# ---- design 1 ----
### src/rtl/seg7_scan_capture.sv
// seg7_scan_capture
// Watches a time-multiplexed 8-digit 7-segment bus, waits for each
// (pattern, digit) pair to settle, decodes it back to BCD, and keeps one
// nibble per digit slot. Also counts complete display frames and checks
// whether the captured counter and lap groups form a legal hh:mm time.

module seg7_scan_capture #(
    parameter int SETTLE_CYCLES = 4
) (
    input  logic        clk,
    input  logic        rst_n,
    input  logic        clr,
    input  logic [6:0]  seg_in,
    input  logic [7:0]  dig_en,
    output logic [31:0] bcd_out,
    output logic [7:0]  dig_valid,
    output logic [7:0]  dig_err,
    output logic        frame_done,
    output logic [7:0]  frame_cnt,
    output logic        cnt_time_valid,
    output logic        lap_time_valid
);

    localparam logic [1:0] ST_IDLE   = 2'd0;
    localparam logic [1:0] ST_SETTLE = 2'd1;
    localparam logic [1:0] ST_HELD   = 2'd2;

    localparam logic [3:0] SETTLE_TGT = 4'(SETTLE_CYCLES);

    logic [6:0] s_seg;
    logic [7:0] s_en;
    logic [1:0] state;
    logic [3:0] stab;
    logic [7:0] seen;

    logic       in_onehot;
    logic       same_in;
    logic       commit;
    logic [2:0] commit_idx;
    logic [3:0] dec_val;
    logic       dec_legal;
    logic [7:0] seen_next;

    assign in_onehot = $onehot(dig_en);
    assign same_in   = (seg_in == s_seg) && (dig_en == s_en);
    // The commit is taken from the registered sample once it has been seen
    // on SETTLE_CYCLES consecutive edges, whatever the bus does right now.
    assign commit    = (state == ST_SETTLE) && (stab == SETTLE_TGT);
    assign seen_next = seen | (8'd1 << commit_idx);

    // Register the raw bus every edge so the settle logic can compare against it.
    always_ff @(posedge clk or negedge rst_n) begin
        if (!rst_n) begin
            s_seg <= 7'h7F;
            s_en  <= 8'h00;
        end else begin
            s_seg <= seg_in;
            s_en  <= dig_en;
        end
    end

    // Turn the sampled one-hot enable into a slot index.
    always_comb begin
        commit_idx = 3'd0;
        for (int i = 0; i < 8; i++) begin
            if (s_en[i]) begin
                commit_idx = 3'(i);
            end
        end
    end

    // Decode the active-low segment pattern; blank decodes to F, anything else is illegal.
    always_comb begin
        dec_val   = 4'hF;
        dec_legal = 1'b1;
        case (s_seg)
            7'b1000000: dec_val = 4'd0;
            7'b1111001: dec_val = 4'd1;
            7'b0100100: dec_val = 4'd2;
            7'b0110000: dec_val = 4'd3;
            7'b0011001: dec_val = 4'd4;
            7'b0010010: dec_val = 4'd5;
            7'b0000010: dec_val = 4'd6;
            7'b1111000: dec_val = 4'd7;
            7'b0000000: dec_val = 4'd8;
            7'b0010000: dec_val = 4'd9;
            7'b1111111: dec_val = 4'hF;
            default:    dec_legal = 1'b0;
        endcase
    end

    // Settle FSM: count identical one-hot samples, commit once, then hold until the bus moves.
    always_ff @(posedge clk or negedge rst_n) begin
        if (!rst_n) begin
            state <= ST_IDLE;
            stab  <= 4'd0;
        end else if (clr || !in_onehot) begin
            state <= ST_IDLE;
            stab  <= 4'd0;
        end else if (state == ST_IDLE || !same_in) begin
            state <= ST_SETTLE;
            stab  <= 4'd1;
        end else if (state == ST_SETTLE) begin
            if (stab == SETTLE_TGT) begin
                state <= ST_HELD;
            end else begin
                stab <= stab + 4'd1;
            end
        end
    end

    // Slot registers and frame tracking; clr wins over a commit on the same edge.
    always_ff @(posedge clk or negedge rst_n) begin
        if (!rst_n) begin
            bcd_out    <= 32'hFFFF_FFFF;
            dig_valid  <= 8'h00;
            dig_err    <= 8'h00;
            seen       <= 8'h00;
            frame_done <= 1'b0;
            frame_cnt  <= 8'd0;
        end else begin
            frame_done <= 1'b0;
            if (clr) begin
                bcd_out   <= 32'hFFFF_FFFF;
                dig_valid <= 8'h00;
                dig_err   <= 8'h00;
                seen      <= 8'h00;
                frame_cnt <= 8'd0;
            end else if (commit) begin
                if (dec_legal) begin
                    bcd_out[{commit_idx, 2'b00} +: 4] <= dec_val;
                    dig_valid[commit_idx]             <= 1'b1;
                    dig_err[commit_idx]               <= 1'b0;
                end else begin
                    dig_valid[commit_idx] <= 1'b0;
                    dig_err[commit_idx]   <= 1'b1;
                end
                if (seen_next == 8'hFF) begin
                    frame_done <= 1'b1;
                    frame_cnt  <= frame_cnt + 8'd1;
                    seen       <= 8'h00;
                end else begin
                    seen <= seen_next;
                end
            end
        end
    end

    // A group of four slots (min ones, min tens, hr ones, hr tens) is a legal hh:mm.
    function automatic logic group_ok(input logic [15:0] nib, input logic [3:0] val,
                                      input logic [3:0] err);
        logic [7:0] mm;
        logic [7:0] hh;
        logic       any_blank;
        mm        = 8'(nib[7:4]) * 8'd10 + 8'(nib[3:0]);
        hh        = 8'(nib[15:12]) * 8'd10 + 8'(nib[11:8]);
        any_blank = (nib[3:0] == 4'hF) || (nib[7:4] == 4'hF) ||
                    (nib[11:8] == 4'hF) || (nib[15:12] == 4'hF);
        return (&val) && !(|err) && !any_blank && (hh <= 8'd23) && (mm <= 8'd59);
    endfunction

    assign cnt_time_valid = group_ok(bcd_out[15:0], dig_valid[3:0], dig_err[3:0]);
    assign lap_time_valid = group_ok(bcd_out[31:16], dig_valid[7:4], dig_err[7:4]);

endmodule

### config.mk
export PLATFORM = sky130hd
export DESIGN_NAME = seg7_scan_capture
export DESIGN_NICKNAME = d
export VERILOG_FILES = /design/src/rtl/seg7_scan_capture.sv
export SDC_FILE = /design/constraint.sdc
export NUM_CORES = 1
export LEC_CHECK = 0
export CAP_MARGIN = 10
export CORE_ASPECT_RATIO = 1.5
export CORE_MARGIN = 3
export CORE_UTILIZATION = 40
export DETAILED_ROUTE_END_ITERATION = 12
export GPL_TIMING_DRIVEN = 0
export PLACE_DENSITY = 0.61
export SLEW_MARGIN = 20
export SYNTH_ARGS = -nofsm -noshare
export SYNTH_HDL_FRONTEND = slang
export SYNTH_SLANG_ARGS = --single-unit
### constraint.sdc
create_clock -name clk -period 2.73 [get_ports clk]
set_input_delay 0.546 -clock clk [delete_from_list [all_inputs] [get_ports clk]]
set_output_delay 0.546 -clock clk [all_outputs]
set_load 0.02 [all_outputs]
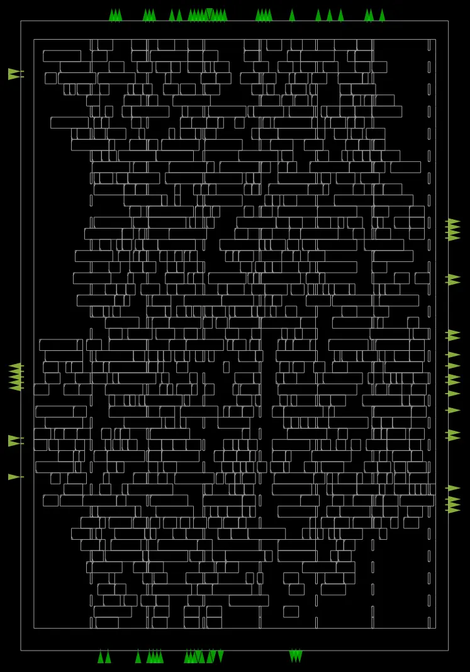
*Placement view, design 1*
core area: 14190 sq um
sequential cell area share: 0.2847

## sequential cells by signal, summed over array words and instances (netlist names)
signal / cells
seen: 8
dig_err: 8
frame_done: 1
dig_valid: 8
frame_cnt: 8
s_seg: 7
stab: 4
bcd_out: 32
s_en: 8
state: 2
## through the flow
stage          std cells    util  setup TNS, ns
2_1_floorplan        597       -         -3.692
3_3_place_gp         864  0.4911        -147.05
4_1_cts              899  0.5326         -3.992
6_report             909  0.5453         -3.944
3_5_place_dp         865  0.4927         -22.62
5_1_grt              909  0.5453         -4.921
==> metrics.cfg <==
[cells_and_area]
flops=86
synthToLayoutAreaGrowth_pct=32.21
nFillCells=1331
comb_area_frac=0.4732

[clocking]
numCtsBuffers=9
cts-resized-gates=58

[die]
die_w_um=104.8

[timing]
hold_viol_final=0
max_freq_mhz=293.5
setup_ws_ns=-0.6770
final-setup-viol-count=8
finClkSkew_ns=0.009515

[global_route]
top_usage_layer=met2
met3_usage=0.03402
grt_use_met2=0.3774

[route]
wire_per_inst_um=17.66
drt_iter0_markers=187

[setup_path]
cp-start-kind=register
crit_arrival_ns=2.86

[synth]
ys.warnings.count=0
xor_area_frac=0.05237
most_common_cell=nor2_1

[flow_run]
maxCapViolCount=0

[power_and_ir_drop]
powerClk_uw=1340

[run_status]
outcome=finished, violations left
violations=negative setup slack

[place]
hpwl_mm=11.85


# ---- design 2 ----
### Signal metal coverage by tile, design 2

The die is cut into 16 by 17 equal tiles; dark blue is low, red is high, scaled to the fullest tile. Values are wire area over tile area, all layers added.
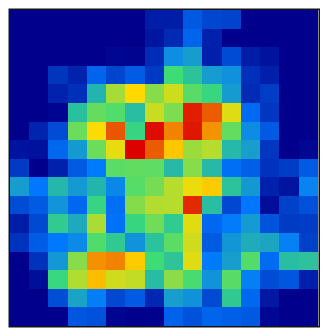
### Placement by cell class, design 2

Fill, decap, tap and diode cells in grey.
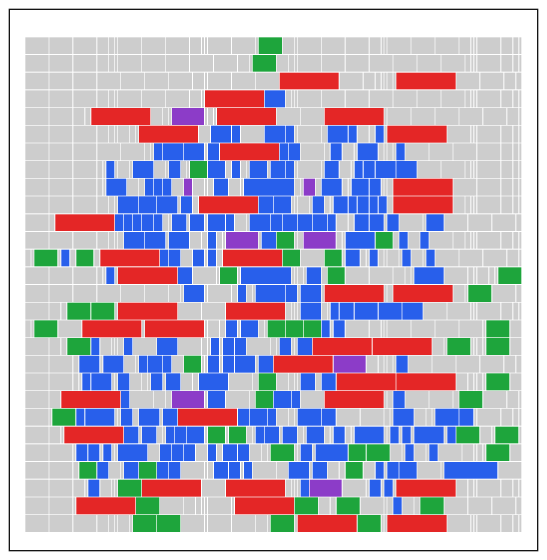
--- config.mk ---
export PLATFORM = sky130hd
export DESIGN_NAME = tdd_slot_scheduler
export DESIGN_NICKNAME = d
export VERILOG_FILES = /design/src/rtl/tdd_slot_scheduler.sv
export SDC_FILE = /design/constraint.sdc
export NUM_CORES = 1
export LEC_CHECK = 0
export CORE_AREA = 2 2 79 81
export DETAILED_ROUTE_END_ITERATION = 8
export DIE_AREA = 0 0 81 83
export PLACE_DENSITY = 0.71
export SYNTH_ARGS = -nofsm -noshare
export SYNTH_HDL_FRONTEND = slang
export SYNTH_SLANG_ARGS = --single-unit
--- constraint.sdc ---
create_clock -name clk4m_i -period 2.4 [get_ports clk4m_i]
set_clock_uncertainty 0.2 [all_clocks]
set_input_delay 0.48 -clock clk4m_i [delete_from_list [all_inputs] [get_ports clk4m_i]]
set_output_delay 0.48 -clock clk4m_i [all_outputs]
set_load 0.01 [all_outputs]
--- src/rtl/tdd_slot_scheduler.sv ---
// TDD slot scheduler for the optical PPM link: frames time into guarded TX/RX slots,
// launches the transmitter, and arms the receive synchronizer and counts its bytes.
module tdd_slot_scheduler #(
   parameter int unsigned SLOT_CYCLES  = 40000,
   parameter int unsigned GUARD_CYCLES = 64,
   parameter int unsigned NUM_SLOTS    = 5,
   parameter int unsigned RX_BYTES     = 149
) (
   input  logic                 clk4m_i,
   input  logic                 reset_i,
   input  logic                 enable_i,
   input  logic [NUM_SLOTS-1:0] tx_slot_map_i,
   input  logic                 tx_req_i,
   input  logic                 tx_busy_i,
   input  logic                 rx_valid_i,
   output logic [2:0]           slot_idx_o,
   output logic                 slot_tick_o,
   output logic                 tx_window_o,
   output logic                 tx_start_o,
   output logic                 tx_overrun_o,
   output logic                 rx_sync_rst_n_o,
   output logic                 rx_window_o,
   output logic [7:0]           rx_byte_count_o,
   output logic                 rx_frame_done_o,
   output logic                 rx_timeout_o
);

   localparam int unsigned TIMER_W = $clog2(SLOT_CYCLES);

   localparam logic [2:0] S_IDLE    = 3'd0;
   localparam logic [2:0] S_GUARD   = 3'd1;
   localparam logic [2:0] S_TX_ACT  = 3'd2;
   localparam logic [2:0] S_RX_ACT  = 3'd3;
   localparam logic [2:0] S_RX_DONE = 3'd4;

   localparam logic [TIMER_W-1:0] T_ZERO       = '0;
   localparam logic [TIMER_W-1:0] T_ONE        = TIMER_W'(1);
   localparam logic [TIMER_W-1:0] T_LAST       = TIMER_W'(SLOT_CYCLES - 1);
   localparam logic [TIMER_W-1:0] T_GUARD_LAST = TIMER_W'(GUARD_CYCLES - 1);
   localparam logic [2:0]         LAST_SLOT    = 3'(NUM_SLOTS - 1);
   localparam logic [7:0]         RX_LAST      = 8'(RX_BYTES - 1);

   logic [2:0]         state_q, state_d;
   logic [TIMER_W-1:0] timer_q, timer_d;
   logic [2:0]         slot_idx_q, slot_idx_d;
   logic               slot_tx_q, slot_tx_d;
   logic [7:0]         count_q, count_d;

   logic slot_end;
   logic slot_is_tx;
   logic final_byte;
   logic tx_start_d;
   logic tx_overrun_d;
   logic rx_frame_done_d;
   logic rx_timeout_d;

   assign slot_end   = (timer_q == T_LAST);
   assign final_byte = rx_valid_i && (count_q == RX_LAST);
   // With a one-cycle guard the latch and the activation decision share an edge.
   assign slot_is_tx = (timer_q == T_ZERO) ? tx_slot_map_i[slot_idx_q] : slot_tx_q;

   always_comb begin
      // NOTE: every combinational output gets a default first so no latch is inferred.
      state_d         = state_q;
      timer_d         = timer_q;
      slot_idx_d      = slot_idx_q;
      slot_tx_d       = slot_tx_q;
      count_d         = count_q;
      tx_start_d      = 1'b0;
      tx_overrun_d    = 1'b0;
      rx_frame_done_d = 1'b0;
      rx_timeout_d    = 1'b0;

      if (!enable_i) begin
         state_d    = S_IDLE;
         timer_d    = T_ZERO;
         slot_idx_d = 3'd0;
         slot_tx_d  = 1'b0;
         count_d    = 8'd0;
      end else if (state_q == S_IDLE) begin
         state_d    = S_GUARD;
         timer_d    = T_ZERO;
         slot_idx_d = 3'd0;
         count_d    = 8'd0;
      end else begin
         timer_d = slot_end ? T_ZERO : timer_q + T_ONE;
         if (slot_end) begin
            slot_idx_d = (slot_idx_q == LAST_SLOT) ? 3'd0 : slot_idx_q + 3'd1;
         end

         case (state_q)
            S_GUARD: begin
               // The previous slot's count stays visible through timer 0, then clears.
               if (timer_q == T_ZERO) begin
                  slot_tx_d = tx_slot_map_i[slot_idx_q];
                  count_d   = 8'd0;
               end
               if (timer_q == T_GUARD_LAST) begin
                  state_d    = slot_is_tx ? S_TX_ACT : S_RX_ACT;
                  tx_start_d = slot_is_tx && tx_req_i;
               end
            end

            S_TX_ACT: begin
               if (slot_end) begin
                  state_d      = S_GUARD;
                  tx_overrun_d = tx_busy_i;
               end
            end

            S_RX_ACT: begin
               if (rx_valid_i) begin
                  count_d = count_q + 8'd1;
               end
               if (final_byte) begin
                  state_d         = S_RX_DONE;
                  rx_frame_done_d = 1'b1;
               end else if (slot_end) begin
                  rx_timeout_d = 1'b1;
               end
               if (slot_end) begin
                  state_d = S_GUARD;
               end
            end

            S_RX_DONE: begin
               if (slot_end) begin
                  state_d = S_GUARD;
               end
            end

            default: begin
               state_d    = S_IDLE;
               timer_d    = T_ZERO;
               slot_idx_d = 3'd0;
               count_d    = 8'd0;
            end
         endcase
      end
   end

   // NOTE: state is updated with non-blocking assignments so all flops see pre-edge values.
   always_ff @(posedge clk4m_i or posedge reset_i) begin
      if (reset_i) begin
         state_q    <= S_IDLE;
         timer_q    <= T_ZERO;
         slot_idx_q <= 3'd0;
         slot_tx_q  <= 1'b0;
         count_q    <= 8'd0;
      end else begin
         state_q    <= state_d;
         timer_q    <= timer_d;
         slot_idx_q <= slot_idx_d;
         slot_tx_q  <= slot_tx_d;
         count_q    <= count_d;
      end
   end

   // Outputs are flopped from the next-state decode so they track state/timer with no input path.
   always_ff @(posedge clk4m_i or posedge reset_i) begin
      if (reset_i) begin
         slot_idx_o      <= 3'd0;
         slot_tick_o     <= 1'b0;
         tx_window_o     <= 1'b0;
         tx_start_o      <= 1'b0;
         tx_overrun_o    <= 1'b0;
         rx_sync_rst_n_o <= 1'b0;
         rx_window_o     <= 1'b0;
         rx_byte_count_o <= 8'd0;
         rx_frame_done_o <= 1'b0;
         rx_timeout_o    <= 1'b0;
      end else begin
         slot_idx_o      <= slot_idx_d;
         slot_tick_o     <= (state_d != S_IDLE) && (timer_d == T_ZERO);
         tx_window_o     <= (state_d == S_TX_ACT);
         tx_start_o      <= tx_start_d;
         tx_overrun_o    <= tx_overrun_d;
         rx_sync_rst_n_o <= (state_d == S_RX_ACT);
         rx_window_o     <= (state_d == S_RX_ACT);
         rx_byte_count_o <= count_d;
         rx_frame_done_o <= rx_frame_done_d;
         rx_timeout_o    <= rx_timeout_d;
      end
   end

endmodule
==> metrics.cfg <==
[cells_and_area]
drive_gt1_frac=0.1263
flops=38

[timing]
period_needed_ns=2.205
hold_viol_final=0

[global_route]
grt_max_degree=39
grt_first_pass_wirelength_mm=8.604

[setup_path]
regToRegEndpoint=rx_window_o
cp_num_cells=8
reg2reg_depth=8
cp-startpoint=rx_byte_count_o[0]

[synth]
ys_cells=251
ys_sh_adder=0.03313
ys_types=46
ff_type=dfrtp_1

[run_status]
outcome=complete, no violations

[route]
highest_layer=met4
routed_via_density=5.239

[min_path]
worstHoldPathCells=2

[clocking]
clock.latency.late_pin_ns=0.30

About 'Signal metal coverage by tile' of design 2:
The fullest tile reaches 0.42. 24% of the tiles are nearly empty. The mean over all tiles is 0.12. 22% of the tiles are over half the peak.
Vias: 1928
overall routing resource usage: 0.1621
DRT Wirelength: 5.041 mm
Routed wire per std cell: 13.70 um

About 'Placement by cell class' of design 2:
Key: green = remaining buffers and delay cells [cells 49, share of their area 16%]; purple = clock drivers and dummy loads [cells 8, share of their area 3.3%]; blue = remaining logic cells [cells 198, share of their area 46%]; red = registers [cells 38, share of their area 35%]
fin area: 2821 sq um
sequential cell area share: 0.3370
core area: 5816 sq um
Final Util: 0.4852
# rows: 28

==> sequential cells by signal, summed over array words and instances, names as in the netlist <==
name	cells
rx_byte_count_o	8
rx_frame_done_o	1
rx_timeout_o	1
rx_window_o	1
slot_idx_o	3
slot_tick_o	1
slot_tx_q	1
state_q	3
timer_q	16
tx_overrun_o	1
tx_start_o	1
tx_window_o	1
==> logic make-up after synthesis <==
group                    count (synthesis)
AND-OR/OR-AND                           34
XOR/XNOR                                21
adder cells (fa/ha/maj)                  6
buffers and inverters                   25
flip-flops                              38
multiplexers                             4
AND/OR/NAND/NOR                        123

# ---- design 3 ----
### Wires at chosen ports, followed through buffers, design 3

Scale bar: 50 um.
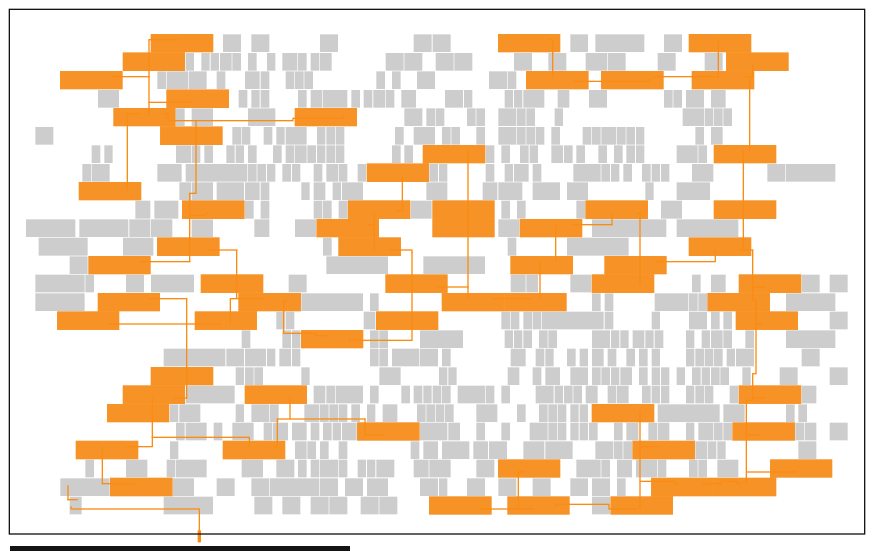
## src/rtl/mcc_perf_counters.sv

```systemverilog
// Free-running cycle counter and retired-instruction counter.
// Both wrap at 2^CNT_WIDTH and clear on reset.
module mcc_perf_counters #(
  parameter int CNT_WIDTH = 32
) (
  input  logic                 clk_i,
  input  logic                 rst_i,
  input  logic                 instr_done_i,
  output logic [CNT_WIDTH-1:0] CycleCnt_o,
  output logic [CNT_WIDTH-1:0] InstrCnt_o
);

  logic [CNT_WIDTH-1:0] cycle_q, cycle_d;
  logic [CNT_WIDTH-1:0] instr_q, instr_d;

  // Next counts: cycles always advance, instructions on each return to fetch.
  always_comb begin
    cycle_d = cycle_q + 1'b1;
    instr_d = instr_q;
    if (instr_done_i) instr_d = instr_q + 1'b1;
  end

  // Counter registers.
  always_ff @(posedge clk_i or negedge rst_i) begin
    if (!rst_i) begin
      cycle_q <= '0;
      instr_q <= '0;
    end else begin
      cycle_q <= cycle_d;
      instr_q <= instr_d;
    end
  end

  assign CycleCnt_o = cycle_q;
  assign InstrCnt_o = instr_q;

endmodule

```

## config.mk

```make
export PLATFORM = sky130hd
export DESIGN_NAME = mcc_perf_counters
export DESIGN_NICKNAME = d
export VERILOG_FILES = /design/src/rtl/mcc_perf_counters.sv
export SDC_FILE = /design/constraint.sdc
export NUM_CORES = 1
export LEC_CHECK = 0
export ABC_AREA = 1
export CAP_MARGIN = 20
export CORE_ASPECT_RATIO = 0.6
export CORE_MARGIN = 2
export CORE_UTILIZATION = 40
export CTS_CLUSTER_SIZE = 20
export DETAILED_ROUTE_END_ITERATION = 7
export PLACE_DENSITY = 0.76
export SKIP_CTS_REPAIR_TIMING = 1
export SLEW_MARGIN = 5
export SYNTH_ARGS = -nofsm -noshare
export SYNTH_HDL_FRONTEND = slang
export SYNTH_SLANG_ARGS = --single-unit
```

## constraint.sdc

```tcl
create_clock -name clk_i -period 1.95 [get_ports clk_i]
set_clock_uncertainty 0.1 [all_clocks]
set_input_delay 0.4875 -clock clk_i [delete_from_list [all_inputs] [get_ports clk_i]]
set_output_delay 0.4875 -clock clk_i [all_outputs]
set_load 0.05 [all_outputs]
```

==> metrics.cfg <==
[synth]
synth_top_area_share=0.4512
topCellsByArea=dfrtp_1, nand2_1, nor2_1
ys_seq_frac=0.4512
edf_count=0
ys.warnings.count=0
most_common_cell=nand2_1
ys_cells=457
ff_type=dfrtp_1
top_logic_kind=simple AND/OR/NAND/NOR gates
ys_sh_simple=0.3909
synthCells=457
ys_sh_adder=0.007050
async_flop_share=1.000
xor_area_frac=0.09129

[min_path]
hold_class=primary input to async pin

[power_and_ir_drop]
switching_share=0.2974
power_combinational_uw=655
p_clk_frac=0.427
switchingPower_uw=1136

[clocking]
cts.sink_count=64
h-tree-depth=3
clk_path_buf_depth=2

[route]
via_count=3235
routed_wl_mm=9.643
drc=0
wl_met2_mm=3.710
wire_per_inst_um=14.68
drt-met1-wl_mm=4.849
highest_layer=met4

[global_route]
globalRouteTotalUtil=0.2108
grt_first_pass_wirelength_mm=16.15
top_usage_layer=met1
use_met1=0.3342

[timing]
hold_viol_final=0
tightest_slew_ns=0.4168
rsz0062_at_grt=false
final-setup-viol-count=0

[cells_and_area]
seqAreaFraction=0.3407
nFillCells=793
clock_buffers=11
drive_gt1_frac=0.2257
final_nets=545

[setup_path]
r2r-start=InstrCnt_o[0]
worstPathCellList=clkdlybuf4s50_1, inv_1, nor2_2, nand3_1, nor2_2, nand2_1, nand2_1, nand2_1
worst_path_max_delay_cell=clkdlybuf4s50_1
reg2reg_depth=8
crit_buf_inv=2
critical_path.endpoint=InstrCnt_o[26]
crit_path_end_kind=register
cp_num_cells=8
worst-path-max-fanout=5

[die]
num_rows=26
chipArea_sq_um=9669
tap_cells=112

[place]
hpwl_mm=7.516
place_congestion=0.9437

[flow_run]
maxCapViolCount=0

[run_status]
outcome=complete, no violations

Notes on 'Wires at chosen ports, followed through buffers' of design 3 above:
Key: orange = rst_i [bits 1, direction input, edge bottom, end cells 64, buffers 2, wire 539 um]
PortBufs: 66
num ports: 67

## sequential cells by signal (all words and copies together) (netlist names)
register,flops
CycleCnt_o,32
InstrCnt_o,32
## metrics by stage
stage / instances / total power [uW]
global placement: 641 / 2208
finish: 657 / 3818
detailed placement: 641 / 2211
CTS: 657 / 3855
floorplan: 457 / 1927
global route: 657 / 3972
## placed cells by master (no fill, tap or decap), drive strengths merged, types with 2 or more instances in the layout
cell	count
nor2	80
clkinv	2
nand3b	11
nand3	23
xor2	24
clkbuf	11
nand4	10
nand2	167
xnor2	13
buf	72
ha	2
clkinvlp	2
nor3	8
dfrtp	64
inv	53

# ---- design 4 ----
### Signal metal coverage by tile, design 4

The die is cut into 19 by 19 equal tiles; dark blue is low, red is high, scaled to the fullest tile. Values are wire area over tile area, all layers added.
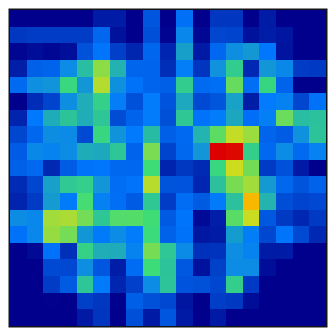
`src/rtl/multicycle_pkg.sv`:
```
// Shared types and constants for the multi-cycle RV32I control unit:
// FSM states, opcode classes, ALU operation codes and small helpers.
package multicycle_pkg;

  typedef enum logic [2:0] {
    S_IDLE   = 3'd0,
    S_FETCH  = 3'd1,
    S_DECODE = 3'd2,
    S_EXEC   = 3'd3,
    S_MEM    = 3'd4,
    S_WB     = 3'd5,
    S_FAULT  = 3'd6
  } state_e;

  typedef enum logic [2:0] {
    OC_NONE   = 3'd0,
    OC_R      = 3'd1,
    OC_I      = 3'd2,
    OC_LOAD   = 3'd3,
    OC_STORE  = 3'd4,
    OC_BRANCH = 3'd5
  } op_class_e;

  localparam logic [6:0] OP_R  = 7'b0110011;
  localparam logic [6:0] OP_I  = 7'b0010011;
  localparam logic [6:0] OP_LW = 7'b0000011;
  localparam logic [6:0] OP_SW = 7'b0100011;
  localparam logic [6:0] OP_BR = 7'b1100011;

  localparam logic [2:0] F3_BEQ = 3'b000;
  localparam logic [2:0] F3_BNE = 3'b001;

  localparam logic [3:0] CC_AND = 4'b0000;
  localparam logic [3:0] CC_OR  = 4'b0001;
  localparam logic [3:0] CC_ADD = 4'b0010;
  localparam logic [3:0] CC_XOR = 4'b0011;
  localparam logic [3:0] CC_SUB = 4'b0110;
  localparam logic [3:0] CC_SLT = 4'b0111;
  localparam logic [3:0] CC_SLL = 4'b1000;
  localparam logic [3:0] CC_SRL = 4'b1001;
  localparam logic [3:0] CC_SRA = 4'b1010;

  // Wide enough to hold the count value TIMEOUT_CYCLES itself.
  function automatic int wdog_width(input int timeout_cycles);
    return $clog2(timeout_cycles + 1);
  endfunction

  // Branches with an unsupported funct3 are classed as illegal.
  function automatic op_class_e classify(input logic [6:0] op, input logic [2:0] f3);
    case (op)
      OP_R:    return OC_R;
      OP_I:    return OC_I;
      OP_LW:   return OC_LOAD;
      OP_SW:   return OC_STORE;
      OP_BR:   return ((f3 == F3_BEQ) || (f3 == F3_BNE)) ? OC_BRANCH : OC_NONE;
      default: return OC_NONE;
    endcase
  endfunction

endpackage

```
`src/rtl/alu_decoder.sv`:
```
// Combinational mapping from (opcode class, funct3, funct7) to the ALU
// operation code. Only funct7[5] carries information for RV32I base ops.
module alu_decoder
  import multicycle_pkg::*;
(
  input  op_class_e   op_class_i,
  input  logic [2:0]  funct3_i,
  input  logic [6:0]  funct7_i,
  output logic [3:0]  alu_cc_o
);

  logic alt_sel;
  logic unused_funct7;

  assign alt_sel       = funct7_i[5];
  assign unused_funct7 = ^{funct7_i[6], funct7_i[4:0]};

  always_comb begin
    alu_cc_o = CC_ADD;
    case (op_class_i)
      OC_R, OC_I: begin
        case (funct3_i)
          3'b000:  alu_cc_o = ((op_class_i == OC_R) && alt_sel) ? CC_SUB : CC_ADD;
          3'b001:  alu_cc_o = CC_SLL;
          3'b010:  alu_cc_o = CC_SLT;
          3'b011:  alu_cc_o = CC_SLT;
          3'b100:  alu_cc_o = CC_XOR;
          // Arithmetic right shift is flagged by funct7[5] in both formats.
          3'b101:  alu_cc_o = alt_sel ? CC_SRA : CC_SRL;
          3'b110:  alu_cc_o = CC_OR;
          default: alu_cc_o = CC_AND;
        endcase
      end
      OC_BRANCH: alu_cc_o = CC_SUB;
      default:   alu_cc_o = CC_ADD;
    endcase
  end

endmodule

```
`src/rtl/multicycle_controller.sv`:
```
// Multi-cycle RV32I control FSM with variable-latency memory handshake,
// memory watchdog, sticky illegal-instruction fault and retire counter.
module multicycle_controller
  import multicycle_pkg::*;
#(
  parameter int TIMEOUT_CYCLES = 15,
  parameter int CNT_W          = 32
) (
  input  logic             clk,
  input  logic             reset,
  input  logic [6:0]       opcode,
  input  logic [2:0]       funct3,
  input  logic [6:0]       funct7,
  input  logic             zero,
  input  logic             mem_ready,
  output logic             mem_req,
  output logic             mem_we,
  output logic             ir_write,
  output logic             pc_write,
  output logic             pc_src,
  output logic             alu_src,
  output logic [3:0]       alu_cc,
  output logic             reg_write,
  output logic             mem2reg,
  output logic             fault,
  output logic [CNT_W-1:0] retired
);

  localparam int WD_W = wdog_width(TIMEOUT_CYCLES);
  localparam logic [WD_W-1:0] WD_LAST = WD_W'(TIMEOUT_CYCLES - 1);

  state_e           state_q, state_d;
  logic [6:0]       opcode_q;
  logic [2:0]       funct3_q;
  logic [6:0]       funct7_q;
  logic [WD_W-1:0]  wait_q, wait_d;
  logic [CNT_W-1:0] retired_q;
  logic             fault_q;

  op_class_e        dec_class;
  op_class_e        op_class_q;
  logic [3:0]       dec_cc;
  logic             mem_phase;
  logic             mem_wait;
  logic             timeout;
  logic             retire;

  assign dec_class  = classify(opcode, funct3);
  assign op_class_q = classify(opcode_q, funct3_q);

  alu_decoder u_alu_decoder (
    .op_class_i (op_class_q),
    .funct3_i   (funct3_q),
    .funct7_i   (funct7_q),
    .alu_cc_o   (dec_cc)
  );

  // A request that is still unanswered on its TIMEOUT_CYCLES-th cycle
  // faults; a ready in that same cycle completes normally.
  assign mem_phase = (state_q == S_FETCH) || (state_q == S_MEM);
  assign mem_wait  = mem_phase && !mem_ready;
  assign timeout   = mem_wait && (wait_q == WD_LAST);

  always_comb begin
    state_d = state_q;
    wait_d  = (mem_wait && !timeout) ? wait_q + WD_W'(1) : '0;
    retire  = 1'b0;
    case (state_q)
      S_IDLE:   state_d = S_FETCH;
      S_FETCH: begin
        if (mem_ready)    state_d = S_DECODE;
        else if (timeout) state_d = S_FAULT;
      end
      S_DECODE: state_d = (dec_class == OC_NONE) ? S_FAULT : S_EXEC;
      S_EXEC: begin
        case (op_class_q)
          OC_R, OC_I:         state_d = S_WB;
          OC_LOAD, OC_STORE:  state_d = S_MEM;
          OC_BRANCH: begin
            state_d = S_FETCH;
            retire  = 1'b1;
          end
          default:            state_d = S_FAULT;
        endcase
      end
      S_MEM: begin
        if (mem_ready) begin
          if (op_class_q == OC_STORE) begin
            state_d = S_FETCH;
            retire  = 1'b1;
          end else begin
            state_d = S_WB;
          end
        end else if (timeout) begin
          state_d = S_FAULT;
        end
      end
      S_WB: begin
        state_d = S_FETCH;
        retire  = 1'b1;
      end
      S_FAULT:  state_d = S_FAULT;
      default:  state_d = S_FAULT;
    endcase
  end

  always_ff @(posedge clk or posedge reset) begin
    if (reset) begin
      state_q   <= S_IDLE;
      opcode_q  <= '0;
      funct3_q  <= '0;
      funct7_q  <= '0;
      wait_q    <= '0;
      retired_q <= '0;
      fault_q   <= 1'b0;
    end else begin
      state_q <= state_d;
      wait_q  <= wait_d;
      if (state_q == S_DECODE) begin
        opcode_q <= opcode;
        funct3_q <= funct3;
        funct7_q <= funct7;
      end
      if (retire) begin
        retired_q <= retired_q + CNT_W'(1);
      end
      if (state_d == S_FAULT) begin
        fault_q <= 1'b1;
      end
    end
  end

  always_comb begin
    mem_req   = 1'b0;
    mem_we    = 1'b0;
    ir_write  = 1'b0;
    pc_write  = 1'b0;
    pc_src    = 1'b0;
    alu_src   = 1'b0;
    alu_cc    = 4'b0000;
    reg_write = 1'b0;
    mem2reg   = 1'b0;
    case (state_q)
      S_FETCH: begin
        mem_req  = 1'b1;
        ir_write = mem_ready;
        pc_write = mem_ready;
      end
      S_EXEC: begin
        alu_src = (op_class_q == OC_I) || (op_class_q == OC_LOAD) || (op_class_q == OC_STORE);
        alu_cc  = dec_cc;
        if (op_class_q == OC_BRANCH) begin
          pc_src   = 1'b1;
          pc_write = (funct3_q == F3_BNE) ? !zero : zero;
        end
      end
      S_MEM: begin
        mem_req = 1'b1;
        mem_we  = (op_class_q == OC_STORE);
        alu_cc  = CC_ADD;
        alu_src = 1'b1;
      end
      S_WB: begin
        reg_write = 1'b1;
        mem2reg   = (op_class_q == OC_LOAD);
      end
      default: ;
    endcase
  end

  assign fault   = fault_q;
  assign retired = retired_q;

endmodule

```
`config.mk`:
```
export PLATFORM = sky130hd
export DESIGN_NAME = multicycle_controller
export DESIGN_NICKNAME = d
export VERILOG_FILES = /design/src/rtl/multicycle_pkg.sv /design/src/rtl/alu_decoder.sv /design/src/rtl/multicycle_controller.sv
export SDC_FILE = /design/constraint.sdc
export NUM_CORES = 1
export LEC_CHECK = 0
export CAP_MARGIN = 30
export CORE_MARGIN = 4
export CORE_UTILIZATION = 35
export CTS_BUF_LIST = sky130_fd_sc_hd__clkbuf_8
export DETAILED_ROUTE_END_ITERATION = 10
export GPL_TIMING_DRIVEN = 0
export HOLD_SLACK_MARGIN = 0.1
export PLACE_DENSITY_LB_ADDON = 0.05
export SETUP_SLACK_MARGIN = 0.02
export SLEW_MARGIN = 40
export SYNTH_ARGS = -nofsm -noshare
export SYNTH_HDL_FRONTEND = slang
export SYNTH_SLANG_ARGS = --single-unit
```
`constraint.sdc`:
```
create_clock -name clk -period 3.1 [get_ports clk]
set_input_delay 0.31 -clock clk [delete_from_list [all_inputs] [get_ports clk]]
set_output_delay 0.31 -clock clk [all_outputs]
set_load 0.02 [all_outputs]
```
==> metrics.cfg <==
[cells_and_area]
clock_buffers=7
final_nets=347
final_cells=423
final-clk-cell-share=0.02894
largestClassByArea=sequential cells
drive_gt1_frac=0.08333
comb_area_frac=0.3651

[setup_path]
worstPathCellList=buf_2, or4b_4, nor4_2, or2_2, clkdlybuf4s50_1
crit_path_end_kind=output port
cp-startpoint=funct3_q[1]
worst_path_max_delay_cell=or4b_4
crit_buf_inv=2
crit_arrival_ns=2.58
critical_path.endpoint=alu_cc[2]
r2r-start=state_q[1]
slowest_delay_ns=0.59

[clocking]
clk_path_buf_depth=2
postCtsHoldBufs=0
h-tree-depth=2

[route]
drt_iter0_markers=127
wl_met2_mm=2.816
antenna_left=0
wire_per_inst_um=14.15
drc=0

[power_and_ir_drop]
maxPowerGroup=registers
p_clk_frac=0.306
comb_power_share=0.134

[timing]
period_needed_ns=2.891
max_freq_mhz=345.8
hold_ws_ns=0.3524

[synth]
synthAoiAreaFrac=0.06766
xor_area_frac=0.1142
ys_types=43
ff_type=dfrtp_1
syn_nets=280
edf_count=0
most_common_cell=dfrtp_1
ys_cells=256
synth_top_area_share=0.4894

[die]
num_io_pins=66
die_y_um=94.32
num_rows=31
tap_cells=99

[place]
dp_cells=415
port_buffers=59
place_ws_ns=0.3828
place_congestion=0.8057

[run_status]
outcome=complete, no violations

[global_route]
grt_use_met2=0.2287
met3_usage=0.03606

## Picture notes: 'Signal metal coverage by tile' of design 4
17% of the tiles are nearly empty. The mean over all tiles is 0.11. The fullest tile reaches 0.48. The emptiest ninth of the die: bottom right. 8.3% of the tiles are over half the peak.
overall routing resource usage: 0.1427
DRT Wirelength: 5.986 mm
Vias: 2086

==> kinds of logic (layout without fill, tap and decap cells) <==
kind of cell	Yosys count	count (layout)
AND/OR/NAND/NOR	115	115
flip-flops	51	51
adder cells (fa/ha/maj)	3	3
buffers and inverters	19	87
multiplexers	9	9
XOR/XNOR	34	34
AND-OR/OR-AND	25	25
==> flip-flops by register name, indices dropped and copies added (netlist names) <==
| register | flops |
|---|---|
| retired | 32 |
| opcode_q | 7 |
| wait_q | 4 |
| funct3_q | 3 |
| state_q | 3 |
| fault | 1 |
| funct7_q | 1 |

# ---- design 5 ----
### Supply network, design 5

Scale bar: 20 um. Pins as bars on the die edge. Tap cells in grey.
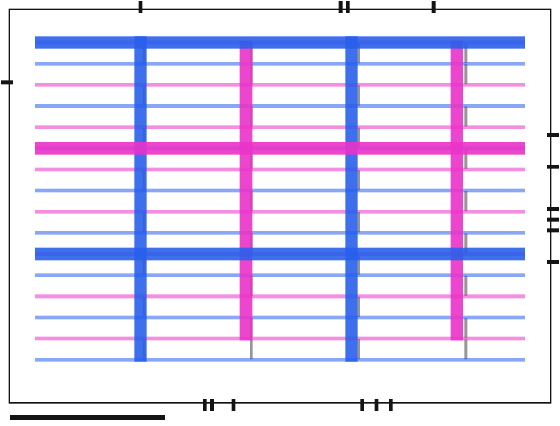
### Placement view, design 5

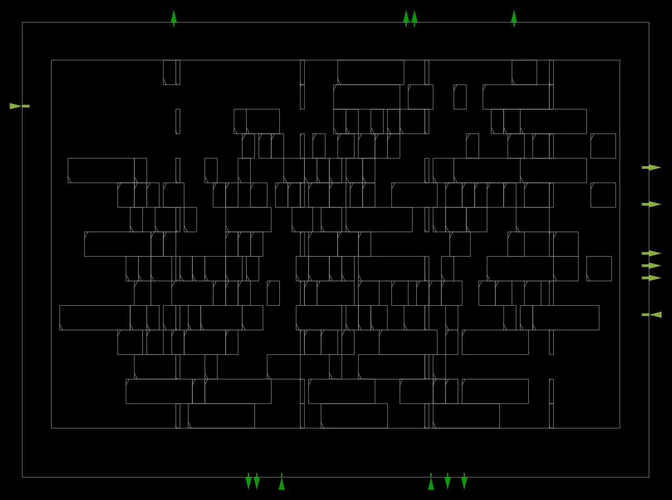
$ cat src/rtl/gate_id_pkg.sv
// rtl/gate_id_pkg.sv - gate-type codes, expected truth tables and FSM states for gate_identifier
package gate_id_pkg;

  localparam logic [2:0] GT_AND     = 3'd0;
  localparam logic [2:0] GT_OR      = 3'd1;
  localparam logic [2:0] GT_NOT_A   = 3'd2;
  localparam logic [2:0] GT_NAND    = 3'd3;
  localparam logic [2:0] GT_NOR     = 3'd4;
  localparam logic [2:0] GT_XOR     = 3'd5;
  localparam logic [2:0] GT_XNOR    = 3'd6;
  localparam logic [2:0] GT_UNKNOWN = 3'd7;

  // Tables are indexed by {A,B}: bit 3 is A=1,B=1, bit 0 is A=0,B=0.
  localparam logic [3:0] TT_AND   = 4'b1000;
  localparam logic [3:0] TT_OR    = 4'b1110;
  localparam logic [3:0] TT_NOT_A = 4'b0011;
  localparam logic [3:0] TT_NAND  = 4'b0111;
  localparam logic [3:0] TT_NOR   = 4'b0001;
  localparam logic [3:0] TT_XOR   = 4'b0110;
  localparam logic [3:0] TT_XNOR  = 4'b1001;

  typedef enum logic [1:0] {
    ST_IDLE,
    ST_SETTLE,
    ST_DONE
  } state_t;

endpackage

$ cat src/rtl/gate_id_decode.sv
// rtl/gate_id_decode.sv - combinational truth-table to gate-type decoder
module gate_id_decode
  import gate_id_pkg::*;
(
  input  logic [3:0] truth,
  output logic       valid,
  output logic [2:0] gate_type
);

  always_comb begin
    valid     = 1'b1;
    gate_type = GT_UNKNOWN;
    case (truth)
      TT_AND:   gate_type = GT_AND;
      TT_OR:    gate_type = GT_OR;
      TT_NOT_A: gate_type = GT_NOT_A;
      TT_NAND:  gate_type = GT_NAND;
      TT_NOR:   gate_type = GT_NOR;
      TT_XOR:   gate_type = GT_XOR;
      TT_XNOR:  gate_type = GT_XNOR;
      default:  valid = 1'b0;
    endcase
  end

endmodule

$ cat src/rtl/gate_identifier.sv
// rtl/gate_identifier.sv - sweeps a 2-input gate through all vectors and decodes its function
// Optional GATE_ID_DOUBLE_SWEEP_EN: two sweeps per start, second table checked against the first.
module gate_identifier
  import gate_id_pkg::*;
#(
  parameter int SETTLE_CYCLES = 2
) (
  input  logic       clk,
  input  logic       rst,
  input  logic       start,
  output logic       probe_a,
  output logic       probe_b,
  input  logic       probe_o,
  output logic       busy,
  output logic       done,
  output logic [3:0] truth,
  output logic [2:0] gate_type,
  output logic       valid,
  output logic       mismatch
);

  localparam int CW = (SETTLE_CYCLES > 1) ? $clog2(SETTLE_CYCLES) : 1;
  localparam logic [CW-1:0] CNT_LAST = CW'(SETTLE_CYCLES - 1);

  state_t          state, state_next;
  logic [1:0]      idx;
  logic [CW-1:0]   cnt;
  logic [3:0]      table_q, table_next;
  logic            sample, final_pass;
  logic            dec_valid;
  logic [2:0]      dec_type;

`ifdef GATE_ID_DOUBLE_SWEEP_EN
  logic       pass_q;
  logic       mismatch_q;
  logic [3:0] first_q;
  assign final_pass = pass_q;
  assign mismatch   = mismatch_q;
`else
  assign final_pass = 1'b1;
  assign mismatch   = 1'b0;
`endif

  assign sample = (state == ST_SETTLE) && (cnt == CNT_LAST);

  // Decoding the table including the bit being captured lets results land as DONE begins.
  always_comb begin
    table_next = table_q;
    if (sample) table_next[idx] = probe_o;
  end

  gate_id_decode u_decode (
    .truth     (table_next),
    .valid     (dec_valid),
    .gate_type (dec_type)
  );

  always_comb begin
    state_next = state;
    case (state)
      ST_IDLE:   if (start) state_next = ST_SETTLE;
      ST_SETTLE: if (sample && (idx == 2'd3) && final_pass) state_next = ST_DONE;
      ST_DONE:   state_next = ST_IDLE;
      default:   state_next = ST_IDLE;
    endcase
  end

  assign probe_a = (state == ST_SETTLE) ? idx[1] : 1'b0;
  assign probe_b = (state == ST_SETTLE) ? idx[0] : 1'b0;
  assign busy    = (state != ST_IDLE);
  assign done    = (state == ST_DONE);

  always_ff @(posedge clk) begin
    if (rst) begin
      state     <= ST_IDLE;
      idx       <= 2'd0;
      cnt       <= '0;
      table_q   <= 4'b0000;
      truth     <= 4'b0000;
      gate_type <= GT_UNKNOWN;
      valid     <= 1'b0;
`ifdef GATE_ID_DOUBLE_SWEEP_EN
      pass_q     <= 1'b0;
      mismatch_q <= 1'b0;
      first_q    <= 4'b0000;
`endif
    end else begin
      state <= state_next;
      case (state)
        ST_IDLE: begin
          if (start) begin
            idx <= 2'd0;
            cnt <= '0;
`ifdef GATE_ID_DOUBLE_SWEEP_EN
            pass_q     <= 1'b0;
            mismatch_q <= 1'b0;
`endif
          end
        end
        ST_SETTLE: begin
          if (sample) begin
            table_q <= table_next;
            cnt     <= '0;
            idx     <= idx + 2'd1;
            if (idx == 2'd3) begin
`ifdef GATE_ID_DOUBLE_SWEEP_EN
              if (!pass_q) begin
                first_q <= table_next;
                pass_q  <= 1'b1;
              end else begin
                truth <= table_next;
                if (table_next != first_q) begin
                  mismatch_q <= 1'b1;
                  gate_type  <= GT_UNKNOWN;
                  valid      <= 1'b0;
                end else begin
                  gate_type <= dec_type;
                  valid     <= dec_valid;
                end
              end
`else
              truth     <= table_next;
              gate_type <= dec_type;
              valid     <= dec_valid;
`endif
            end
          end else begin
            cnt <= cnt + 1'b1;
          end
        end
        default: ;
      endcase
    end
  end

endmodule

$ cat config.mk
export PLATFORM = sky130hd
export DESIGN_NAME = gate_identifier
export DESIGN_NICKNAME = d
export VERILOG_FILES = /design/src/rtl/gate_id_pkg.sv /design/src/rtl/gate_id_decode.sv /design/src/rtl/gate_identifier.sv
export SDC_FILE = /design/constraint.sdc
export NUM_CORES = 1
export LEC_CHECK = 0
export ABC_AREA = 1
export CAP_MARGIN = 20
export CORE_ASPECT_RATIO = 0.7
export CORE_MARGIN = 3
export CORE_UTILIZATION = 35
export CTS_CLUSTER_SIZE = 28
export DETAILED_ROUTE_END_ITERATION = 7
export SKIP_LAST_GASP = 1
export SLEW_MARGIN = 30
export SYNTH_ARGS = -nofsm -noshare
export SYNTH_HDL_FRONTEND = slang
export SYNTH_SLANG_ARGS = --single-unit
$ cat constraint.sdc
create_clock -name clk -period 1.75 [get_ports clk]
set_input_delay 0.175 -clock clk [delete_from_list [all_inputs] [get_ports clk]]
set_output_delay 0.175 -clock clk [all_outputs]
set_load 0.1 [all_outputs]
==> metrics.cfg <==
[synth]
topCellsByArea=dfxtp_1, nand2_1, nand2_2
ys_cells=146
async_flop_share=0
synthTopCellsByCount=nand2_1, dfxtp_1, inv_1, nor2_1, nand2_2
synth_top_area_share=0.3447
ys_sh_simple=0.4043
top_logic_kind=simple AND/OR/NAND/NOR gates
edf_count=0

[setup_path]
cp-startpoint=idx[0]
cp-start-kind=register
crit_path_end_kind=register
slowest_delay_ns=0.38
crit_buf_inv=2
worstPathCellList=inv_2, ha_1, inv_1, nand2_1, nand2_1, nand2_2, nand2_2, nor2_1, nand2_1, nand3_2, nor2_1, nor2_1
r2r-start=idx[0]
r2r_slack_ns=0.17

[route]
routed_wl_mm=2.234
drtPass1Iterations=4

[clocking]
cts.sink_count=17
postCtsSetupBuffers=0
numCtsBuffers=3
clkTransAtPathRegs_ns=0.07
clock.latency.late_pin_ns=0.26
cts_root_buf=clkbuf_8
postCtsHoldBufs=0

[cells_and_area]
nFillCells=258
final_nets=172
drive_gt1_frac=0.2577
seq_area_sq_um=341.6
reg_top3=table_q (4), truth (4), gate_type (3)

[power_and_ir_drop]
switchingPower_uw=252.4
p_leak_uw=0.0006071
comb_power_share=0.161
internal_power_uw=596.2
power_density_nw_per_um2=683.7

[timing]
final.setup.tns_ns=0
maxSlewViolCount=0

[global_route]
grt_pass1_vias=757
grt_max_degree=16
globalRouteTotalUtil=0.1334

[min_path]
hold_class=register to register

[flow_run]
tool_warnings=30

[die]
num_io_pins=17

[run_status]
outcome=complete, no violations

[place]
place_congestion=0.8203
placed_cell_area_sq_um=1185

## Picture notes: 'Supply network' of design 5
Key: magenta = VDD; blue = VSS
The core has 15 rows. 3 straps on met5. 16 met1 rails follow the rows. 34 tap cells.
Max IR drop VDD: 0.3010 mV
Die Ht: 50.44 um
core area: 2571 sq um
die width: 69.48 um

## Picture notes: 'Placement view' of design 5
Final Util: 0.4827
sequential cell area share: 0.2752
# rows: 15
num sequential: 17

-- area by class of cell --
cell class,count,area share
inverter,19,0.05746
timing repair buffer,16,0.1431
tap,34,0.03427
clock inverter,1,0.004032
clock buffer,3,0.03327
sequential,17,0.2752
multi-input combinational,107,0.4526
-- routing by layer --
metal  wire length [um]  up-vias  track usage
li1                   -      482            -
met1               1249      385       0.1954
met2                867       14       0.1804
met3                 80        5      0.04000
met4                 36        0      0.04870
met5                  0        -            0
-- repair_timing --
item | 4_1_cts | 5_1_grt
setup endpoints to repair | 0 | 3
resized | 0 | 5
hold endpoints to repair | 0 | 0

# ---- design 6 ----
### Placement by cell class, design 6

Fill, decap, tap and diode cells in grey.
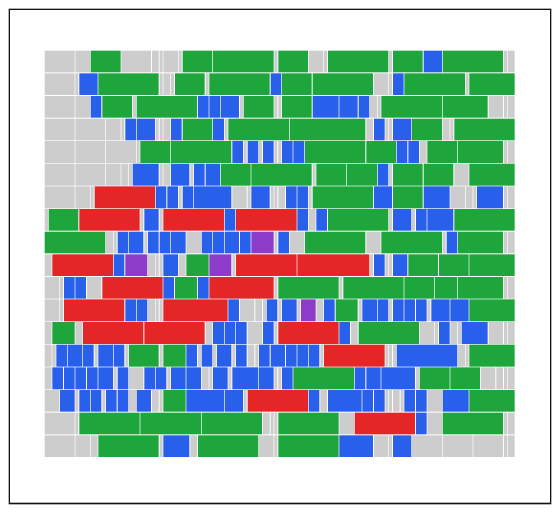
### Supply network, design 6

Scale bar: 20 um. Pins as bars on the die edge. Tap cells in grey.
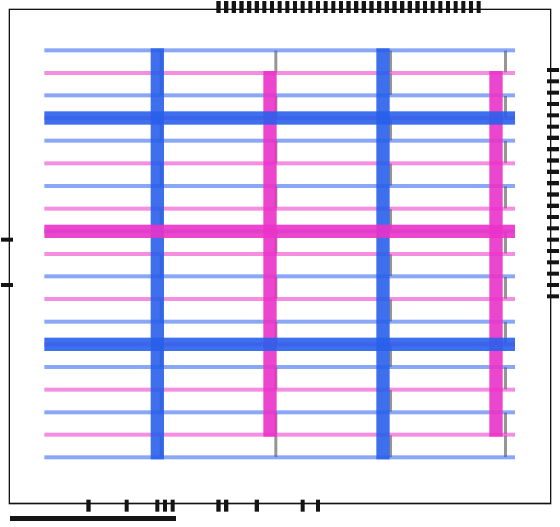
`config.mk`:
```
export PLATFORM = sky130hd
export DESIGN_NAME = pc_fetch
export DESIGN_NICKNAME = d
export VERILOG_FILES = /design/src/rtl/pc_fetch_pkg.sv /design/src/rtl/pc_fetch_switch_debounce.sv /design/src/rtl/pc_fetch.sv
export VERILOG_INCLUDE_DIRS = /design/src /design/src/rtl
export SDC_FILE = /design/constraint.sdc
export NUM_CORES = 1
export LEC_CHECK = 0
export ABC_AREA = 1
export CAP_MARGIN = 20
export CORE_ASPECT_RATIO = 0.9
export CORE_MARGIN = 4
export CORE_UTILIZATION = 35
export DETAILED_ROUTE_END_ITERATION = 12
export PLACE_DENSITY = 0.77
export SLEW_MARGIN = 40
export SYNTH_ARGS = -nofsm -noshare
export SYNTH_HDL_FRONTEND = slang
export SYNTH_SLANG_ARGS = --single-unit
```
`constraint.sdc`:
```
create_clock -name clk -period 1.5 [get_ports clk]
set_input_delay 0.3 -clock clk [delete_from_list [all_inputs] [get_ports clk]]
set_output_delay 0.3 -clock clk [all_outputs]
set_load 0.05 [all_outputs]
```
`src/rtl/opcodes.sv`:
```
// Opcode field width and the opcode encodings that the decode stage shares.
`ifndef OPCODES_SV
`define OPCODES_SV

`define OPCODE_SIZE 6

`define NOP 6'h3f
`define ADD 6'h01
`define SUB 6'h02
`define LDI 6'h03
`define JMP 6'h04

`endif

```
`src/rtl/pc_fetch_pkg.sv`:
```
// Shared global parameters for the fetch slice: opcode width, NOP encoding and
// the sequencer state type.
`include "opcodes.sv"

package pc_fetch_pkg;

   localparam int unsigned OPCODE_SIZE = `OPCODE_SIZE;
   localparam logic [OPCODE_SIZE-1:0] NOP_OPCODE = `NOP;

   typedef enum logic {
      StRun  = 1'b0,
      StHalt = 1'b1
   } fetch_state_t;

endpackage

```
`src/rtl/pc_fetch_switch_debounce.sv`:
```
// Two-flop synchroniser followed by a stable-count debouncer for the
// handshake switch.
module switch_debounce #(
   parameter int unsigned DEBOUNCE_CYCLES = 16
) (
   input  logic clk,
   input  logic reset,
   input  logic raw,
   output logic level
);

   localparam int unsigned CntW = (DEBOUNCE_CYCLES > 2) ? $clog2(DEBOUNCE_CYCLES) : 1;
   localparam logic [CntW-1:0] CntLast = CntW'(DEBOUNCE_CYCLES - 1);

   logic            sync1_q;
   logic            sync2_q;
   logic [CntW-1:0] cnt_q;
   logic            level_q;

   always_ff @(posedge clk) begin
      if (reset) begin
         sync1_q <= 1'b0;
         sync2_q <= 1'b0;
         cnt_q   <= '0;
         level_q <= 1'b0;
      end else begin
         sync1_q <= raw;
         sync2_q <= sync1_q;
         // Any agreement with the accepted level restarts the stability count.
         if (sync2_q == level_q) begin
            cnt_q <= '0;
         end else if (cnt_q == CntLast) begin
            level_q <= sync2_q;
            cnt_q   <= '0;
         end else begin
            cnt_q <= cnt_q + CntW'(1);
         end
      end
   end

   assign level = level_q;

endmodule

```
`src/rtl/pc_fetch.sv`:
```
// Program counter sequencer: presents the ROM word for the current PC, advances
// on decoder request, and either wraps or halts after the last program word.
`include "opcodes.sv"

module pc_fetch
   import pc_fetch_pkg::*;
#(
   parameter int unsigned          PC_WIDTH        = 8,
   parameter int unsigned          INSN_WIDTH      = 24,
   parameter int unsigned          OPCODE_SIZE     = `OPCODE_SIZE,
   parameter int unsigned          DEBOUNCE_CYCLES = 16,
   parameter logic [PC_WIDTH-1:0]  LAST_ADDR       = {PC_WIDTH{1'b1}},
   parameter bit                   WRAP            = 1'b0
) (
   input  logic                   clk,
   input  logic                   reset,
   input  logic                   switch_raw,
   input  logic                   pc_inc,
   input  logic [INSN_WIDTH-1:0]  prog_data,
   output logic [PC_WIDTH-1:0]    prog_addr,
   output logic [INSN_WIDTH-1:0]  instr,
   output logic [OPCODE_SIZE-1:0] opcode,
   output logic                   handshake_switch,
   output logic                   halted
);

   // Word fed to decode while halted: NOP opcode, everything else cleared.
   localparam logic [INSN_WIDTH-1:0] HaltWord =
      {OPCODE_SIZE'(`NOP), {(INSN_WIDTH - OPCODE_SIZE){1'b0}}};

   logic [PC_WIDTH-1:0] pc_q;
   fetch_state_t        state_q;
   logic                halted_q;

   always_ff @(posedge clk) begin
      if (reset) begin
         pc_q     <= '0;
         state_q  <= StRun;
         halted_q <= 1'b0;
      end else begin
         unique case (state_q)
            StRun: begin
               if (pc_inc) begin
                  if (pc_q != LAST_ADDR) begin
                     pc_q <= pc_q + PC_WIDTH'(1);
                  end else if (WRAP) begin
                     pc_q <= '0;
                  end else begin
                     state_q  <= StHalt;
                     halted_q <= 1'b1;
                  end
               end
            end
            StHalt: begin
               state_q  <= StHalt;
               halted_q <= 1'b1;
            end
            default: begin
               state_q  <= StHalt;
               halted_q <= 1'b1;
            end
         endcase
      end
   end

   assign prog_addr = pc_q;
   assign halted    = halted_q;
   assign instr     = halted_q ? HaltWord : prog_data;
   assign opcode    = instr[INSN_WIDTH-1 -: OPCODE_SIZE];

   switch_debounce #(
      .DEBOUNCE_CYCLES(DEBOUNCE_CYCLES)
   ) u_switch_debounce (
      .clk  (clk),
      .reset(reset),
      .raw  (switch_raw),
      .level(handshake_switch)
   );

endmodule

```
==> metrics.cfg <==
[timing]
max_freq_mhz=656.0
rsz0062_at_grt=true
hold_viol_final=0
final-setup-viol-count=13
setup_ws_ns=-0.02449
final.setup.tns_ns=-0.1654
timing.final.crit_share=1.016

[flow_run]
tool_warnings=29
maxCapViolCount=0

[place]
dp_cells=267
placed_cell_area_sq_um=2036
hpwl_mm=2.654

[cells_and_area]
synthToLayoutAreaGrowth_pct=119.0
final-clk-cell-share=0.01231
seq_area_sq_um=346.6
antennaDiodeCount=0
mi_logic_area_sq_um=541.8
nFillCells=168

[synth]
ys_sh_simple=0.3676
avgSynthCellArea_sq_um=6.341
ys_sh_adder=0.02451
xor_area_frac=0.02574
top_area_cell=dfxtp_1
synthCells=161
ys_seq_frac=0.3333
syn_area_sq_um=1021
syn_nets=191
ys_cells=161

[run_status]
violations=negative setup slack
outcome=finished, violations left

[clocking]
postCtsSetupBuffers=1
h-tree-depth=1
clock.latency.late_pin_ns=0.28
clkTransAtPathRegs_ns=0.10
cts.sink_count=17

[setup_path]
crit_arrival_ns=1.22
regToRegEndpoint=prog_addr[1]
crit_path_end_kind=output port
required_ns=1.20
slowest_delay_ns=0.39
r2r-start=prog_addr[0]
cp_top_family=flip-flops
cp_num_cells=3
r2r_slack_ns=0.13

[route]
drc=0
routed_via_density=4.310
drt_iter0_markers=26
drtPass1Iterations=4
dr_wl_met3_um=161
via_count=1181
drt-met1-wl_mm=1.342
routed_wl_mm=3.451
wl_met2_mm=1.864
highest_layer=met4

[power_and_ir_drop]
p_seq_uw=472
p_clk_frac=0.190
comb_power_share=0.434
switching_share=0.3428
power_combinational_uw=545
maxPowerGroup=combinational cells
power_density_nw_per_um2=561.8

[min_path]
holdPathEnd=u_switch_debounce.sync2_q
hp-start=u_switch_debounce.sync1_q

[global_route]
grt_first_pass_wirelength_mm=5.230
grt_use_met2=0.3397
grt.overflow.total=0
globalRouteTotalUtil=0.1776

About 'Placement by cell class' of design 6:
Key: red = registers [cells 17, share of their area 16%]; purple = clock drivers and dummy loads [cells 4, share of their area 1.3%]; green = remaining buffers and delay cells [cells 77, share of their area 52%]; blue = remaining logic cells [cells 136, share of their area 31%]
# rows: 18
fin area: 2236 sq um
sequential cell area share: 0.1550
core area: 2770 sq um

About 'Supply network' of design 6:
Key: blue = VSS; magenta = VDD
19 met1 rails follow the rows. 3 straps on met5. 68 signal pins sit on the boundary. 40 tap cells.
Die Ht: 59.24 um
die width: 64.93 um
Max IR drop VDD: 0.6288 mV

==> cells in the mapped netlist <==
| cell | n |
|---|---|
| nor2_1 | 35 |
| inv_1 | 34 |
| nand2_1 | 28 |
| dfxtp_1 | 17 |
| a21oi_1 | 6 |
| buf_4 | 6 |
| nand3_1 | 6 |
| o21ai_0 | 6 |
| or2_2 | 6 |
| xor2_1 | 3 |
| clkbuf_1 | 2 |
| ha_1 | 2 |
| nor2_4 | 2 |
| o21ai_1 | 2 |
| inv_2 | 1 |
| nand2_2 | 1 |
| nand2_4 | 1 |
| nand2_8 | 1 |
| nor2_2 | 1 |
| nor3_1 | 1 |

# ---- design 7 ----
## src/rtl/imem_loader.sv

```systemverilog
// Instruction-memory loader: assembles a little-endian byte stream into
// 32-bit words and writes them to consecutive word addresses while holding
// the CPU in reset. Optional trailing checksum byte when
// IMEM_LOADER_CHECKSUM_EN is defined.
module imem_loader #(
  parameter int unsigned MAX_WORDS = 64,
  parameter int unsigned AW        = 32
) (
  input  logic          clk,
  input  logic          reset,
  input  logic          start,
  input  logic [15:0]   num_words,
  input  logic [7:0]    byte_in,
  input  logic          byte_valid,
  output logic          byte_ready,
  output logic          mem_we,
  output logic [AW-1:0] mem_addr,
  output logic [31:0]   mem_wdata,
  output logic          busy,
  output logic          done,
  output logic          error,
  output logic          cpu_hold
);

  typedef enum logic [2:0] {
    IDLE,
    RECV,
    WRITE,
`ifdef IMEM_LOADER_CHECKSUM_EN
    CHECK,
`endif
    DONE,
    ERR
  } state_t;

  state_t        state_q, state_d;
  logic [AW-1:0] addr_q, addr_d;
  logic [15:0]   cnt_q, cnt_d;
  logic [15:0]   num_q, num_d;
  logic [1:0]    idx_q, idx_d;
  logic [23:0]   word_q, word_d;
  logic [AW-1:0] waddr_q, waddr_d;
  logic [31:0]   wdata_q, wdata_d;
`ifdef IMEM_LOADER_CHECKSUM_EN
  logic [7:0]    sum_q, sum_d;
`endif
  logic          ready_q, we_q, busy_q, done_q, error_q, hold_q;
  logic          accept;
  logic          len_ok;
  logic          rx_state_d;

  assign accept = byte_valid && ready_q;
  assign len_ok = (num_words != '0) && (32'(num_words) <= MAX_WORDS);

  // Next-state, byte assembly and address/counter bookkeeping.
  always_comb begin
    state_d = state_q;
    addr_d  = addr_q;
    cnt_d   = cnt_q;
    num_d   = num_q;
    idx_d   = idx_q;
    word_d  = word_q;
    waddr_d = waddr_q;
    wdata_d = wdata_q;
`ifdef IMEM_LOADER_CHECKSUM_EN
    sum_d   = sum_q;
`endif
    case (state_q)
      IDLE, DONE, ERR: begin
        if (start) begin
          if (len_ok) begin
            state_d = RECV;
            addr_d  = '0;
            cnt_d   = '0;
            idx_d   = '0;
            num_d   = num_words;
`ifdef IMEM_LOADER_CHECKSUM_EN
            sum_d   = '0;
`endif
          end else begin
            state_d = ERR;
          end
        end
      end
      RECV: begin
        if (accept) begin
          idx_d = idx_q + 2'd1;
`ifdef IMEM_LOADER_CHECKSUM_EN
          sum_d = sum_q + byte_in;
`endif
          case (idx_q)
            2'd0: word_d[7:0]   = byte_in;
            2'd1: word_d[15:8]  = byte_in;
            2'd2: word_d[23:16] = byte_in;
            default: begin
              // The fourth byte goes straight to the write register.
              state_d = WRITE;
              waddr_d = addr_q;
              wdata_d = {byte_in, word_q};
            end
          endcase
        end
      end
      WRITE: begin
        addr_d = addr_q + AW'(4);
        cnt_d  = cnt_q + 16'd1;
        if (cnt_d == num_q) begin
`ifdef IMEM_LOADER_CHECKSUM_EN
          state_d = CHECK;
`else
          state_d = DONE;
`endif
        end else begin
          state_d = RECV;
        end
      end
`ifdef IMEM_LOADER_CHECKSUM_EN
      CHECK: begin
        if (accept) state_d = (byte_in == sum_q) ? DONE : ERR;
      end
`endif
      default: state_d = IDLE;
    endcase
  end

`ifdef IMEM_LOADER_CHECKSUM_EN
  assign rx_state_d = (state_d == RECV) || (state_d == CHECK);
`else
  assign rx_state_d = (state_d == RECV);
`endif

  // State, datapath and outputs registered from the next state.
  always_ff @(posedge clk) begin
    if (reset) begin
      state_q <= IDLE;
      addr_q  <= '0;
      cnt_q   <= '0;
      num_q   <= '0;
      idx_q   <= '0;
      word_q  <= '0;
      waddr_q <= '0;
      wdata_q <= '0;
`ifdef IMEM_LOADER_CHECKSUM_EN
      sum_q   <= '0;
`endif
      ready_q <= 1'b0;
      we_q    <= 1'b0;
      busy_q  <= 1'b0;
      done_q  <= 1'b0;
      error_q <= 1'b0;
      hold_q  <= 1'b1;
    end else begin
      state_q <= state_d;
      addr_q  <= addr_d;
      cnt_q   <= cnt_d;
      num_q   <= num_d;
      idx_q   <= idx_d;
      word_q  <= word_d;
      waddr_q <= waddr_d;
      wdata_q <= wdata_d;
`ifdef IMEM_LOADER_CHECKSUM_EN
      sum_q   <= sum_d;
`endif
      ready_q <= rx_state_d;
      we_q    <= (state_d == WRITE);
      busy_q  <= rx_state_d || (state_d == WRITE);
      done_q  <= (state_d == DONE);
      error_q <= (state_d == ERR);
      hold_q  <= (state_d != DONE);
    end
  end

  assign byte_ready = ready_q;
  assign mem_we     = we_q;
  assign mem_addr   = waddr_q;
  assign mem_wdata  = wdata_q;
  assign busy       = busy_q;
  assign done       = done_q;
  assign error      = error_q;
  assign cpu_hold   = hold_q;

endmodule
```

## config.mk

```make
export PLATFORM = sky130hd
export DESIGN_NAME = imem_loader
export DESIGN_NICKNAME = d
export VERILOG_FILES = /design/src/rtl/imem_loader.sv
export SDC_FILE = /design/constraint.sdc
export NUM_CORES = 1
export LEC_CHECK = 0
export CAP_MARGIN = 20
export CORE_MARGIN = 8
export CORE_UTILIZATION = 55
export DETAILED_ROUTE_END_ITERATION = 8
export DONT_BUFFER_PORTS = 1
export PLACE_DENSITY = 0.7
export SYNTH_ARGS = -nofsm -noshare
export SYNTH_HDL_FRONTEND = slang
export SYNTH_SLANG_ARGS = --single-unit
```

## constraint.sdc

```tcl
create_clock -name clk -period 6.4 [get_ports clk]
set_input_delay 1.28 -clock clk [delete_from_list [all_inputs] [get_ports clk]]
set_output_delay 1.28 -clock clk [all_outputs]
set_load 0.01 [all_outputs]
```

==> metrics.cfg <==
[run_status]
outcome=complete, no violations

[power_and_ir_drop]
maxPowerGroup=clock
power_density_nw_per_um2=272.8
powerClk_uw=998

[route]
drc=0

[timing]
timing.final.crit_share=0.4430
final-setup-viol-count=0

[place]
place_congestion=0.7782

[synth]
top_area_cell=dfxtp_1
topCellsByArea=dfxtp_1, nand2_1, a21oi_1
postSynthRegisterBits=159
ys_types=53

[die]
num_io_pins=98

[flow_run]
maxCapViolCount=0

[cells_and_area]
nMultiInputCombCells=593

[global_route]
top_usage_layer=met2

[clocking]
clock.latency.late_pin_ns=0.42

worst max-delay path, cell delays in order:
cell       delay (ns)
nor4_1           0.35
nand3_1          0.21
a211oi_2         0.25
buf_4            0.32
o2111ai_1        0.24
or3_1            0.40
a21oi_1          0.14
cells in the final DEF (no fill, tap or decap), types with 11 or more instances in the layout:
cell type    n
nand2_1    166
dfxtp_1    159
a21oi_1    109
nor2_1      64
nand3_1     36
xor2_1      33
o21ai_0     19
and2_1      17
clkbuf_16   17
xnor2_1     16
o2111ai_1   14
nor3_1      13
and3_1      11
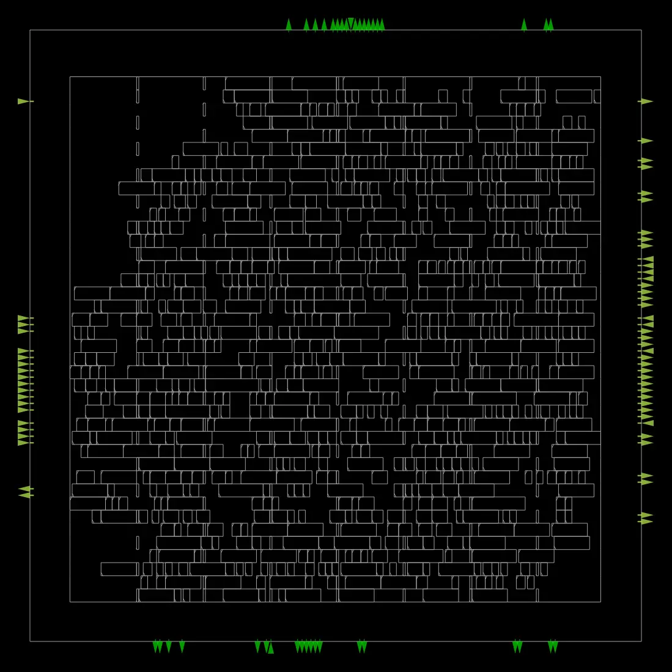
*Placement view, design 7*
num sequential: 159
well tap count: 147
sequential cell area share: 0.4341

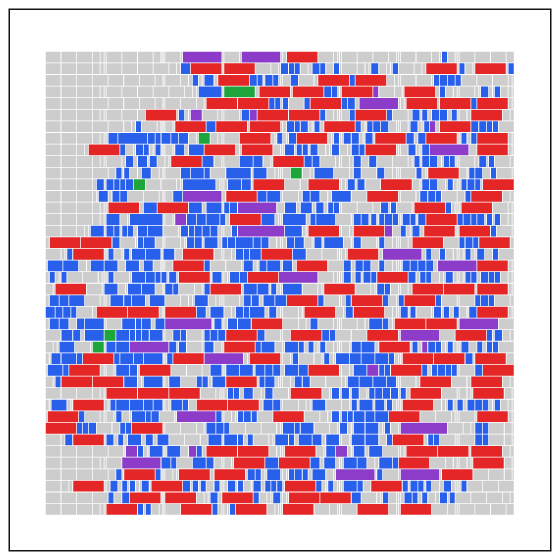
*Placement by cell class, design 7*
Fill, decap, tap and diode cells in grey.
Key: red = registers [cells 159, share of their area 45%]; purple = clock drivers and dummy loads [cells 31, share of their area 8.1%]; green = remaining buffers and delay cells [cells 6, share of their area 0.81%]; blue = remaining logic cells [cells 599, share of their area 47%]
core area: 11960 sq um
Final Util: 0.6131
fin area: 7333 sq um


# ---- design 8 ----
### Placement by cell class, design 8

Fill, decap, tap and diode cells in grey.
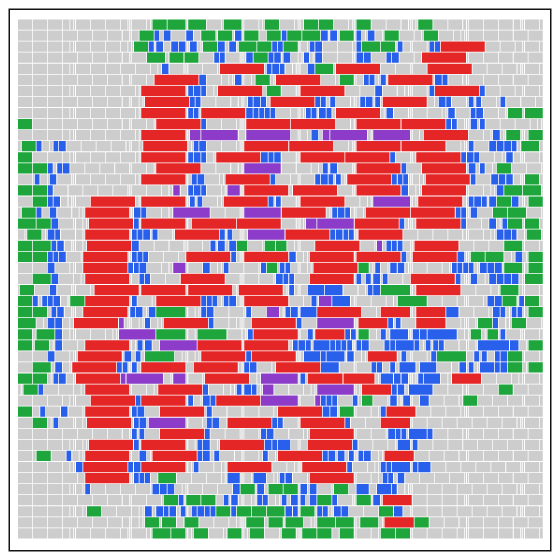
### Signal metal coverage by tile, design 8

The die is cut into 27 by 27 equal tiles; dark blue is low, red is high, scaled to the fullest tile. Values are wire area over tile area, all layers added.
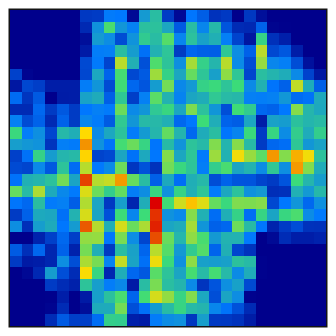
`src/rtl/branch_sched_pkg.sv`:
```
// Shared types for the predictor port scheduler: one queued resolved-branch update.
package branch_sched_pkg;

    typedef struct packed {
        logic [31:0] pc;
        logic        taken;
    } upd_entry_t;

endpackage

```
`src/rtl/branch_upd_queue.sv`:
```
// In-order FIFO of resolved-branch updates; count carries one extra bit so full and empty differ.
module branch_upd_queue
    import branch_sched_pkg::*;
#(
    parameter int unsigned p_depth = 4
) (
    input  logic       clk,
    input  logic       reset,
    input  logic       i_enq,
    input  upd_entry_t i_enq_data,
    input  logic       i_deq,
    output logic       o_full,
    output logic       o_empty,
    output upd_entry_t o_head
);

    localparam int unsigned c_aw = $clog2(p_depth);

    upd_entry_t          r_mem [p_depth];
    logic [c_aw-1:0]     r_wr_ptr;
    logic [c_aw-1:0]     r_rd_ptr;
    logic [c_aw:0]       r_count;
    logic                w_do_enq;
    logic                w_do_deq;

    assign o_full   = (r_count == (c_aw+1)'(p_depth));
    assign o_empty  = (r_count == '0);
    assign o_head   = r_mem[r_rd_ptr];
    assign w_do_enq = i_enq && !o_full;
    assign w_do_deq = i_deq && !o_empty;

    always_ff @(posedge clk) begin
        if (w_do_enq && !reset) begin
            r_mem[r_wr_ptr] <= i_enq_data;
        end
    end

    // Pointers wrap naturally because the depth is a power of two.
    always_ff @(posedge clk) begin
        if (reset) begin
            r_wr_ptr <= '0;
            r_rd_ptr <= '0;
            r_count  <= '0;
        end else begin
            if (w_do_enq) r_wr_ptr <= r_wr_ptr + 1'b1;
            if (w_do_deq) r_rd_ptr <= r_rd_ptr + 1'b1;
            r_count <= r_count + (c_aw+1)'(w_do_enq) - (c_aw+1)'(w_do_deq);
        end
    end

endmodule

```
`src/rtl/branch_pht_port_sched.sv`:
```
// Arbitrates the GShare predictor's single PC port between fetch lookups and queued updates;
// fetch has priority, with a starvation counter forcing update progress.
module branch_pht_port_sched
    import branch_sched_pkg::*;
#(
    parameter int unsigned p_queue_depth = 4,
    parameter int unsigned p_max_starve  = 4
) (
    input  logic        clk,
    input  logic        reset,
    input  logic        fetch_req_val,
    input  logic [31:0] fetch_req_pc,
    output logic        fetch_req_rdy,
    output logic        fetch_resp_val,
    output logic        fetch_resp_taken,
    input  logic        upd0_val,
    input  logic [31:0] upd0_pc,
    input  logic        upd0_taken,
    output logic        upd0_rdy,
    input  logic        upd1_val,
    input  logic [31:0] upd1_pc,
    input  logic        upd1_taken,
    output logic        upd1_rdy,
    output logic [31:0] pred_pc,
    output logic        pred_update_en,
    output logic        pred_update_val,
    input  logic        pred_prediction
);

    localparam int unsigned c_sw = $clog2(p_max_starve + 1);

    logic [c_sw-1:0] r_starve_cnt;
    logic            r_rr_ptr;
    logic            r_resp_val;
    logic            r_resp_taken;

    logic            w_full;
    logic            w_empty;
    upd_entry_t      w_head;
    upd_entry_t      w_enq_data;
    logic            w_starved;
    logic            w_upd_grant;
    logic            w_enq0;
    logic            w_enq1;
    logic            w_fetch_acc;

    branch_upd_queue #(.p_depth(p_queue_depth)) u_queue (
        .clk        (clk),
        .reset      (reset),
        .i_enq      (w_enq0 || w_enq1),
        .i_enq_data (w_enq_data),
        .i_deq      (w_upd_grant),
        .o_full     (w_full),
        .o_empty    (w_empty),
        .o_head     (w_head)
    );

    assign w_starved   = (r_starve_cnt == c_sw'(p_max_starve));
    assign w_upd_grant = !reset && !w_empty && (!fetch_req_val || w_full || w_starved);
    assign fetch_req_rdy = !reset && !w_upd_grant;
    assign w_fetch_acc = fetch_req_val && fetch_req_rdy;

    // A requester is ready when it holds the round-robin turn or the other side is idle.
    assign upd0_rdy = !reset && !w_full && (!r_rr_ptr || !upd1_val);
    assign upd1_rdy = !reset && !w_full && ( r_rr_ptr || !upd0_val);
    assign w_enq0   = upd0_val && upd0_rdy;
    assign w_enq1   = upd1_val && upd1_rdy;
    assign w_enq_data = w_enq0 ? upd_entry_t'{pc: upd0_pc, taken: upd0_taken}
                               : upd_entry_t'{pc: upd1_pc, taken: upd1_taken};

    always_comb begin
        pred_pc         = fetch_req_pc;
        pred_update_en  = 1'b0;
        pred_update_val = 1'b0;
        if (reset) begin
            pred_pc = '0;
        end else if (w_upd_grant) begin
            pred_pc         = w_head.pc;
            pred_update_en  = 1'b1;
            pred_update_val = w_head.taken;
        end
    end

    always_ff @(posedge clk) begin
        if (reset) begin
            r_starve_cnt <= '0;
            r_rr_ptr     <= 1'b0;
            r_resp_val   <= 1'b0;
            r_resp_taken <= 1'b0;
        end else begin
            r_resp_val <= w_fetch_acc;
            if (w_fetch_acc) r_resp_taken <= pred_prediction;
            if (w_enq0 || w_enq1) r_rr_ptr <= w_enq0;
            if (w_empty || w_upd_grant) begin
                r_starve_cnt <= '0;
            end else if (!w_starved) begin
                r_starve_cnt <= r_starve_cnt + 1'b1;
            end
        end
    end

    assign fetch_resp_val   = r_resp_val;
    assign fetch_resp_taken = r_resp_taken;

endmodule

```
`config.mk`:
```
export PLATFORM = sky130hd
export DESIGN_NAME = branch_pht_port_sched
export DESIGN_NICKNAME = d
export VERILOG_FILES = /design/src/rtl/branch_sched_pkg.sv /design/src/rtl/branch_upd_queue.sv /design/src/rtl/branch_pht_port_sched.sv
export SDC_FILE = /design/constraint.sdc
export NUM_CORES = 1
export LEC_CHECK = 0
export ABC_AREA = 1
export CAP_MARGIN = 20
export CORE_MARGIN = 1.5
export CORE_UTILIZATION = 40
export CTS_CLUSTER_SIZE = 14
export DETAILED_ROUTE_END_ITERATION = 10
export PLACE_DENSITY = 0.65
export SETUP_SLACK_MARGIN = 0.2
export SLEW_MARGIN = 20
export SYNTH_ARGS = -nofsm -noshare
export SYNTH_HDL_FRONTEND = slang
export SYNTH_SLANG_ARGS = --single-unit
```
`constraint.sdc`:
```
create_clock -name clk -period 3.1 [get_ports clk]
set_input_delay 0.31 -clock clk [delete_from_list [all_inputs] [get_ports clk]]
set_output_delay 0.31 -clock clk [all_outputs]
set_load 0.02 [all_outputs]
```
==> metrics.cfg <==
[die]
initCoreUtil=0.4077
num_rows=47
die_y_um=132.8

[synth]
edf_count=132
postSynthRegisterBits=147
xor_area_frac=0.003900
synth-area-yosys_sq_um=6736
synthTopCellsByCount=nand2_1, edfxtp_1, nand3_1
topCellsByArea=edfxtp_1, nand2_1, nand3_1
top_area_cell=edfxtp_1
ff_type=edfxtp_1

[cells_and_area]
largest_reg_flops=132
mostFrequentLayoutCells=nand2_1, edfxtp_1, clkdlybuf4s50_1, nand3_1, inv_1
antennaDiodeCount=0

[timing]
hold_viol_final=0
maxSlewViolCount=0

[setup_path]
cp-start-kind=register
worstPathCellList=inv_1, ha_1, a21oi_2, nand2_2, nand2_4, buf_12, nand2_1, inv_1, clkdlybuf4s50_1
critical_path.endpoint=fetch_req_rdy
critPathKind=register to output port
cp-startpoint=r_starve_cnt[0]
r2r_slack_ns=0.72

[route]
highest_layer=met4
drt_iter0_markers=255
drtPass1Iterations=5
dr_wl_met3_um=667
drc=0

[power_and_ir_drop]
total_power_uw=6139
p_leak_uw=0.003938

[run_status]
outcome=complete, no violations

[min_path]
holdPathEnd=r_starve_cnt[0]

[global_route]
grt_max_degree=40

[clocking]
clkTransAtPathRegs_ns=0.06
clk_path_buf_depth=2

Notes on 'Placement by cell class' of design 8 above:
Key: green = remaining buffers and delay cells [cells 158, share of their area 19%]; purple = clock drivers and dummy loads [cells 32, share of their area 6.2%]; blue = remaining logic cells [cells 482, share of their area 26%]; red = registers [cells 147, share of their area 49%]
sequential cell area share: 0.4714
fin area: 9056 sq um

Notes on 'Signal metal coverage by tile' of design 8 above:
The fullest tile reaches 0.47. 16% of the tiles are nearly empty. The mean over all tiles is 0.13. 14% of the tiles are over half the peak.
Vias: 4996
Routed wire per std cell: 14.42 um

-- power by group --
part | switching, uW | internal [uW] | total (uW)
clock | 740 | 1110 | 1850
sequential | 104 | 2450 | 2550
combinational | 1050 | 688 | 1740
total | 1900 | 4240 | 6140
-- cell type report --
cell class / instances / area, sq um / share of cell area
multi-input combinational: 423 / 2034 / 0.2246
clock buffer: 21 / 440.4 / 0.04863
tap: 220 / 275.3 / 0.03040
sequential: 147 / 4269 / 0.4714
timing repair buffer: 158 / 1709 / 0.1887
inverter: 59 / 221.5 / 0.02445
clock inverter: 11 / 106.4 / 0.01174

# ---- design 9 ----
### Wires at chosen ports, followed through buffers, design 9

Scale bar: 20 um.
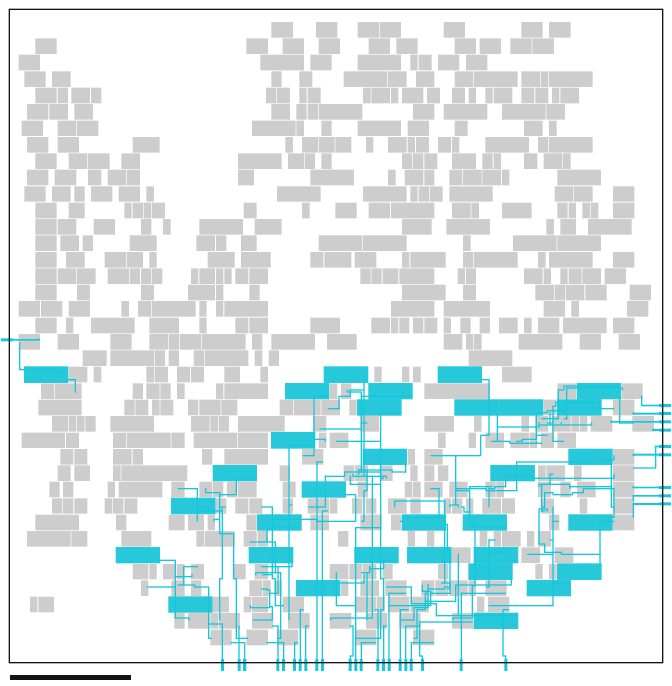
### Supply network, design 9

Scale bar: 20 um. Pins as bars on the die edge. Tap cells in grey.
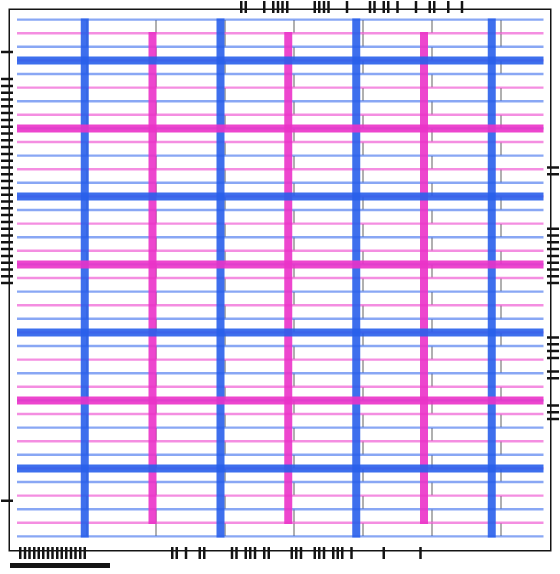
<file path="config.mk">
export PLATFORM = sky130hd
export DESIGN_NAME = hazard_ctrl
export DESIGN_NICKNAME = d
export VERILOG_FILES = /design/src/rtl/pipeline_pkg.sv /design/src/rtl/hazard_detect.sv /design/src/rtl/hazard_ctrl.sv
export SDC_FILE = /design/constraint.sdc
export NUM_CORES = 1
export LEC_CHECK = 0
export ABC_AREA = 0
export CORE_MARGIN = 1
export CORE_UTILIZATION = 35
export DETAILED_ROUTE_END_ITERATION = 8
export GPL_TIMING_DRIVEN = 0
export HOLD_SLACK_MARGIN = 0.05
export MAX_ROUTING_LAYER = met4
export SKIP_CTS_REPAIR_TIMING = 1
export SKIP_LAST_GASP = 1
export SYNTH_ARGS = -nofsm -noshare
export SYNTH_HDL_FRONTEND = slang
export SYNTH_SLANG_ARGS = --single-unit
</file>
<file path="constraint.sdc">
create_clock -name clk -period 5.2 [get_ports clk]
set_clock_uncertainty 0.1 [all_clocks]
set_input_delay 0.52 -clock clk [delete_from_list [all_inputs] [get_ports clk]]
set_output_delay 0.52 -clock clk [all_outputs]
set_load 0.05 [all_outputs]
</file>
<file path="src/rtl/pipeline_pkg.sv">
// pipeline_pkg: shared FSM encoding, NOP constant and the rs-usage opcode classes for the IF|EX|WB core
package pipeline_pkg;
  typedef enum logic [1:0] {ST_RESET = 2'd0, ST_RUN = 2'd1, ST_FLUSH = 2'd2} state_t;
  localparam logic [31:0] NOP = 32'h0000_0013;
  // Opcode values mirror Opcode.vh
  localparam logic [6:0] OP_LUI    = 7'b0110111;
  localparam logic [6:0] OP_AUIPC  = 7'b0010111;
  localparam logic [6:0] OP_JAL    = 7'b1101111;
  localparam logic [6:0] OP_RTYPE  = 7'b0110011;
  localparam logic [6:0] OP_STORE  = 7'b0100011;
  localparam logic [6:0] OP_BRANCH = 7'b1100011;
  function automatic logic uses_rs1(input logic [6:0] op);
    return !(op == OP_LUI || op == OP_AUIPC || op == OP_JAL);
  endfunction
  function automatic logic uses_rs2(input logic [6:0] op);
    return op == OP_RTYPE || op == OP_STORE || op == OP_BRANCH;
  endfunction
endpackage

</file>
<file path="src/rtl/hazard_detect.sv">
// hazard_detect: rs-usage decode of the EX instruction compared against the WB destination
module hazard_detect
  import pipeline_pkg::*;
(
  input  logic [31:0] x_instruction,
  input  logic        x_valid,
  input  logic [4:0]  wb_rd,
  input  logic        wb_reg_we,
  output logic        hz_a,
  output logic        hz_b
);
  logic live;
  logic unused_bits;
  assign unused_bits = ^{x_instruction[31:25], x_instruction[14:7]};
  assign live = x_valid && wb_reg_we && wb_rd != 5'd0;
  assign hz_a = live && uses_rs1(x_instruction[6:0]) && x_instruction[19:15] == wb_rd;
  assign hz_b = live && uses_rs2(x_instruction[6:0]) && x_instruction[24:20] == wb_rd;
endmodule

</file>
<file path="src/rtl/hazard_ctrl.sv">
// hazard_ctrl: pipeline sequencing (warm-up, stall/forward, redirect flush, perf counters); FORWARD_EN_ selects forwarding over stalling
module hazard_ctrl
  import pipeline_pkg::*;
#(
  parameter int RESET_HOLD   = 2,
  parameter int FLUSH_CYCLES = 1
) (
  input  logic        clk,
  input  logic        rst,
  input  logic [31:0] x_instruction,
  input  logic        x_valid,
  input  logic        redirect,
  input  logic [4:0]  wb_rd,
  input  logic        wb_reg_we,
  output logic        pc_reset,
  output logic        stall,
  output logic        kill_x,
  output logic        kill_f,
  output logic        fwd_a,
  output logic        fwd_b,
  output logic [1:0]  state,
  output logic [31:0] stall_cnt,
  output logic [31:0] flush_cnt
);
  state_t cur, nxt;
  logic [15:0] cnt, cnt_nxt;
  logic hz_a, hz_b, accept;
  hazard_detect u_detect (
    .x_instruction(x_instruction),
    .x_valid(x_valid),
    .wb_rd(wb_rd),
    .wb_reg_we(wb_reg_we),
    .hz_a(hz_a),
    .hz_b(hz_b)
  );
  assign state = cur;
  always_comb begin
    nxt = cur;
    cnt_nxt = cnt;
    pc_reset = 1'b0;
    stall = 1'b0;
    kill_x = 1'b0;
    kill_f = 1'b0;
    fwd_a = 1'b0;
    fwd_b = 1'b0;
    accept = 1'b0;
    if (cur == ST_RESET) begin
      pc_reset = 1'b1;
      kill_f = 1'b1;
      cnt_nxt = cnt - 16'd1;
      nxt = cnt <= 16'd1 ? ST_RUN : ST_RESET;
    end else if (cur == ST_FLUSH) begin
      kill_f = 1'b1;
      cnt_nxt = cnt - 16'd1;
      nxt = cnt <= 16'd1 ? ST_RUN : ST_FLUSH;
    end else begin
`ifdef FORWARD_EN_
      fwd_a = hz_a;
      fwd_b = hz_b;
`else
      stall = hz_a | hz_b;
      kill_x = stall;
`endif
      // A stalled redirect is re-evaluated next cycle with forwarded-through operands
      accept = redirect && x_valid && !stall;
      kill_f = accept;
      if (accept && FLUSH_CYCLES > 0) begin
        nxt = ST_FLUSH;
        cnt_nxt = 16'(FLUSH_CYCLES);
      end
    end
  end
  always_ff @(posedge clk) begin
    if (rst) begin
      cur <= ST_RESET;
      cnt <= 16'(RESET_HOLD);
      stall_cnt <= '0;
      flush_cnt <= '0;
    end else begin
      cur <= nxt;
      cnt <= cnt_nxt;
      stall_cnt <= stall_cnt + {31'd0, stall};
      flush_cnt <= flush_cnt + {31'd0, accept};
    end
  end
endmodule

</file>
==> metrics.cfg <==
[route]
routed_wl_mm=9.381
wl_met2_mm=4.486
via_count=3549

[setup_path]
cp_num_cells=13
reg2reg_depth=11
critical_path.endpoint=flush_cnt[30]
critPathKind=primary input to register
required_ns=5.34
cp_top_family=simple AND/OR/NAND/NOR gates
worst-path-max-fanout=10

[cells_and_area]
seq_area_sq_um=1642
mostFrequentLayoutCells=clkdlybuf4s50_1, dfxtp_1, nor2_1, xor2_1, nand3_1
buf_share=0.2006
flops=82
seqAreaFraction=0.3111
drive_gt1_frac=0.07473
clock_buffers=9

[synth]
synthCells=451
xor_area_frac=0.1314
ys_sh_mux=0

[die]
initCoreUtil=0.3612
chipArea_sq_um=11660

[power_and_ir_drop]
switching_share=0.3204
maxPowerGroup=registers
p_leak_uw=0.001886
power_density_nw_per_um2=317.9

[global_route]
use_met1=0.2114
met3_usage=0.03978
grt.overflow.total=0

[timing]
rsz0062_at_grt=false
max_freq_mhz=249.2
final-setup-viol-count=0
final.setup.tns_ns=0

[place]
placed_cell_area_sq_um=5062

[run_status]
outcome=complete, no violations

[clocking]
numCtsBuffers=9
cts.sink_count=82

[min_path]
holdPathEnd=cnt[14]

About 'Wires at chosen ports, followed through buffers' of design 9:
Key: cyan = flush_cnt [bits 32, direction output, edge 22 bottom, 9 right, 1 left, end cells 32, buffers 32, wire 1320 um]
PortBufs: 95
num ports: 114

About 'Supply network' of design 9:
Key: magenta = VDD; blue = VSS
114 signal pins sit on the boundary. 7 straps on met4. The core has 38 rows. 39 met1 rails follow the rows. 140 tap cells.
core area: 10890 sq um
Die Ht: 108 um
Max IR drop VDD: 0.2561 mV

-- cells in the mapped netlist (3+ instances only) --
cell type  count
o31ai_1        5
buf_4          3
clkbuf_1      10
xnor2_1       21
inv_1          8
and3_1        11
or3_1         17
or2_2          4
nor2_1        59
and4_2         3
dfxtp_1       82
nand2_1       29
nand4b_1       4
a211oi_1       3
nor3_1         9
ha_1           6
xor2_1        38
nand3_1       36
or4_1          5
a21oi_1       14
nor2b_1        5
and4_1         3
nand4_1       21
o21ai_0       16
nor4_1         7
-- tightest hold or removal path, stage by stage, from the launching register on --
cell and delay, ns:
dfxtp_1 0.32, nand3_1 0.06, o21ai_1 0.06

# ---- design 10 ----
[src/rtl/rf_pkg.sv]
// rf_pkg: shared state encoding and default sizes for the scoreboarded register file
package rf_pkg;
    typedef enum logic [1:0] {RF_CLEAR, RF_RUN, RF_HALT} rf_state_t;
    localparam int RF_DW_DEF = 32;
    localparam int RF_AW_DEF = 5;
endpackage

[src/rtl/rf_scoreboard.sv]
// rf_scoreboard: per-register busy bits for in-flight writebacks
module rf_scoreboard
    import rf_pkg::*;
#(
    parameter int AW       = RF_AW_DEF,
    parameter int ZERO_REG = 1
) (
    input  logic          clk,
    input  logic          rst,
    input  logic          clr_en,
    input  logic [AW-1:0] clr_addr,
    input  logic          set_en,
    input  logic [AW-1:0] set_addr,
    input  logic [AW-1:0] sr1,
    input  logic [AW-1:0] sr2,
    output logic          nb1,
    output logic          nb2
);
    localparam int NREG = 1 << AW;
    logic [NREG-1:0] busy_q, busy_d;
    // set applied after clear so a new producer wins over a retiring one
    always_comb begin
        busy_d = busy_q;
        if (clr_en) busy_d[clr_addr] = 1'b0;
        if (set_en) busy_d[set_addr] = 1'b1;
        if (ZERO_REG != 0) busy_d[0] = 1'b0;
        nb1 = busy_d[sr1];
        nb2 = busy_d[sr2];
    end
    // busy bit register
    always_ff @(posedge clk) busy_q <= rst ? '0 : busy_d;
endmodule

[src/rtl/reg_file_sb.sv]
// reg_file_sb: dual-read register file with bypass, busy scoreboard, halt freeze and post-reset clear
module reg_file_sb
    import rf_pkg::*;
#(
    parameter int DW       = RF_DW_DEF,
    parameter int AW       = RF_AW_DEF,
    parameter int ZERO_REG = 1,
    parameter int BYPASS   = 1
) (
    input  logic          CLK,
    input  logic          RST,
    input  logic          HLT,
    input  logic          RegW,
    input  logic [AW-1:0] DR,
    input  logic [DW-1:0] Reg_In,
    input  logic          Issue,
    input  logic [AW-1:0] IssueDR,
    input  logic [AW-1:0] SR1,
    input  logic [AW-1:0] SR2,
    output logic [DW-1:0] ReadReg1,
    output logic [DW-1:0] ReadReg2,
    output logic          Busy1,
    output logic          Busy2,
    input  logic [AW-1:0] DbgAddr,
    output logic [DW-1:0] DbgData,
    output logic          Ready
);
    localparam int NREG = 1 << AW;
    rf_state_t state_q, state_d;
    logic [AW:0] cnt_q, cnt_d;
    logic [DW-1:0] mem_q [NREG];
    logic [DW-1:0] rd1_q, rd1_d, rd2_q, rd2_d, dbg_q, dbg_d, mem_wd, src1, src2;
    logic b1_q, b1_d, b2_q, b2_d, ready_q, ready_d;
    logic run, we, upd, mem_we, nb1, nb2;
    logic [AW-1:0] mem_wa;

    rf_scoreboard #(.AW(AW), .ZERO_REG(ZERO_REG)) u_sb (
        .clk(CLK), .rst(RST),
        .clr_en(RegW && run), .clr_addr(DR),
        .set_en(Issue && run), .set_addr(IssueDR),
        .sr1(SR1), .sr2(SR2), .nb1(nb1), .nb2(nb2)
    );

    // FSM, clear sweep, write port selection, bypass muxes and halt hold
    always_comb begin
        run     = state_q != RF_CLEAR;
        we      = run && RegW && !(ZERO_REG != 0 && DR == '0);
        upd     = run && !HLT;
        state_d = !run ? ((cnt_q == (AW+1)'(NREG-1)) ? RF_RUN : RF_CLEAR)
                       : (HLT ? RF_HALT : RF_RUN);
        cnt_d   = run ? cnt_q : cnt_q + (AW+1)'(1);
        mem_we  = we || !run;
        mem_wa  = run ? DR : cnt_q[AW-1:0];
        mem_wd  = run ? Reg_In : '0;
        src1    = (ZERO_REG != 0 && SR1 == '0) ? '0
                : (BYPASS != 0 && we && DR == SR1) ? Reg_In : mem_q[SR1];
        src2    = (ZERO_REG != 0 && SR2 == '0) ? '0
                : (BYPASS != 0 && we && DR == SR2) ? Reg_In : mem_q[SR2];
        rd1_d   = !run ? '0 : (upd ? src1 : rd1_q);
        rd2_d   = !run ? '0 : (upd ? src2 : rd2_q);
        b1_d    = !run ? 1'b0 : (upd ? nb1 : b1_q);
        b2_d    = !run ? 1'b0 : (upd ? nb2 : b2_q);
        dbg_d   = run ? mem_q[DbgAddr] : '0;
        ready_d = state_d != RF_CLEAR;
    end

    // control and output registers
    always_ff @(posedge CLK) begin
        if (RST) begin
            state_q <= RF_CLEAR;
            cnt_q   <= '0;
            rd1_q   <= '0;
            rd2_q   <= '0;
            b1_q    <= 1'b0;
            b2_q    <= 1'b0;
            dbg_q   <= '0;
            ready_q <= 1'b0;
        end else begin
            state_q <= state_d;
            cnt_q   <= cnt_d;
            rd1_q   <= rd1_d;
            rd2_q   <= rd2_d;
            b1_q    <= b1_d;
            b2_q    <= b2_d;
            dbg_q   <= dbg_d;
            ready_q <= ready_d;
        end
    end

    // storage array; a write coinciding with reset is dropped
    always_ff @(posedge CLK) begin
        if (!RST && mem_we) mem_q[mem_wa] <= mem_wd;
    end

    assign ReadReg1 = rd1_q;
    assign ReadReg2 = rd2_q;
    assign Busy1    = b1_q;
    assign Busy2    = b2_q;
    assign DbgData  = dbg_q;
    assign Ready    = ready_q;
endmodule
[config.mk]
export PLATFORM = sky130hd
export DESIGN_NAME = reg_file_sb
export DESIGN_NICKNAME = d
export VERILOG_FILES = /design/src/rtl/rf_pkg.sv /design/src/rtl/rf_scoreboard.sv /design/src/rtl/reg_file_sb.sv
export SDC_FILE = /design/constraint.sdc
export NUM_CORES = 2
export LEC_CHECK = 0
export CAP_MARGIN = 20
export CORE_UTILIZATION = 65
export DETAILED_ROUTE_END_ITERATION = 6
export PLACE_DENSITY = 0.82
export SETUP_SLACK_MARGIN = 0.3
export SYNTH_ARGS = -nofsm -noshare
export SYNTH_HDL_FRONTEND = slang
export SYNTH_SLANG_ARGS = --single-unit
[constraint.sdc]
create_clock -name CLK -period 5.6 [get_ports CLK]
set_clock_uncertainty 0.15 [all_clocks]
set_input_delay 1.12 -clock CLK [delete_from_list [all_inputs] [get_ports CLK]]
set_output_delay 1.12 -clock CLK [all_outputs]
set_load 0.03 [all_outputs]
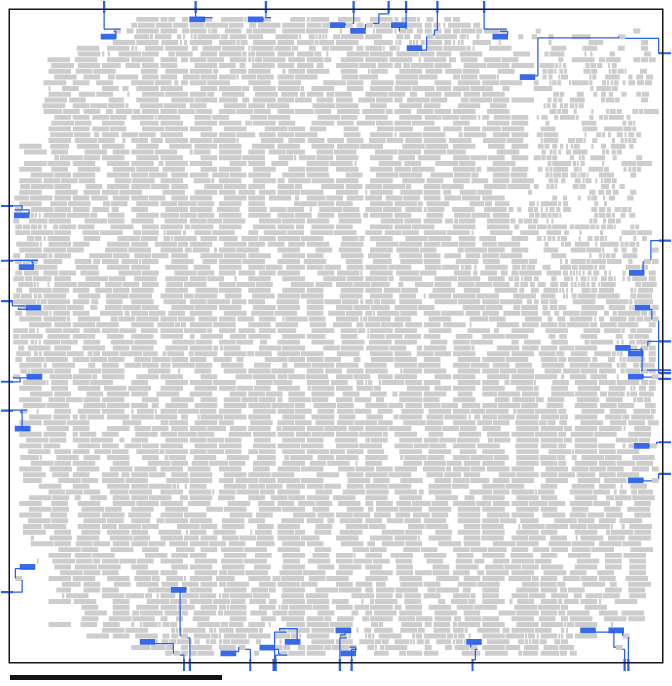
*Wires at chosen ports, followed through buffers, design 10*
Scale bar: 100 um.
Key: blue = DbgData [bits 32, direction output, edge 10 bottom, 8 top, 8 right, 6 left, end cells 32, buffers 32, wire 628 um]
num ports: 161
PortBufs: 160

==> metrics.cfg <==
[clocking]
cts.sink_count=1162
clkTransAtPathRegs_ns=0.06
cts_root_buf=clkbuf_16
postCtsSetupBuffers=0

[setup_path]
regToRegEndpoint=mem_q[14][2]
critPathKind=primary input to register
r2r-start=state_q[1]
critical_path.endpoint=ReadReg2[12]

[power_and_ir_drop]
internal_power_uw=14790
powerClk_uw=7970
sequentialPowerShare=0.487

[cells_and_area]
final_nets=3268
seq_area_sq_um=33510
mostFrequentLayoutCells=edfxtp_1, mux4_2, clkdlybuf4s50_1, dfxtp_1, nor2_1
mi_logic_area_sq_um=26320
flops=1162
nMultiInputCombCells=1629
nFillCells=4989
buf_share=0.04728
final-clk-cell-share=0.05613

[die]
initCoreUtil=0.6597

[synth]
synth_top_area_share=0.5062
xor_area_frac=0.002018
most_common_cell=edfxtp_1
ys.warnings.count=0
avgSynthCellArea_sq_um=19.69
ys_sh_simple=0.02643
ys_types=67

[global_route]
grt_pass1_vias=39130
grt_max_degree=95

[place]
placed_cell_area_sq_um=64540

[timing]
hold_viol_final=0
max_freq_mhz=241.0

[route]
drc=4
wl_met2_mm=90.71
highest_layer=met5

[min_path]
worstHoldPathCells=1
hp-start=ReadReg1[25]
hold_class=register to register

[run_status]
outcome=finished, violations left
violations=design-rule violations

[flow_run]
maxCapViolCount=0

state kept, by name, summed over array words and instances, names as in the netlist:
signal / flops
Busy1: 1
ReadReg2: 32
Ready: 1
DbgData: 32
state_q: 2
cnt_q: 6
ReadReg1: 32
Busy2: 1
u_sb.busy_q: 31
mem_q: 1024
worst max-delay path: stages:
cell and delay [ns]:
clkdlybuf4s50_1 0.73, or4_1 0.68, o211a_1 0.28, nand4_1 0.08, buf_4 0.56, nor2_1 0.14
a21oi_1 0.72, a22o_1 0.22

# ---- design 11 ----
[src/rtl/audio_deserializer_pkg.sv]
`default_nettype none
// ============================================================================
//  Module      : audio_pkg
//  Description : Shared types and constants for the WM8731 audio path
//                (deserializer FSM states, channel encoding, default width).
//  Revision    : 1.0 - initial release
// ============================================================================
package audio_pkg;

    // Sample width shared with the transmit-side serializer.
    localparam int c_data_w_default = 24;

    // I2S LRCK encoding: low = left, high = right.
    localparam logic c_chan_left  = 1'b0;
    localparam logic c_chan_right = 1'b1;

    // Receive FSM states.
    typedef enum logic [1:0] {
        ST_SYNC  = 2'd0,
        ST_SKIP  = 2'd1,
        ST_SHIFT = 2'd2,
        ST_WAIT  = 2'd3
    } state_t;

endpackage
`default_nettype wire

[src/rtl/audio_deserializer_if.sv]
`default_nettype none
// ============================================================================
//  Module      : audio_deserializer_if
//  Description : Avalon-ST style sample-pair stream.
//                source_data  : {left, right}, left in the MSBs
//                source_valid : pair available
//                source_ready : sink accepts the pair
//                master = producer (deserializer), slave = consumer.
//  Revision    : 1.0 - initial release
// ============================================================================
interface audio_deserializer_if import audio_pkg::*; #(
    parameter int DATA_W = c_data_w_default
);
    logic [2*DATA_W-1:0] source_data;
    logic                source_valid;
    logic                source_ready;

    modport master (
        output source_data,
        output source_valid,
        input  source_ready
    );

    modport slave (
        input  source_data,
        input  source_valid,
        output source_ready
    );
endinterface
`default_nettype wire

[src/rtl/audio_deserializer_sync_edge_det.sv]
`default_nettype none
// ============================================================================
//  Module      : sync_edge_det
//  Description : Multi-stage synchronizer for an asynchronous input plus a
//                one-clk rising-edge strobe on the synchronized value.
//                clk, reset : system clock, synchronous active-high reset
//                i_din      : asynchronous input
//                o_sync     : synchronized level
//                o_rise     : one-clk pulse on a synchronized 0->1 transition
//  Revision    : 1.0 - initial release
// ============================================================================
module sync_edge_det #(
    parameter int SYNC_STAGES = 2
) (
    input  wire logic clk,
    input  wire logic reset,
    input  wire logic i_din,
    output logic      o_sync,
    output logic      o_rise
);

    logic [SYNC_STAGES-1:0] r_sync;
    logic                   r_prev;

    always_ff @(posedge clk) begin
        if (reset) begin
            r_sync <= '0;
            r_prev <= 1'b0;
        end else begin
            r_sync <= {r_sync[SYNC_STAGES-2:0], i_din};
            r_prev <= r_sync[SYNC_STAGES-1];
        end
    end

    assign o_sync = r_sync[SYNC_STAGES-1];
    assign o_rise = r_sync[SYNC_STAGES-1] & ~r_prev;

endmodule
`default_nettype wire

[src/rtl/audio_deserializer.sv]
`default_nettype none
// ============================================================================
//  Module      : audio_deserializer
//  Description : Captures the WM8731 ADC I2S stream (codec is bus master) and
//                delivers {left, right} sample pairs on a one-entry
//                Avalon-ST source buffer.
//                clk, reset     : system clock (>= 4x bclk), sync reset
//                bclk, adclrck,
//                adcdat         : asynchronous codec pins
//                src            : sample-pair stream (master modport)
//                overrun        : sticky, a pair was dropped
//                overrun_clr    : clears overrun (set wins)
//  Revision    : 1.0 - initial release
// ============================================================================
module audio_deserializer import audio_pkg::*; #(
    parameter int DATA_W      = c_data_w_default,
    parameter int SYNC_STAGES = 2
) (
    input  wire logic               clk,
    input  wire logic               reset,
    input  wire logic               bclk,
    input  wire logic               adclrck,
    input  wire logic               adcdat,
    audio_deserializer_if.master    src,
    output logic                    overrun,
    input  wire logic               overrun_clr
);

    localparam int                c_cnt_w   = $clog2(DATA_W + 1);
    localparam logic [DATA_W-1:0] c_msb_one = {1'b1, {(DATA_W-1){1'b0}}};

    logic w_bit_en, w_lrck_s, w_dat_s;
    logic w_lrck_rise_unused, w_dat_rise_unused;

    // Identical synchronizer depth on all three pins keeps data and lrck
    // aligned to the synchronized bclk edge that samples them.
    sync_edge_det #(.SYNC_STAGES(SYNC_STAGES)) u_sync_bclk (
        .clk(clk), .reset(reset), .i_din(bclk),
        .o_sync(), .o_rise(w_bit_en)
    );
    sync_edge_det #(.SYNC_STAGES(SYNC_STAGES)) u_sync_lrck (
        .clk(clk), .reset(reset), .i_din(adclrck),
        .o_sync(w_lrck_s), .o_rise(w_lrck_rise_unused)
    );
    sync_edge_det #(.SYNC_STAGES(SYNC_STAGES)) u_sync_dat (
        .clk(clk), .reset(reset), .i_din(adcdat),
        .o_sync(w_dat_s), .o_rise(w_dat_rise_unused)
    );

    state_t             r_state;
    logic [c_cnt_w-1:0] r_cnt;
    logic [DATA_W-1:0]  r_shift;
    logic [DATA_W-1:0]  r_left_hold;
    logic               r_lrck_q;

    logic [2*DATA_W-1:0] r_source_data;
    logic                r_source_valid;
    logic                r_overrun;

    logic              w_boundary;
    logic              w_last_bit;
    logic [DATA_W-1:0] w_shift_next;
    logic              w_store;
    logic [DATA_W-1:0] w_word;
    logic              w_pair_done;
    logic              w_drop;

    assign w_boundary = (w_lrck_s != r_lrck_q);
    assign w_last_bit = (r_cnt == c_cnt_w'(DATA_W - 1));

    // Bits are placed at their final position (MSB down), so a word cut short
    // by a boundary is already left-justified with zero LSBs.
    assign w_shift_next = w_dat_s ? (r_shift | (c_msb_one >> r_cnt)) : r_shift;

    always_comb begin
        w_store = 1'b0;
        w_word  = w_shift_next;
        if (w_bit_en && (r_state == ST_SHIFT)) begin
            if (w_boundary) begin
                w_store = 1'b1;
                w_word  = r_shift;
            end else if (w_last_bit) begin
                w_store = 1'b1;
            end
        end
    end

    // While shifting, r_lrck_q still names the channel being received.
    assign w_pair_done = w_store && (r_lrck_q == c_chan_right);
    assign w_drop      = w_pair_done && r_source_valid && !src.source_ready;

    always_ff @(posedge clk) begin
        if (reset) begin
            r_state     <= ST_SYNC;
            r_cnt       <= '0;
            r_shift     <= '0;
            r_left_hold <= '0;
            r_lrck_q    <= 1'b0;
        end else if (w_bit_en) begin
            r_lrck_q <= w_lrck_s;
            case (r_state)
                ST_SYNC: begin
                    // Only a falling lrck starts capture, so pairs begin with left.
                    if (w_boundary && (w_lrck_s == c_chan_left))
                        r_state <= ST_SKIP;
                end
                ST_SKIP: begin
                    r_shift <= w_dat_s ? c_msb_one : '0;
                    r_cnt   <= c_cnt_w'(1);
                    r_state <= ST_SHIFT;
                end
                ST_SHIFT: begin
                    if (w_boundary) begin
                        r_state <= ST_SKIP;
                    end else begin
                        r_shift <= w_shift_next;
                        r_cnt   <= r_cnt + c_cnt_w'(1);
                        if (w_last_bit)
                            r_state <= ST_WAIT;
                    end
                end
                ST_WAIT: begin
                    if (w_boundary)
                        r_state <= ST_SKIP;
                end
                default: r_state <= ST_SYNC;
            endcase
            if (w_store && (r_lrck_q == c_chan_left))
                r_left_hold <= w_word;
        end
    end

    // One-entry output buffer; an accept in the same cycle frees the slot.
    always_ff @(posedge clk) begin
        if (reset) begin
            r_source_data  <= '0;
            r_source_valid <= 1'b0;
            r_overrun      <= 1'b0;
        end else begin
            if (w_pair_done && (!r_source_valid || src.source_ready)) begin
                r_source_data  <= {r_left_hold, w_word};
                r_source_valid <= 1'b1;
            end else if (r_source_valid && src.source_ready) begin
                r_source_valid <= 1'b0;
            end

            if (w_drop)
                r_overrun <= 1'b1;
            else if (overrun_clr)
                r_overrun <= 1'b0;
        end
    end

    assign src.source_data  = r_source_data;
    assign src.source_valid = r_source_valid;
    assign overrun          = r_overrun;

endmodule
`default_nettype wire
[src/flat_wrapper.sv]
// flat-port wrapper written by rule: the top's interface ports become plain ports
module audio_deserializer_flat import audio_pkg::*;
#(
    parameter int DATA_W      = c_data_w_default,
    parameter int SYNC_STAGES = 2
)
  (clk, reset, bclk, adclrck, adcdat, overrun, overrun_clr, src_source_data, src_source_valid, src_source_ready);
  audio_deserializer_if #(.DATA_W(DATA_W)) src_i ();
  input  wire logic clk;
  input  wire logic reset;
  input  wire logic bclk;
  input  wire logic adclrck;
  input  wire logic adcdat;
  output logic overrun;
  input  wire logic overrun_clr;
  output wire logic [$bits(src_i.source_data)-1:0] src_source_data;
  output wire logic [$bits(src_i.source_valid)-1:0] src_source_valid;
  input wire logic [$bits(src_i.source_ready)-1:0] src_source_ready;
  assign src_source_data = src_i.source_data;
  assign src_source_valid = src_i.source_valid;
  assign src_i.source_ready = src_source_ready;
  audio_deserializer #(.DATA_W(DATA_W), .SYNC_STAGES(SYNC_STAGES)) u_core (.clk(clk), .reset(reset), .bclk(bclk), .adclrck(adclrck), .adcdat(adcdat), .src(src_i), .overrun(overrun), .overrun_clr(overrun_clr));
endmodule
[config.mk]
export PLATFORM = sky130hd
export DESIGN_NAME = audio_deserializer_flat
export DESIGN_NICKNAME = d
export VERILOG_FILES = /design/src/rtl/audio_deserializer_pkg.sv /design/src/rtl/audio_deserializer_if.sv /design/src/rtl/audio_deserializer_sync_edge_det.sv /design/src/rtl/audio_deserializer.sv /design/src/flat_wrapper.sv
export SDC_FILE = /design/constraint.sdc
export NUM_CORES = 1
export LEC_CHECK = 0
export CELL_PAD_IN_SITES_DETAIL_PLACEMENT = 0
export CELL_PAD_IN_SITES_GLOBAL_PLACEMENT = 2
export CORE_MARGIN = 4
export CORE_UTILIZATION = 39
export CTS_CLUSTER_SIZE = 8
export DETAILED_ROUTE_END_ITERATION = 16
export DONT_BUFFER_PORTS = 1
export PLACE_DENSITY = 0.78
export SYNTH_ARGS = -nofsm -noshare
export SYNTH_HDL_FRONTEND = slang
export SYNTH_HIERARCHICAL = 1
export SYNTH_SLANG_ARGS = --single-unit
[constraint.sdc]
create_clock -name clk -period 2.2 [get_ports clk]
set_input_delay 0.55 -clock clk [delete_from_list [all_inputs] [get_ports clk]]
set_output_delay 0.55 -clock clk [all_outputs]
set_load 0.02 [all_outputs]
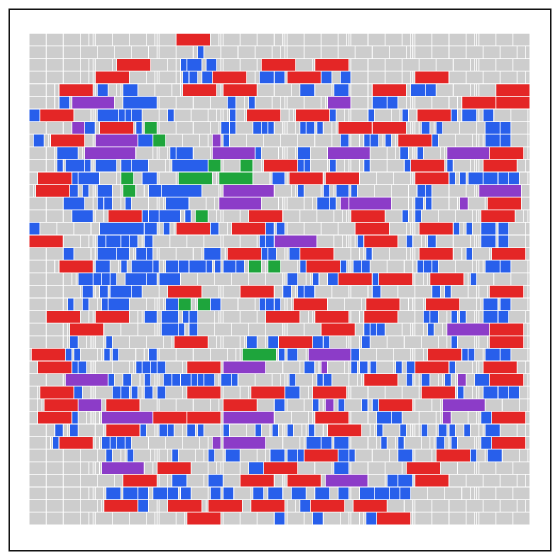
*Placement by cell class, design 11*
Fill, decap, tap and diode cells in grey.
Key: green = remaining buffers and delay cells [cells 14, share of their area 2.8%]; red = registers [cells 113, share of their area 44%]; purple = clock drivers and dummy loads [cells 32, share of their area 12%]; blue = remaining logic cells [cells 365, share of their area 42%]
Final Util: 0.4670
# rows: 39
sequential cell area share: 0.4224
core area: 11470 sq um
fin area: 5355 sq um

==> metrics.cfg <==
[power_and_ir_drop]
power_density_nw_per_um2=921.6
p_clk_frac=0.576
power_combinational_uw=36.5

[cells_and_area]
largest_reg_flops=48
comb_area_frac=0.3956
nFillCells=1114
final_nets=530

[setup_path]
required_ns=2.54
r2r-start=u_core/r_lrck_q
critPathKind=register to register
cp-start-kind=register

[clocking]
clk_path_buf_depth=2
cts_tree=built
cts-resized-gates=0

[run_status]
outcome=complete, no violations

[route]
drc=0
wl_met2_mm=4.957

[timing]
maxSlewViolCount=0

[min_path]
hold_class=primary input to register

## worst max path at each step
stage          cells past startpoint              start                     end
2_1_floorplan                      6    u_core/r_lrck_q       u_core/r_state[1]
3_3_place_gp                       7  u_core/r_state[0]  u_core/r_left_hold[16]
5_1_grt                            6    u_core/r_lrck_q      u_core/r_shift[23]
4_1_cts                            7  u_core/r_state[0]  u_core/r_left_hold[16]
6_report                           7    u_core/r_lrck_q      u_core/r_shift[19]
3_5_place_dp                       6    u_core/r_lrck_q      u_core/r_shift[23]

# ---- design 12 ----
### Placement by cell class, design 12

Fill, decap, tap and diode cells in grey.
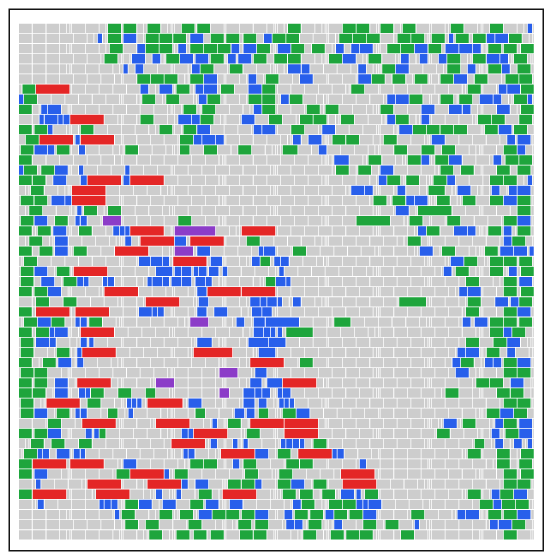
### Wires at chosen ports, followed through buffers, design 12

Scale bar: 50 um.
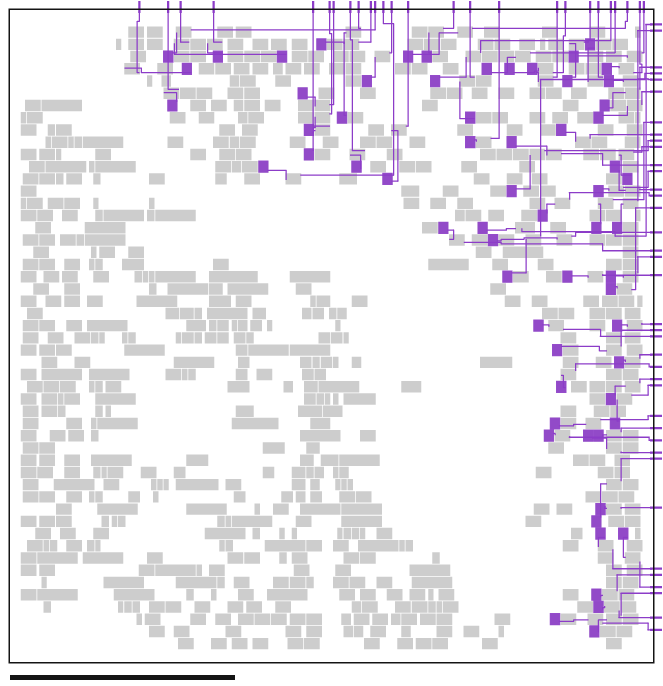
==> config.mk <==
export PLATFORM = sky130hd
export DESIGN_NAME = axi_wr_arbiter
export DESIGN_NICKNAME = d
export VERILOG_FILES = /design/src/rtl/axi_wr_arbiter.sv
export SDC_FILE = /design/constraint.sdc
export NUM_CORES = 1
export LEC_CHECK = 0
export CAP_MARGIN = 15
export CORE_AREA = 2 2 141 143
export CTS_BUF_LIST = sky130_fd_sc_hd__clkbuf_2 sky130_fd_sc_hd__clkbuf_4 sky130_fd_sc_hd__clkbuf_8
export DETAILED_ROUTE_END_ITERATION = 8
export DIE_AREA = 0 0 143 145
export HOLD_SLACK_MARGIN = 0.08
export PLACE_DENSITY = 0.54
export SKIP_CTS_REPAIR_TIMING = 1
export SYNTH_ARGS = -nofsm -noshare
export SYNTH_HDL_FRONTEND = slang
export SYNTH_SLANG_ARGS = --single-unit
==> constraint.sdc <==
create_clock -name clk -period 3 [get_ports clk]
set_clock_uncertainty 0.2 [all_clocks]
set_input_delay 0.6 -clock clk [delete_from_list [all_inputs] [get_ports clk]]
set_output_delay 0.6 -clock clk [all_outputs]
set_load 0.01 [all_outputs]
==> src/rtl/axi_wr_arbiter.sv <==
// Shares one AXI3 write port (AW/W/B) between NumReq burst requesters, one burst at a time.
// Define AXI_WR_ARB_FIXED_PRIO_EN for fixed priority (lowest index wins); default is round-robin.
module axi_wr_arbiter #(
    parameter int NumReq      = 2,
    parameter int DataBits    = 64,
    parameter int AxiAddrBits = 32
) (
    input  logic                              clk,
    input  logic                              rst_n,
    input  logic [NumReq-1:0]                 req_awvalid,
    output logic [NumReq-1:0]                 req_awready,
    input  logic [NumReq*AxiAddrBits-1:0]     req_awaddr,
    input  logic [NumReq*4-1:0]               req_awlen,
    input  logic [NumReq-1:0]                 req_wvalid,
    output logic [NumReq-1:0]                 req_wready,
    input  logic [NumReq*DataBits-1:0]        req_wdata,
    input  logic [NumReq*DataBits/8-1:0]      req_wstrb,
    input  logic [NumReq-1:0]                 req_wlast,
    output logic [NumReq-1:0]                 req_bvalid,
    input  logic [NumReq-1:0]                 req_bready,
    output logic [1:0]                        req_bresp,
    output logic                              m_awvalid,
    input  logic                              m_awready,
    output logic [AxiAddrBits-1:0]            m_awaddr,
    output logic [3:0]                        m_awlen,
    output logic [3:0]                        m_awid,
    output logic [2:0]                        m_awsize,
    output logic [1:0]                        m_awburst,
    output logic                              m_wvalid,
    input  logic                              m_wready,
    output logic [DataBits-1:0]               m_wdata,
    output logic [DataBits/8-1:0]             m_wstrb,
    output logic                              m_wlast,
    output logic [3:0]                        m_wid,
    input  logic                              m_bvalid,
    output logic                              m_bready,
    input  logic [1:0]                        m_bresp,
    output logic [NumReq-1:0]                 grant,
    output logic                              wlast_err
);
    localparam int IdxW     = (NumReq > 1) ? $clog2(NumReq) : 1;
    localparam int StrbBits = DataBits / 8;

    typedef enum logic [1:0] {IDLE, ADDR, DATA, RESP} state_t;

    state_t                   state;
    logic [IdxW-1:0]          gidx;
    logic [IdxW-1:0]          win;
    logic                     win_vld;
    logic [NumReq-1:0]        win_oh;
    logic [AxiAddrBits-1:0]   addr_q;
    logic [3:0]               len_q;
    logic [4:0]               cnt;
    logic                     last_beat;
    logic                     w_hs;
    logic                     b_hs;

`ifdef AXI_WR_ARB_FIXED_PRIO_EN
    // Descending scan so the lowest asserted index is written last and wins.
    always_comb begin
        win     = '0;
        win_vld = 1'b0;
        for (int k = NumReq - 1; k >= 0; k--) begin
            if (req_awvalid[k]) begin
                win     = IdxW'(k);
                win_vld = 1'b1;
            end
        end
    end
`else
    logic [IdxW-1:0] ptr;
    int              idx;

    always_comb begin
        win     = '0;
        win_vld = 1'b0;
        idx     = 0;
        for (int k = 0; k < NumReq; k++) begin
            idx = int'(ptr) + k;
            if (idx >= NumReq) idx = idx - NumReq;
            if (!win_vld && req_awvalid[IdxW'(idx)]) begin
                win     = IdxW'(idx);
                win_vld = 1'b1;
            end
        end
    end
`endif

    assign win_oh    = NumReq'(1) << win;
    assign last_beat = (cnt == {1'b0, len_q});
    assign w_hs      = (state == DATA) && req_wvalid[gidx] && m_wready;
    assign b_hs      = (state == RESP) && m_bvalid && req_bready[gidx];

    always_ff @(posedge clk or negedge rst_n) begin
        if (!rst_n) begin
            state     <= IDLE;
            gidx      <= '0;
            grant     <= '0;
            addr_q    <= '0;
            len_q     <= '0;
            cnt       <= '0;
            wlast_err <= 1'b0;
`ifndef AXI_WR_ARB_FIXED_PRIO_EN
            ptr       <= '0;
`endif
        end else begin
            case (state)
                IDLE: if (win_vld) begin
                    gidx   <= win;
                    grant  <= win_oh;
                    addr_q <= req_awaddr[int'(win)*AxiAddrBits +: AxiAddrBits];
                    len_q  <= req_awlen[int'(win)*4 +: 4];
                    state  <= ADDR;
                end
                ADDR: if (m_awready) begin
                    cnt   <= '0;
                    state <= DATA;
                end
                DATA: if (w_hs) begin
                    cnt <= cnt + 5'd1;
                    if (req_wlast[gidx] != last_beat) wlast_err <= 1'b1;
                    if (last_beat) state <= RESP;
                end
                RESP: if (b_hs) begin
                    grant <= '0;
                    state <= IDLE;
`ifndef AXI_WR_ARB_FIXED_PRIO_EN
                    ptr   <= (gidx == IdxW'(NumReq - 1)) ? '0 : gidx + 1'b1;
`endif
                end
                default: state <= IDLE;
            endcase
        end
    end

    // rst_n gates the only path that is not decoded from registered state.
    assign req_awready = (rst_n && state == IDLE && win_vld) ? win_oh : '0;

    assign m_awvalid = (state == ADDR);
    assign m_awaddr  = addr_q;
    assign m_awlen   = len_q;
    assign m_awid    = 4'(gidx);
    assign m_awsize  = 3'($clog2(StrbBits));
    assign m_awburst = 2'b01;

    assign m_wvalid   = (state == DATA) && req_wvalid[gidx];
    assign req_wready = (state == DATA && m_wready) ? grant : '0;
    assign m_wdata    = (state == DATA) ? req_wdata[int'(gidx)*DataBits +: DataBits] : '0;
    assign m_wstrb    = (state == DATA) ? req_wstrb[int'(gidx)*StrbBits +: StrbBits] : '0;
    assign m_wlast    = (state == DATA) && last_beat;
    assign m_wid      = 4'(gidx);

    assign m_bready   = (state == RESP) && req_bready[gidx];
    assign req_bvalid = (state == RESP && m_bvalid) ? grant : '0;
    assign req_bresp  = (state == RESP) ? m_bresp : 2'b00;
endmodule

==> metrics.cfg <==
[run_status]
outcome=complete, no violations

[synth]
ys_seq_frac=0.3115
topCellsByArea=dfrtp_1, mux2i_1, nor2b_1
most_common_cell=mux2i_1
ys.warnings.count=0
top_area_cell=dfrtp_1
xor_area_frac=0.009085
ys_cells=429
synthTopCellsByCount=mux2i_1, nor2b_1, dfrtp_1
synth_top_area_share=0.3115
top_logic_kind=multiplexers
ys_sh_mux=0.2992
postSynthRegisterBits=48

[setup_path]
crit_path_end_kind=output port
cp-start-kind=register
crit_arrival_ns=2.10
regToRegEndpoint=cnt[3]
crit_buf_inv=2
worstPathCellList=buf_12, mux2i_1, nor2b_1, clkdlybuf4s50_1
r2r_slack_ns=0.71
cp_num_cells=4

[power_and_ir_drop]
powerClk_uw=478
comb_power_share=0.715
switchingPower_uw=2352
p_leak_uw=0.003332
p_clk_frac=0.081
p_seq_uw=1200

[timing]
maxSlewViolCount=0
timing.final.crit_share=0.9672
period_needed_ns=2.902
hold_viol_final=0

[place]
place_congestion=0.8085
place_ws_ns=0.1555

[clocking]
clock.latency.late_pin_ns=0.30
numCtsBuffers=5
h-tree-depth=2

[cells_and_area]
clock_buffers=6
largest_reg_flops=32
flops=48
antennaDiodeCount=0
comb_area_frac=0.3133
final_nets=1003
nFillCells=1892
nMultiInputCombCells=339
signal_buffers=367
largestClassByArea=non-clock buffers

[route]
drc=0
drtPass1Iterations=4
routed_wl_mm=17.19
antenna_left=0
routed_via_density=4.139
drt_iter0_markers=123

[die]
tap_cells=265
chipArea_sq_um=20740
initCoreUtil=0.2008

[min_path]
hold_class=primary input to async pin

[flow_run]
maxCapViolCount=0

[global_route]
grt.overflow.total=0
grt_pass1_vias=4255

Notes on 'Placement by cell class' of design 12 above:
Key: purple = clock drivers and dummy loads [cells 7, share of their area 1.4%]; red = registers [cells 48, share of their area 16%]; green = remaining buffers and delay cells [cells 367, share of their area 49%]; blue = remaining logic cells [cells 345, share of their area 33%]
# rows: 51
sequential cell area share: 0.1542
Final Util: 0.4073
core area: 19210 sq um
fin area: 7823 sq um

Notes on 'Wires at chosen ports, followed through buffers' of design 12 above:
Key: purple = m_wdata [bits 64, direction output, edge 38 right, 26 top, end cells 64, buffers 64, wire 1580 um]
PortBufs: 354
num ports: 367

## metal layers
metal | track usage | vias to the layer above | part of all wire
met5 | 0 | - | 0
li1 | - | 2121 | -
met1 | 0.1703 | 1940 | 0.39
met3 | 0.04356 | 8 | 0.091
met4 | 0.02129 | 0 | 0.0056
met2 | 0.2813 | 202 | 0.52
## metrics by stage
step	util	TNS [ns]	total power, uW	cells
floorplan	-	0	3366	438
global placement	0.3980	0	5297	1023
detailed placement	0.3980	0	5359	1023
CTS	0.4036	-0.05588	5865	1030
global route	0.4073	0	6332	1032
finish	0.4073	0	5900	1032

# ---- design 13 ----
File: config.mk
export PLATFORM = sky130hd
export DESIGN_NAME = vend_txn_ctrl_flat
export DESIGN_NICKNAME = d
export VERILOG_FILES = /design/src/rtl/vend_txn_ctrl_if.sv /design/src/rtl/vend_txn_ctrl.sv /design/src/flat_wrapper.sv
export SDC_FILE = /design/constraint.sdc
export NUM_CORES = 1
export LEC_CHECK = 0
export CAP_MARGIN = 20
export CORE_UTILIZATION = 40
export DETAILED_ROUTE_END_ITERATION = 6
export PLACE_DENSITY = 0.67
export SETUP_SLACK_MARGIN = 0.02
export SKIP_LAST_GASP = 1
export SYNTH_ARGS = -nofsm -noshare
export SYNTH_HDL_FRONTEND = slang
export SYNTH_SLANG_ARGS = --single-unit
export TNS_END_PERCENT = 20
File: constraint.sdc
create_clock -name clk -period 2.7 [get_ports clk]
set_input_delay 0.54 -clock clk [delete_from_list [all_inputs] [get_ports clk]]
set_output_delay 0.54 -clock clk [all_outputs]
set_load 0.03 [all_outputs]
File: src/rtl/vend_txn_ctrl_if.sv
// Vending transaction controller bus: coin/selection inputs, status outputs,
// and the dispenser / change-hopper request-acknowledge pairs.
interface vend_txn_ctrl_if;
    logic       coin_valid;
    logic [1:0] coin_sel;
    logic       sel_left;
    logic       sel_right;
    logic       buy;
    logic       cancel;
    logic       disp_ack;
    logic       chg_ack;

    logic [6:0] credit;
    logic [2:0] item_idx;
    logic [3:0] item_price;
    logic [4:0] afford;
    logic       disp_req;
    logic [2:0] disp_item;
    logic       chg_req;
    logic [1:0] chg_coin;
    logic       coin_reject;
    logic       busy;

    // Driver side (front panel, coin mech, dispenser, hopper)
    modport master (
        output coin_valid, coin_sel, sel_left, sel_right, buy, cancel, disp_ack, chg_ack,
        input  credit, item_idx, item_price, afford, disp_req, disp_item,
               chg_req, chg_coin, coin_reject, busy
    );

    // Controller side
    modport slave (
        input  coin_valid, coin_sel, sel_left, sel_right, buy, cancel, disp_ack, chg_ack,
        output credit, item_idx, item_price, afford, disp_req, disp_item,
               chg_req, chg_coin, coin_reject, busy
    );
endinterface

File: src/rtl/vend_txn_ctrl.sv
// Vending transaction controller: accumulates coin credit, lets the user
// scroll through five items, dispenses a purchase and pays change back one
// coin at a time (largest denomination first) with a one-cycle gap between coins.
module vend_txn_ctrl #(
    parameter logic [3:0] PRICE0     = 4'd7,
    parameter logic [3:0] PRICE1     = 4'd5,
    parameter logic [3:0] PRICE2     = 4'd6,
    parameter logic [3:0] PRICE3     = 4'd10,
    parameter logic [3:0] PRICE4     = 4'd8,
    parameter logic [6:0] MAX_CREDIT = 7'd79
) (
    input  logic           clk,
    input  logic           rst,
    vend_txn_ctrl_if.slave bus
);
    localparam logic [3:0] PRICE_TBL [5] = '{PRICE0, PRICE1, PRICE2, PRICE3, PRICE4};

    typedef enum logic [1:0] {
        ACCEPT   = 2'd0,
        DISPENSE = 2'd1,
        CHANGE   = 2'd2,
        CHG_GAP  = 2'd3
    } state_t;

    state_t     state_reg;
    logic [6:0] credit_reg;
    logic [2:0] item_idx_reg;
    logic [2:0] disp_item_reg;
    logic [1:0] chg_coin_reg;
    logic       disp_req_reg;
    logic       chg_req_reg;
    logic       coin_reject_reg;

    logic [3:0] item_price;
    logic [7:0] coin_sum;
    logic [1:0] change_code;

    // Coin code to value: 0=1, 1=5, 2=10, 3=20
    function automatic logic [6:0] coin_value(input logic [1:0] code);
        case (code)
            2'd0:    coin_value = 7'd1;
            2'd1:    coin_value = 7'd5;
            2'd2:    coin_value = 7'd10;
            default: coin_value = 7'd20;
        endcase
    endfunction

    // Largest denomination not exceeding the given credit
    function automatic logic [1:0] largest_coin(input logic [6:0] amount);
        if (amount >= 7'd20)      largest_coin = 2'd3;
        else if (amount >= 7'd10) largest_coin = 2'd2;
        else if (amount >= 7'd5)  largest_coin = 2'd1;
        else                      largest_coin = 2'd0;
    endfunction

    // Price lookup for the currently selected item
    always_comb begin
        item_price = PRICE0;
        case (item_idx_reg)
            3'd0:    item_price = PRICE0;
            3'd1:    item_price = PRICE1;
            3'd2:    item_price = PRICE2;
            3'd3:    item_price = PRICE3;
            3'd4:    item_price = PRICE4;
            default: item_price = PRICE0;
        endcase
    end

    // One extra bit so an over-ceiling sum can never wrap into an accepted value
    assign coin_sum    = {1'b0, credit_reg} + {1'b0, coin_value(bus.coin_sel)};
    // Credit is stable on every transition into CHANGE, so the current value names the coin
    assign change_code = largest_coin(credit_reg);

    // Transaction FSM with all handshake outputs registered alongside the state
    always_ff @(posedge clk) begin
        if (rst) begin
            state_reg       <= ACCEPT;
            credit_reg      <= '0;
            item_idx_reg    <= '0;
            disp_item_reg   <= '0;
            chg_coin_reg    <= '0;
            disp_req_reg    <= 1'b0;
            chg_req_reg     <= 1'b0;
            coin_reject_reg <= 1'b0;
        end else begin
            coin_reject_reg <= 1'b0;
            case (state_reg)
                ACCEPT: begin
                    if (bus.cancel) begin
                        // A coin arriving alongside a higher-priority event is refused
                        coin_reject_reg <= bus.coin_valid;
                        if (credit_reg != '0) begin
                            state_reg    <= CHANGE;
                            chg_req_reg  <= 1'b1;
                            chg_coin_reg <= change_code;
                        end
                    end else if (bus.buy) begin
                        coin_reject_reg <= bus.coin_valid;
                        if (credit_reg >= {3'b000, item_price}) begin
                            credit_reg    <= credit_reg - {3'b000, item_price};
                            disp_item_reg <= item_idx_reg;
                            state_reg     <= DISPENSE;
                            disp_req_reg  <= 1'b1;
                        end
                    end else if (bus.coin_valid) begin
                        if (coin_sum <= {1'b0, MAX_CREDIT})
                            credit_reg <= coin_sum[6:0];
                        else
                            coin_reject_reg <= 1'b1;
                    end else if (bus.sel_right && !bus.sel_left) begin
                        item_idx_reg <= (item_idx_reg == 3'd4) ? 3'd0 : item_idx_reg + 3'd1;
                    end else if (bus.sel_left && !bus.sel_right) begin
                        item_idx_reg <= (item_idx_reg == 3'd0) ? 3'd4 : item_idx_reg - 3'd1;
                    end
                end
                DISPENSE: begin
                    coin_reject_reg <= bus.coin_valid;
                    if (bus.disp_ack) begin
                        disp_req_reg <= 1'b0;
                        if (credit_reg != '0) begin
                            state_reg    <= CHANGE;
                            chg_req_reg  <= 1'b1;
                            chg_coin_reg <= change_code;
                        end else begin
                            state_reg <= ACCEPT;
                        end
                    end
                end
                CHANGE: begin
                    coin_reject_reg <= bus.coin_valid;
                    if (bus.chg_ack) begin
                        // chg_coin never exceeds credit, so this cannot underflow
                        credit_reg  <= credit_reg - coin_value(chg_coin_reg);
                        chg_req_reg <= 1'b0;
                        state_reg   <= CHG_GAP;
                    end
                end
                CHG_GAP: begin
                    coin_reject_reg <= bus.coin_valid;
                    if (credit_reg != '0) begin
                        state_reg    <= CHANGE;
                        chg_req_reg  <= 1'b1;
                        chg_coin_reg <= change_code;
                    end else begin
                        state_reg <= ACCEPT;
                    end
                end
                default: begin
                    state_reg <= ACCEPT;
                end
            endcase
        end
    end

    // One affordability flag per item price
    for (genvar gi = 0; gi < 5; gi++) begin : g_afford
        assign bus.afford[gi] = (credit_reg >= {3'b000, PRICE_TBL[gi]});
    end

    assign bus.credit      = credit_reg;
    assign bus.item_idx    = item_idx_reg;
    assign bus.item_price  = item_price;
    assign bus.disp_req    = disp_req_reg;
    assign bus.disp_item   = disp_item_reg;
    assign bus.chg_req     = chg_req_reg;
    assign bus.chg_coin    = chg_coin_reg;
    assign bus.coin_reject = coin_reject_reg;
    assign bus.busy        = (state_reg != ACCEPT);
endmodule

File: src/flat_wrapper.sv
// flat-port wrapper written by rule: the top's interface ports become plain ports
module vend_txn_ctrl_flat 
#(
    parameter logic [3:0] PRICE0     = 4'd7,
    parameter logic [3:0] PRICE1     = 4'd5,
    parameter logic [3:0] PRICE2     = 4'd6,
    parameter logic [3:0] PRICE3     = 4'd10,
    parameter logic [3:0] PRICE4     = 4'd8,
    parameter logic [6:0] MAX_CREDIT = 7'd79
)
  (clk, rst, bus_coin_valid, bus_coin_sel, bus_sel_left, bus_sel_right, bus_buy, bus_cancel, bus_disp_ack, bus_chg_ack, bus_credit, bus_item_idx, bus_item_price, bus_afford, bus_disp_req, bus_disp_item, bus_chg_req, bus_chg_coin, bus_coin_reject, bus_busy);
  vend_txn_ctrl_if bus_i ();
  input  logic clk;
  input  logic rst;
  input wire logic [$bits(bus_i.coin_valid)-1:0] bus_coin_valid;
  input wire logic [$bits(bus_i.coin_sel)-1:0] bus_coin_sel;
  input wire logic [$bits(bus_i.sel_left)-1:0] bus_sel_left;
  input wire logic [$bits(bus_i.sel_right)-1:0] bus_sel_right;
  input wire logic [$bits(bus_i.buy)-1:0] bus_buy;
  input wire logic [$bits(bus_i.cancel)-1:0] bus_cancel;
  input wire logic [$bits(bus_i.disp_ack)-1:0] bus_disp_ack;
  input wire logic [$bits(bus_i.chg_ack)-1:0] bus_chg_ack;
  output wire logic [$bits(bus_i.credit)-1:0] bus_credit;
  output wire logic [$bits(bus_i.item_idx)-1:0] bus_item_idx;
  output wire logic [$bits(bus_i.item_price)-1:0] bus_item_price;
  output wire logic [$bits(bus_i.afford)-1:0] bus_afford;
  output wire logic [$bits(bus_i.disp_req)-1:0] bus_disp_req;
  output wire logic [$bits(bus_i.disp_item)-1:0] bus_disp_item;
  output wire logic [$bits(bus_i.chg_req)-1:0] bus_chg_req;
  output wire logic [$bits(bus_i.chg_coin)-1:0] bus_chg_coin;
  output wire logic [$bits(bus_i.coin_reject)-1:0] bus_coin_reject;
  output wire logic [$bits(bus_i.busy)-1:0] bus_busy;
  assign bus_i.coin_valid = bus_coin_valid;
  assign bus_i.coin_sel = bus_coin_sel;
  assign bus_i.sel_left = bus_sel_left;
  assign bus_i.sel_right = bus_sel_right;
  assign bus_i.buy = bus_buy;
  assign bus_i.cancel = bus_cancel;
  assign bus_i.disp_ack = bus_disp_ack;
  assign bus_i.chg_ack = bus_chg_ack;
  assign bus_credit = bus_i.credit;
  assign bus_item_idx = bus_i.item_idx;
  assign bus_item_price = bus_i.item_price;
  assign bus_afford = bus_i.afford;
  assign bus_disp_req = bus_i.disp_req;
  assign bus_disp_item = bus_i.disp_item;
  assign bus_chg_req = bus_i.chg_req;
  assign bus_chg_coin = bus_i.chg_coin;
  assign bus_coin_reject = bus_i.coin_reject;
  assign bus_busy = bus_i.busy;
  vend_txn_ctrl #(.PRICE0(PRICE0), .PRICE1(PRICE1), .PRICE2(PRICE2), .PRICE3(PRICE3), .PRICE4(PRICE4), .MAX_CREDIT(MAX_CREDIT)) u_core (.clk(clk), .rst(rst), .bus(bus_i));
endmodule
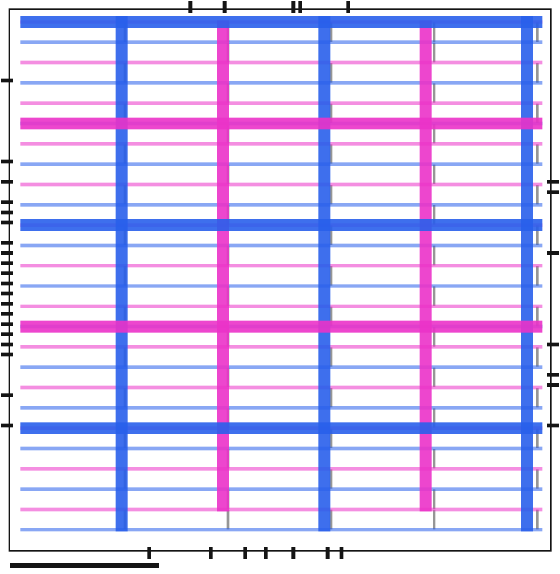
*Supply network, design 13*
Scale bar: 20 um. Pins as bars on the die edge. Tap cells in grey.
Key: magenta = VDD; blue = VSS
39 signal pins sit on the boundary. 5 straps on met4. 67 tap cells. The core has 25 rows. 5 straps on met5.
die width: 72.33 um
core area: 4755 sq um
Max IR drop VDD: 1.046 mV
Die Ht: 72.33 um

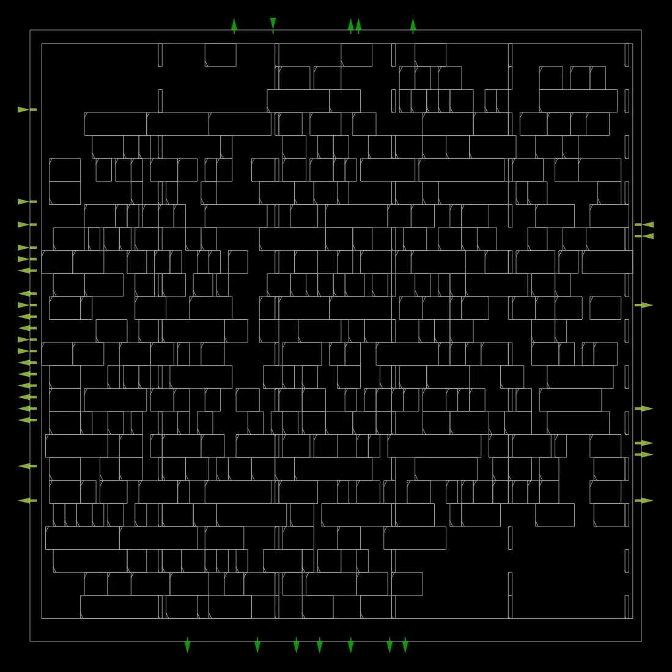
*Placement view, design 13*
well tap count: 67
# rows: 25
sequential cell area share: 0.1377
filler cell count in the final layout: 442
num sequential: 20

==> metrics.cfg <==
[run_status]
outcome=finished, violations left
violations=negative setup slack

[global_route]
grt_use_met2=0.3832
grt_max_degree=18
grt_pass1_vias=1946
globalRouteTotalUtil=0.2223

[setup_path]
cp-start-kind=register
cp_top_family=AND-OR/OR-AND gates
required_ns=2.89
reg2reg_depth=15
crit_buf_inv=3

[synth]
ys_sh_simple=0.2385
ys_cells=270
edf_count=0
synthAoiAreaFrac=0.2872
ys_sh_adder=0.1531
xor_area_frac=0.03985
top_logic_kind=AND-OR/OR-AND gates
synthCells=270

[die]
initCoreUtil=0.4161

[clocking]
cts_tree=built
postCtsSetupBuffers=0

[timing]
setup_ws_ns=-0.08015
finClkSkew_ns=0.003126
final-setup-viol-count=5
tightest_slew_ns=0.4807

[cells_and_area]
final-clk-cell-share=0.02393
seq_area_sq_um=410.4
largestClassByArea=combinational gates
utilization=0.6268
synthToLayoutAreaGrowth_pct=50.66
buf_share=0.2376
clock_buffers=3

[min_path]
hold_class=register to register

[power_and_ir_drop]
power_combinational_uw=2370
sequentialPowerShare=0.150
p_clk_frac=0.098
powerClk_uw=310

[route]
via_count=2217
highest_layer=met4
routed_via_density=5.421

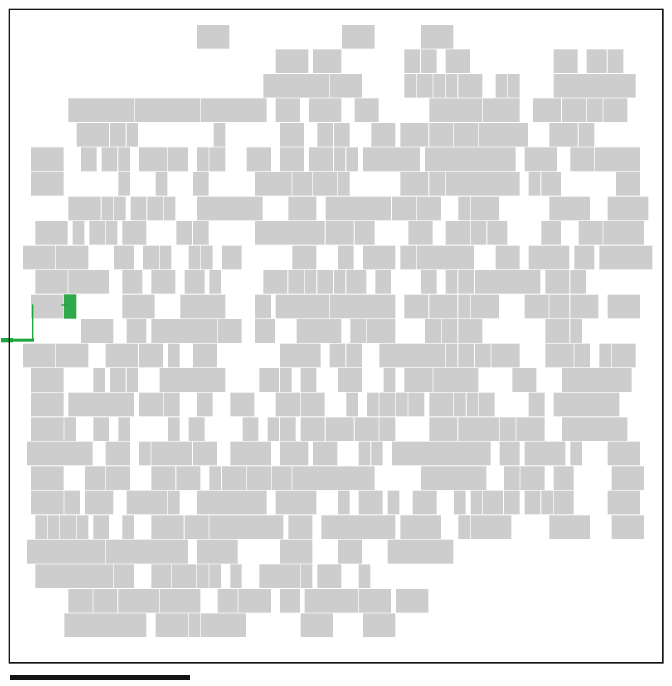
*Wires at chosen ports, followed through buffers, design 13*
Scale bar: 20 um.
Key: green = bus_sel_left [bits 1, direction input, edge left, end cells 1, buffers 1, wire 6.60 um]
PortBufs: 38
num ports: 39

==> metrics by stage <==
step	power [uW]	setup TNS (ns)	cell area (sq um)	worst slack [ns]	hold WS (ns)
after floorplan	1889	-0.5335	2053	-0.1835	0.5800
after global placement	2661	-2.403	2730	-0.3395	0.4605
after detailed placement	2678	-2.841	2730	-0.4331	0.4584
after CTS	3019	-0.4145	2815	-0.09341	0.5086
after global routing	3388	-1.495	2980	-0.2363	0.5232
final	3155	-0.2225	2980	-0.08015	0.4974

# ---- design 14 ----
### Placement by cell class, design 14

Fill, decap, tap and diode cells in grey.
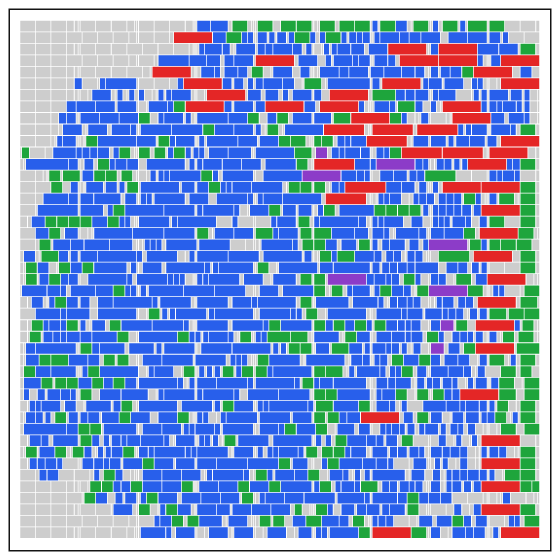
==> src/rtl/rc_symbol_src.sv <==
// rc_symbol_src
// Symbol-rate source that feeds the raised-cosine polyphase interpolator.
// It produces the interpolator's sample strobe (cke) and symbol strobe (den).
// It also produces signed 16-bit PAM symbols (dout).
// Symbols come from a PRBS9, an alternating +/-amp pattern, or a user value.
// den is generated on the cke at which the interpolator's phase counter wraps.
// As a result, a new symbol enters the interpolator exactly on phase 0.

module rc_symbol_src #(
    parameter int OSR   = 10,
    parameter int DIV_W = 16
) (
    input  logic             clk,
    input  logic             rst,
    input  logic             en,
    input  logic [DIV_W-1:0] div,
    input  logic [1:0]       mode,
    input  logic [14:0]      amp,
    input  logic [15:0]      user_sym,
    output logic             cke,
    output logic             den,
    output logic [15:0]      dout
);

    localparam int             PH_W    = $clog2(OSR);
    localparam logic [PH_W-1:0] PH_LAST = PH_W'(OSR - 1);

    localparam logic [1:0] MODE_PAM2 = 2'd0;
    localparam logic [1:0] MODE_PAM4 = 2'd1;
    localparam logic [1:0] MODE_ALT  = 2'd2;

    logic [DIV_W-1:0] divcnt;
    logic             div_wrap;
    logic [PH_W-1:0]  phase;
    logic             primed;
    logic [8:0]       lfsr;
    logic             alt;
    logic             load;

    logic [8:0]       lfsr_step1;
    logic [8:0]       lfsr_step2;
    logic [14:0]      a3;
    logic [15:0]      amp_pos;
    logic [15:0]      amp_neg;
    logic [15:0]      a3_pos;
    logic [15:0]      a3_neg;
    logic [15:0]      next_sym;
    logic [8:0]       next_lfsr;
    logic             next_alt;

    // The divider wraps when divcnt reaches the live div value.
    // Using >= means a div lowered below the current count wraps at once, not after a 2^DIV_W roll-over.
    assign div_wrap = (divcnt >= div);

    // Sample-rate divider: registered cke one clk after the count reaches div.
    always_ff @(posedge clk or negedge rst) begin
        if (!rst) begin
            divcnt <= '0;
            cke    <= 1'b0;
        end else if (!en) begin
            divcnt <= '0;
            cke    <= 1'b0;
        end else if (div_wrap) begin
            divcnt <= '0;
            cke    <= 1'b1;
        end else begin
            divcnt <= divcnt + DIV_W'(1);
            cke    <= 1'b0;
        end
    end

    // Phase counter: advances together with each generated cke.
    // den is raised on the same cke that takes phase from OSR-1 back to 0.
    always_ff @(posedge clk or negedge rst) begin
        if (!rst) begin
            phase <= '0;
            den   <= 1'b0;
        end else if (!en) begin
            phase <= '0;
            den   <= 1'b0;
        end else if (div_wrap) begin
            den   <= (phase == PH_LAST);
            phase <= (phase == PH_LAST) ? '0 : phase + PH_W'(1);
        end else begin
            den   <= 1'b0;
        end
    end

    // A new symbol is loaded right after each den, and once on the first enabled clk to prime dout.
    assign load = !primed || den;

    // PRBS9 (x^9 + x^5 + 1): output is lfsr[8], and the register shifts left with new bit lfsr[8]^lfsr[4].
    // PAM4 consumes two bits per symbol, so a second step is precomputed here.
    always_comb begin
        lfsr_step1 = {lfsr[7:0], lfsr[8] ^ lfsr[4]};
        lfsr_step2 = {lfsr_step1[7:0], lfsr_step1[8] ^ lfsr_step1[4]};
    end

    // Symbol magnitudes: a3 is floor(amp * 21845 / 65536), i.e. roughly amp/3.
    // amp is at most 32767, so negation never overflows 16 bits.
    assign a3      = 15'(({16'd0, amp} * 31'd21845) >> 16);
    assign amp_pos = {1'b0, amp};
    assign amp_neg = -amp_pos;
    assign a3_pos  = {1'b0, a3};
    assign a3_neg  = -a3_pos;

    // Next-symbol selection from mode.
    // Only the PRBS modes advance the lfsr; only the alternating mode toggles alt.
    always_comb begin
        next_sym  = dout;
        next_lfsr = lfsr;
        next_alt  = alt;
        case (mode)
            MODE_PAM2: begin
                next_sym  = lfsr[8] ? amp_pos : amp_neg;
                next_lfsr = lfsr_step1;
            end
            MODE_PAM4: begin
                // Gray mapping, first PRBS bit is the MSB
                case ({lfsr[8], lfsr_step1[8]})
                    2'b00:   next_sym = amp_neg;
                    2'b01:   next_sym = a3_neg;
                    2'b11:   next_sym = a3_pos;
                    default: next_sym = amp_pos;
                endcase
                next_lfsr = lfsr_step2;
            end
            MODE_ALT: begin
                next_sym = alt ? amp_neg : amp_pos;
                next_alt = ~alt;
            end
            default: begin
                next_sym = user_sym;
            end
        endcase
    end

    // Symbol state: dout, lfsr and alt hold while disabled.
    // primed is cleared so that re-enabling loads the next symbol in the sequence.
    always_ff @(posedge clk or negedge rst) begin
        if (!rst) begin
            dout   <= '0;
            lfsr   <= 9'h1FF;
            alt    <= 1'b0;
            primed <= 1'b0;
        end else if (!en) begin
            primed <= 1'b0;
        end else begin
            primed <= 1'b1;
            if (load) begin
                dout <= next_sym;
                lfsr <= next_lfsr;
                alt  <= next_alt;
            end
        end
    end

endmodule

==> config.mk <==
export PLATFORM = sky130hd
export DESIGN_NAME = rc_symbol_src
export DESIGN_NICKNAME = d
export VERILOG_FILES = /design/src/rtl/rc_symbol_src.sv
export SDC_FILE = /design/constraint.sdc
export NUM_CORES = 1
export LEC_CHECK = 0
export ABC_AREA = 0
export CORE_MARGIN = 2
export CORE_UTILIZATION = 55
export DETAILED_ROUTE_END_ITERATION = 10
export GPL_TIMING_DRIVEN = 1
export PLACE_DENSITY = 0.76
export SETUP_SLACK_MARGIN = 0.1
export SYNTH_ARGS = -nofsm -noshare
export SYNTH_HDL_FRONTEND = slang
export SYNTH_SLANG_ARGS = --single-unit
export TNS_END_PERCENT = 50
==> constraint.sdc <==
create_clock -name clk -period 3.1 [get_ports clk]
set_input_delay 0.62 -clock clk [delete_from_list [all_inputs] [get_ports clk]]
set_output_delay 0.62 -clock clk [all_outputs]
set_load 0.05 [all_outputs]
==> metrics.cfg <==
[run_status]
violations=negative setup slack
outcome=finished, violations left

[synth]
ys_sh_adder=0.3465
syn_area_sq_um=8398
synth_top_area_share=0.2011
top_logic_kind=adder cells
ys_cells=1011

[timing]
finClkSkew_ns=0.007779
setup_ws_ns=-2.881
final-setup-viol-count=16

[clocking]
cts_root_buf=clkbuf_16
cts-resized-gates=98
clock.latency.late_pin_ns=0.30

[cells_and_area]
lay_top_count=buf_4
final_cells=1425
final_nets=1484

[die]
num_io_pins=70
core-area_sq_um=15030

[setup_path]
cp_top_family=adder cells
crit_buf_inv=6
r2r_slack_ns=0.35

[min_path]
hold_class=primary input to async pin

[route]
routed_via_density=5.849

About 'Placement by cell class' of design 14:
Key: red = registers [cells 49, share of their area 11%]; blue = remaining logic cells [cells 922, share of their area 69%]; green = remaining buffers and delay cells [cells 258, share of their area 19%]; purple = clock drivers and dummy loads [cells 8, share of their area 1.3%]
sequential cell area share: 0.1050
# rows: 45
fin area: 11780 sq um

==> metal layers <==
layer	global-route usage	routed length, um	up-vias
met5	0	0	-
met4	0.06917	567	0
met3	0.02973	1500	57
met2	0.5222	12670	336
met1	0.4088	10920	3999
li1	-	-	3943
==> state kept, by name (all words and copies together), names as in the netlist <==
| register | cells |
|---|---|
| divcnt | 16 |
| primed | 1 |
| den | 1 |
| lfsr | 9 |
| alt | 1 |
| cke | 1 |
| dout | 16 |
| phase | 4 |

# ---- design 15 ----
### Supply network, design 15

Scale bar: 50 um. Pins as bars on the die edge. Tap cells in grey.
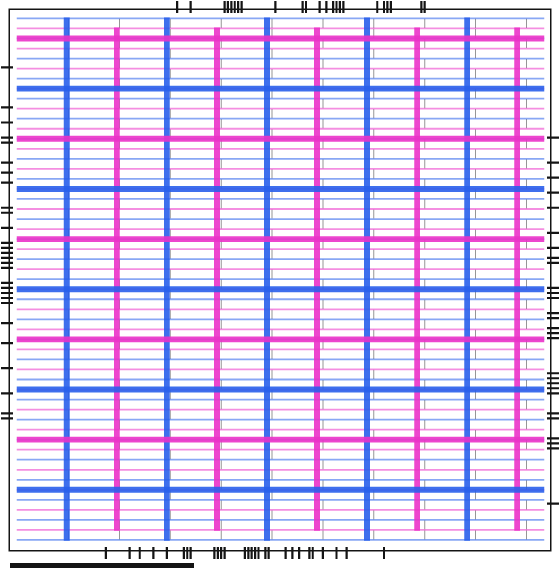
### Signal metal coverage by tile, design 15

The die is cut into 29 by 29 equal tiles; dark blue is low, red is high, scaled to the fullest tile. Values are wire area over tile area, all layers added.
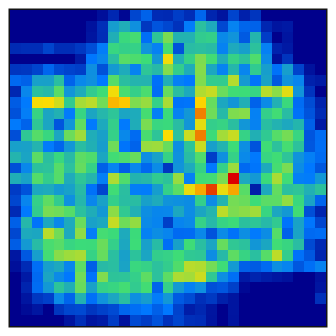
[config.mk]
export PLATFORM = sky130hd
export DESIGN_NAME = operand_stream_feeder
export DESIGN_NICKNAME = d
export VERILOG_FILES = /design/src/rtl/feeder_pkg.sv /design/src/rtl/stream_delay_line.sv /design/src/rtl/operand_stream_feeder.sv
export SDC_FILE = /design/constraint.sdc
export NUM_CORES = 1
export LEC_CHECK = 0
export CORE_MARGIN = 1.5
export CORE_UTILIZATION = 55
export DETAILED_ROUTE_END_ITERATION = 8
export HOLD_SLACK_MARGIN = 0.12
export PLACE_DENSITY = 0.87
export SLEW_MARGIN = 25
export SYNTH_ARGS = -nofsm -noshare
export SYNTH_HDL_FRONTEND = slang
export SYNTH_SLANG_ARGS = --single-unit
[constraint.sdc]
create_clock -name clk -period 2.5 [get_ports clk]
set_input_delay 0.5 -clock clk [delete_from_list [all_inputs] [get_ports clk]]
set_output_delay 0.5 -clock clk [all_outputs]
set_load 0.01 [all_outputs]
[src/rtl/feeder_pkg.sv]
// Shared constants and FSM state encoding for the operand stream feeder.
package feeder_pkg;
   localparam int DEFAULT_WIDTH = 32;
   localparam int DEFAULT_LEN   = 3;

   typedef enum logic [1:0] {
      IDLE   = 2'd0,
      STREAM = 2'd1,
      DRAIN  = 2'd2
   } state_t;
endpackage

[src/rtl/stream_delay_line.sv]
// Delays a {valid, data} pair by DEPTH register stages; DEPTH=0 is a wire.
module stream_delay_line #(
   parameter int WIDTH = 32,
   parameter int DEPTH = 1
) (
   input  logic             clk,
   input  logic             rst,
   input  logic             in_valid,
   input  logic [WIDTH-1:0] in_data,
   output logic             out_valid,
   output logic [WIDTH-1:0] out_data
);
   generate
      if (DEPTH == 0) begin : g_pass
         logic unused_clk_rst;
         assign unused_clk_rst = clk ^ rst;
         assign out_valid = in_valid;
         assign out_data  = in_data;
      end else begin : g_pipe
         logic [WIDTH:0] pipe [DEPTH];
         always_ff @(posedge clk or negedge rst) begin
            if (!rst) begin
               for (int i = 0; i < DEPTH; i++) pipe[i] <= '0;
            end else begin
               pipe[0] <= {in_valid, in_data};
               for (int i = 1; i < DEPTH; i++) pipe[i] <= pipe[i-1];
            end
         end
         assign {out_valid, out_data} = pipe[DEPTH-1];
      end
   endgenerate
endmodule

[src/rtl/operand_stream_feeder.sv]
// Buffers U/V operand vectors and streams them out on start; V lags U by SKEW cycles.
module operand_stream_feeder
   import feeder_pkg::*;
#(
   parameter int WIDTH = DEFAULT_WIDTH,
   parameter int LEN   = DEFAULT_LEN,
   parameter int SKEW  = 0,
   parameter int AW    = (LEN > 1) ? $clog2(LEN) : 1
) (
   input  logic             clk,
   input  logic             rst,
   input  logic             wr_en,
   input  logic             wr_sel,
   input  logic [AW-1:0]    wr_addr,
   input  logic [WIDTH-1:0] wr_data,
   input  logic             start,
   output logic             busy,
   output logic             done,
   output logic [WIDTH-1:0] u_out,
   output logic             u_valid,
   output logic [WIDTH-1:0] v_out,
   output logic             v_valid
);
   localparam int CW = $clog2(LEN + 1);
   localparam int DW = (SKEW > 1) ? $clog2(SKEW) : 1;

   state_t           state;
   logic [WIDTH-1:0] u_buf [LEN];
   logic [WIDTH-1:0] v_buf [LEN];
   logic [CW-1:0]    idx;
   logic [DW-1:0]    dcnt;
   logic             v_raw_valid;
   logic [WIDTH-1:0] v_raw;
   logic             wr_ok;
   logic [WIDTH-1:0] u_first;
   logic [WIDTH-1:0] v_first;

   assign wr_ok = wr_en && (state == IDLE) && (int'(wr_addr) < LEN);

   // Element 0 is read on the start edge, so a same-cycle write must bypass the buffer.
   always_comb begin
      u_first = u_buf[0];
      v_first = v_buf[0];
      if (wr_ok && wr_addr == '0) begin
         if (wr_sel) v_first = wr_data;
         else        u_first = wr_data;
      end
   end

   always_ff @(posedge clk or negedge rst) begin
      if (!rst) begin
         state       <= IDLE;
         busy        <= 1'b0;
         done        <= 1'b0;
         u_valid     <= 1'b0;
         u_out       <= '0;
         v_raw_valid <= 1'b0;
         v_raw       <= '0;
         idx         <= '0;
         dcnt        <= '0;
         for (int i = 0; i < LEN; i++) begin
            u_buf[i] <= '0;
            v_buf[i] <= '0;
         end
      end else begin
         done <= 1'b0;
         if (wr_ok) begin
            if (wr_sel) v_buf[wr_addr] <= wr_data;
            else        u_buf[wr_addr] <= wr_data;
         end
         case (state)
            IDLE: begin
               if (start) begin
                  state       <= STREAM;
                  busy        <= 1'b1;
                  u_valid     <= 1'b1;
                  u_out       <= u_first;
                  v_raw_valid <= 1'b1;
                  v_raw       <= v_first;
                  idx         <= CW'(1);
               end
            end
            STREAM: begin
               if (idx == CW'(LEN)) begin
                  u_valid     <= 1'b0;
                  u_out       <= '0;
                  v_raw_valid <= 1'b0;
                  v_raw       <= '0;
                  if (SKEW == 0) begin
                     state <= IDLE;
                     busy  <= 1'b0;
                     done  <= 1'b1;
                  end else begin
                     state <= DRAIN;
                     dcnt  <= '0;
                  end
               end else begin
                  u_out <= u_buf[idx[AW-1:0]];
                  v_raw <= v_buf[idx[AW-1:0]];
                  idx   <= idx + CW'(1);
               end
            end
            DRAIN: begin
               if (dcnt == DW'(SKEW - 1)) begin
                  state <= IDLE;
                  busy  <= 1'b0;
                  done  <= 1'b1;
               end else begin
                  dcnt <= dcnt + DW'(1);
               end
            end
            default: state <= IDLE;
         endcase
      end
   end

   stream_delay_line #(.WIDTH(WIDTH), .DEPTH(SKEW)) u_v_skew (
      .clk       (clk),
      .rst       (rst),
      .in_valid  (v_raw_valid),
      .in_data   (v_raw),
      .out_valid (v_valid),
      .out_data  (v_out)
   );
endmodule

==> metrics.cfg <==
[power_and_ir_drop]
power_density_nw_per_um2=1335
switchingPower_uw=5942

[setup_path]
cp-start-kind=register
reg2reg_depth=6
critical_path.endpoint=u_out[15]
crit_path_end_kind=register
r2r-start=idx[1]
cp_top_family=buffers and inverters

[clocking]
clock.latency.late_pin_ns=0.53
clk_path_buf_depth=3
numCtsBuffers=26
cts-resized-gates=0

[place]
hpwl_mm=15.93
dp_cells=1140

[cells_and_area]
nFillCells=1397
mi_logic_area_sq_um=4553
mostFrequentLayoutCells=dfrtp_1, mux2_2, clkdlybuf4s50_1
lay_top_count=dfrtp_1
clock_buffers=35
largestClassByArea=sequential cells
utilization=0.6823
seqAreaFraction=0.4716
synthToLayoutAreaGrowth_pct=21.99

[flow_run]
maxCapViolCount=0
tool_warnings=26

[die]
initCoreUtil=0.5593

[timing]
final.setup.tns_ns=0
hold_ws_ns=0.5066

[route]
drc=0
highest_layer=met4
drtPass1Iterations=5

[global_route]
top_usage_layer=met2
grt.overflow.total=0

[run_status]
outcome=complete, no violations

[synth]
ys_seq_frac=0.5749
ys_sh_mux=0.2553
async_flop_share=1.000

About 'Supply network' of design 15:
Key: blue = VSS; magenta = VDD
107 signal pins sit on the boundary. The core has 52 rows. 10 straps on met4. 270 tap cells.
die width: 146.4 um
core area: 20230 sq um
Die Ht: 146.4 um
Max IR drop VDD: 0.7891 mV

About 'Signal metal coverage by tile' of design 15:
The mean over all tiles is 0.20. 19% of the tiles are over half the peak. The emptiest ninth of the die: bottom right. The fullest tile reaches 0.64. 11% of the tiles are nearly empty.
overall routing resource usage: 0.2628
DRT Wirelength: 27.26 mm
Vias: 7386
Routed wire per std cell: 22.96 um

==> timing repair <==
item                                    in CTS  in global routing
setup buffers                                0                  0
endpoints found under the setup margin       0                  0
endpoints found under the hold margin       61                  0
hold buffers                                 1                  0
==> logic make-up after synthesis <==
family / count (synthesis)
flip-flops: 260
multiplexers: 257
AND-OR/OR-AND: 131
AND/OR/NAND/NOR: 80
buffers and inverters: 65
XOR/XNOR: 1
adder cells (fa/ha/maj): 1
==> state kept, by name, indices dropped and copies added, names as in the netlist <==
signal	cells
u_out	32
u_buf	96
v_raw	32
v_raw_valid	1
done	1
v_buf	96
idx	2

# ---- design 16 ----
### Signal metal coverage by tile, design 16

The die is cut into 29 by 29 equal tiles; dark blue is low, red is high, scaled to the fullest tile. Values are wire area over tile area, all layers added.
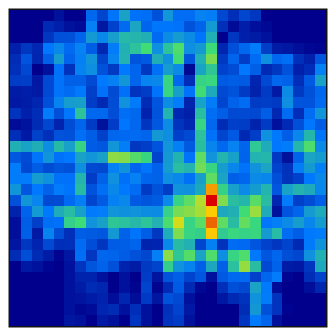
### Wires at chosen ports, followed through buffers, design 16

Scale bar: 50 um.
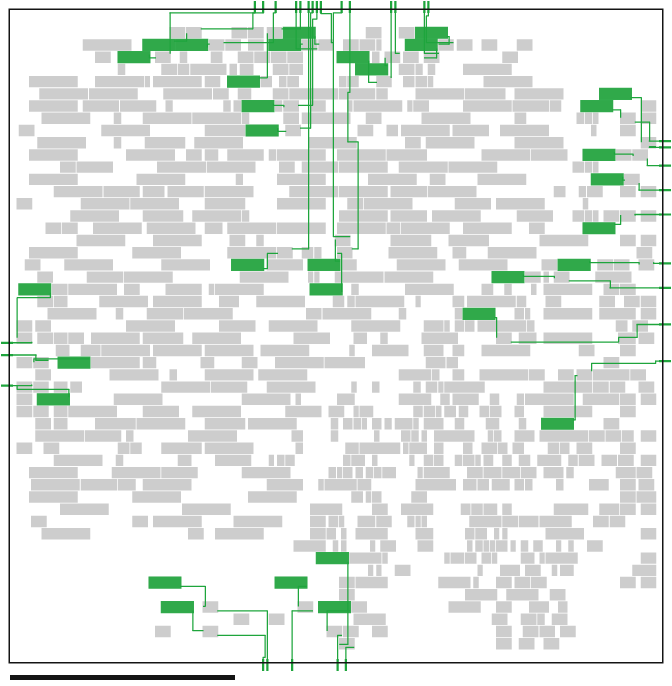
$ cat src/rtl/wb_fibo_ctrl_if.sv
// Wishbone classic slave bus between the management core and wb_fibo_ctrl.
// Signal names keep the core-side wbs_* naming so both ends read the same.
interface wb_fibo_ctrl_if;
    logic        wbs_stb_i;
    logic        wbs_cyc_i;
    logic        wbs_we_i;
    logic [3:0]  wbs_sel_i;
    logic [31:0] wbs_adr_i;
    logic [31:0] wbs_dat_i;
    logic        wbs_ack_o;
    logic [31:0] wbs_dat_o;

    modport master (
        output wbs_stb_i, wbs_cyc_i, wbs_we_i, wbs_sel_i, wbs_adr_i, wbs_dat_i,
        input  wbs_ack_o, wbs_dat_o
    );

    modport slave (
        input  wbs_stb_i, wbs_cyc_i, wbs_we_i, wbs_sel_i, wbs_adr_i, wbs_dat_i,
        output wbs_ack_o, wbs_dat_o
    );
endinterface

$ cat src/rtl/wb_fibo_ctrl.sv
// Register window controlling NUM_CH Fibonacci channels: clock selects, enables,
// value readback, a mailbox FIFO, interrupt status/enable and a sticky panic.
module wb_fibo_ctrl #(
    parameter logic [31:0] BASE_ADDRESS = 32'h3000_0000,
    parameter int          CLOCK_WIDTH  = 6,
    parameter int          NUM_CH       = 2,
    parameter int          VAL_WIDTH    = 30,
    parameter int          FIFO_DEPTH   = 4,
    parameter logic [31:0] ID           = 32'h4669626f
) (
    input  logic                          wb_clk_i,
    input  logic                          reset,
    wb_fibo_ctrl_if.slave                 wbs,
    input  logic [NUM_CH*VAL_WIDTH-1:0]   val_in,
    output logic [NUM_CH*CLOCK_WIDTH-1:0] clock_op,
    output logic [NUM_CH-1:0]             switch_out,
    output logic                          irq_o
);

    localparam int          PTR_W     = $clog2(FIFO_DEPTH);
    localparam int          CNT_W     = PTR_W + 1;
    localparam logic [31:0] WIN_BYTES = 32'h20 + 32'(8 * NUM_CH);
    localparam logic [31:0] EMPTY_POP = 32'hf00d_f00d;

    typedef enum logic {
        ST_IDLE = 1'b0,
        ST_ACK  = 1'b1
    } state_t;

    state_t state, state_next;

    logic [31:0]            offset;
    logic                   in_window;
    logic [5:0]             widx;
    logic                   req;
    logic                   wr_en;
    logic                   rd_en;
    logic                   push;
    logic                   pop;
    logic [31:0]            read_data;
    logic [31:0]            dat_reg;

    logic [2:0]             irq_en;
    logic [NUM_CH-1:0]      switch_reg;
    logic [CLOCK_WIDTH-1:0] clock_reg [NUM_CH];
    logic                   overflow;
    logic                   panic;

    logic [31:0]            fifo_mem [FIFO_DEPTH];
    logic [PTR_W-1:0]       wr_ptr;
    logic [PTR_W-1:0]       rd_ptr;
    logic [CNT_W-1:0]       count;
    logic                   fifo_empty;
    logic                   fifo_full;
    logic [2:0]             irq_status;

    assign offset     = wbs.wbs_adr_i - BASE_ADDRESS;
    assign in_window  = (wbs.wbs_adr_i >= BASE_ADDRESS) && (offset < WIN_BYTES);
    assign widx       = offset[7:2];
    assign fifo_empty = (count == '0);
    assign fifo_full  = (count == CNT_W'(FIFO_DEPTH));
    assign irq_status = {panic, overflow, !fifo_empty};

    // A request is accepted only from idle, so a master holding stb across the
    // ack cycle does not trigger a second set of side effects.
    always_comb begin
        state_next = state;
        req        = 1'b0;
        case (state)
            ST_IDLE: begin
                if (wbs.wbs_stb_i && wbs.wbs_cyc_i && in_window) begin
                    req        = 1'b1;
                    state_next = ST_ACK;
                end
            end
            ST_ACK:  state_next = ST_IDLE;
            default: state_next = ST_IDLE;
        endcase
    end

    assign wr_en = req && wbs.wbs_we_i && (wbs.wbs_sel_i == 4'hF);
    assign rd_en = req && !wbs.wbs_we_i;
    assign push  = wr_en && (widx == 6'd5);
    assign pop   = rd_en && (widx == 6'd5) && !fifo_empty;

    always_comb begin
        read_data = '0;
        case (widx)
            6'd0: read_data = {8'(NUM_CH), 8'(FIFO_DEPTH), 16'(8 + 2 * NUM_CH)};
            6'd1: read_data = ID;
            6'd2: read_data = {29'b0, irq_status};
            6'd3: read_data = {29'b0, irq_en};
            6'd4: read_data = 32'(switch_reg);
            6'd5: read_data = fifo_empty ? EMPTY_POP : fifo_mem[rd_ptr];
            6'd6: read_data = {23'b0, 5'(count), 2'b0, fifo_full, fifo_empty};
            6'd7: read_data = {31'b0, panic};
            default: begin
                for (int c = 0; c < NUM_CH; c++) begin
                    if (widx == 6'(8 + 2 * c))
                        read_data = 32'(clock_reg[c]);
                    if (widx == 6'(9 + 2 * c))
                        read_data = 32'(val_in[c*VAL_WIDTH +: VAL_WIDTH]);
                end
            end
        endcase
    end

    always_ff @(posedge wb_clk_i) begin
        if (reset)
            state <= ST_IDLE;
        else
            state <= state_next;
    end

    // Read data is captured on the accepting edge and is zero outside the ack cycle.
    always_ff @(posedge wb_clk_i) begin
        if (reset)
            dat_reg <= '0;
        else if (rd_en)
            dat_reg <= read_data;
        else
            dat_reg <= '0;
    end

    assign wbs.wbs_ack_o = (state == ST_ACK);
    assign wbs.wbs_dat_o = dat_reg;

    always_ff @(posedge wb_clk_i) begin
        if (reset) begin
            irq_en     <= '0;
            switch_reg <= '1;
            overflow   <= 1'b0;
            panic      <= 1'b0;
            irq_o      <= 1'b0;
            wr_ptr     <= '0;
            rd_ptr     <= '0;
            count      <= '0;
            for (int c = 0; c < NUM_CH; c++)
                clock_reg[c] <= CLOCK_WIDTH'(1);
        end else begin
            irq_o <= |(irq_status & irq_en);
            if (wr_en) begin
                case (widx)
                    6'd2: if (wbs.wbs_dat_i[1]) overflow <= 1'b0;
                    6'd3: irq_en     <= wbs.wbs_dat_i[2:0];
                    6'd4: switch_reg <= wbs.wbs_dat_i[NUM_CH-1:0];
                    6'd7: panic      <= 1'b1;
                    default: ;
                endcase
                for (int c = 0; c < NUM_CH; c++)
                    if (widx == 6'(8 + 2 * c))
                        clock_reg[c] <= wbs.wbs_dat_i[CLOCK_WIDTH-1:0];
            end
            if (push) begin
                if (fifo_full) begin
                    overflow <= 1'b1;
                end else begin
                    wr_ptr <= wr_ptr + PTR_W'(1);
                    count  <= count + CNT_W'(1);
                end
            end
            if (pop) begin
                rd_ptr <= rd_ptr + PTR_W'(1);
                count  <= count - CNT_W'(1);
            end
        end
    end

    always_ff @(posedge wb_clk_i) begin
        if (!reset && push && !fifo_full)
            fifo_mem[wr_ptr] <= wbs.wbs_dat_i;
    end

    for (genvar c = 0; c < NUM_CH; c++) begin : g_clock_op
        assign clock_op[c*CLOCK_WIDTH +: CLOCK_WIDTH] = clock_reg[c];
    end

    assign switch_out = panic ? '0 : switch_reg;

endmodule
$ cat src/flat_wrapper.sv
// flat-port wrapper written by rule: the top's interface ports become plain ports
module wb_fibo_ctrl_flat 
#(
    parameter logic [31:0] BASE_ADDRESS = 32'h3000_0000,
    parameter int          CLOCK_WIDTH  = 6,
    parameter int          NUM_CH       = 2,
    parameter int          VAL_WIDTH    = 30,
    parameter int          FIFO_DEPTH   = 4,
    parameter logic [31:0] ID           = 32'h4669626f
)
  (wb_clk_i, reset, val_in, clock_op, switch_out, irq_o, wbs_wbs_stb_i, wbs_wbs_cyc_i, wbs_wbs_we_i, wbs_wbs_sel_i, wbs_wbs_adr_i, wbs_wbs_dat_i, wbs_wbs_ack_o, wbs_wbs_dat_o);
  wb_fibo_ctrl_if wbs_i ();
  input  logic wb_clk_i;
  input  logic reset;
  input  logic [NUM_CH*VAL_WIDTH-1:0] val_in;
  output logic [NUM_CH*CLOCK_WIDTH-1:0] clock_op;
  output logic [NUM_CH-1:0] switch_out;
  output logic irq_o;
  input wire logic [$bits(wbs_i.wbs_stb_i)-1:0] wbs_wbs_stb_i;
  input wire logic [$bits(wbs_i.wbs_cyc_i)-1:0] wbs_wbs_cyc_i;
  input wire logic [$bits(wbs_i.wbs_we_i)-1:0] wbs_wbs_we_i;
  input wire logic [$bits(wbs_i.wbs_sel_i)-1:0] wbs_wbs_sel_i;
  input wire logic [$bits(wbs_i.wbs_adr_i)-1:0] wbs_wbs_adr_i;
  input wire logic [$bits(wbs_i.wbs_dat_i)-1:0] wbs_wbs_dat_i;
  output wire logic [$bits(wbs_i.wbs_ack_o)-1:0] wbs_wbs_ack_o;
  output wire logic [$bits(wbs_i.wbs_dat_o)-1:0] wbs_wbs_dat_o;
  assign wbs_i.wbs_stb_i = wbs_wbs_stb_i;
  assign wbs_i.wbs_cyc_i = wbs_wbs_cyc_i;
  assign wbs_i.wbs_we_i = wbs_wbs_we_i;
  assign wbs_i.wbs_sel_i = wbs_wbs_sel_i;
  assign wbs_i.wbs_adr_i = wbs_wbs_adr_i;
  assign wbs_i.wbs_dat_i = wbs_wbs_dat_i;
  assign wbs_wbs_ack_o = wbs_i.wbs_ack_o;
  assign wbs_wbs_dat_o = wbs_i.wbs_dat_o;
  wb_fibo_ctrl #(.BASE_ADDRESS(BASE_ADDRESS), .CLOCK_WIDTH(CLOCK_WIDTH), .NUM_CH(NUM_CH), .VAL_WIDTH(VAL_WIDTH), .FIFO_DEPTH(FIFO_DEPTH), .ID(ID)) u_core (.wb_clk_i(wb_clk_i), .reset(reset), .wbs(wbs_i), .val_in(val_in), .clock_op(clock_op), .switch_out(switch_out), .irq_o(irq_o));
endmodule
$ cat config.mk
export PLATFORM = sky130hd
export DESIGN_NAME = wb_fibo_ctrl_flat
export DESIGN_NICKNAME = d
export VERILOG_FILES = /design/src/rtl/wb_fibo_ctrl_if.sv /design/src/rtl/wb_fibo_ctrl.sv /design/src/flat_wrapper.sv
export SDC_FILE = /design/constraint.sdc
export NUM_CORES = 1
export LEC_CHECK = 0
export CORE_UTILIZATION = 38
export CTS_CLUSTER_DIAMETER = 150
export DETAILED_ROUTE_END_ITERATION = 7
export PLACE_DENSITY = 0.62
export SETUP_SLACK_MARGIN = 0.2
export SLEW_MARGIN = 30
export SYNTH_ARGS = -nofsm -noshare
export SYNTH_HDL_FRONTEND = slang
export SYNTH_SLANG_ARGS = --single-unit
export TNS_END_PERCENT = 30
$ cat constraint.sdc
create_clock -name wb_clk_i -period 6.2 [get_ports wb_clk_i]
set_input_delay 1.24 -clock wb_clk_i [delete_from_list [all_inputs] [get_ports wb_clk_i]]
set_output_delay 1.24 -clock wb_clk_i [all_outputs]
set_load 0.01 [all_outputs]
==> metrics.cfg <==
[cells_and_area]
mi_logic_area_sq_um=2439
clock_buffers=18
signal_buffers=187
mostFrequentLayoutCells=clkdlybuf4s50_1, edfxtp_1, dfxtp_1, mux4_2, a21oi_1
final-clk-cell-share=0.05788
utilization=0.5300
nFillCells=1682
inverters=13
seq_area_sq_um=5210
comb_area_frac=0.2326
largest_reg_flops=128

[timing]
hold_ws_ns=0.5298
maxSlewViolCount=0
final-setup-viol-count=0
rsz0062_at_grt=false
hold_viol_final=0
max_freq_mhz=232.2
maxSlewHeadroom=0.3356

[run_status]
outcome=complete, no violations

[setup_path]
critical_path.endpoint=u_core.fifo_mem[3][26]
cp-start-kind=primary input
r2r-start=u_core.wbs.wbs_ack_o
critPathKind=primary input to register
slowest_delay_ns=0.87
cp_top_family=simple AND/OR/NAND/NOR gates
regToRegEndpoint=u_core.fifo_mem[3][26]
reg2reg_depth=5

[power_and_ir_drop]
sequentialPowerShare=0.518
switching_share=0.2235
switchingPower_uw=589.8
powerClk_uw=1110
power_combinational_uw=159
p_leak_uw=0.003242
comb_power_share=0.060
p_seq_uw=1370
total_power_uw=2639

[clocking]
postCtsSetupBuffers=0
cts_root_buf=clkbuf_16
cts-resized-gates=0
clock.latency.late_pin_ns=0.44
clk_path_buf_depth=2
postCtsHoldBufs=0

[flow_run]
maxCapViolCount=0
tool_warnings=31

[place]
place_congestion=0.8476
hpwl_mm=13.67
place_ws_ns=1.456

[synth]
topCellsByArea=edfxtp_1, dfxtp_1, mux4_2
ys.warnings.count=0
synthCells=509
syn_area_sq_um=7786
avgSynthCellArea_sq_um=15.30
xor_area_frac=0.003375
ys_types=54
top_area_cell=edfxtp_1
async_flop_share=0

[route]
wl_met2_mm=10.34
antenna_left=0
highest_layer=met5

[global_route]
use_met1=0.2591
grt.overflow.total=0
grt_first_pass_wirelength_mm=31.68
grt_max_degree=33

[die]
die_w_um=145.1
core-area_sq_um=19780

[min_path]
hp-start=u_core.wr_ptr[0]

## Picture notes: 'Signal metal coverage by tile' of design 16
4.5% of the tiles are over half the peak. The mean over all tiles is 0.16. The densest ninth of the die: middle. The fullest tile reaches 0.76.
Vias: 5319
Routed wire per std cell: 21.43 um

## Picture notes: 'Wires at chosen ports, followed through buffers' of design 16
Key: green = wbs_wbs_dat_o [bits 32, direction output, edge 15 top, 9 right, 5 bottom, 3 left, end cells 32, buffers 32, wire 789 um]
num ports: 181
PortBufs: 178

-- cells in the mapped netlist (all sizes together), types with 2 or more instances --
cell type and n:
or3 3, and2 9, or4 2, nor4 12, nand2 23, or2 2, dfxtp 50, a221oi 11
nor3 17, nand4bb 2, nand3 6, a31o 2, clkbuf 20, o31ai 2, edfxtp 140, nor4b 2
mux2i 6, a32oi 3, inv 13, mux4 36, a21oi 30, buf 9, a311o 2, ha 4
xnor2 3, a211oi 10, a31oi 5, nand4 8, o21ai 15, a22oi 16, nor2 28, nor2b 3
nand2b 3

# ---- design 17 ----
### Supply network, design 17

Scale bar: 20 um. Pins as bars on the die edge. Tap cells in grey.
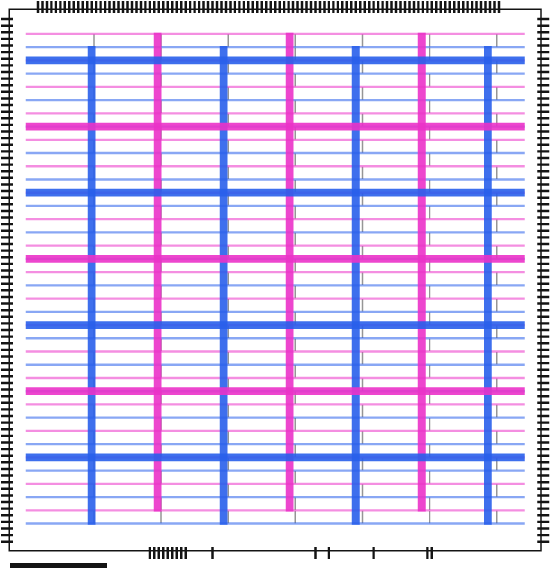
### Signal metal coverage by tile, design 17

The die is cut into 22 by 22 equal tiles; dark blue is low, red is high, scaled to the fullest tile. Values are wire area over tile area, all layers added.
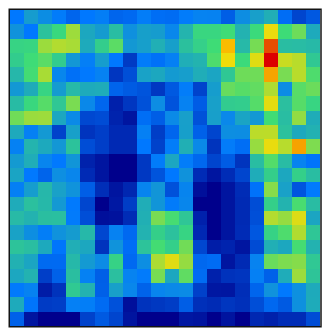
[src/rtl/axi_rd_arbiter_pkg.sv]
`default_nettype none
// ============================================================================
// Module   : axi_rd_arbiter_pkg
// Purpose  : Shared AXI constants, field widths and arbiter FSM encoding
// Revision : 1.0 - initial release
// ============================================================================
package axi_rd_arbiter_pkg;

    // AXI burst / response encodings
    localparam logic [1:0] BURST_FIXED = 2'b00;
    localparam logic [1:0] BURST_INCR  = 2'b01;
    localparam logic [1:0] RESP_OKAY   = 2'b00;

    // AXI field widths that do not depend on the bus parameters
    localparam int LEN_W   = 8;
    localparam int SIZE_W  = 3;
    localparam int BURST_W = 2;
    localparam int RESP_W  = 2;

    // Arbiter FSM: choose a master, pass its AR, then stream its R beats
    typedef enum logic [1:0] {
        IDLE = 2'd0,
        ADDR = 2'd1,
        DATA = 2'd2
    } arb_state_t;

endpackage
`default_nettype wire

[src/rtl/rr_pick2.sv]
`default_nettype none
// ============================================================================
// Module   : rr_pick2
// Purpose  : Two-input round-robin picker. A lone requester wins; when both
//            request, the one that did not win last time is chosen.
// Revision : 1.0 - initial release
// ============================================================================
module rr_pick2 (
    input  logic [1:0] req,
    input  logic       last_grant,
    output logic       grant,
    output logic       any
);

    // Pure combinational pick; the caller registers the result
    always_comb begin
        any   = |req;
        grant = (req == 2'b11) ? ~last_grant : req[1];
    end

endmodule
`default_nettype wire

[src/rtl/axi_rd_arbiter.sv]
`default_nettype none
// ============================================================================
// Module   : axi_rd_arbiter
// Purpose  : 2:1 AXI4 read-channel arbiter (IFU = master 0, LSU = master 1)
//            in front of a single pmem slave. One master owns the bus from
//            its AR handshake through the RLAST beat; beat count is checked
//            against the captured ARLEN.
// Revision : 1.0 - initial release
// ============================================================================
module axi_rd_arbiter
    import axi_rd_arbiter_pkg::*;
#(
    parameter int ID_W   = 4,
    parameter int ADDR_W = 32,
    parameter int DATA_W = 32
) (
    input  logic               clk,
    input  logic               reset,
    // master 0 (IFU)
    input  logic               m0_arvalid,
    input  logic [ADDR_W-1:0]  m0_araddr,
    input  logic [ID_W-1:0]    m0_arid,
    input  logic [LEN_W-1:0]   m0_arlen,
    input  logic [SIZE_W-1:0]  m0_arsize,
    input  logic [BURST_W-1:0] m0_arburst,
    output logic               m0_arready,
    input  logic               m0_rready,
    output logic               m0_rvalid,
    output logic [DATA_W-1:0]  m0_rdata,
    output logic [RESP_W-1:0]  m0_rresp,
    output logic               m0_rlast,
    output logic [ID_W-1:0]    m0_rid,
    // master 1 (LSU read port)
    input  logic               m1_arvalid,
    input  logic [ADDR_W-1:0]  m1_araddr,
    input  logic [ID_W-1:0]    m1_arid,
    input  logic [LEN_W-1:0]   m1_arlen,
    input  logic [SIZE_W-1:0]  m1_arsize,
    input  logic [BURST_W-1:0] m1_arburst,
    output logic               m1_arready,
    input  logic               m1_rready,
    output logic               m1_rvalid,
    output logic [DATA_W-1:0]  m1_rdata,
    output logic [RESP_W-1:0]  m1_rresp,
    output logic               m1_rlast,
    output logic [ID_W-1:0]    m1_rid,
    // slave (pmem)
    output logic               s_arvalid,
    output logic [ADDR_W-1:0]  s_araddr,
    output logic [ID_W-1:0]    s_arid,
    output logic [LEN_W-1:0]   s_arlen,
    output logic [SIZE_W-1:0]  s_arsize,
    output logic [BURST_W-1:0] s_arburst,
    input  logic               s_arready,
    input  logic               s_rvalid,
    input  logic [DATA_W-1:0]  s_rdata,
    input  logic [RESP_W-1:0]  s_rresp,
    input  logic               s_rlast,
    input  logic [ID_W-1:0]    s_rid,
    output logic               s_rready,
    output logic               err_beats
);

    arb_state_t       r_state;
    arb_state_t       w_next_state;
    logic             r_grant;
    logic             r_last_grant;
    logic             r_err_beats;
    logic [LEN_W-1:0] r_len_q;
    logic [LEN_W-1:0] r_beat_cnt;
    logic             w_pick_grant;
    logic             w_pick_any;
    logic             w_ar_hs;
    logic             w_r_hs;

    rr_pick2 u_pick (
        .req        ({m1_arvalid, m0_arvalid}),
        .last_grant (r_last_grant),
        .grant      (w_pick_grant),
        .any        (w_pick_any)
    );

    assign w_ar_hs   = (r_state == ADDR) && s_arvalid && s_arready;
    assign w_r_hs    = (r_state == DATA) && s_rvalid && s_rready;
    assign err_beats = r_err_beats;

    // State register
    always_ff @(posedge clk or posedge reset) begin
        if (reset) begin
            r_state <= IDLE;
        end else begin
            r_state <= w_next_state;
        end
    end

    // Next-state: leave DATA only on the RLAST beat, never re-arbitrate in ADDR
    always_comb begin
        w_next_state = r_state;
        case (r_state)
            IDLE:    if (w_pick_any) w_next_state = ADDR;
            ADDR:    if (w_ar_hs) w_next_state = DATA;
            DATA:    if (w_r_hs && s_rlast) w_next_state = IDLE;
            default: w_next_state = IDLE;
        endcase
    end

    // Grant, burst length capture, beat counting and the sticky beat-count error
    always_ff @(posedge clk or posedge reset) begin
        if (reset) begin
            r_grant      <= 1'b0;
            r_last_grant <= 1'b1;
            r_len_q      <= '0;
            r_beat_cnt   <= '0;
            r_err_beats  <= 1'b0;
        end else begin
            if ((r_state == IDLE) && w_pick_any) begin
                r_grant <= w_pick_grant;
            end
            if (w_ar_hs) begin
                r_len_q    <= s_arlen;
                r_beat_cnt <= '0;
            end
            if (w_r_hs) begin
                r_beat_cnt <= r_beat_cnt + 1'b1;
                if (s_rlast) begin
                    if (r_beat_cnt != r_len_q) begin
                        r_err_beats <= 1'b1;
                    end
                    r_last_grant <= r_grant;
                end else if (r_beat_cnt == r_len_q) begin
                    r_err_beats <= 1'b1;
                end
            end
        end
    end

    // Channel muxing: AR of the granted master in ADDR, R to the granted master in DATA
    always_comb begin
        s_arvalid  = 1'b0;
        s_araddr   = '0;
        s_arid     = '0;
        s_arlen    = '0;
        s_arsize   = '0;
        s_arburst  = '0;
        s_rready   = 1'b0;
        m0_arready = 1'b0;
        m1_arready = 1'b0;
        m0_rvalid  = 1'b0;
        m0_rdata   = '0;
        m0_rresp   = '0;
        m0_rlast   = 1'b0;
        m0_rid     = '0;
        m1_rvalid  = 1'b0;
        m1_rdata   = '0;
        m1_rresp   = '0;
        m1_rlast   = 1'b0;
        m1_rid     = '0;
        if (r_state == ADDR) begin
            if (!r_grant) begin
                s_arvalid  = m0_arvalid;
                s_araddr   = m0_araddr;
                s_arid     = m0_arid;
                s_arlen    = m0_arlen;
                s_arsize   = m0_arsize;
                s_arburst  = m0_arburst;
                m0_arready = s_arready;
            end else begin
                s_arvalid  = m1_arvalid;
                s_araddr   = m1_araddr;
                s_arid     = m1_arid;
                s_arlen    = m1_arlen;
                s_arsize   = m1_arsize;
                s_arburst  = m1_arburst;
                m1_arready = s_arready;
            end
        end else if (r_state == DATA) begin
            if (!r_grant) begin
                m0_rvalid = s_rvalid;
                m0_rdata  = s_rdata;
                m0_rresp  = s_rresp;
                m0_rlast  = s_rlast;
                m0_rid    = s_rid;
                s_rready  = m0_rready;
            end else begin
                m1_rvalid = s_rvalid;
                m1_rdata  = s_rdata;
                m1_rresp  = s_rresp;
                m1_rlast  = s_rlast;
                m1_rid    = s_rid;
                s_rready  = m1_rready;
            end
        end
    end

endmodule
`default_nettype wire

[config.mk]
export PLATFORM = sky130hd
export DESIGN_NAME = axi_rd_arbiter
export DESIGN_NICKNAME = d
export VERILOG_FILES = /design/src/rtl/axi_rd_arbiter_pkg.sv /design/src/rtl/rr_pick2.sv /design/src/rtl/axi_rd_arbiter.sv
export SDC_FILE = /design/constraint.sdc
export NUM_CORES = 1
export LEC_CHECK = 0
export CAP_MARGIN = 20
export CORE_AREA = 3 3 106 108
export CTS_BUF_LIST = sky130_fd_sc_hd__clkbuf_4 sky130_fd_sc_hd__clkbuf_8 sky130_fd_sc_hd__clkbuf_16
export DETAILED_ROUTE_END_ITERATION = 16
export DIE_AREA = 0 0 109 111
export PLACE_DENSITY = 0.73
export SLEW_MARGIN = 5
export SYNTH_ARGS = -nofsm -noshare
export SYNTH_HDL_FRONTEND = slang
export SYNTH_SLANG_ARGS = --single-unit
[constraint.sdc]
create_clock -name clk -period 1.85 [get_ports clk]
set_clock_uncertainty 0.15 [all_clocks]
set_input_delay 0.4625 -clock clk [delete_from_list [all_inputs] [get_ports clk]]
set_output_delay 0.4625 -clock clk [all_outputs]
set_load 0.005 [all_outputs]
==> metrics.cfg <==
[flow_run]
tool_warnings=28
maxCapViolCount=0

[synth]
ys_seq_frac=0.2178
ys_sh_mux=0.2261
postSynthRegisterBits=21
top_area_cell=mux2i_1
synthCells=326
most_common_cell=and3_1
synth_top_area_share=0.2152
ys_sh_simple=0.4237

[power_and_ir_drop]
p_leak_uw=0.003342
p_seq_uw=751
powerClk_uw=309
power_density_nw_per_um2=1173
sequentialPowerShare=0.093
total_power_uw=8078

[timing]
setup_ws_ns=-0.3705
period_needed_ns=2.220
max_freq_mhz=450.4
final-setup-viol-count=152

[setup_path]
worst_path_max_delay_cell=dfrtp_4
slowest_delay_ns=0.52
critical_path.endpoint=s_rready
cp_num_cells=5
worstPathCellList=buf_8, buf_12, mux2_4, and2_4, buf_6
r2r-start=r_grant
crit_buf_inv=3

[run_status]
violations=negative setup slack
outcome=finished, violations left

[global_route]
grt_first_pass_wirelength_mm=19.78
grt_pass1_vias=3731

[cells_and_area]
final-clk-cell-share=0.007084
inverters=3
buf_share=0.5500
seq_area_sq_um=531.8
nFillCells=796
clock_buffers=4
reg_top3=r_beat_cnt (8), r_len_q (8), r_state (2)
nMultiInputCombCells=268

[clocking]
cts-resized-gates=477
clock.latency.late_pin_ns=0.25
clk_path_buf_depth=2
cts_tree=built
cts_root_buf=clkbuf_8
postCtsHoldBufs=0

[place]
place_congestion=0.8200
port_buffers=278
place_ws_ns=-0.5490

[min_path]
hp-start=err_beats
holdPathEnd=err_beats

## Picture notes: 'Supply network' of design 17
Key: blue = VSS; magenta = VDD
7 straps on met4. 38 met1 rails follow the rows. 136 tap cells. 279 signal pins sit on the boundary.
die width: 109 um
core area: 10320 sq um
Die Ht: 111 um

## Picture notes: 'Signal metal coverage by tile' of design 17
15% of the tiles are over half the peak. The mean over all tiles is 0.20. The emptiest ninth of the die: middle. The fullest tile reaches 0.65.
overall routing resource usage: 0.2030
Vias: 3871

==> cells in the final DEF (no fill, tap or decap), types with 2 or more instances in the layout <==
master and count:
buf_12 16, xnor2_1 8, nand4_1 4, nand2_1 30
nor2_4 14, o21ai_0 2, mux2i_2 7, nor3b_1 4
and3_1 38, buf_6 64, clkbuf_2 17, mux2i_4 11
a211o_1 4, buf_8 8, nor2_2 17, nand2b_4 2
nor2_1 23, dfrtp_1 18, and3_4 45, clkdlybuf4s50_1 145
clkbuf_8 3, nor3_1 3, buf_2 65, clkbuf_16 14
buf_16 3, buf_4 43, nand3_1 2, mux2i_1 34
mux2_4 2

# ---- design 18 ----
### Wires at chosen ports, followed through buffers, design 18

Scale bar: 20 um.
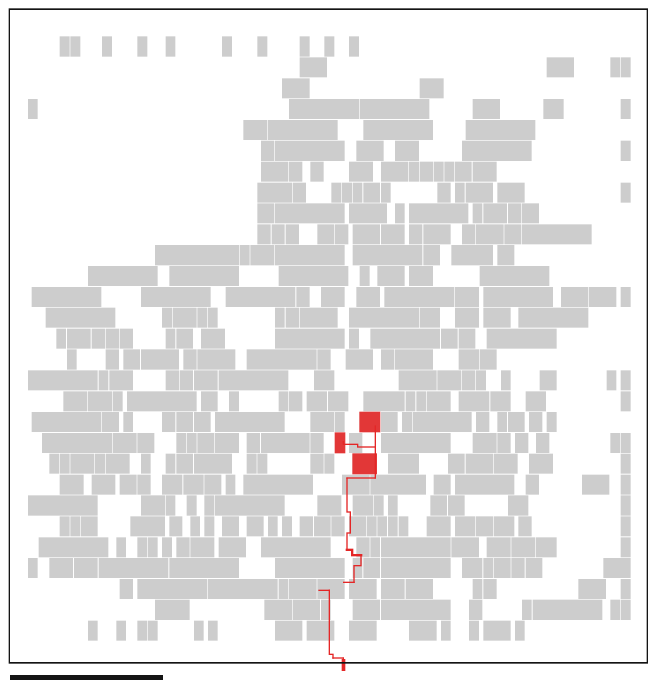
## config.mk

```make
export PLATFORM = sky130hd
export DESIGN_NAME = spw_link_ctrl_flat
export DESIGN_NICKNAME = d
export VERILOG_FILES = /design/src/rtl/spw_link_pkg.sv /design/src/rtl/spw_link_ctrl_if.sv /design/src/rtl/spw_link_timer.sv /design/src/rtl/spw_link_ctrl.sv /design/src/flat_wrapper.sv
export SDC_FILE = /design/constraint.sdc
export NUM_CORES = 1
export LEC_CHECK = 0
export CORE_AREA = 2 2 81 83
export CTS_CLUSTER_DIAMETER = 200
export DETAILED_ROUTE_END_ITERATION = 16
export DIE_AREA = 0 0 83 85
export HOLD_SLACK_MARGIN = 0.15
export PLACE_DENSITY = 0.83
export SLEW_MARGIN = 20
export SYNTH_ARGS = -nofsm -noshare
export SYNTH_HDL_FRONTEND = slang
export SYNTH_SLANG_ARGS = --single-unit
```

## constraint.sdc

```tcl
create_clock -name pclk -period 3.4 [get_ports pclk]
set_input_delay 0.34 -clock pclk [delete_from_list [all_inputs] [get_ports pclk]]
set_output_delay 0.34 -clock pclk [all_outputs]
set_load 0.1 [all_outputs]
```

## src/rtl/spw_link_pkg.sv

```systemverilog
// SpaceWire link FSM shared types: state encodings, exit-cause codes, statistics slice indices.
// Latency: n/a (declarations only).
// Backpressure: n/a.
package spw_link_pkg;

    typedef enum logic [5:0] {
        ST_ERROR_RESET = 6'b000000,
        ST_ERROR_WAIT  = 6'b000001,
        ST_READY       = 6'b000010,
        ST_STARTED     = 6'b000100,
        ST_CONNECTING  = 6'b001000,
        ST_RUN         = 6'b010000
    } link_state_t;

    typedef enum logic [2:0] {
        CAUSE_NONE     = 3'd0,
        CAUSE_RX_ERR   = 3'd1,
        CAUSE_CREDIT   = 3'd2,
        CAUSE_DISC     = 3'd3,
        CAUSE_CHAR     = 3'd4,
        CAUSE_TIMEOUT  = 3'd5,
        CAUSE_DISABLE  = 3'd6
    } exit_cause_t;

    // Slice positions inside err_stat; slice i counts exits with cause i+1.
    localparam int STAT_RX_ERR  = 0;
    localparam int STAT_CREDIT  = 1;
    localparam int STAT_DISC    = 2;
    localparam int STAT_CHAR    = 3;
    localparam int STAT_TIMEOUT = 4;
    localparam int STAT_N       = 5;

    function automatic exit_cause_t stat_cause(input int idx);
        return exit_cause_t'(idx + 1);
    endfunction

    // Fixed-priority selection among the exit events that apply in the current state.
    function automatic exit_cause_t pick_cause(input logic rx_err, input logic credit,
                                               input logic disc, input logic bad_char,
                                               input logic tmo, input logic dis);
        if (rx_err)        return CAUSE_RX_ERR;
        else if (credit)   return CAUSE_CREDIT;
        else if (disc)     return CAUSE_DISC;
        else if (bad_char) return CAUSE_CHAR;
        else if (tmo)      return CAUSE_TIMEOUT;
        else if (dis)      return CAUSE_DISABLE;
        else               return CAUSE_NONE;
    endfunction

endpackage

```

## src/rtl/spw_link_ctrl_if.sv

```systemverilog
// Link-controller signal bundle: rx decoder events and host controls in, tx controls and status out.
// Latency: n/a (wires only).
// Backpressure: none; every event is a single-cycle strobe or a level.
interface spw_link_ctrl_if #(
    parameter int STAT_W = 8
);
    logic                  auto_start;
    logic                  link_start;
    logic                  link_disable;
    logic                  rx_error;
    logic                  rx_credit_error;
    logic                  rx_got_bit;
    logic                  rx_got_null;
    logic                  rx_got_fct;
    logic                  rx_got_nchar;
    logic                  rx_got_time_code;
    logic                  rx_resetn;
    logic                  enable_tx;
    logic                  send_null_tx;
    logic                  send_fct_tx;
    logic                  link_up;
    logic [5:0]            fsm_state;
    logic [2:0]            exit_cause;
    logic [5*STAT_W-1:0]   err_stat;

    modport master (
        output auto_start, link_start, link_disable, rx_error, rx_credit_error,
               rx_got_bit, rx_got_null, rx_got_fct, rx_got_nchar, rx_got_time_code,
        input  rx_resetn, enable_tx, send_null_tx, send_fct_tx, link_up,
               fsm_state, exit_cause, err_stat
    );

    modport slave (
        input  auto_start, link_start, link_disable, rx_error, rx_credit_error,
               rx_got_bit, rx_got_null, rx_got_fct, rx_got_nchar, rx_got_time_code,
        output rx_resetn, enable_tx, send_null_tx, send_fct_tx, link_up,
               fsm_state, exit_cause, err_stat
    );
endinterface

```

## src/rtl/spw_link_timer.sv

```systemverilog
// Saturating up-counter with synchronous clear and a terminal-value match flag.
// Latency: hit reflects the registered count (no input-to-output path).
// Backpressure: none; en pauses counting, clr wins over en.
module spw_link_timer #(
    parameter int CNT_W = 16
) (
    input  logic             pclk,
    input  logic             resetn,
    input  logic             clr,
    input  logic             en,
    input  logic [CNT_W-1:0] term,
    output logic             hit
);
    logic [CNT_W-1:0] cnt_q;

    // Count up while enabled, stick at all-ones, restart from zero on clear.
    always_ff @(posedge pclk or negedge resetn) begin
        if (!resetn)                   cnt_q <= '0;
        else if (clr)                  cnt_q <= '0;
        else if (en && (cnt_q != '1))  cnt_q <= cnt_q + CNT_W'(1);
    end

    assign hit = (cnt_q == term);
endmodule

```

## src/rtl/spw_link_ctrl.sv

```systemverilog
// SpaceWire link-initialisation FSM with cycle-count timeouts; optional exit statistics via SPW_LINK_STATS_EN.
// Latency: every output is registered; an input event changes outputs one pclk edge later.
// Backpressure: none; rx events are strobes sampled every cycle, link_disable holds or drops the link.
module spw_link_ctrl
    import spw_link_pkg::*;
#(
    parameter int CNT_W     = 16,
    parameter int RESET_CYC = 640,
    parameter int WAIT_CYC  = 1280,
    parameter int DISC_CYC  = 85,
    parameter int STAT_W    = 8
) (
    input  logic           pclk,
    input  logic           resetn,
    spw_link_ctrl_if.slave lnk
);
    localparam longint CNT_MAX = (longint'(1) << CNT_W) - 1;

    if (longint'(WAIT_CYC) > CNT_MAX || longint'(RESET_CYC) > CNT_MAX ||
        longint'(DISC_CYC) > CNT_MAX) begin : g_param_check
        $fatal(1, "spw_link_ctrl: a cycle parameter does not fit in CNT_W bits");
    end

    link_state_t      state_q, state_nxt;
    exit_cause_t      cause, exit_cause_q;
    logic             null_seen, bit_seen;
    logic             st_hit, disc_hit, disconnect;
    logic [CNT_W-1:0] st_term;
    logic             rx_resetn_q, enable_tx_q, send_null_q, send_fct_q, link_up_q;
    logic             bad_char_any, bad_char_data;

    // ERROR_RESET has its own dwell; every other state uses the wait/timeout length.
    assign st_term = (state_q == ST_ERROR_RESET) ? CNT_W'(RESET_CYC - 1) : CNT_W'(WAIT_CYC - 1);

    spw_link_timer #(.CNT_W(CNT_W)) u_state_tmr (
        .pclk   (pclk),
        .resetn (resetn),
        .clr    (state_nxt != state_q),
        .en     (1'b1),
        .term   (st_term),
        .hit    (st_hit)
    );

    // Disconnect timing only starts once a bit has been seen since leaving ERROR_RESET.
    spw_link_timer #(.CNT_W(CNT_W)) u_disc_tmr (
        .pclk   (pclk),
        .resetn (resetn),
        .clr    (lnk.rx_got_bit || !bit_seen),
        .en     (state_q != ST_ERROR_RESET),
        .term   (CNT_W'(DISC_CYC - 1)),
        .hit    (disc_hit)
    );

    assign disconnect    = disc_hit && (state_q != ST_ERROR_RESET);
    assign bad_char_data = lnk.rx_got_nchar || lnk.rx_got_time_code;
    assign bad_char_any  = bad_char_data || lnk.rx_got_fct;

    // Next state and exit cause; any error exit overrides forward progress.
    always_comb begin
        cause     = CAUSE_NONE;
        state_nxt = state_q;
        case (state_q)
            ST_ERROR_RESET: begin
                if (st_hit) state_nxt = ST_ERROR_WAIT;
            end
            ST_ERROR_WAIT: begin
                cause = pick_cause(lnk.rx_error, 1'b0, disconnect, bad_char_any, 1'b0, 1'b0);
                if (st_hit) state_nxt = ST_READY;
            end
            ST_READY: begin
                cause = pick_cause(lnk.rx_error, 1'b0, disconnect, bad_char_any, 1'b0, 1'b0);
                if (!lnk.link_disable && (lnk.link_start || (lnk.auto_start && null_seen)))
                    state_nxt = ST_STARTED;
            end
            ST_STARTED: begin
                cause = pick_cause(lnk.rx_error, 1'b0, disconnect, bad_char_any, st_hit,
                                   lnk.link_disable);
                if (null_seen) state_nxt = ST_CONNECTING;
            end
            ST_CONNECTING: begin
                cause = pick_cause(lnk.rx_error, 1'b0, disconnect, bad_char_data, st_hit,
                                   lnk.link_disable);
                if (lnk.rx_got_fct) state_nxt = ST_RUN;
            end
            ST_RUN: begin
                cause = pick_cause(lnk.rx_error, lnk.rx_credit_error, disconnect, 1'b0, 1'b0,
                                   lnk.link_disable);
            end
            default: state_nxt = ST_ERROR_RESET;
        endcase
        if (cause != CAUSE_NONE) state_nxt = ST_ERROR_RESET;
    end

    // State register, latched rx flags, exit cause and registered output decode.
    always_ff @(posedge pclk or negedge resetn) begin
        if (!resetn) begin
            state_q      <= ST_ERROR_RESET;
            exit_cause_q <= CAUSE_NONE;
            null_seen    <= 1'b0;
            bit_seen     <= 1'b0;
            rx_resetn_q  <= 1'b0;
            enable_tx_q  <= 1'b0;
            send_null_q  <= 1'b0;
            send_fct_q   <= 1'b0;
            link_up_q    <= 1'b0;
        end else begin
            state_q <= state_nxt;
            if (cause != CAUSE_NONE) exit_cause_q <= cause;
            if (state_q == ST_ERROR_RESET) begin
                null_seen <= 1'b0;
                bit_seen  <= 1'b0;
            end else begin
                if (lnk.rx_got_null) null_seen <= 1'b1;
                if (lnk.rx_got_bit)  bit_seen  <= 1'b1;
            end
            rx_resetn_q <= (state_nxt != ST_ERROR_RESET);
            enable_tx_q <= state_nxt inside {ST_READY, ST_STARTED, ST_CONNECTING, ST_RUN};
            send_null_q <= state_nxt inside {ST_STARTED, ST_CONNECTING, ST_RUN};
            send_fct_q  <= state_nxt inside {ST_CONNECTING, ST_RUN};
            link_up_q   <= (state_nxt == ST_RUN);
        end
    end

    assign lnk.fsm_state    = state_q;
    assign lnk.exit_cause   = exit_cause_q;
    assign lnk.rx_resetn    = rx_resetn_q;
    assign lnk.enable_tx    = enable_tx_q;
    assign lnk.send_null_tx = send_null_q;
    assign lnk.send_fct_tx  = send_fct_q;
    assign lnk.link_up      = link_up_q;

`ifdef SPW_LINK_STATS_EN
    logic [STAT_W-1:0] stat_q [STAT_N];

    // One saturating counter per counted exit cause; only resetn clears them.
    always_ff @(posedge pclk or negedge resetn) begin
        if (!resetn) begin
            for (int i = 0; i < STAT_N; i++) stat_q[i] <= '0;
        end else begin
            for (int i = 0; i < STAT_N; i++)
                if ((cause == stat_cause(i)) && (stat_q[i] != '1))
                    stat_q[i] <= stat_q[i] + STAT_W'(1);
        end
    end

    for (genvar g = 0; g < STAT_N; g++) begin : g_stat_out
        assign lnk.err_stat[g*STAT_W +: STAT_W] = stat_q[g];
    end
`else
    assign lnk.err_stat = '0;
`endif

endmodule

```

## src/flat_wrapper.sv

```systemverilog
// flat-port wrapper written by rule: the top's interface ports become plain ports
module spw_link_ctrl_flat import spw_link_pkg::*;
#(
    parameter int CNT_W     = 16,
    parameter int RESET_CYC = 640,
    parameter int WAIT_CYC  = 1280,
    parameter int DISC_CYC  = 85,
    parameter int STAT_W    = 8
)
  (pclk, resetn, lnk_auto_start, lnk_link_start, lnk_link_disable, lnk_rx_error, lnk_rx_credit_error, lnk_rx_got_bit, lnk_rx_got_null, lnk_rx_got_fct, lnk_rx_got_nchar, lnk_rx_got_time_code, lnk_rx_resetn, lnk_enable_tx, lnk_send_null_tx, lnk_send_fct_tx, lnk_link_up, lnk_fsm_state, lnk_exit_cause, lnk_err_stat);
  spw_link_ctrl_if #(.STAT_W(STAT_W)) lnk_i ();
  input  logic pclk;
  input  logic resetn;
  input wire logic [$bits(lnk_i.auto_start)-1:0] lnk_auto_start;
  input wire logic [$bits(lnk_i.link_start)-1:0] lnk_link_start;
  input wire logic [$bits(lnk_i.link_disable)-1:0] lnk_link_disable;
  input wire logic [$bits(lnk_i.rx_error)-1:0] lnk_rx_error;
  input wire logic [$bits(lnk_i.rx_credit_error)-1:0] lnk_rx_credit_error;
  input wire logic [$bits(lnk_i.rx_got_bit)-1:0] lnk_rx_got_bit;
  input wire logic [$bits(lnk_i.rx_got_null)-1:0] lnk_rx_got_null;
  input wire logic [$bits(lnk_i.rx_got_fct)-1:0] lnk_rx_got_fct;
  input wire logic [$bits(lnk_i.rx_got_nchar)-1:0] lnk_rx_got_nchar;
  input wire logic [$bits(lnk_i.rx_got_time_code)-1:0] lnk_rx_got_time_code;
  output wire logic [$bits(lnk_i.rx_resetn)-1:0] lnk_rx_resetn;
  output wire logic [$bits(lnk_i.enable_tx)-1:0] lnk_enable_tx;
  output wire logic [$bits(lnk_i.send_null_tx)-1:0] lnk_send_null_tx;
  output wire logic [$bits(lnk_i.send_fct_tx)-1:0] lnk_send_fct_tx;
  output wire logic [$bits(lnk_i.link_up)-1:0] lnk_link_up;
  output wire logic [$bits(lnk_i.fsm_state)-1:0] lnk_fsm_state;
  output wire logic [$bits(lnk_i.exit_cause)-1:0] lnk_exit_cause;
  output wire logic [$bits(lnk_i.err_stat)-1:0] lnk_err_stat;
  assign lnk_i.auto_start = lnk_auto_start;
  assign lnk_i.link_start = lnk_link_start;
  assign lnk_i.link_disable = lnk_link_disable;
  assign lnk_i.rx_error = lnk_rx_error;
  assign lnk_i.rx_credit_error = lnk_rx_credit_error;
  assign lnk_i.rx_got_bit = lnk_rx_got_bit;
  assign lnk_i.rx_got_null = lnk_rx_got_null;
  assign lnk_i.rx_got_fct = lnk_rx_got_fct;
  assign lnk_i.rx_got_nchar = lnk_rx_got_nchar;
  assign lnk_i.rx_got_time_code = lnk_rx_got_time_code;
  assign lnk_rx_resetn = lnk_i.rx_resetn;
  assign lnk_enable_tx = lnk_i.enable_tx;
  assign lnk_send_null_tx = lnk_i.send_null_tx;
  assign lnk_send_fct_tx = lnk_i.send_fct_tx;
  assign lnk_link_up = lnk_i.link_up;
  assign lnk_fsm_state = lnk_i.fsm_state;
  assign lnk_exit_cause = lnk_i.exit_cause;
  assign lnk_err_stat = lnk_i.err_stat;
  spw_link_ctrl #(.CNT_W(CNT_W), .RESET_CYC(RESET_CYC), .WAIT_CYC(WAIT_CYC), .DISC_CYC(DISC_CYC), .STAT_W(STAT_W)) u_core (.pclk(pclk), .resetn(resetn), .lnk(lnk_i));
endmodule
```

==> metrics.cfg <==
[run_status]
outcome=complete, no violations

[route]
via_count=2392
dr_wl_met3_um=311
highest_layer=met4
antenna_left=0
routed_wl_mm=6.281
routed_via_density=5.474
drt-met1-wl_mm=2.739

[power_and_ir_drop]
switchingPower_uw=472.8
sequentialPowerShare=0.440
switching_share=0.3501
comb_power_share=0.230
p_seq_uw=594

[timing]
hold_ws_ns=0.5329
final.setup.tns_ns=0
setup_ws_ns=0.5772
tightest_slew_ns=0.9921
hold_viol_final=0
maxSlewHeadroom=0.3365

[die]
core-area_sq_um=6205
die_w_um=83
initCoreUtil=0.5015
chipArea_sq_um=7055
num_rows=29

[cells_and_area]
seq_area_sq_um=1201
mi_logic_area_sq_um=1648
utilization=0.5424
antennaDiodeCount=0
lay_top_count=dfrtp_1
stdcell_area_sq_um=3366
final_nets=374

[synth]
synth-area-yosys_sq_um=3112
ys_cells=338
topCellsByArea=dfrtp_1, buf_4, nor2_1
synthTopCellsByCount=dfrtp_1, buf_4, nor2_1
ff_type=dfrtp_1
most_common_cell=dfrtp_1

[clocking]
cts_root_buf=clkbuf_8
postCtsHoldBufs=0
numCtsBuffers=5
cts-resized-gates=0
cts.sink_count=48

[setup_path]
crit_path_end_kind=register
critical_path.endpoint=u_core.u_state_tmr.cnt_q[2]
r2r-start=u_core.lnk.fsm_state[2]
cp-startpoint=u_core.lnk.fsm_state[2]
crit_buf_inv=0
critPathKind=register to register
regToRegEndpoint=u_core.u_state_tmr.cnt_q[2]

[global_route]
antenna_found_initial=0
use_met1=0.2380
grt.overflow.total=0
globalRouteTotalUtil=0.1827
grt_max_degree=49
grt_pass1_vias=2224

[min_path]
hp-start=u_core.bit_seen
hold_class=register to register
holdPathEnd=u_core.bit_seen

[place]
place_congestion=0.8950
dp_cells=428

About 'Wires at chosen ports, followed through buffers' of design 18:
Key: red = lnk_rx_credit_error [bits 1, direction input, edge bottom, end cells 3, buffers 1, wire 46.2 um]
num ports: 66
PortBufs: 25

## worst register-to-register path, delay by kind of cell (launching register included)
family | cells | cell delay, ns
AND/OR/NAND/NOR | 4 | 1.19
AND-OR/OR-AND | 2 | 0.60
flip-flops | 1 | 0.55
multiplexers | 1 | 0.34
## layout make-up
cell class | instances | share of cell area
clock inverter | 1 | 0.008922
multi-input combinational | 268 | 0.4896
tap | 77 | 0.02862
clock buffer | 7 | 0.02862
inverter | 9 | 0.01004
timing repair buffer | 27 | 0.07732
sequential | 48 | 0.3569

# ---- design 19 ----
**src/rtl/elevator_car_if.sv**
```systemverilog
// elevator_car_if: request and status signals between a button panel (master)
// and the elevator car controller (slave).
interface elevator_car_if #(
  parameter int NUM_FLOORS = 9
);
  logic [4:0]            current;
  logic [4:0]            destination;
  logic                  input_confirm;
  logic [4:0]            car_floor;
  logic [NUM_FLOORS-1:0] floor_lamps;
  logic                  moving_up;
  logic                  moving_down;
  logic                  door_open;
  logic                  busy;
  logic                  arrived;
  logic                  req_err;

  modport master (
    output current, destination, input_confirm,
    input  car_floor, floor_lamps, moving_up, moving_down, door_open, busy, arrived, req_err
  );

  modport slave (
    input  current, destination, input_confirm,
    output car_floor, floor_lamps, moving_up, moving_down, door_open, busy, arrived, req_err
  );
endinterface

```
**src/rtl/elevator_car_controller.sv**
```systemverilog
// elevator_car_controller: serves one (pickup, destination) request at a time.
// It travels to the pickup floor and cycles the door, then travels to the
// destination floor and cycles the door again. All outputs are registered.
// Optional feature macro: REQ_HOLD_EN -- a one-entry hold register for a valid
// request that arrives while busy; it is started as soon as the current trip ends.
module elevator_car_controller #(
  parameter int NUM_FLOORS  = 9,
  parameter int FLOOR_TICKS = 50,
  parameter int DOOR_TICKS  = 20,
  parameter int CNT_W       = 16
) (
  input  logic          clk,
  input  logic          rst_n,
  elevator_car_if.slave bus
);
  typedef enum logic [2:0] {
    IDLE, GOTO_PICK, DOOR_PICK, GOTO_DEST, DOOR_DEST
  } state_t;

  localparam logic [4:0]       TOP_FLOOR  = 5'(NUM_FLOORS);
  localparam logic [CNT_W-1:0] FLOOR_LAST = CNT_W'(FLOOR_TICKS - 1);
  localparam logic [CNT_W-1:0] DOOR_LAST  = CNT_W'(DOOR_TICKS - 1);

  state_t                state, state_d;
  logic [4:0]            car_q, car_d;
  logic [4:0]            pick_r, pick_d;
  logic [4:0]            dest_r, dest_d;
  logic [4:0]            target;
  logic [CNT_W-1:0]      timer, timer_d;
  logic                  confirm_q, rise, req_ok, accept;
  logic                  up_q, down_q, door_q, busy_q, arrived_q, req_err_q;
  logic                  up_d, down_d, door_d, busy_d, arrived_d, req_err_d;
  logic [NUM_FLOORS-1:0] lamps_q;
`ifdef REQ_HOLD_EN
  logic                  hold_v, hold_v_d;
  logic [4:0]            hold_pick, hold_pick_d;
  logic [4:0]            hold_dest, hold_dest_d;
`endif

  assign rise   = bus.input_confirm & ~confirm_q;
  assign req_ok = (bus.current != 5'd0) && (bus.current <= TOP_FLOOR) &&
                  (bus.destination != 5'd0) && (bus.destination <= TOP_FLOOR);
  assign accept = rise & req_ok;
  assign target = (state == GOTO_PICK) ? pick_r : dest_r;

  // Next-state, timer, car position and the next value of every registered output
  always_comb begin
    // NOTE: every variable gets a default before the case so no path leaves one
    // unassigned; an unassigned path in always_comb would infer a latch.
    state_d   = state;
    car_d     = car_q;
    pick_d    = pick_r;
    dest_d    = dest_r;
    timer_d   = timer;
    arrived_d = 1'b0;
    req_err_d = rise & ~req_ok;
`ifdef REQ_HOLD_EN
    hold_v_d    = hold_v;
    hold_pick_d = hold_pick;
    hold_dest_d = hold_dest;
    if (accept && state != IDLE) begin
      hold_v_d    = 1'b1;
      hold_pick_d = bus.current;
      hold_dest_d = bus.destination;
    end
`endif

    case (state)
      IDLE: begin
        if (accept) begin
          pick_d  = bus.current;
          dest_d  = bus.destination;
          timer_d = '0;
          state_d = GOTO_PICK;
        end
      end
      GOTO_PICK, GOTO_DEST: begin
        if (car_q == target) begin
          timer_d = '0;
          state_d = (state == GOTO_PICK) ? DOOR_PICK : DOOR_DEST;
        end else if (timer == FLOOR_LAST) begin
          timer_d = '0;
          car_d   = (car_q < target) ? car_q + 5'd1 : car_q - 5'd1;
        end else begin
          timer_d = timer + CNT_W'(1);
        end
      end
      DOOR_PICK, DOOR_DEST: begin
        if (timer == DOOR_LAST) begin
          timer_d = '0;
          if (state == DOOR_PICK) begin
            state_d = GOTO_DEST;
          end else begin
            arrived_d = 1'b1;
            state_d   = IDLE;
`ifdef REQ_HOLD_EN
            if (hold_v_d) begin
              pick_d   = hold_pick_d;
              dest_d   = hold_dest_d;
              hold_v_d = 1'b0;
              state_d  = GOTO_PICK;
            end
`endif
          end
        end else begin
          timer_d = timer + CNT_W'(1);
        end
      end
      default: state_d = IDLE;
    endcase

    // Motion flags follow the position the car will hold next cycle, so they
    // drop in the same cycle the car reaches its target floor.
    up_d   = ((state_d == GOTO_PICK) && (car_d < pick_d)) ||
             ((state_d == GOTO_DEST) && (car_d < dest_d));
    down_d = ((state_d == GOTO_PICK) && (car_d > pick_d)) ||
             ((state_d == GOTO_DEST) && (car_d > dest_d));
    door_d = (state_d == DOOR_PICK) || (state_d == DOOR_DEST);
    busy_d = (state_d != IDLE);
  end

  // State, timer, request registers and registered outputs; synchronous reset
  always_ff @(posedge clk) begin
    // NOTE: sequential state uses non-blocking assignments so every register
    // samples pre-edge values regardless of statement order.
    if (!rst_n) begin
      state     <= IDLE;
      car_q     <= 5'd1;
      lamps_q   <= NUM_FLOORS'(1);
      pick_r    <= 5'd1;
      dest_r    <= 5'd1;
      timer     <= '0;
      confirm_q <= 1'b0;
      up_q      <= 1'b0;
      down_q    <= 1'b0;
      door_q    <= 1'b0;
      busy_q    <= 1'b0;
      arrived_q <= 1'b0;
      req_err_q <= 1'b0;
`ifdef REQ_HOLD_EN
      hold_v    <= 1'b0;
      hold_pick <= 5'd1;
      hold_dest <= 5'd1;
`endif
    end else begin
      state     <= state_d;
      car_q     <= car_d;
      lamps_q   <= NUM_FLOORS'(1) << (car_d - 5'd1);
      pick_r    <= pick_d;
      dest_r    <= dest_d;
      timer     <= timer_d;
      confirm_q <= bus.input_confirm;
      up_q      <= up_d;
      down_q    <= down_d;
      door_q    <= door_d;
      busy_q    <= busy_d;
      arrived_q <= arrived_d;
      req_err_q <= req_err_d;
`ifdef REQ_HOLD_EN
      hold_v    <= hold_v_d;
      hold_pick <= hold_pick_d;
      hold_dest <= hold_dest_d;
`endif
    end
  end

  assign bus.car_floor   = car_q;
  assign bus.floor_lamps = lamps_q;
  assign bus.moving_up   = up_q;
  assign bus.moving_down = down_q;
  assign bus.door_open   = door_q;
  assign bus.busy        = busy_q;
  assign bus.arrived     = arrived_q;
  assign bus.req_err     = req_err_q;
endmodule
```
**src/flat_wrapper.sv**
```systemverilog
// flat-port wrapper written by rule: the top's interface ports become plain ports
module elevator_car_controller_flat 
#(
  parameter int NUM_FLOORS  = 9,
  parameter int FLOOR_TICKS = 50,
  parameter int DOOR_TICKS  = 20,
  parameter int CNT_W       = 16
)
  (clk, rst_n, bus_current, bus_destination, bus_input_confirm, bus_car_floor, bus_floor_lamps, bus_moving_up, bus_moving_down, bus_door_open, bus_busy, bus_arrived, bus_req_err);
  elevator_car_if #(.NUM_FLOORS(NUM_FLOORS)) bus_i ();
  input  logic clk;
  input  logic rst_n;
  input wire logic [$bits(bus_i.current)-1:0] bus_current;
  input wire logic [$bits(bus_i.destination)-1:0] bus_destination;
  input wire logic [$bits(bus_i.input_confirm)-1:0] bus_input_confirm;
  output wire logic [$bits(bus_i.car_floor)-1:0] bus_car_floor;
  output wire logic [$bits(bus_i.floor_lamps)-1:0] bus_floor_lamps;
  output wire logic [$bits(bus_i.moving_up)-1:0] bus_moving_up;
  output wire logic [$bits(bus_i.moving_down)-1:0] bus_moving_down;
  output wire logic [$bits(bus_i.door_open)-1:0] bus_door_open;
  output wire logic [$bits(bus_i.busy)-1:0] bus_busy;
  output wire logic [$bits(bus_i.arrived)-1:0] bus_arrived;
  output wire logic [$bits(bus_i.req_err)-1:0] bus_req_err;
  assign bus_i.current = bus_current;
  assign bus_i.destination = bus_destination;
  assign bus_i.input_confirm = bus_input_confirm;
  assign bus_car_floor = bus_i.car_floor;
  assign bus_floor_lamps = bus_i.floor_lamps;
  assign bus_moving_up = bus_i.moving_up;
  assign bus_moving_down = bus_i.moving_down;
  assign bus_door_open = bus_i.door_open;
  assign bus_busy = bus_i.busy;
  assign bus_arrived = bus_i.arrived;
  assign bus_req_err = bus_i.req_err;
  elevator_car_controller #(.NUM_FLOORS(NUM_FLOORS), .FLOOR_TICKS(FLOOR_TICKS), .DOOR_TICKS(DOOR_TICKS), .CNT_W(CNT_W)) u_core (.clk(clk), .rst_n(rst_n), .bus(bus_i));
endmodule
```
**config.mk**
```make
export PLATFORM = sky130hd
export DESIGN_NAME = elevator_car_controller_flat
export DESIGN_NICKNAME = d
export VERILOG_FILES = /design/src/rtl/elevator_car_if.sv /design/src/rtl/elevator_car_controller.sv /design/src/flat_wrapper.sv
export SDC_FILE = /design/constraint.sdc
export NUM_CORES = 1
export LEC_CHECK = 0
export ABC_AREA = 1
export ABC_CLOCK_PERIOD_IN_PS = 3460
export CAP_MARGIN = 20
export CORE_ASPECT_RATIO = 1.4
export CORE_MARGIN = 1
export CORE_UTILIZATION = 51
export DETAILED_ROUTE_END_ITERATION = 6
export GPL_TIMING_DRIVEN = 1
export MAX_ROUTING_LAYER = met4
export PLACE_DENSITY = 0.76
export SLEW_MARGIN = 0
export SYNTH_ARGS = -nofsm -noshare
export SYNTH_HDL_FRONTEND = slang
export SYNTH_SLANG_ARGS = --single-unit
```
**constraint.sdc**
```tcl
create_clock -name clk -period 3.46 [get_ports clk]
set_input_delay 0.692 -clock clk [delete_from_list [all_inputs] [get_ports clk]]
set_output_delay 0.692 -clock clk [all_outputs]
set_load 0.005 [all_outputs]
```
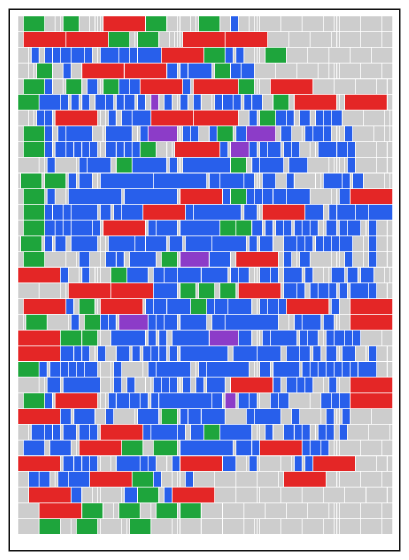
*Placement by cell class, design 19*
Fill, decap, tap and diode cells in grey.
Key: blue = remaining logic cells [cells 370, share of their area 58%]; purple = clock drivers and dummy loads [cells 8, share of their area 2.2%]; green = remaining buffers and delay cells [cells 59, share of their area 14%]; red = registers [cells 50, share of their area 26%]
sequential cell area share: 0.2541
fin area: 3954 sq um
Final Util: 0.6791
core area: 5822 sq um
# rows: 33

==> metrics.cfg <==
[run_status]
outcome=finished, violations left
violations=negative setup slack

[synth]
ys.warnings.count=0
syn_nets=461
synthTopCellsByCount=nand2_1, nor2_1, dfxtp_1
synthAoiAreaFrac=0.07998
ys_sh_simple=0.3700
topCellsByArea=dfxtp_1, nand2_1, nor2_1
synth-area-yosys_sq_um=3050
ys_seq_frac=0.3281
synthCells=427
ys_types=38

[route]
routed_via_density=5.390
antenna_left=0
wl_met2_mm=4.169
drtPass1Iterations=4
drt-met1-wl_mm=3.115

[setup_path]
reg2reg_depth=25
crit_buf_inv=4
regToRegEndpoint=u_core.bus.moving_down
cp_num_cells=25
r2r_slack_ns=-0.17
crit_arrival_ns=3.87
cp_top_family=simple AND/OR/NAND/NOR gates
critPathKind=register to register
cp-startpoint=u_core.state[0]
critical_path.endpoint=u_core.bus.moving_down
required_ns=3.71

[cells_and_area]
final_nets=520
final-clk-cell-share=0.02184
comb_area_frac=0.5193
antennaDiodeCount=0
drive_gt1_frac=0.2136
signal_buffers=59
largestClassByArea=combinational gates

[power_and_ir_drop]
p_leak_uw=0.001766
total_power_uw=1053
power_combinational_uw=127
sequentialPowerShare=0.553
peakVddDrop_mv=0.2439
p_clk_frac=0.326
power_density_nw_per_um2=266.4

[timing]
maxSlewViolCount=0
max_freq_mhz=275.8
hold_ws_ns=0.4239
period_needed_ns=3.625
finClkSkew_ns=0.009668
setup_ws_ns=-0.1653
final-setup-viol-count=2
final.setup.tns_ns=-0.1801

[place]
place_congestion=0.8937
port_buffers=32
placed_cell_area_sq_um=3557
hpwl_mm=5.572
dp_cells=537

[flow_run]
maxCapViolCount=0

[clocking]
postCtsHoldBufs=0
cts.sink_count=50
clkTransAtPathRegs_ns=0.09
h-tree-depth=2
cts-resized-gates=16

[min_path]
holdPathEnd=u_core.bus.req_err
worstHoldPathCells=1

[die]
tap_cells=70
die_w_um=67.36
die_y_um=93.51

[global_route]
grt_pass1_vias=2809
top_usage_layer=met2
grt_first_pass_wirelength_mm=12.12

registers in the layout (all words and copies together), names as in the netlist:
| signal | flops |
|---|---|
| u_core.dest_r | 5 |
| u_core.bus.arrived | 1 |
| u_core.bus.busy | 1 |
| u_core.bus.car_floor | 5 |
| u_core.bus.moving_down | 1 |
| u_core.bus.floor_lamps | 9 |
| u_core.timer | 16 |
| u_core.state | 3 |
| u_core.bus.req_err | 1 |
| u_core.bus.door_open | 1 |
| u_core.bus.moving_up | 1 |
| u_core.pick_r | 5 |
| u_core.confirm_q | 1 |

# ---- design 20 ----
<file path="config.mk">
export PLATFORM = sky130hd
export DESIGN_NAME = button_debouncer
export DESIGN_NICKNAME = d
export VERILOG_FILES = /design/src/rtl/button_debouncer_pkg.sv /design/src/rtl/button_debouncer_sync_2ff.sv /design/src/rtl/button_debouncer.sv
export SDC_FILE = /design/constraint.sdc
export NUM_CORES = 1
export LEC_CHECK = 0
export CORE_AREA = 2 2 43 75
export CTS_CLUSTER_DIAMETER = 100
export CTS_CLUSTER_SIZE = 10
export DETAILED_ROUTE_END_ITERATION = 8
export DIE_AREA = 0 0 45 77
export PLACE_DENSITY_LB_ADDON = 0.08
export SLEW_MARGIN = 20
export SYNTH_ARGS = -nofsm -noshare
export SYNTH_HDL_FRONTEND = slang
export SYNTH_SLANG_ARGS = --single-unit
export TNS_END_PERCENT = 1
</file>
<file path="constraint.sdc">
create_clock -name clk -period 2.5 [get_ports clk]
set_input_delay 0.625 -clock clk [delete_from_list [all_inputs] [get_ports clk]]
set_output_delay 0.625 -clock clk [all_outputs]
set_load 0.05 [all_outputs]
</file>
<file path="src/rtl/button_debouncer_pkg.sv">
// Shared state encodings and default 12 MHz timing constants for the
// button debouncer and the neighbouring state-machine stage.
package button_debouncer_pkg;

    typedef enum logic [1:0] {
        ST_LOW       = 2'd0,
        ST_WAIT_HIGH = 2'd1,
        ST_HIGH      = 2'd2,
        ST_WAIT_LOW  = 2'd3
    } db_state_t;

    localparam int unsigned CLK_HZ             = 12_000_000;
    localparam int unsigned DEBOUNCE_MS        = 10;
    localparam int unsigned DEBOUNCE_CNT_MAX   = (CLK_HZ / 1000) * DEBOUNCE_MS - 1;
    localparam int unsigned DEBOUNCE_CNT_WIDTH = 18;

endpackage

</file>
<file path="src/rtl/button_debouncer_sync_2ff.sv">
// Two-flop synchronizer for raw asynchronous board inputs; resets to 0.
module sync_2ff (
    input  logic clk,
    input  logic rst,
    input  logic d,
    output logic q
);

    logic s1;

    always_ff @(posedge clk or posedge rst) begin
        if (rst) begin
            s1 <= 1'b0;
            q  <= 1'b0;
        end else begin
            s1 <= d;
            q  <= s1;
        end
    end

endmodule

</file>
<file path="src/rtl/button_debouncer.sv">
// Push-button debouncer: synchronizer plus counter-qualified 4-state FSM,
// producing a registered level and one-cycle rise/fall pulses.
module button_debouncer
    import button_debouncer_pkg::*;
#(
    parameter int unsigned CNT_WIDTH = DEBOUNCE_CNT_WIDTH,
    parameter int unsigned CNT_MAX   = DEBOUNCE_CNT_MAX
) (
    input  logic clk,
    input  logic rst,
    input  logic btn_in,
    output logic btn_level,
    output logic btn_rise,
    output logic btn_fall
);

    localparam logic [CNT_WIDTH-1:0] CNT_LAST = CNT_WIDTH'(CNT_MAX);

    logic                 btn_s;
    db_state_t            state_q, state_d;
    logic [CNT_WIDTH-1:0] cnt_q, cnt_d;
    logic                 level_d, rise_d, fall_d;

    sync_2ff u_sync (
        .clk (clk),
        .rst (rst),
        .d   (btn_in),
        .q   (btn_s)
    );

    always_ff @(posedge clk or posedge rst) begin
        if (rst) begin
            state_q   <= ST_LOW;
            cnt_q     <= '0;
            btn_level <= 1'b0;
            btn_rise  <= 1'b0;
            btn_fall  <= 1'b0;
        end else begin
            state_q   <= state_d;
            cnt_q     <= cnt_d;
            btn_level <= level_d;
            btn_rise  <= rise_d;
            btn_fall  <= fall_d;
        end
    end

    // Counter holds at CNT_LAST on acceptance, so it never wraps.
    always_comb begin
        state_d = state_q;
        cnt_d   = cnt_q;
        level_d = btn_level;
        rise_d  = 1'b0;
        fall_d  = 1'b0;
        case (state_q)
            ST_LOW: begin
                if (btn_s) begin
                    state_d = ST_WAIT_HIGH;
                    cnt_d   = '0;
                end
            end
            ST_WAIT_HIGH: begin
                if (!btn_s) begin
                    state_d = ST_LOW;
                    cnt_d   = '0;
                end else if (cnt_q == CNT_LAST) begin
                    state_d = ST_HIGH;
                    level_d = 1'b1;
                    rise_d  = 1'b1;
                end else begin
                    cnt_d = cnt_q + 1'b1;
                end
            end
            ST_HIGH: begin
                if (!btn_s) begin
                    state_d = ST_WAIT_LOW;
                    cnt_d   = '0;
                end
            end
            ST_WAIT_LOW: begin
                if (btn_s) begin
                    state_d = ST_HIGH;
                    cnt_d   = '0;
                end else if (cnt_q == CNT_LAST) begin
                    state_d = ST_LOW;
                    level_d = 1'b0;
                    fall_d  = 1'b1;
                end else begin
                    cnt_d = cnt_q + 1'b1;
                end
            end
            default: begin
                state_d = ST_LOW;
                cnt_d   = '0;
            end
        endcase
    end

endmodule

</file>
==> metrics.cfg <==
[run_status]
outcome=complete, no violations

[synth]
synthAoiAreaFrac=0.1980
synth-area-yosys_sq_um=1378
synth_top_area_share=0.4541
edf_count=0
ys_seq_frac=0.4541
ff_type=dfrtp_1
top_area_cell=dfrtp_1
topCellsByArea=dfrtp_1, o21ai_1, a21oi_1
async_flop_share=1.000
postSynthRegisterBits=25
ys_cells=140
syn_area_sq_um=1378
ys.warnings.count=0

[cells_and_area]
antennaDiodeCount=0
comb_area_frac=0.4664
synthToLayoutAreaGrowth_pct=6.903
largest_reg_flops=18
mi_logic_area_sq_um=686.9
signal_buffers=7
drive_gt1_frac=0.1181
lay_top_count=dfrtp_1
inverters=4
final_nets=149
final-clk-cell-share=0.03059

[setup_path]
r2r-start=cnt_q[0]
cp_num_cells=1
crit_path_end_kind=output port
crit_arrival_ns=1.46
worstPathCellList=clkdlybuf4s50_1
critPathKind=register to output port
worst-path-max-fanout=3
cp-startpoint=btn_level
cp-start-kind=register
reg2reg_depth=6
critical_path.endpoint=btn_level

[timing]
hold_ws_ns=0.3718
timing.final.crit_share=0.8348
finClkSkew_ns=0.002621
final-setup-viol-count=0
maxSlewViolCount=0
final.setup.tns_ns=0
hold_viol_final=0

[die]
initCoreUtil=0.4812
tap_cells=28

[min_path]
hp-start=u_sync.s1
holdPathEnd=u_sync.q
hold_class=register to register

[clocking]
cts_tree=built
postCtsHoldBufs=0
clk_path_buf_depth=2
cts.sink_count=25
cts_root_buf=clkbuf_8
cts-resized-gates=0
clock.latency.late_pin_ns=0.27
numCtsBuffers=3

[power_and_ir_drop]
maxPowerGroup=registers
switchingPower_uw=164.8
p_clk_frac=0.348
sequentialPowerShare=0.589
p_seq_uw=414

[global_route]
grt_use_met2=0.3143
grt_first_pass_wirelength_mm=4.968
grt.overflow.total=0
antenna_found_initial=0

[route]
drt-met1-wl_mm=1.237
drt_iter0_markers=23

[flow_run]
maxCapViolCount=0
tool_warnings=26

cells in the mapped netlist, types with 2 or more instances:
library cell,count
nand2_2,2
nand4_1,5
nand3_1,5
o21ai_1,13
and2_1,2
o21ai_0,5
buf_4,2
nor2_1,6
o311ai_1,2
or3_1,3
clkbuf_1,2
a22o_1,2
o31ai_1,2
and3_1,3
a31oi_1,4
a21o_1,4
nand3_2,2
buf_6,2
dfrtp_1,25
nor3_1,6
inv_1,4
nor3_4,2
nand2_1,9
and4_1,2
a21oi_1,7
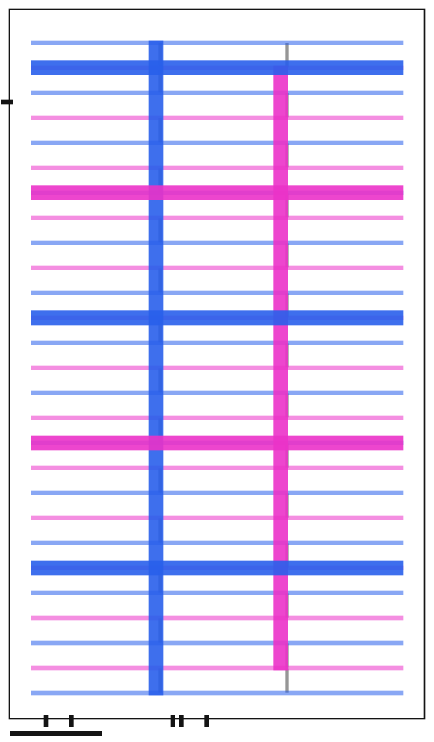
*Supply network, design 20*
Scale bar: 10 um. Pins as bars on the die edge. Tap cells in grey.
Key: magenta = VDD; blue = VSS
The core has 26 rows. 27 met1 rails follow the rows.
core area: 2863 sq um
die width: 45 um
Max IR drop VDD: 0.3007 mV

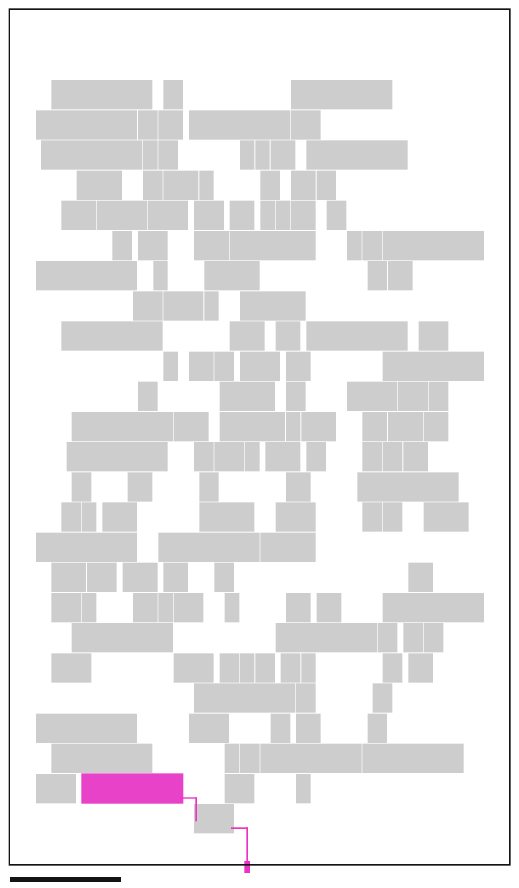
*Wires at chosen ports, followed through buffers, design 20*
Scale bar: 10 um.
Key: magenta = btn_fall [bits 1, direction output, edge bottom, end cells 1, buffers 1, wire 7.70 um]
PortBufs: 5
num ports: 6


# ---- design 21 ----
--- config.mk ---
export PLATFORM = sky130hd
export DESIGN_NAME = mem_port_arbiter
export DESIGN_NICKNAME = d
export VERILOG_FILES = /design/src/rtl/mem_port_arbiter.sv
export SDC_FILE = /design/constraint.sdc
export NUM_CORES = 1
export LEC_CHECK = 0
export CAP_MARGIN = 40
export CORE_AREA = 2 2 169 171
export DETAILED_ROUTE_END_ITERATION = 6
export DIE_AREA = 0 0 171 173
export HOLD_SLACK_MARGIN = 0.08
export SETUP_SLACK_MARGIN = 0.5
export SYNTH_ARGS = -nofsm -noshare
export SYNTH_HDL_FRONTEND = slang
export SYNTH_SLANG_ARGS = --single-unit
--- constraint.sdc ---
create_clock -name clk -period 4.05 [get_ports clk]
set_input_delay 1.0125 -clock clk [delete_from_list [all_inputs] [get_ports clk]]
set_output_delay 1.0125 -clock clk [all_outputs]
set_load 0.005 [all_outputs]
--- src/rtl/mem_port_arbiter.sv ---
// Purpose: shares one line-wide memory port between ICache reads and DCache reads/writes; MEM_ARB_STATS_EN builds grant/conflict counters.
// Latency: strobes registered, asserted 1 cycle after a request is seen in IDLE; completions pass through combinationally; 1-cycle TURN after each ack.
// Backpressure: one outstanding transaction; the losing requester holds its level request until granted.
module mem_port_arbiter #(
    parameter int WORD_SIZE  = 16,
    parameter bit D_PRIORITY = 1'b0
) (
    input  logic                   clk,
    input  logic                   reset_n,
    input  logic                   i_readM,
    input  logic [WORD_SIZE-1:0]   i_address,
    output logic [4*WORD_SIZE-1:0] i_rdata,
    output logic                   i_input_readyM,
    input  logic                   d_readM,
    input  logic                   d_writeM,
    input  logic [WORD_SIZE-1:0]   d_address,
    input  logic [4*WORD_SIZE-1:0] d_wdata,
    output logic [4*WORD_SIZE-1:0] d_rdata,
    output logic                   d_input_readyM,
    output logic                   d_doneM,
    output logic                   m_readM,
    output logic                   m_writeM,
    output logic [WORD_SIZE-1:0]   m_address,
    output logic [4*WORD_SIZE-1:0] m_wdata,
    input  logic [4*WORD_SIZE-1:0] m_rdata,
    input  logic                   m_input_readyM,
    input  logic                   m_doneM,
    output logic                   busy,
    output logic [WORD_SIZE-1:0]   num_i_grant,
    output logic [WORD_SIZE-1:0]   num_d_grant,
    output logic [WORD_SIZE-1:0]   num_conflict
);

    typedef enum logic [2:0] {IDLE, I_RD, D_RD, D_WR, TURN} state_t;

    state_t                 state_q, state_d;
    logic                   last_d_q;      // 1 = D was granted last
    logic                   m_readM_q, m_writeM_q;
    logic [WORD_SIZE-1:0]   m_address_q;
    logic [4*WORD_SIZE-1:0] m_wdata_q;
    logic                   grant_i, grant_d_rd, grant_d_wr, ack_seen, tie;

    // Next-state and grant decode; write beats read when D raises both.
    always_comb begin
        state_d    = state_q;
        grant_i    = 1'b0;
        grant_d_rd = 1'b0;
        grant_d_wr = 1'b0;
        ack_seen   = 1'b0;
        tie        = i_readM && (d_readM || d_writeM);
        case (state_q)
            IDLE: begin
                if (i_readM && (!(d_readM || d_writeM) || !(D_PRIORITY || !last_d_q))) begin
                    grant_i = 1'b1;
                    state_d = I_RD;
                end else if (d_writeM) begin
                    grant_d_wr = 1'b1;
                    state_d    = D_WR;
                end else if (d_readM) begin
                    grant_d_rd = 1'b1;
                    state_d    = D_RD;
                end
            end
            I_RD, D_RD: begin
                if (m_input_readyM) begin
                    ack_seen = 1'b1;
                    state_d  = TURN;
                end
            end
            D_WR: begin
                if (m_doneM) begin
                    ack_seen = 1'b1;
                    state_d  = TURN;
                end
            end
            TURN:    state_d = IDLE;
            default: state_d = IDLE;
        endcase
    end

    // State, round-robin bit and registered memory-side strobes.
    always_ff @(posedge clk) begin
        if (!reset_n) begin
            state_q     <= IDLE;
            last_d_q    <= 1'b1;
            m_readM_q   <= 1'b0;
            m_writeM_q  <= 1'b0;
            m_address_q <= '0;
            m_wdata_q   <= '0;
        end else begin
            state_q <= state_d;
            if (grant_i) begin
                m_readM_q   <= 1'b1;
                m_address_q <= i_address;
                last_d_q    <= 1'b0;
            end else if (grant_d_rd) begin
                m_readM_q   <= 1'b1;
                m_address_q <= d_address;
                last_d_q    <= 1'b1;
            end else if (grant_d_wr) begin
                m_writeM_q  <= 1'b1;
                m_address_q <= d_address;
                m_wdata_q   <= d_wdata;
                last_d_q    <= 1'b1;
            end else if (ack_seen) begin
                m_readM_q  <= 1'b0;
                m_writeM_q <= 1'b0;
            end
        end
    end

`ifdef MEM_ARB_STATS_EN
    logic [WORD_SIZE-1:0] num_i_q, num_d_q, num_c_q;

    // Saturating grant and tie statistics.
    always_ff @(posedge clk) begin
        if (!reset_n) begin
            num_i_q <= '0;
            num_d_q <= '0;
            num_c_q <= '0;
        end else begin
            if (grant_i && num_i_q != '1)
                num_i_q <= num_i_q + 1'b1;
            if ((grant_d_rd || grant_d_wr) && num_d_q != '1)
                num_d_q <= num_d_q + 1'b1;
            if (state_q == IDLE && tie && num_c_q != '1)
                num_c_q <= num_c_q + 1'b1;
        end
    end

    assign num_i_grant  = num_i_q;
    assign num_d_grant  = num_d_q;
    assign num_conflict = num_c_q;
`else
    assign num_i_grant  = '0;
    assign num_d_grant  = '0;
    assign num_conflict = '0;
`endif

    // Completions only reach the granted side, and never while reset is held.
    assign i_input_readyM = reset_n && (state_q == I_RD) && m_input_readyM;
    assign d_input_readyM = reset_n && (state_q == D_RD) && m_input_readyM;
    assign d_doneM        = reset_n && (state_q == D_WR) && m_doneM;
    assign i_rdata        = m_rdata;
    assign d_rdata        = m_rdata;
    assign m_readM        = m_readM_q;
    assign m_writeM       = m_writeM_q;
    assign m_address      = m_address_q;
    assign m_wdata        = m_wdata_q;
    assign busy           = (state_q != IDLE);

endmodule

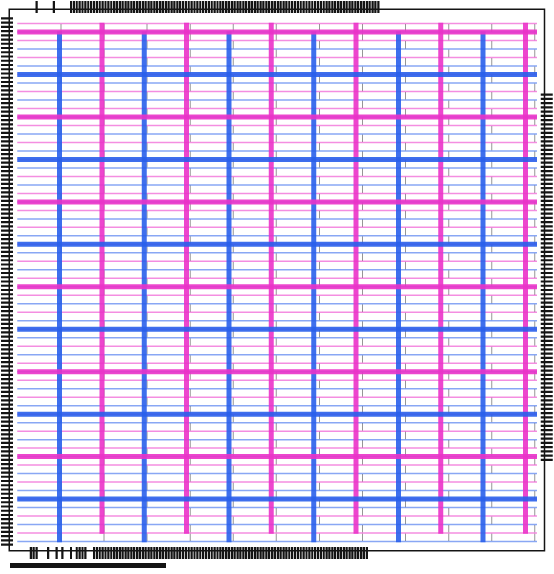
*Supply network, design 21*
Scale bar: 50 um. Pins as bars on the die edge. Tap cells in grey.
Key: magenta = VDD; blue = VSS
429 signal pins sit on the boundary. The core has 61 rows.
Max IR drop VDD: 0.1740 mV
die width: 171 um
Die Ht: 173 um
core area: 27630 sq um

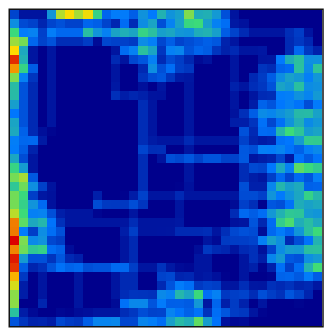
*Signal metal coverage by tile, design 21*
The die is cut into 34 by 35 equal tiles; dark blue is low, red is high, scaled to the fullest tile. Values are wire area over tile area, all layers added.
The densest ninth of the die: right middle. 2.9% of the tiles are over half the peak. The emptiest ninth of the die: middle.
Vias: 3635
overall routing resource usage: 0.09254
DRT Wirelength: 14.20 mm
Routed wire per std cell: 13.97 um

## cell type report
class                      count  area (sq um)
clock buffer                   9         225.2
clock inverter                 7         81.33
fill                        3045         21170
inverter                       1         3.754
multi-input combinational    340          1989
sequential                    86          1722
tap                          378         473.0
timing repair buffer         195          1967
## cells by family after synthesis
family                 count (synthesis)
AND/OR/NAND/NOR                      185
other                                  1
buffers and inverters                209
XOR/XNOR                               1
flip-flops                            86
AND-OR/OR-AND                        106
## state kept, by name, summed over array words and instances (netlist names)
signal,count
last_d_q,1
m_address,16
m_readM,1
m_wdata,64
m_writeM,1
state_q,3
==> metrics.cfg <==
[route]
drc=0
wl_met2_mm=6.610
dr_wl_met3_mm=1.579

[global_route]
grt_use_met2=0.1531
grt_max_degree=84
use_met1=0.09598

[setup_path]
cp_top_family=buffers and inverters
crit_buf_inv=3
crit_path_end_kind=output port
slowest_delay_ns=0.56
crit_arrival_ns=2.45
required_ns=3.04

[flow_run]
maxCapViolCount=0

[power_and_ir_drop]
power_density_nw_per_um2=425.8
sequentialPowerShare=0.377
switching_share=0.3093
p_seq_uw=1040

[timing]
setup_ws_ns=0.5829
period_needed_ns=3.467
timing.final.crit_share=0.8561
finClkSkew_ns=0.004730
maxSlewViolCount=0

[clocking]
clk_path_buf_depth=2
postCtsHoldBufs=0
cts_root_buf=clkbuf_16

[die]
num_rows=61
initCoreUtil=0.1863

[cells_and_area]
synthToLayoutAreaGrowth_pct=25.52
mostFrequentLayoutCells=clkdlybuf4s50_1, nand2_1, dfxtp_1, nand2_2, a21boi_2
stdcell_area_sq_um=6461
drive_gt1_frac=0.2022

[place]
placed_cell_area_sq_um=6155

[run_status]
outcome=complete, no violations

[synth]
ys_types=33
synthTopCellsByCount=buf_4, nand2_1, dfxtp_1
avgSynthCellArea_sq_um=8.754


# ---- design 22 ----
`config.mk`:
```
export PLATFORM = sky130hd
export DESIGN_NAME = pc_fetch_ctrl
export DESIGN_NICKNAME = d
export VERILOG_FILES = /design/src/rtl/pc_ctrl_pkg.sv /design/src/rtl/pc_next_calc.sv /design/src/rtl/pc_fetch_ctrl.sv
export SDC_FILE = /design/constraint.sdc
export NUM_CORES = 1
export LEC_CHECK = 0
export ABC_AREA = 1
export ABC_CLOCK_PERIOD_IN_PS = 6900
export CAP_MARGIN = 0
export CORE_ASPECT_RATIO = 1.25
export CORE_MARGIN = 3
export CORE_UTILIZATION = 45
export DETAILED_ROUTE_END_ITERATION = 8
export GPL_TIMING_DRIVEN = 1
export PLACE_DENSITY = 0.82
export SLEW_MARGIN = 10
export SYNTH_ARGS = -nofsm -noshare
export SYNTH_HDL_FRONTEND = slang
export SYNTH_SLANG_ARGS = --single-unit
```
`constraint.sdc`:
```
create_clock -name clk_i -period 6.9 [get_ports clk_i]
set_input_delay 1.38 -clock clk_i [delete_from_list [all_inputs] [get_ports clk_i]]
set_output_delay 1.38 -clock clk_i [all_outputs]
set_load 0.02 [all_outputs]
```
`src/rtl/pc_ctrl_pkg.sv`:
```
`default_nettype none
// ============================================================================
//  Module   : pc_ctrl_pkg
//  Purpose  : Shared types and helpers for the program-counter sequencer:
//             FSM state encodings, default datapath width and the next-PC
//             function (pc, imm, taken -> target).
//  Revision : 1.0 - initial release
// ============================================================================
package pc_ctrl_pkg;

  localparam int unsigned PC_XLEN = 64;

  typedef enum logic [1:0] {
    S_IDLE  = 2'd0,
    S_FETCH = 2'd1,
    S_EXEC  = 2'd2,
    S_HALT  = 2'd3
  } pc_state_e;

  // Branch targets are half-word scaled; the shift drops the imm MSB, which
  // is harmless because all PC arithmetic wraps modulo 2^PC_XLEN.
  function automatic logic [PC_XLEN-1:0] pc_next_fn(
    input logic [PC_XLEN-1:0] pc,
    input logic [PC_XLEN-1:0] imm,
    input logic               taken
  );
    return taken ? (pc + (imm << 1)) : (pc + PC_XLEN'(4));
  endfunction

endpackage
`default_nettype wire

```
`src/rtl/pc_next_calc.sv`:
```
`default_nettype none
// ============================================================================
//  Module   : pc_next_calc
//  Purpose  : Combinational next-PC generator (sequential or branch target)
//             with misalignment detection. Reusable by a pipelined core.
//  Ports    : pc_i           - current PC
//             branch_imm_i   - sign-extended, unshifted branch immediate
//             branch_taken_i - select branch target instead of pc+4
//             next_o         - selected next PC (unmasked)
//             pc_plus4_o     - pc_i + 4
//             misaligned_o   - next_o[1:0] != 0
//  Revision : 1.0 - initial release
// ============================================================================
module pc_next_calc
  import pc_ctrl_pkg::*;
#(
  parameter int unsigned XLEN = PC_XLEN
) (
  input  logic [XLEN-1:0] pc_i,
  input  logic [XLEN-1:0] branch_imm_i,
  input  logic            branch_taken_i,
  output logic [XLEN-1:0] next_o,
  output logic [XLEN-1:0] pc_plus4_o,
  output logic            misaligned_o
);

  assign pc_plus4_o = pc_i + XLEN'(4);

  // The package helper is fixed at the default width; other widths use an
  // equivalent inline expression.
  generate
    if (XLEN == PC_XLEN) begin : g_pkg_fn
      assign next_o = pc_next_fn(pc_i, branch_imm_i, branch_taken_i);
    end else begin : g_generic
      assign next_o = branch_taken_i ? (pc_i + (branch_imm_i << 1)) : pc_plus4_o;
    end
  endgenerate

  assign misaligned_o = (next_o[1:0] != 2'b00);

endmodule
`default_nettype wire

```
`src/rtl/pc_fetch_ctrl.sv`:
```
`default_nettype none
// ============================================================================
//  Module   : pc_fetch_ctrl
//  Purpose  : Multi-cycle sequencer owning the program counter of a
//             non-pipelined RISC-V core: fetches over a req/ack handshake,
//             holds the instruction during execute, then commits next PC.
//  Ports    : clk_i/reset_i          - clock, asynchronous active-high reset
//             imem_req_o/addr_o      - fetch request and address (= pc)
//             imem_ack_i/rdata_i     - fetch response
//             instr_o/instr_valid_o  - latched instruction, first-EXEC pulse
//             exec_done_i            - commit strobe from the datapath
//             branch_taken_i/imm_i   - branch select and immediate
//             halt_i                 - enter HALT after this commit
//             pc_o/pc_plus4_o        - architectural PC and PC+4
//             state_o                - FSM state (IDLE/FETCH/EXEC/HALT)
//             retired_o              - committed instruction count
//             fault_o/fault_pc_o     - sticky misaligned-target flag/address
//  Config   : PC_MISALIGN_TRAP_EN - misaligned targets redirect to
//             TRAP_VECTOR and raise fault; otherwise the target is
//             silently word-aligned and fault outputs are tied low.
//  Revision : 1.0 - initial release
// ============================================================================
module pc_fetch_ctrl
  import pc_ctrl_pkg::*;
#(
  parameter int unsigned     XLEN         = PC_XLEN,
  parameter logic [XLEN-1:0] RESET_VECTOR = '0,
  parameter logic [XLEN-1:0] TRAP_VECTOR  = XLEN'(32'h100)
) (
  input  logic            clk_i,
  input  logic            reset_i,
  output logic            imem_req_o,
  output logic [XLEN-1:0] imem_addr_o,
  input  logic            imem_ack_i,
  input  logic [31:0]     imem_rdata_i,
  output logic [31:0]     instr_o,
  output logic            instr_valid_o,
  input  logic            exec_done_i,
  input  logic            branch_taken_i,
  input  logic [XLEN-1:0] branch_imm_i,
  input  logic            halt_i,
  output logic [XLEN-1:0] pc_o,
  output logic [XLEN-1:0] pc_plus4_o,
  output logic [1:0]      state_o,
  output logic [XLEN-1:0] retired_o,
  output logic            fault_o,
  output logic [XLEN-1:0] fault_pc_o
);

  pc_state_e       state_q;
  logic [XLEN-1:0] pc_q;
  logic [XLEN-1:0] pc_d;
  logic [XLEN-1:0] retired_q;
  logic [31:0]     instr_q;
  logic            instr_valid_q;
  logic            imem_req_q;

  logic [XLEN-1:0] w_next;
  logic            w_misaligned;
  logic            w_commit;

  pc_next_calc #(
    .XLEN (XLEN)
  ) u_next (
    .pc_i           (pc_q),
    .branch_imm_i   (branch_imm_i),
    .branch_taken_i (branch_taken_i),
    .next_o         (w_next),
    .pc_plus4_o     (pc_plus4_o),
    .misaligned_o   (w_misaligned)
  );

  assign w_commit = (state_q == S_EXEC) && exec_done_i;

`ifdef PC_MISALIGN_TRAP_EN
  logic            fault_q;
  logic [XLEN-1:0] fault_pc_q;

  assign pc_d = w_misaligned ? TRAP_VECTOR : w_next;

  always_ff @(posedge clk_i or posedge reset_i) begin
    if (reset_i) begin
      fault_q    <= 1'b0;
      fault_pc_q <= '0;
    end else if (w_commit && w_misaligned) begin
      fault_q    <= 1'b1;
      fault_pc_q <= w_next;
    end
  end

  assign fault_o    = fault_q;
  assign fault_pc_o = fault_pc_q;
`else
  logic w_unused_trap;

  // Only a taken branch can misalign; drop the low bits to stay word-aligned.
  assign pc_d          = {w_next[XLEN-1:2], 2'b00};
  assign fault_o       = 1'b0;
  assign fault_pc_o    = '0;
  assign w_unused_trap = ^{w_misaligned, TRAP_VECTOR};
`endif

  // Main sequencer. imem_req is a registered output that is high exactly
  // while the FSM sits in FETCH, so the request and address are glitch-free.
  always_ff @(posedge clk_i or posedge reset_i) begin
    if (reset_i) begin
      state_q       <= S_IDLE;
      pc_q          <= RESET_VECTOR;
      imem_req_q    <= 1'b0;
      instr_q       <= '0;
      instr_valid_q <= 1'b0;
      retired_q     <= '0;
    end else begin
      instr_valid_q <= 1'b0;
      case (state_q)
        S_IDLE: begin
          state_q    <= S_FETCH;
          imem_req_q <= 1'b1;
        end
        S_FETCH: begin
          if (imem_ack_i) begin
            instr_q       <= imem_rdata_i;
            instr_valid_q <= 1'b1;
            imem_req_q    <= 1'b0;
            state_q       <= S_EXEC;
          end
        end
        S_EXEC: begin
          if (w_commit) begin
            pc_q      <= pc_d;
            retired_q <= retired_q + XLEN'(1);
            if (halt_i) begin
              state_q <= S_HALT;
            end else begin
              state_q    <= S_FETCH;
              imem_req_q <= 1'b1;
            end
          end
        end
        S_HALT: begin
          imem_req_q <= 1'b0;
        end
        default: begin
          state_q    <= S_IDLE;
          imem_req_q <= 1'b0;
        end
      endcase
    end
  end

  assign imem_req_o    = imem_req_q;
  assign imem_addr_o   = pc_q;
  assign instr_o       = instr_q;
  assign instr_valid_o = instr_valid_q;
  assign pc_o          = pc_q;
  assign state_o       = state_q;
  assign retired_o     = retired_q;

endmodule
`default_nettype wire
```
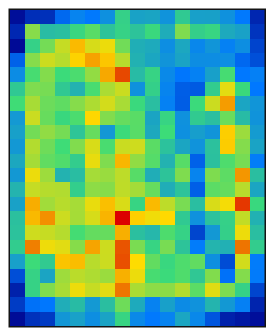
*Signal metal coverage by tile, design 22*
The die is cut into 17 by 22 equal tiles; dark blue is low, red is high, scaled to the fullest tile. Values are wire area over tile area, all layers added.
The fullest tile reaches 0.64. The mean over all tiles is 0.31. 47% of the tiles are over half the peak.
Routed wire per std cell: 20.62 um
overall routing resource usage: 0.3623
Vias: 18030
DRT Wirelength: 70.02 mm

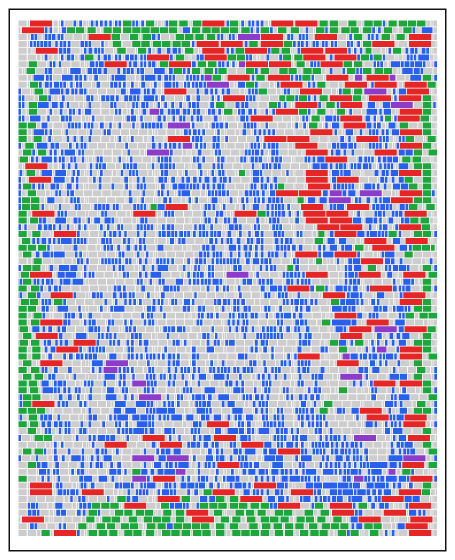
*Placement by cell class, design 22*
Fill, decap, tap and diode cells in grey.
Key: red = registers [cells 162, share of their area 21%]; blue = remaining logic cells [cells 2338, share of their area 56%]; purple = clock drivers and dummy loads [cells 32, share of their area 3.0%]; green = remaining buffers and delay cells [cells 395, share of their area 20%]
# rows: 76
Final Util: 0.5807

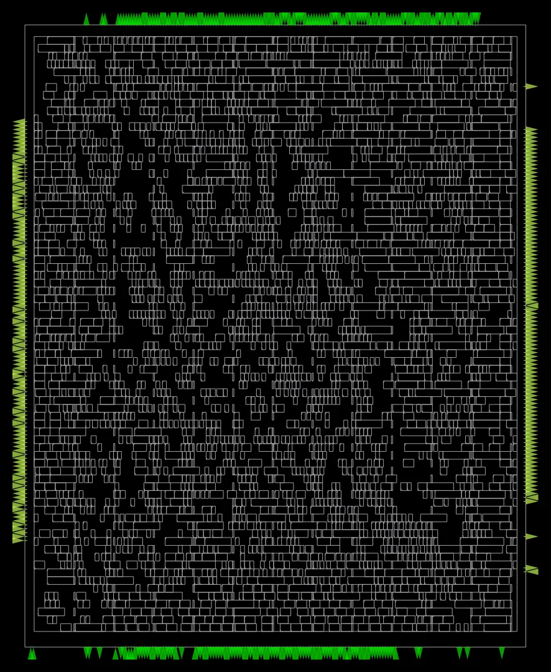
*Placement view, design 22*
core area: 34710 sq um
num sequential: 162
Finished Layout Cells: 3395

==> metrics.cfg <==
[synth]
async_flop_share=1.000
avgSynthCellArea_sq_um=6.128
ff_type=dfrtp_1
postSynthRegisterBits=162
topCellsByArea=dfrtp_1, nand2_1, inv_1
synthTopCellsByCount=nand2_1, inv_1, nor2_1
ys_sh_adder=0.05396
ys_sh_mux=0

[setup_path]
crit_arrival_ns=3.72
cp_num_cells=8
crit_top_cell=nand3_2
worst-path-max-fanout=9

[timing]
rsz0062_at_grt=false
tightest_slew_ns=1.049
hold_ws_ns=0.4764
hold_viol_final=0
maxSlewViolCount=0

[place]
dp_cells=3363
place_congestion=1.051
placed_cell_area_sq_um=19560

[global_route]
grt_use_met2=0.6325
grt_pass1_vias=17310

[route]
drt-met1-wl_mm=27.14
routed_via_density=5.309
drt_iter0_markers=1459

[clocking]
cts_tree=built
postCtsSetupBuffers=0

[cells_and_area]
buf_share=0.1947
clock_buffers=18
nMultiInputCombCells=1943
inverters=395
synthToLayoutAreaGrowth_pct=26.70

[power_and_ir_drop]
peakVddDrop_mv=0.2284

[die]
num_io_pins=459

[flow_run]
tool_warnings=31

[min_path]
hp-start=retired_o[63]

[run_status]
outcome=complete, no violations

flip-flops by register name, summed over array words and instances (netlist names):
name           count
instr_o           32
imem_req_o         1
instr_valid_o      1
imem_addr_o       62
state_o            2
retired_o         64
where the power goes:
| part | leakage [uW] | internal [uW] | total, uW | switching (uW) |
|---|---|---|---|---|
| Clock | 0.000286 | 497 | 1010 | 513 |
| Sequential | 0.00210 | 1230 | 1730 | 507 |
| Combinational | 0.00789 | 2150 | 5790 | 3640 |

# ---- design 23 ----
File: src/rtl/if_fetch_stage.sv
// Instruction-fetch stage with IF/ID pipeline register. Issues one imem request
// at a time, buffers a returned word under stall, and squashes work on redirect.
module if_fetch_stage #(
    parameter int                ADDR_W   = 64,
    parameter int                INSTR_W  = 32,
    parameter logic [ADDR_W-1:0] RESET_PC = {ADDR_W{1'b0}},
    parameter int                PC_INC   = 4
) (
    input  logic               CLK,
    input  logic               Reset_L,
    input  logic               PC_WriteEn,
    input  logic               IFID_WriteEn,
    input  logic               Branch_Taken,
    input  logic [ADDR_W-1:0]  Branch_Target,
    output logic               Imem_Req,
    output logic [ADDR_W-1:0]  Imem_Addr,
    input  logic               Imem_Ready,
    input  logic               Imem_RValid,
    input  logic [INSTR_W-1:0] Imem_RData,
    output logic [ADDR_W-1:0]  IFID_PC,
    output logic [INSTR_W-1:0] IFID_Instr,
    output logic               IFID_Valid
);

    typedef enum logic [1:0] {
        ST_FETCH = 2'd0,
        ST_WAIT  = 2'd1,
        ST_HOLD  = 2'd2
    } state_e;

    state_e              state_q, state_d;
    logic [ADDR_W-1:0]   pc_q, pc_d;
    logic                kill_q, kill_d;
    logic [INSTR_W-1:0]  buf_q, buf_d;
    logic                req_q, req_d;
    logic [ADDR_W-1:0]   ifid_pc_q, ifid_pc_d;
    logic [INSTR_W-1:0]  ifid_instr_q, ifid_instr_d;
    logic                ifid_valid_q, ifid_valid_d;

    logic                req_fire_s;
    logic                available_s;
    logic                advance_s;
    logic [INSTR_W-1:0]  word_s;

    // Request is registered and only counts as accepted once it is actually driven.
    assign req_fire_s  = req_q & Imem_Ready;
    assign available_s = (state_q == ST_HOLD) |
                         ((state_q == ST_WAIT) & Imem_RValid & ~kill_q);
    assign advance_s   = available_s & PC_WriteEn & IFID_WriteEn;
    assign word_s      = (state_q == ST_HOLD) ? buf_q : Imem_RData;
    assign req_d       = (state_d == ST_FETCH);

    // Next-state, PC, holding buffer and IF/ID update; redirect overrides everything.
    always_comb begin
        state_d      = state_q;
        pc_d         = pc_q;
        kill_d       = kill_q;
        buf_d        = buf_q;
        ifid_pc_d    = ifid_pc_q;
        ifid_instr_d = ifid_instr_q;
        ifid_valid_d = ifid_valid_q;

        if (Branch_Taken) begin
            pc_d         = Branch_Target;
            ifid_instr_d = {INSTR_W{1'b0}};
            ifid_valid_d = 1'b0;
            buf_d        = {INSTR_W{1'b0}};
            case (state_q)
                ST_FETCH: begin
                    if (req_fire_s) begin
                        kill_d  = 1'b1;
                        state_d = ST_WAIT;
                    end else begin
                        kill_d  = 1'b0;
                        state_d = ST_FETCH;
                    end
                end
                ST_WAIT: begin
                    if (Imem_RValid) begin
                        kill_d  = 1'b0;
                        state_d = ST_FETCH;
                    end else begin
                        kill_d  = 1'b1;
                        state_d = ST_WAIT;
                    end
                end
                default: begin
                    kill_d  = 1'b0;
                    state_d = ST_FETCH;
                end
            endcase
        end else if (available_s) begin
            if (advance_s) begin
                ifid_pc_d    = pc_q;
                ifid_instr_d = word_s;
                ifid_valid_d = 1'b1;
                pc_d         = pc_q + ADDR_W'(PC_INC);
                state_d      = ST_FETCH;
            end else begin
                buf_d   = word_s;
                state_d = ST_HOLD;
            end
        end else begin
            case (state_q)
                ST_FETCH: begin
                    if (req_fire_s) begin
                        state_d = ST_WAIT;
                    end else begin
                        state_d = ST_FETCH;
                    end
                end
                ST_WAIT: begin
                    // A killed response is swallowed here; stray data outside WAIT never reaches this path.
                    if (Imem_RValid & kill_q) begin
                        kill_d  = 1'b0;
                        state_d = ST_FETCH;
                    end else begin
                        state_d = ST_WAIT;
                    end
                end
                default: begin
                    state_d = ST_FETCH;
                end
            endcase
            if (IFID_WriteEn) begin
                ifid_instr_d = {INSTR_W{1'b0}};
                ifid_valid_d = 1'b0;
            end else begin
                ifid_instr_d = ifid_instr_q;
                ifid_valid_d = ifid_valid_q;
            end
        end
    end

    // State and datapath registers; reset drops any outstanding request.
    always_ff @(posedge CLK or negedge Reset_L) begin
        if (!Reset_L) begin
            state_q      <= ST_FETCH;
            pc_q         <= RESET_PC;
            kill_q       <= 1'b0;
            buf_q        <= {INSTR_W{1'b0}};
            req_q        <= 1'b0;
            ifid_pc_q    <= {ADDR_W{1'b0}};
            ifid_instr_q <= {INSTR_W{1'b0}};
            ifid_valid_q <= 1'b0;
        end else begin
            state_q      <= state_d;
            pc_q         <= pc_d;
            kill_q       <= kill_d;
            buf_q        <= buf_d;
            req_q        <= req_d;
            ifid_pc_q    <= ifid_pc_d;
            ifid_instr_q <= ifid_instr_d;
            ifid_valid_q <= ifid_valid_d;
        end
    end

    assign Imem_Req   = req_q;
    assign Imem_Addr  = pc_q;
    assign IFID_PC    = ifid_pc_q;
    assign IFID_Instr = ifid_instr_q;
    assign IFID_Valid = ifid_valid_q;

endmodule

File: config.mk
export PLATFORM = sky130hd
export DESIGN_NAME = if_fetch_stage
export DESIGN_NICKNAME = d
export VERILOG_FILES = /design/src/rtl/if_fetch_stage.sv
export SDC_FILE = /design/constraint.sdc
export NUM_CORES = 1
export LEC_CHECK = 0
export CORE_MARGIN = 1.5
export CORE_UTILIZATION = 30
export DETAILED_ROUTE_END_ITERATION = 8
export HOLD_SLACK_MARGIN = 0.06
export PLACE_DENSITY_LB_ADDON = 0.2
export SYNTH_ARGS = -nofsm -noshare
export SYNTH_HDL_FRONTEND = slang
export SYNTH_SLANG_ARGS = --single-unit
export TNS_END_PERCENT = 50
File: constraint.sdc
create_clock -name CLK -period 3.6 [get_ports CLK]
set_input_delay 0.72 -clock CLK [delete_from_list [all_inputs] [get_ports CLK]]
set_output_delay 0.72 -clock CLK [all_outputs]
set_load 0.01 [all_outputs]
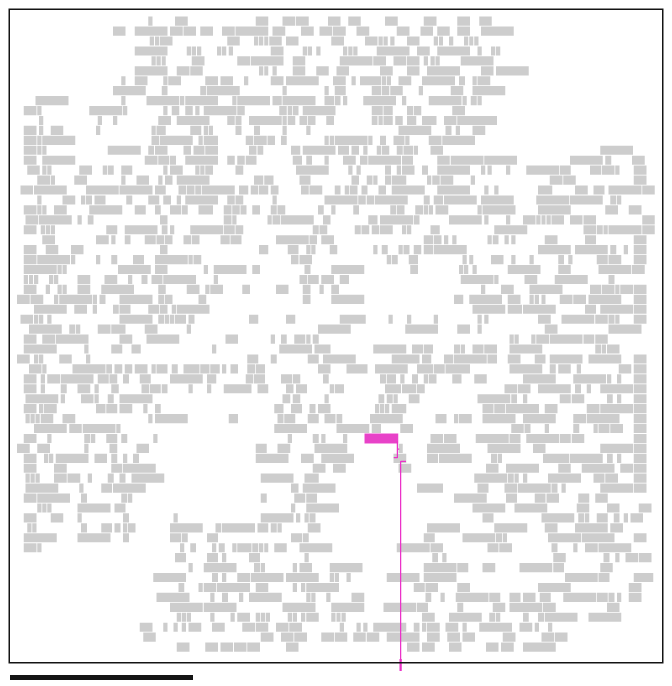
*Wires at chosen ports, followed through buffers, design 23*
Scale bar: 50 um.
Key: magenta = Imem_Req [bits 1, direction output, edge bottom, end cells 1, buffers 1, wire 61.8 um]
PortBufs: 264
num ports: 265

==> metrics.cfg <==
[setup_path]
crit_buf_inv=1
reg2reg_depth=5
slowest_delay_ns=0.80
cp_top_family=simple AND/OR/NAND/NOR gates
cp_num_cells=6
cp-start-kind=primary input
worstPathCellList=clkdlybuf4s50_1, and2_1, o2111ai_1, or4_1, or3_1, a31oi_1
cp-startpoint=IFID_WriteEn
r2r-start=Imem_Addr[9]
r2r_slack_ns=0.65
critical_path.endpoint=Imem_Addr[52]

[die]
die_y_um=178.5
initCoreUtil=0.3036
core-area_sq_um=30430
chipArea_sq_um=31860
tap_cells=396

[run_status]
outcome=complete, no violations

[place]
place_ws_ns=0.2261
dp_cells=1606

[timing]
final-setup-viol-count=0
maxSlewViolCount=0
hold_ws_ns=0.1895
period_needed_ns=2.959
final.setup.tns_ns=0

[cells_and_area]
comb_area_frac=0.3133
mi_logic_area_sq_um=4060
nFillCells=3016
final_nets=1333
final-clk-cell-share=0.04519
final_cells=1640
signal_buffers=285
clock_buffers=18
mostFrequentLayoutCells=nand2_1, clkdlybuf4s50_1, dfrtp_1, o21ai_0, mux2i_1
seqAreaFraction=0.3805
seq_area_sq_um=4930

[synth]
ff_type=dfrtp_1
ys.warnings.count=0
synthAoiAreaFrac=0.1182
ys_types=53
ys_sh_mux=0.04930
synth_top_area_share=0.5336
xor_area_frac=0.03223
ys_sh_simple=0.2329
synthTopCellsByCount=nand2_1, dfrtp_1, o21ai_0
async_flop_share=1.000
most_common_cell=nand2_1
ys_cells=989

[clocking]
h-tree-depth=4
cts_root_buf=clkbuf_16
cts-resized-gates=0
clock.latency.late_pin_ns=0.45

[power_and_ir_drop]
total_power_uw=7058
peakVddDrop_mv=0.3113

[flow_run]
tool_warnings=26

[global_route]
grt.overflow.total=0
antenna_found_initial=2
grt_pass1_vias=8108
grt_first_pass_wirelength_mm=47.12

[route]
drc=0

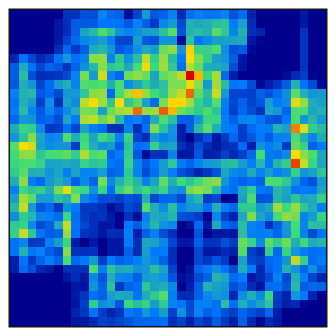
*Signal metal coverage by tile, design 23*
The die is cut into 36 by 36 equal tiles; dark blue is low, red is high, scaled to the fullest tile. Values are wire area over tile area, all layers added.
The mean over all tiles is 0.15. 12% of the tiles are over half the peak. The fullest tile reaches 0.56.
Vias: 8132
DRT Wirelength: 30.29 mm
Routed wire per std cell: 18.47 um
overall routing resource usage: 0.1927

routing by layer:
layer  global-route usage  share of wire  up-vias
met3              0.04859          0.062       28
met4              0.05069          0.013        0
met1               0.2705           0.47     3942
li1                     -              -     3921
met5                    0              0        -
met2               0.2941           0.45      241
where the power goes:
| group | switching, uW | internal [uW] | total [uW] |
|---|---|---|---|
| Combinational | 923 | 1120 | 2050 |
| Clock | 982 | 993 | 1970 |
| Sequential | 355 | 2680 | 3040 |
| Total | 2260 | 4800 | 7060 |


==> layout pictures side by side <==
Supply network.
panel A
Scale bar: 50 um. Pins as bars on the die edge. Tap cells in grey.
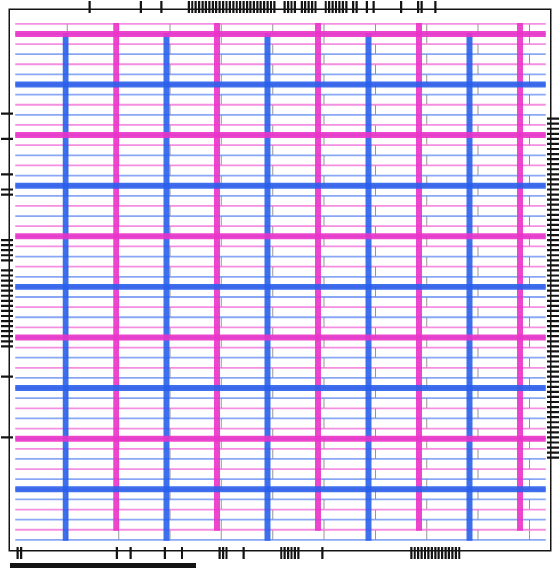
panel B
Scale bar: 20 um. Pins as bars on the die edge. Tap cells in grey.
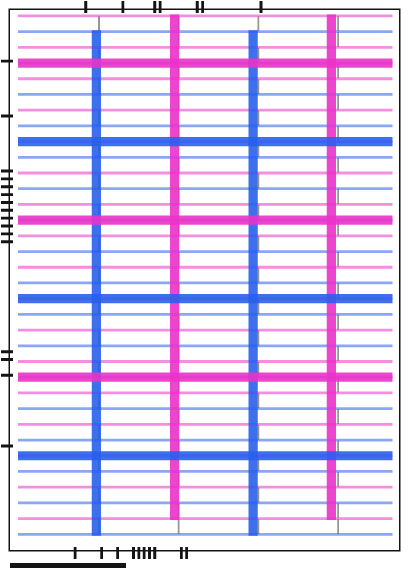
panel C
Scale bar: 50 um. Pins as bars on the die edge. Tap cells in grey.
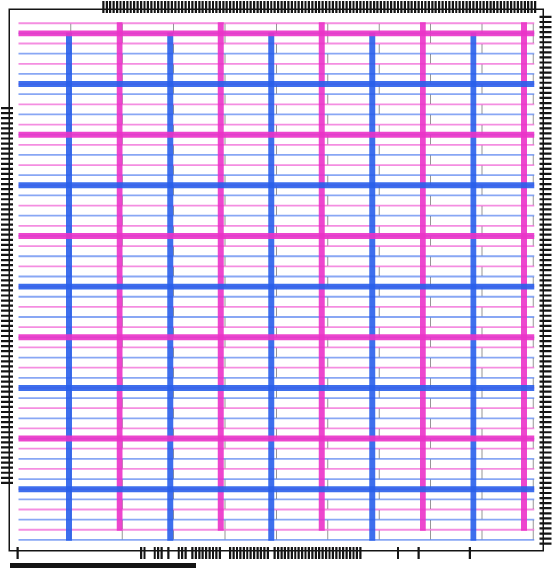
panel D
Scale bar: 50 um. Pins as bars on the die edge. Tap cells in grey.
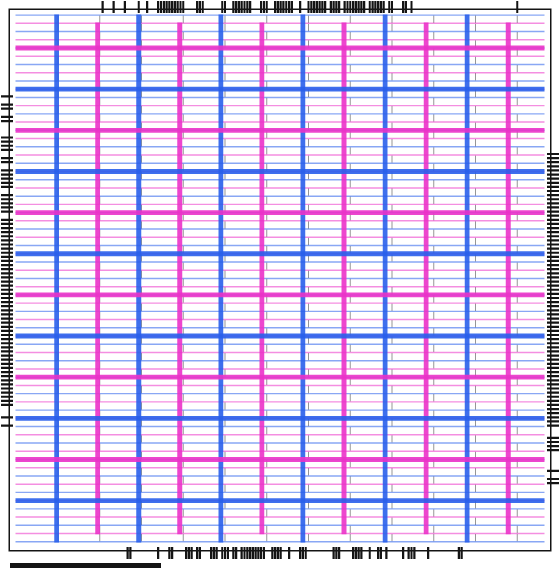
panel E
Scale bar: 50 um. Pins as bars on the die edge. Tap cells in grey.
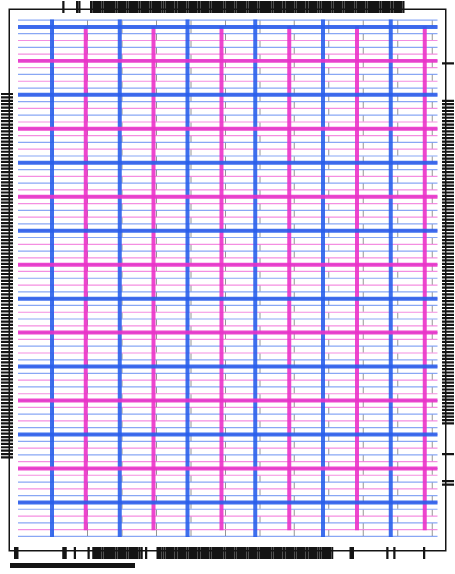
panel F
Scale bar: 20 um. Pins as bars on the die edge. Tap cells in grey.
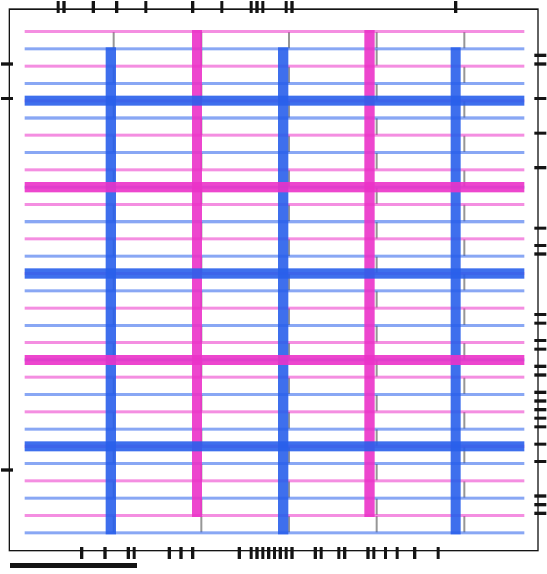
Design 16 is panel A.
Design 12 is panel C.
Design 23 is panel D.
Design 19 is panel B.
Design 18 is panel F.
Design 22 is panel E.


==> layout pictures side by side <==
Signal metal coverage by tile.
image #1
The die is cut into 29 by 29 equal tiles; dark blue is low, red is high, scaled to the fullest tile. Values are wire area over tile area, all layers added.
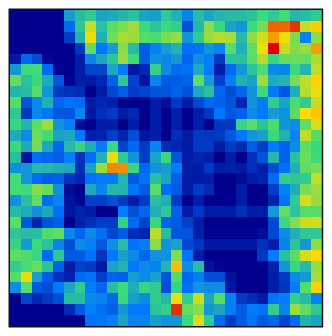
image #2
The die is cut into 23 by 23 equal tiles; dark blue is low, red is high, scaled to the fullest tile. Values are wire area over tile area, all layers added.
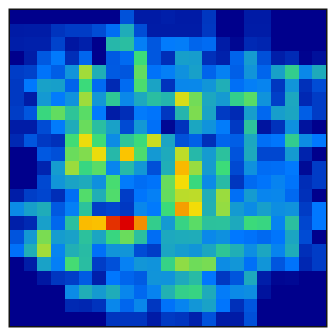
image #3
The die is cut into 25 by 25 equal tiles; dark blue is low, red is high, scaled to the fullest tile. Values are wire area over tile area, all layers added.
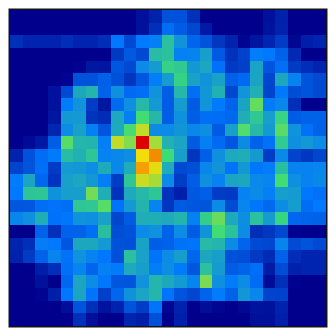
image #4
The die is cut into 17 by 17 equal tiles; dark blue is low, red is high, scaled to the fullest tile. Values are wire area over tile area, all layers added.
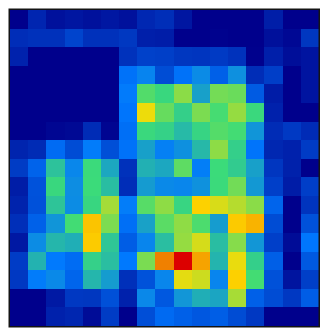
image #5
The die is cut into 14 by 14 equal tiles; dark blue is low, red is high, scaled to the fullest tile. Values are wire area over tile area, all layers added.
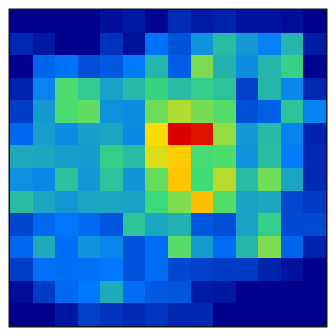
image #6
The die is cut into 21 by 31 equal tiles; dark blue is low, red is high, scaled to the fullest tile. Values are wire area over tile area, all layers added.
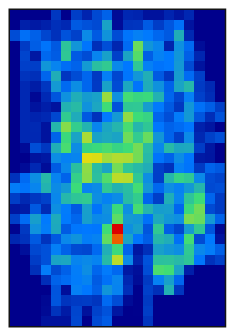
For design 18, see image #4.
For design 1, see image #6.
For design 11, see image #2.
For design 13, see image #5.
For design 7, see image #3.
For design 12, see image #1.

Key to image #1:
The emptiest ninth of the die: middle. The densest ninth of the die: top right. 16% of the tiles are over half the peak. The mean over all tiles is 0.13.

Power figures rest on the tool's default switching activity, not on a simulated workload.
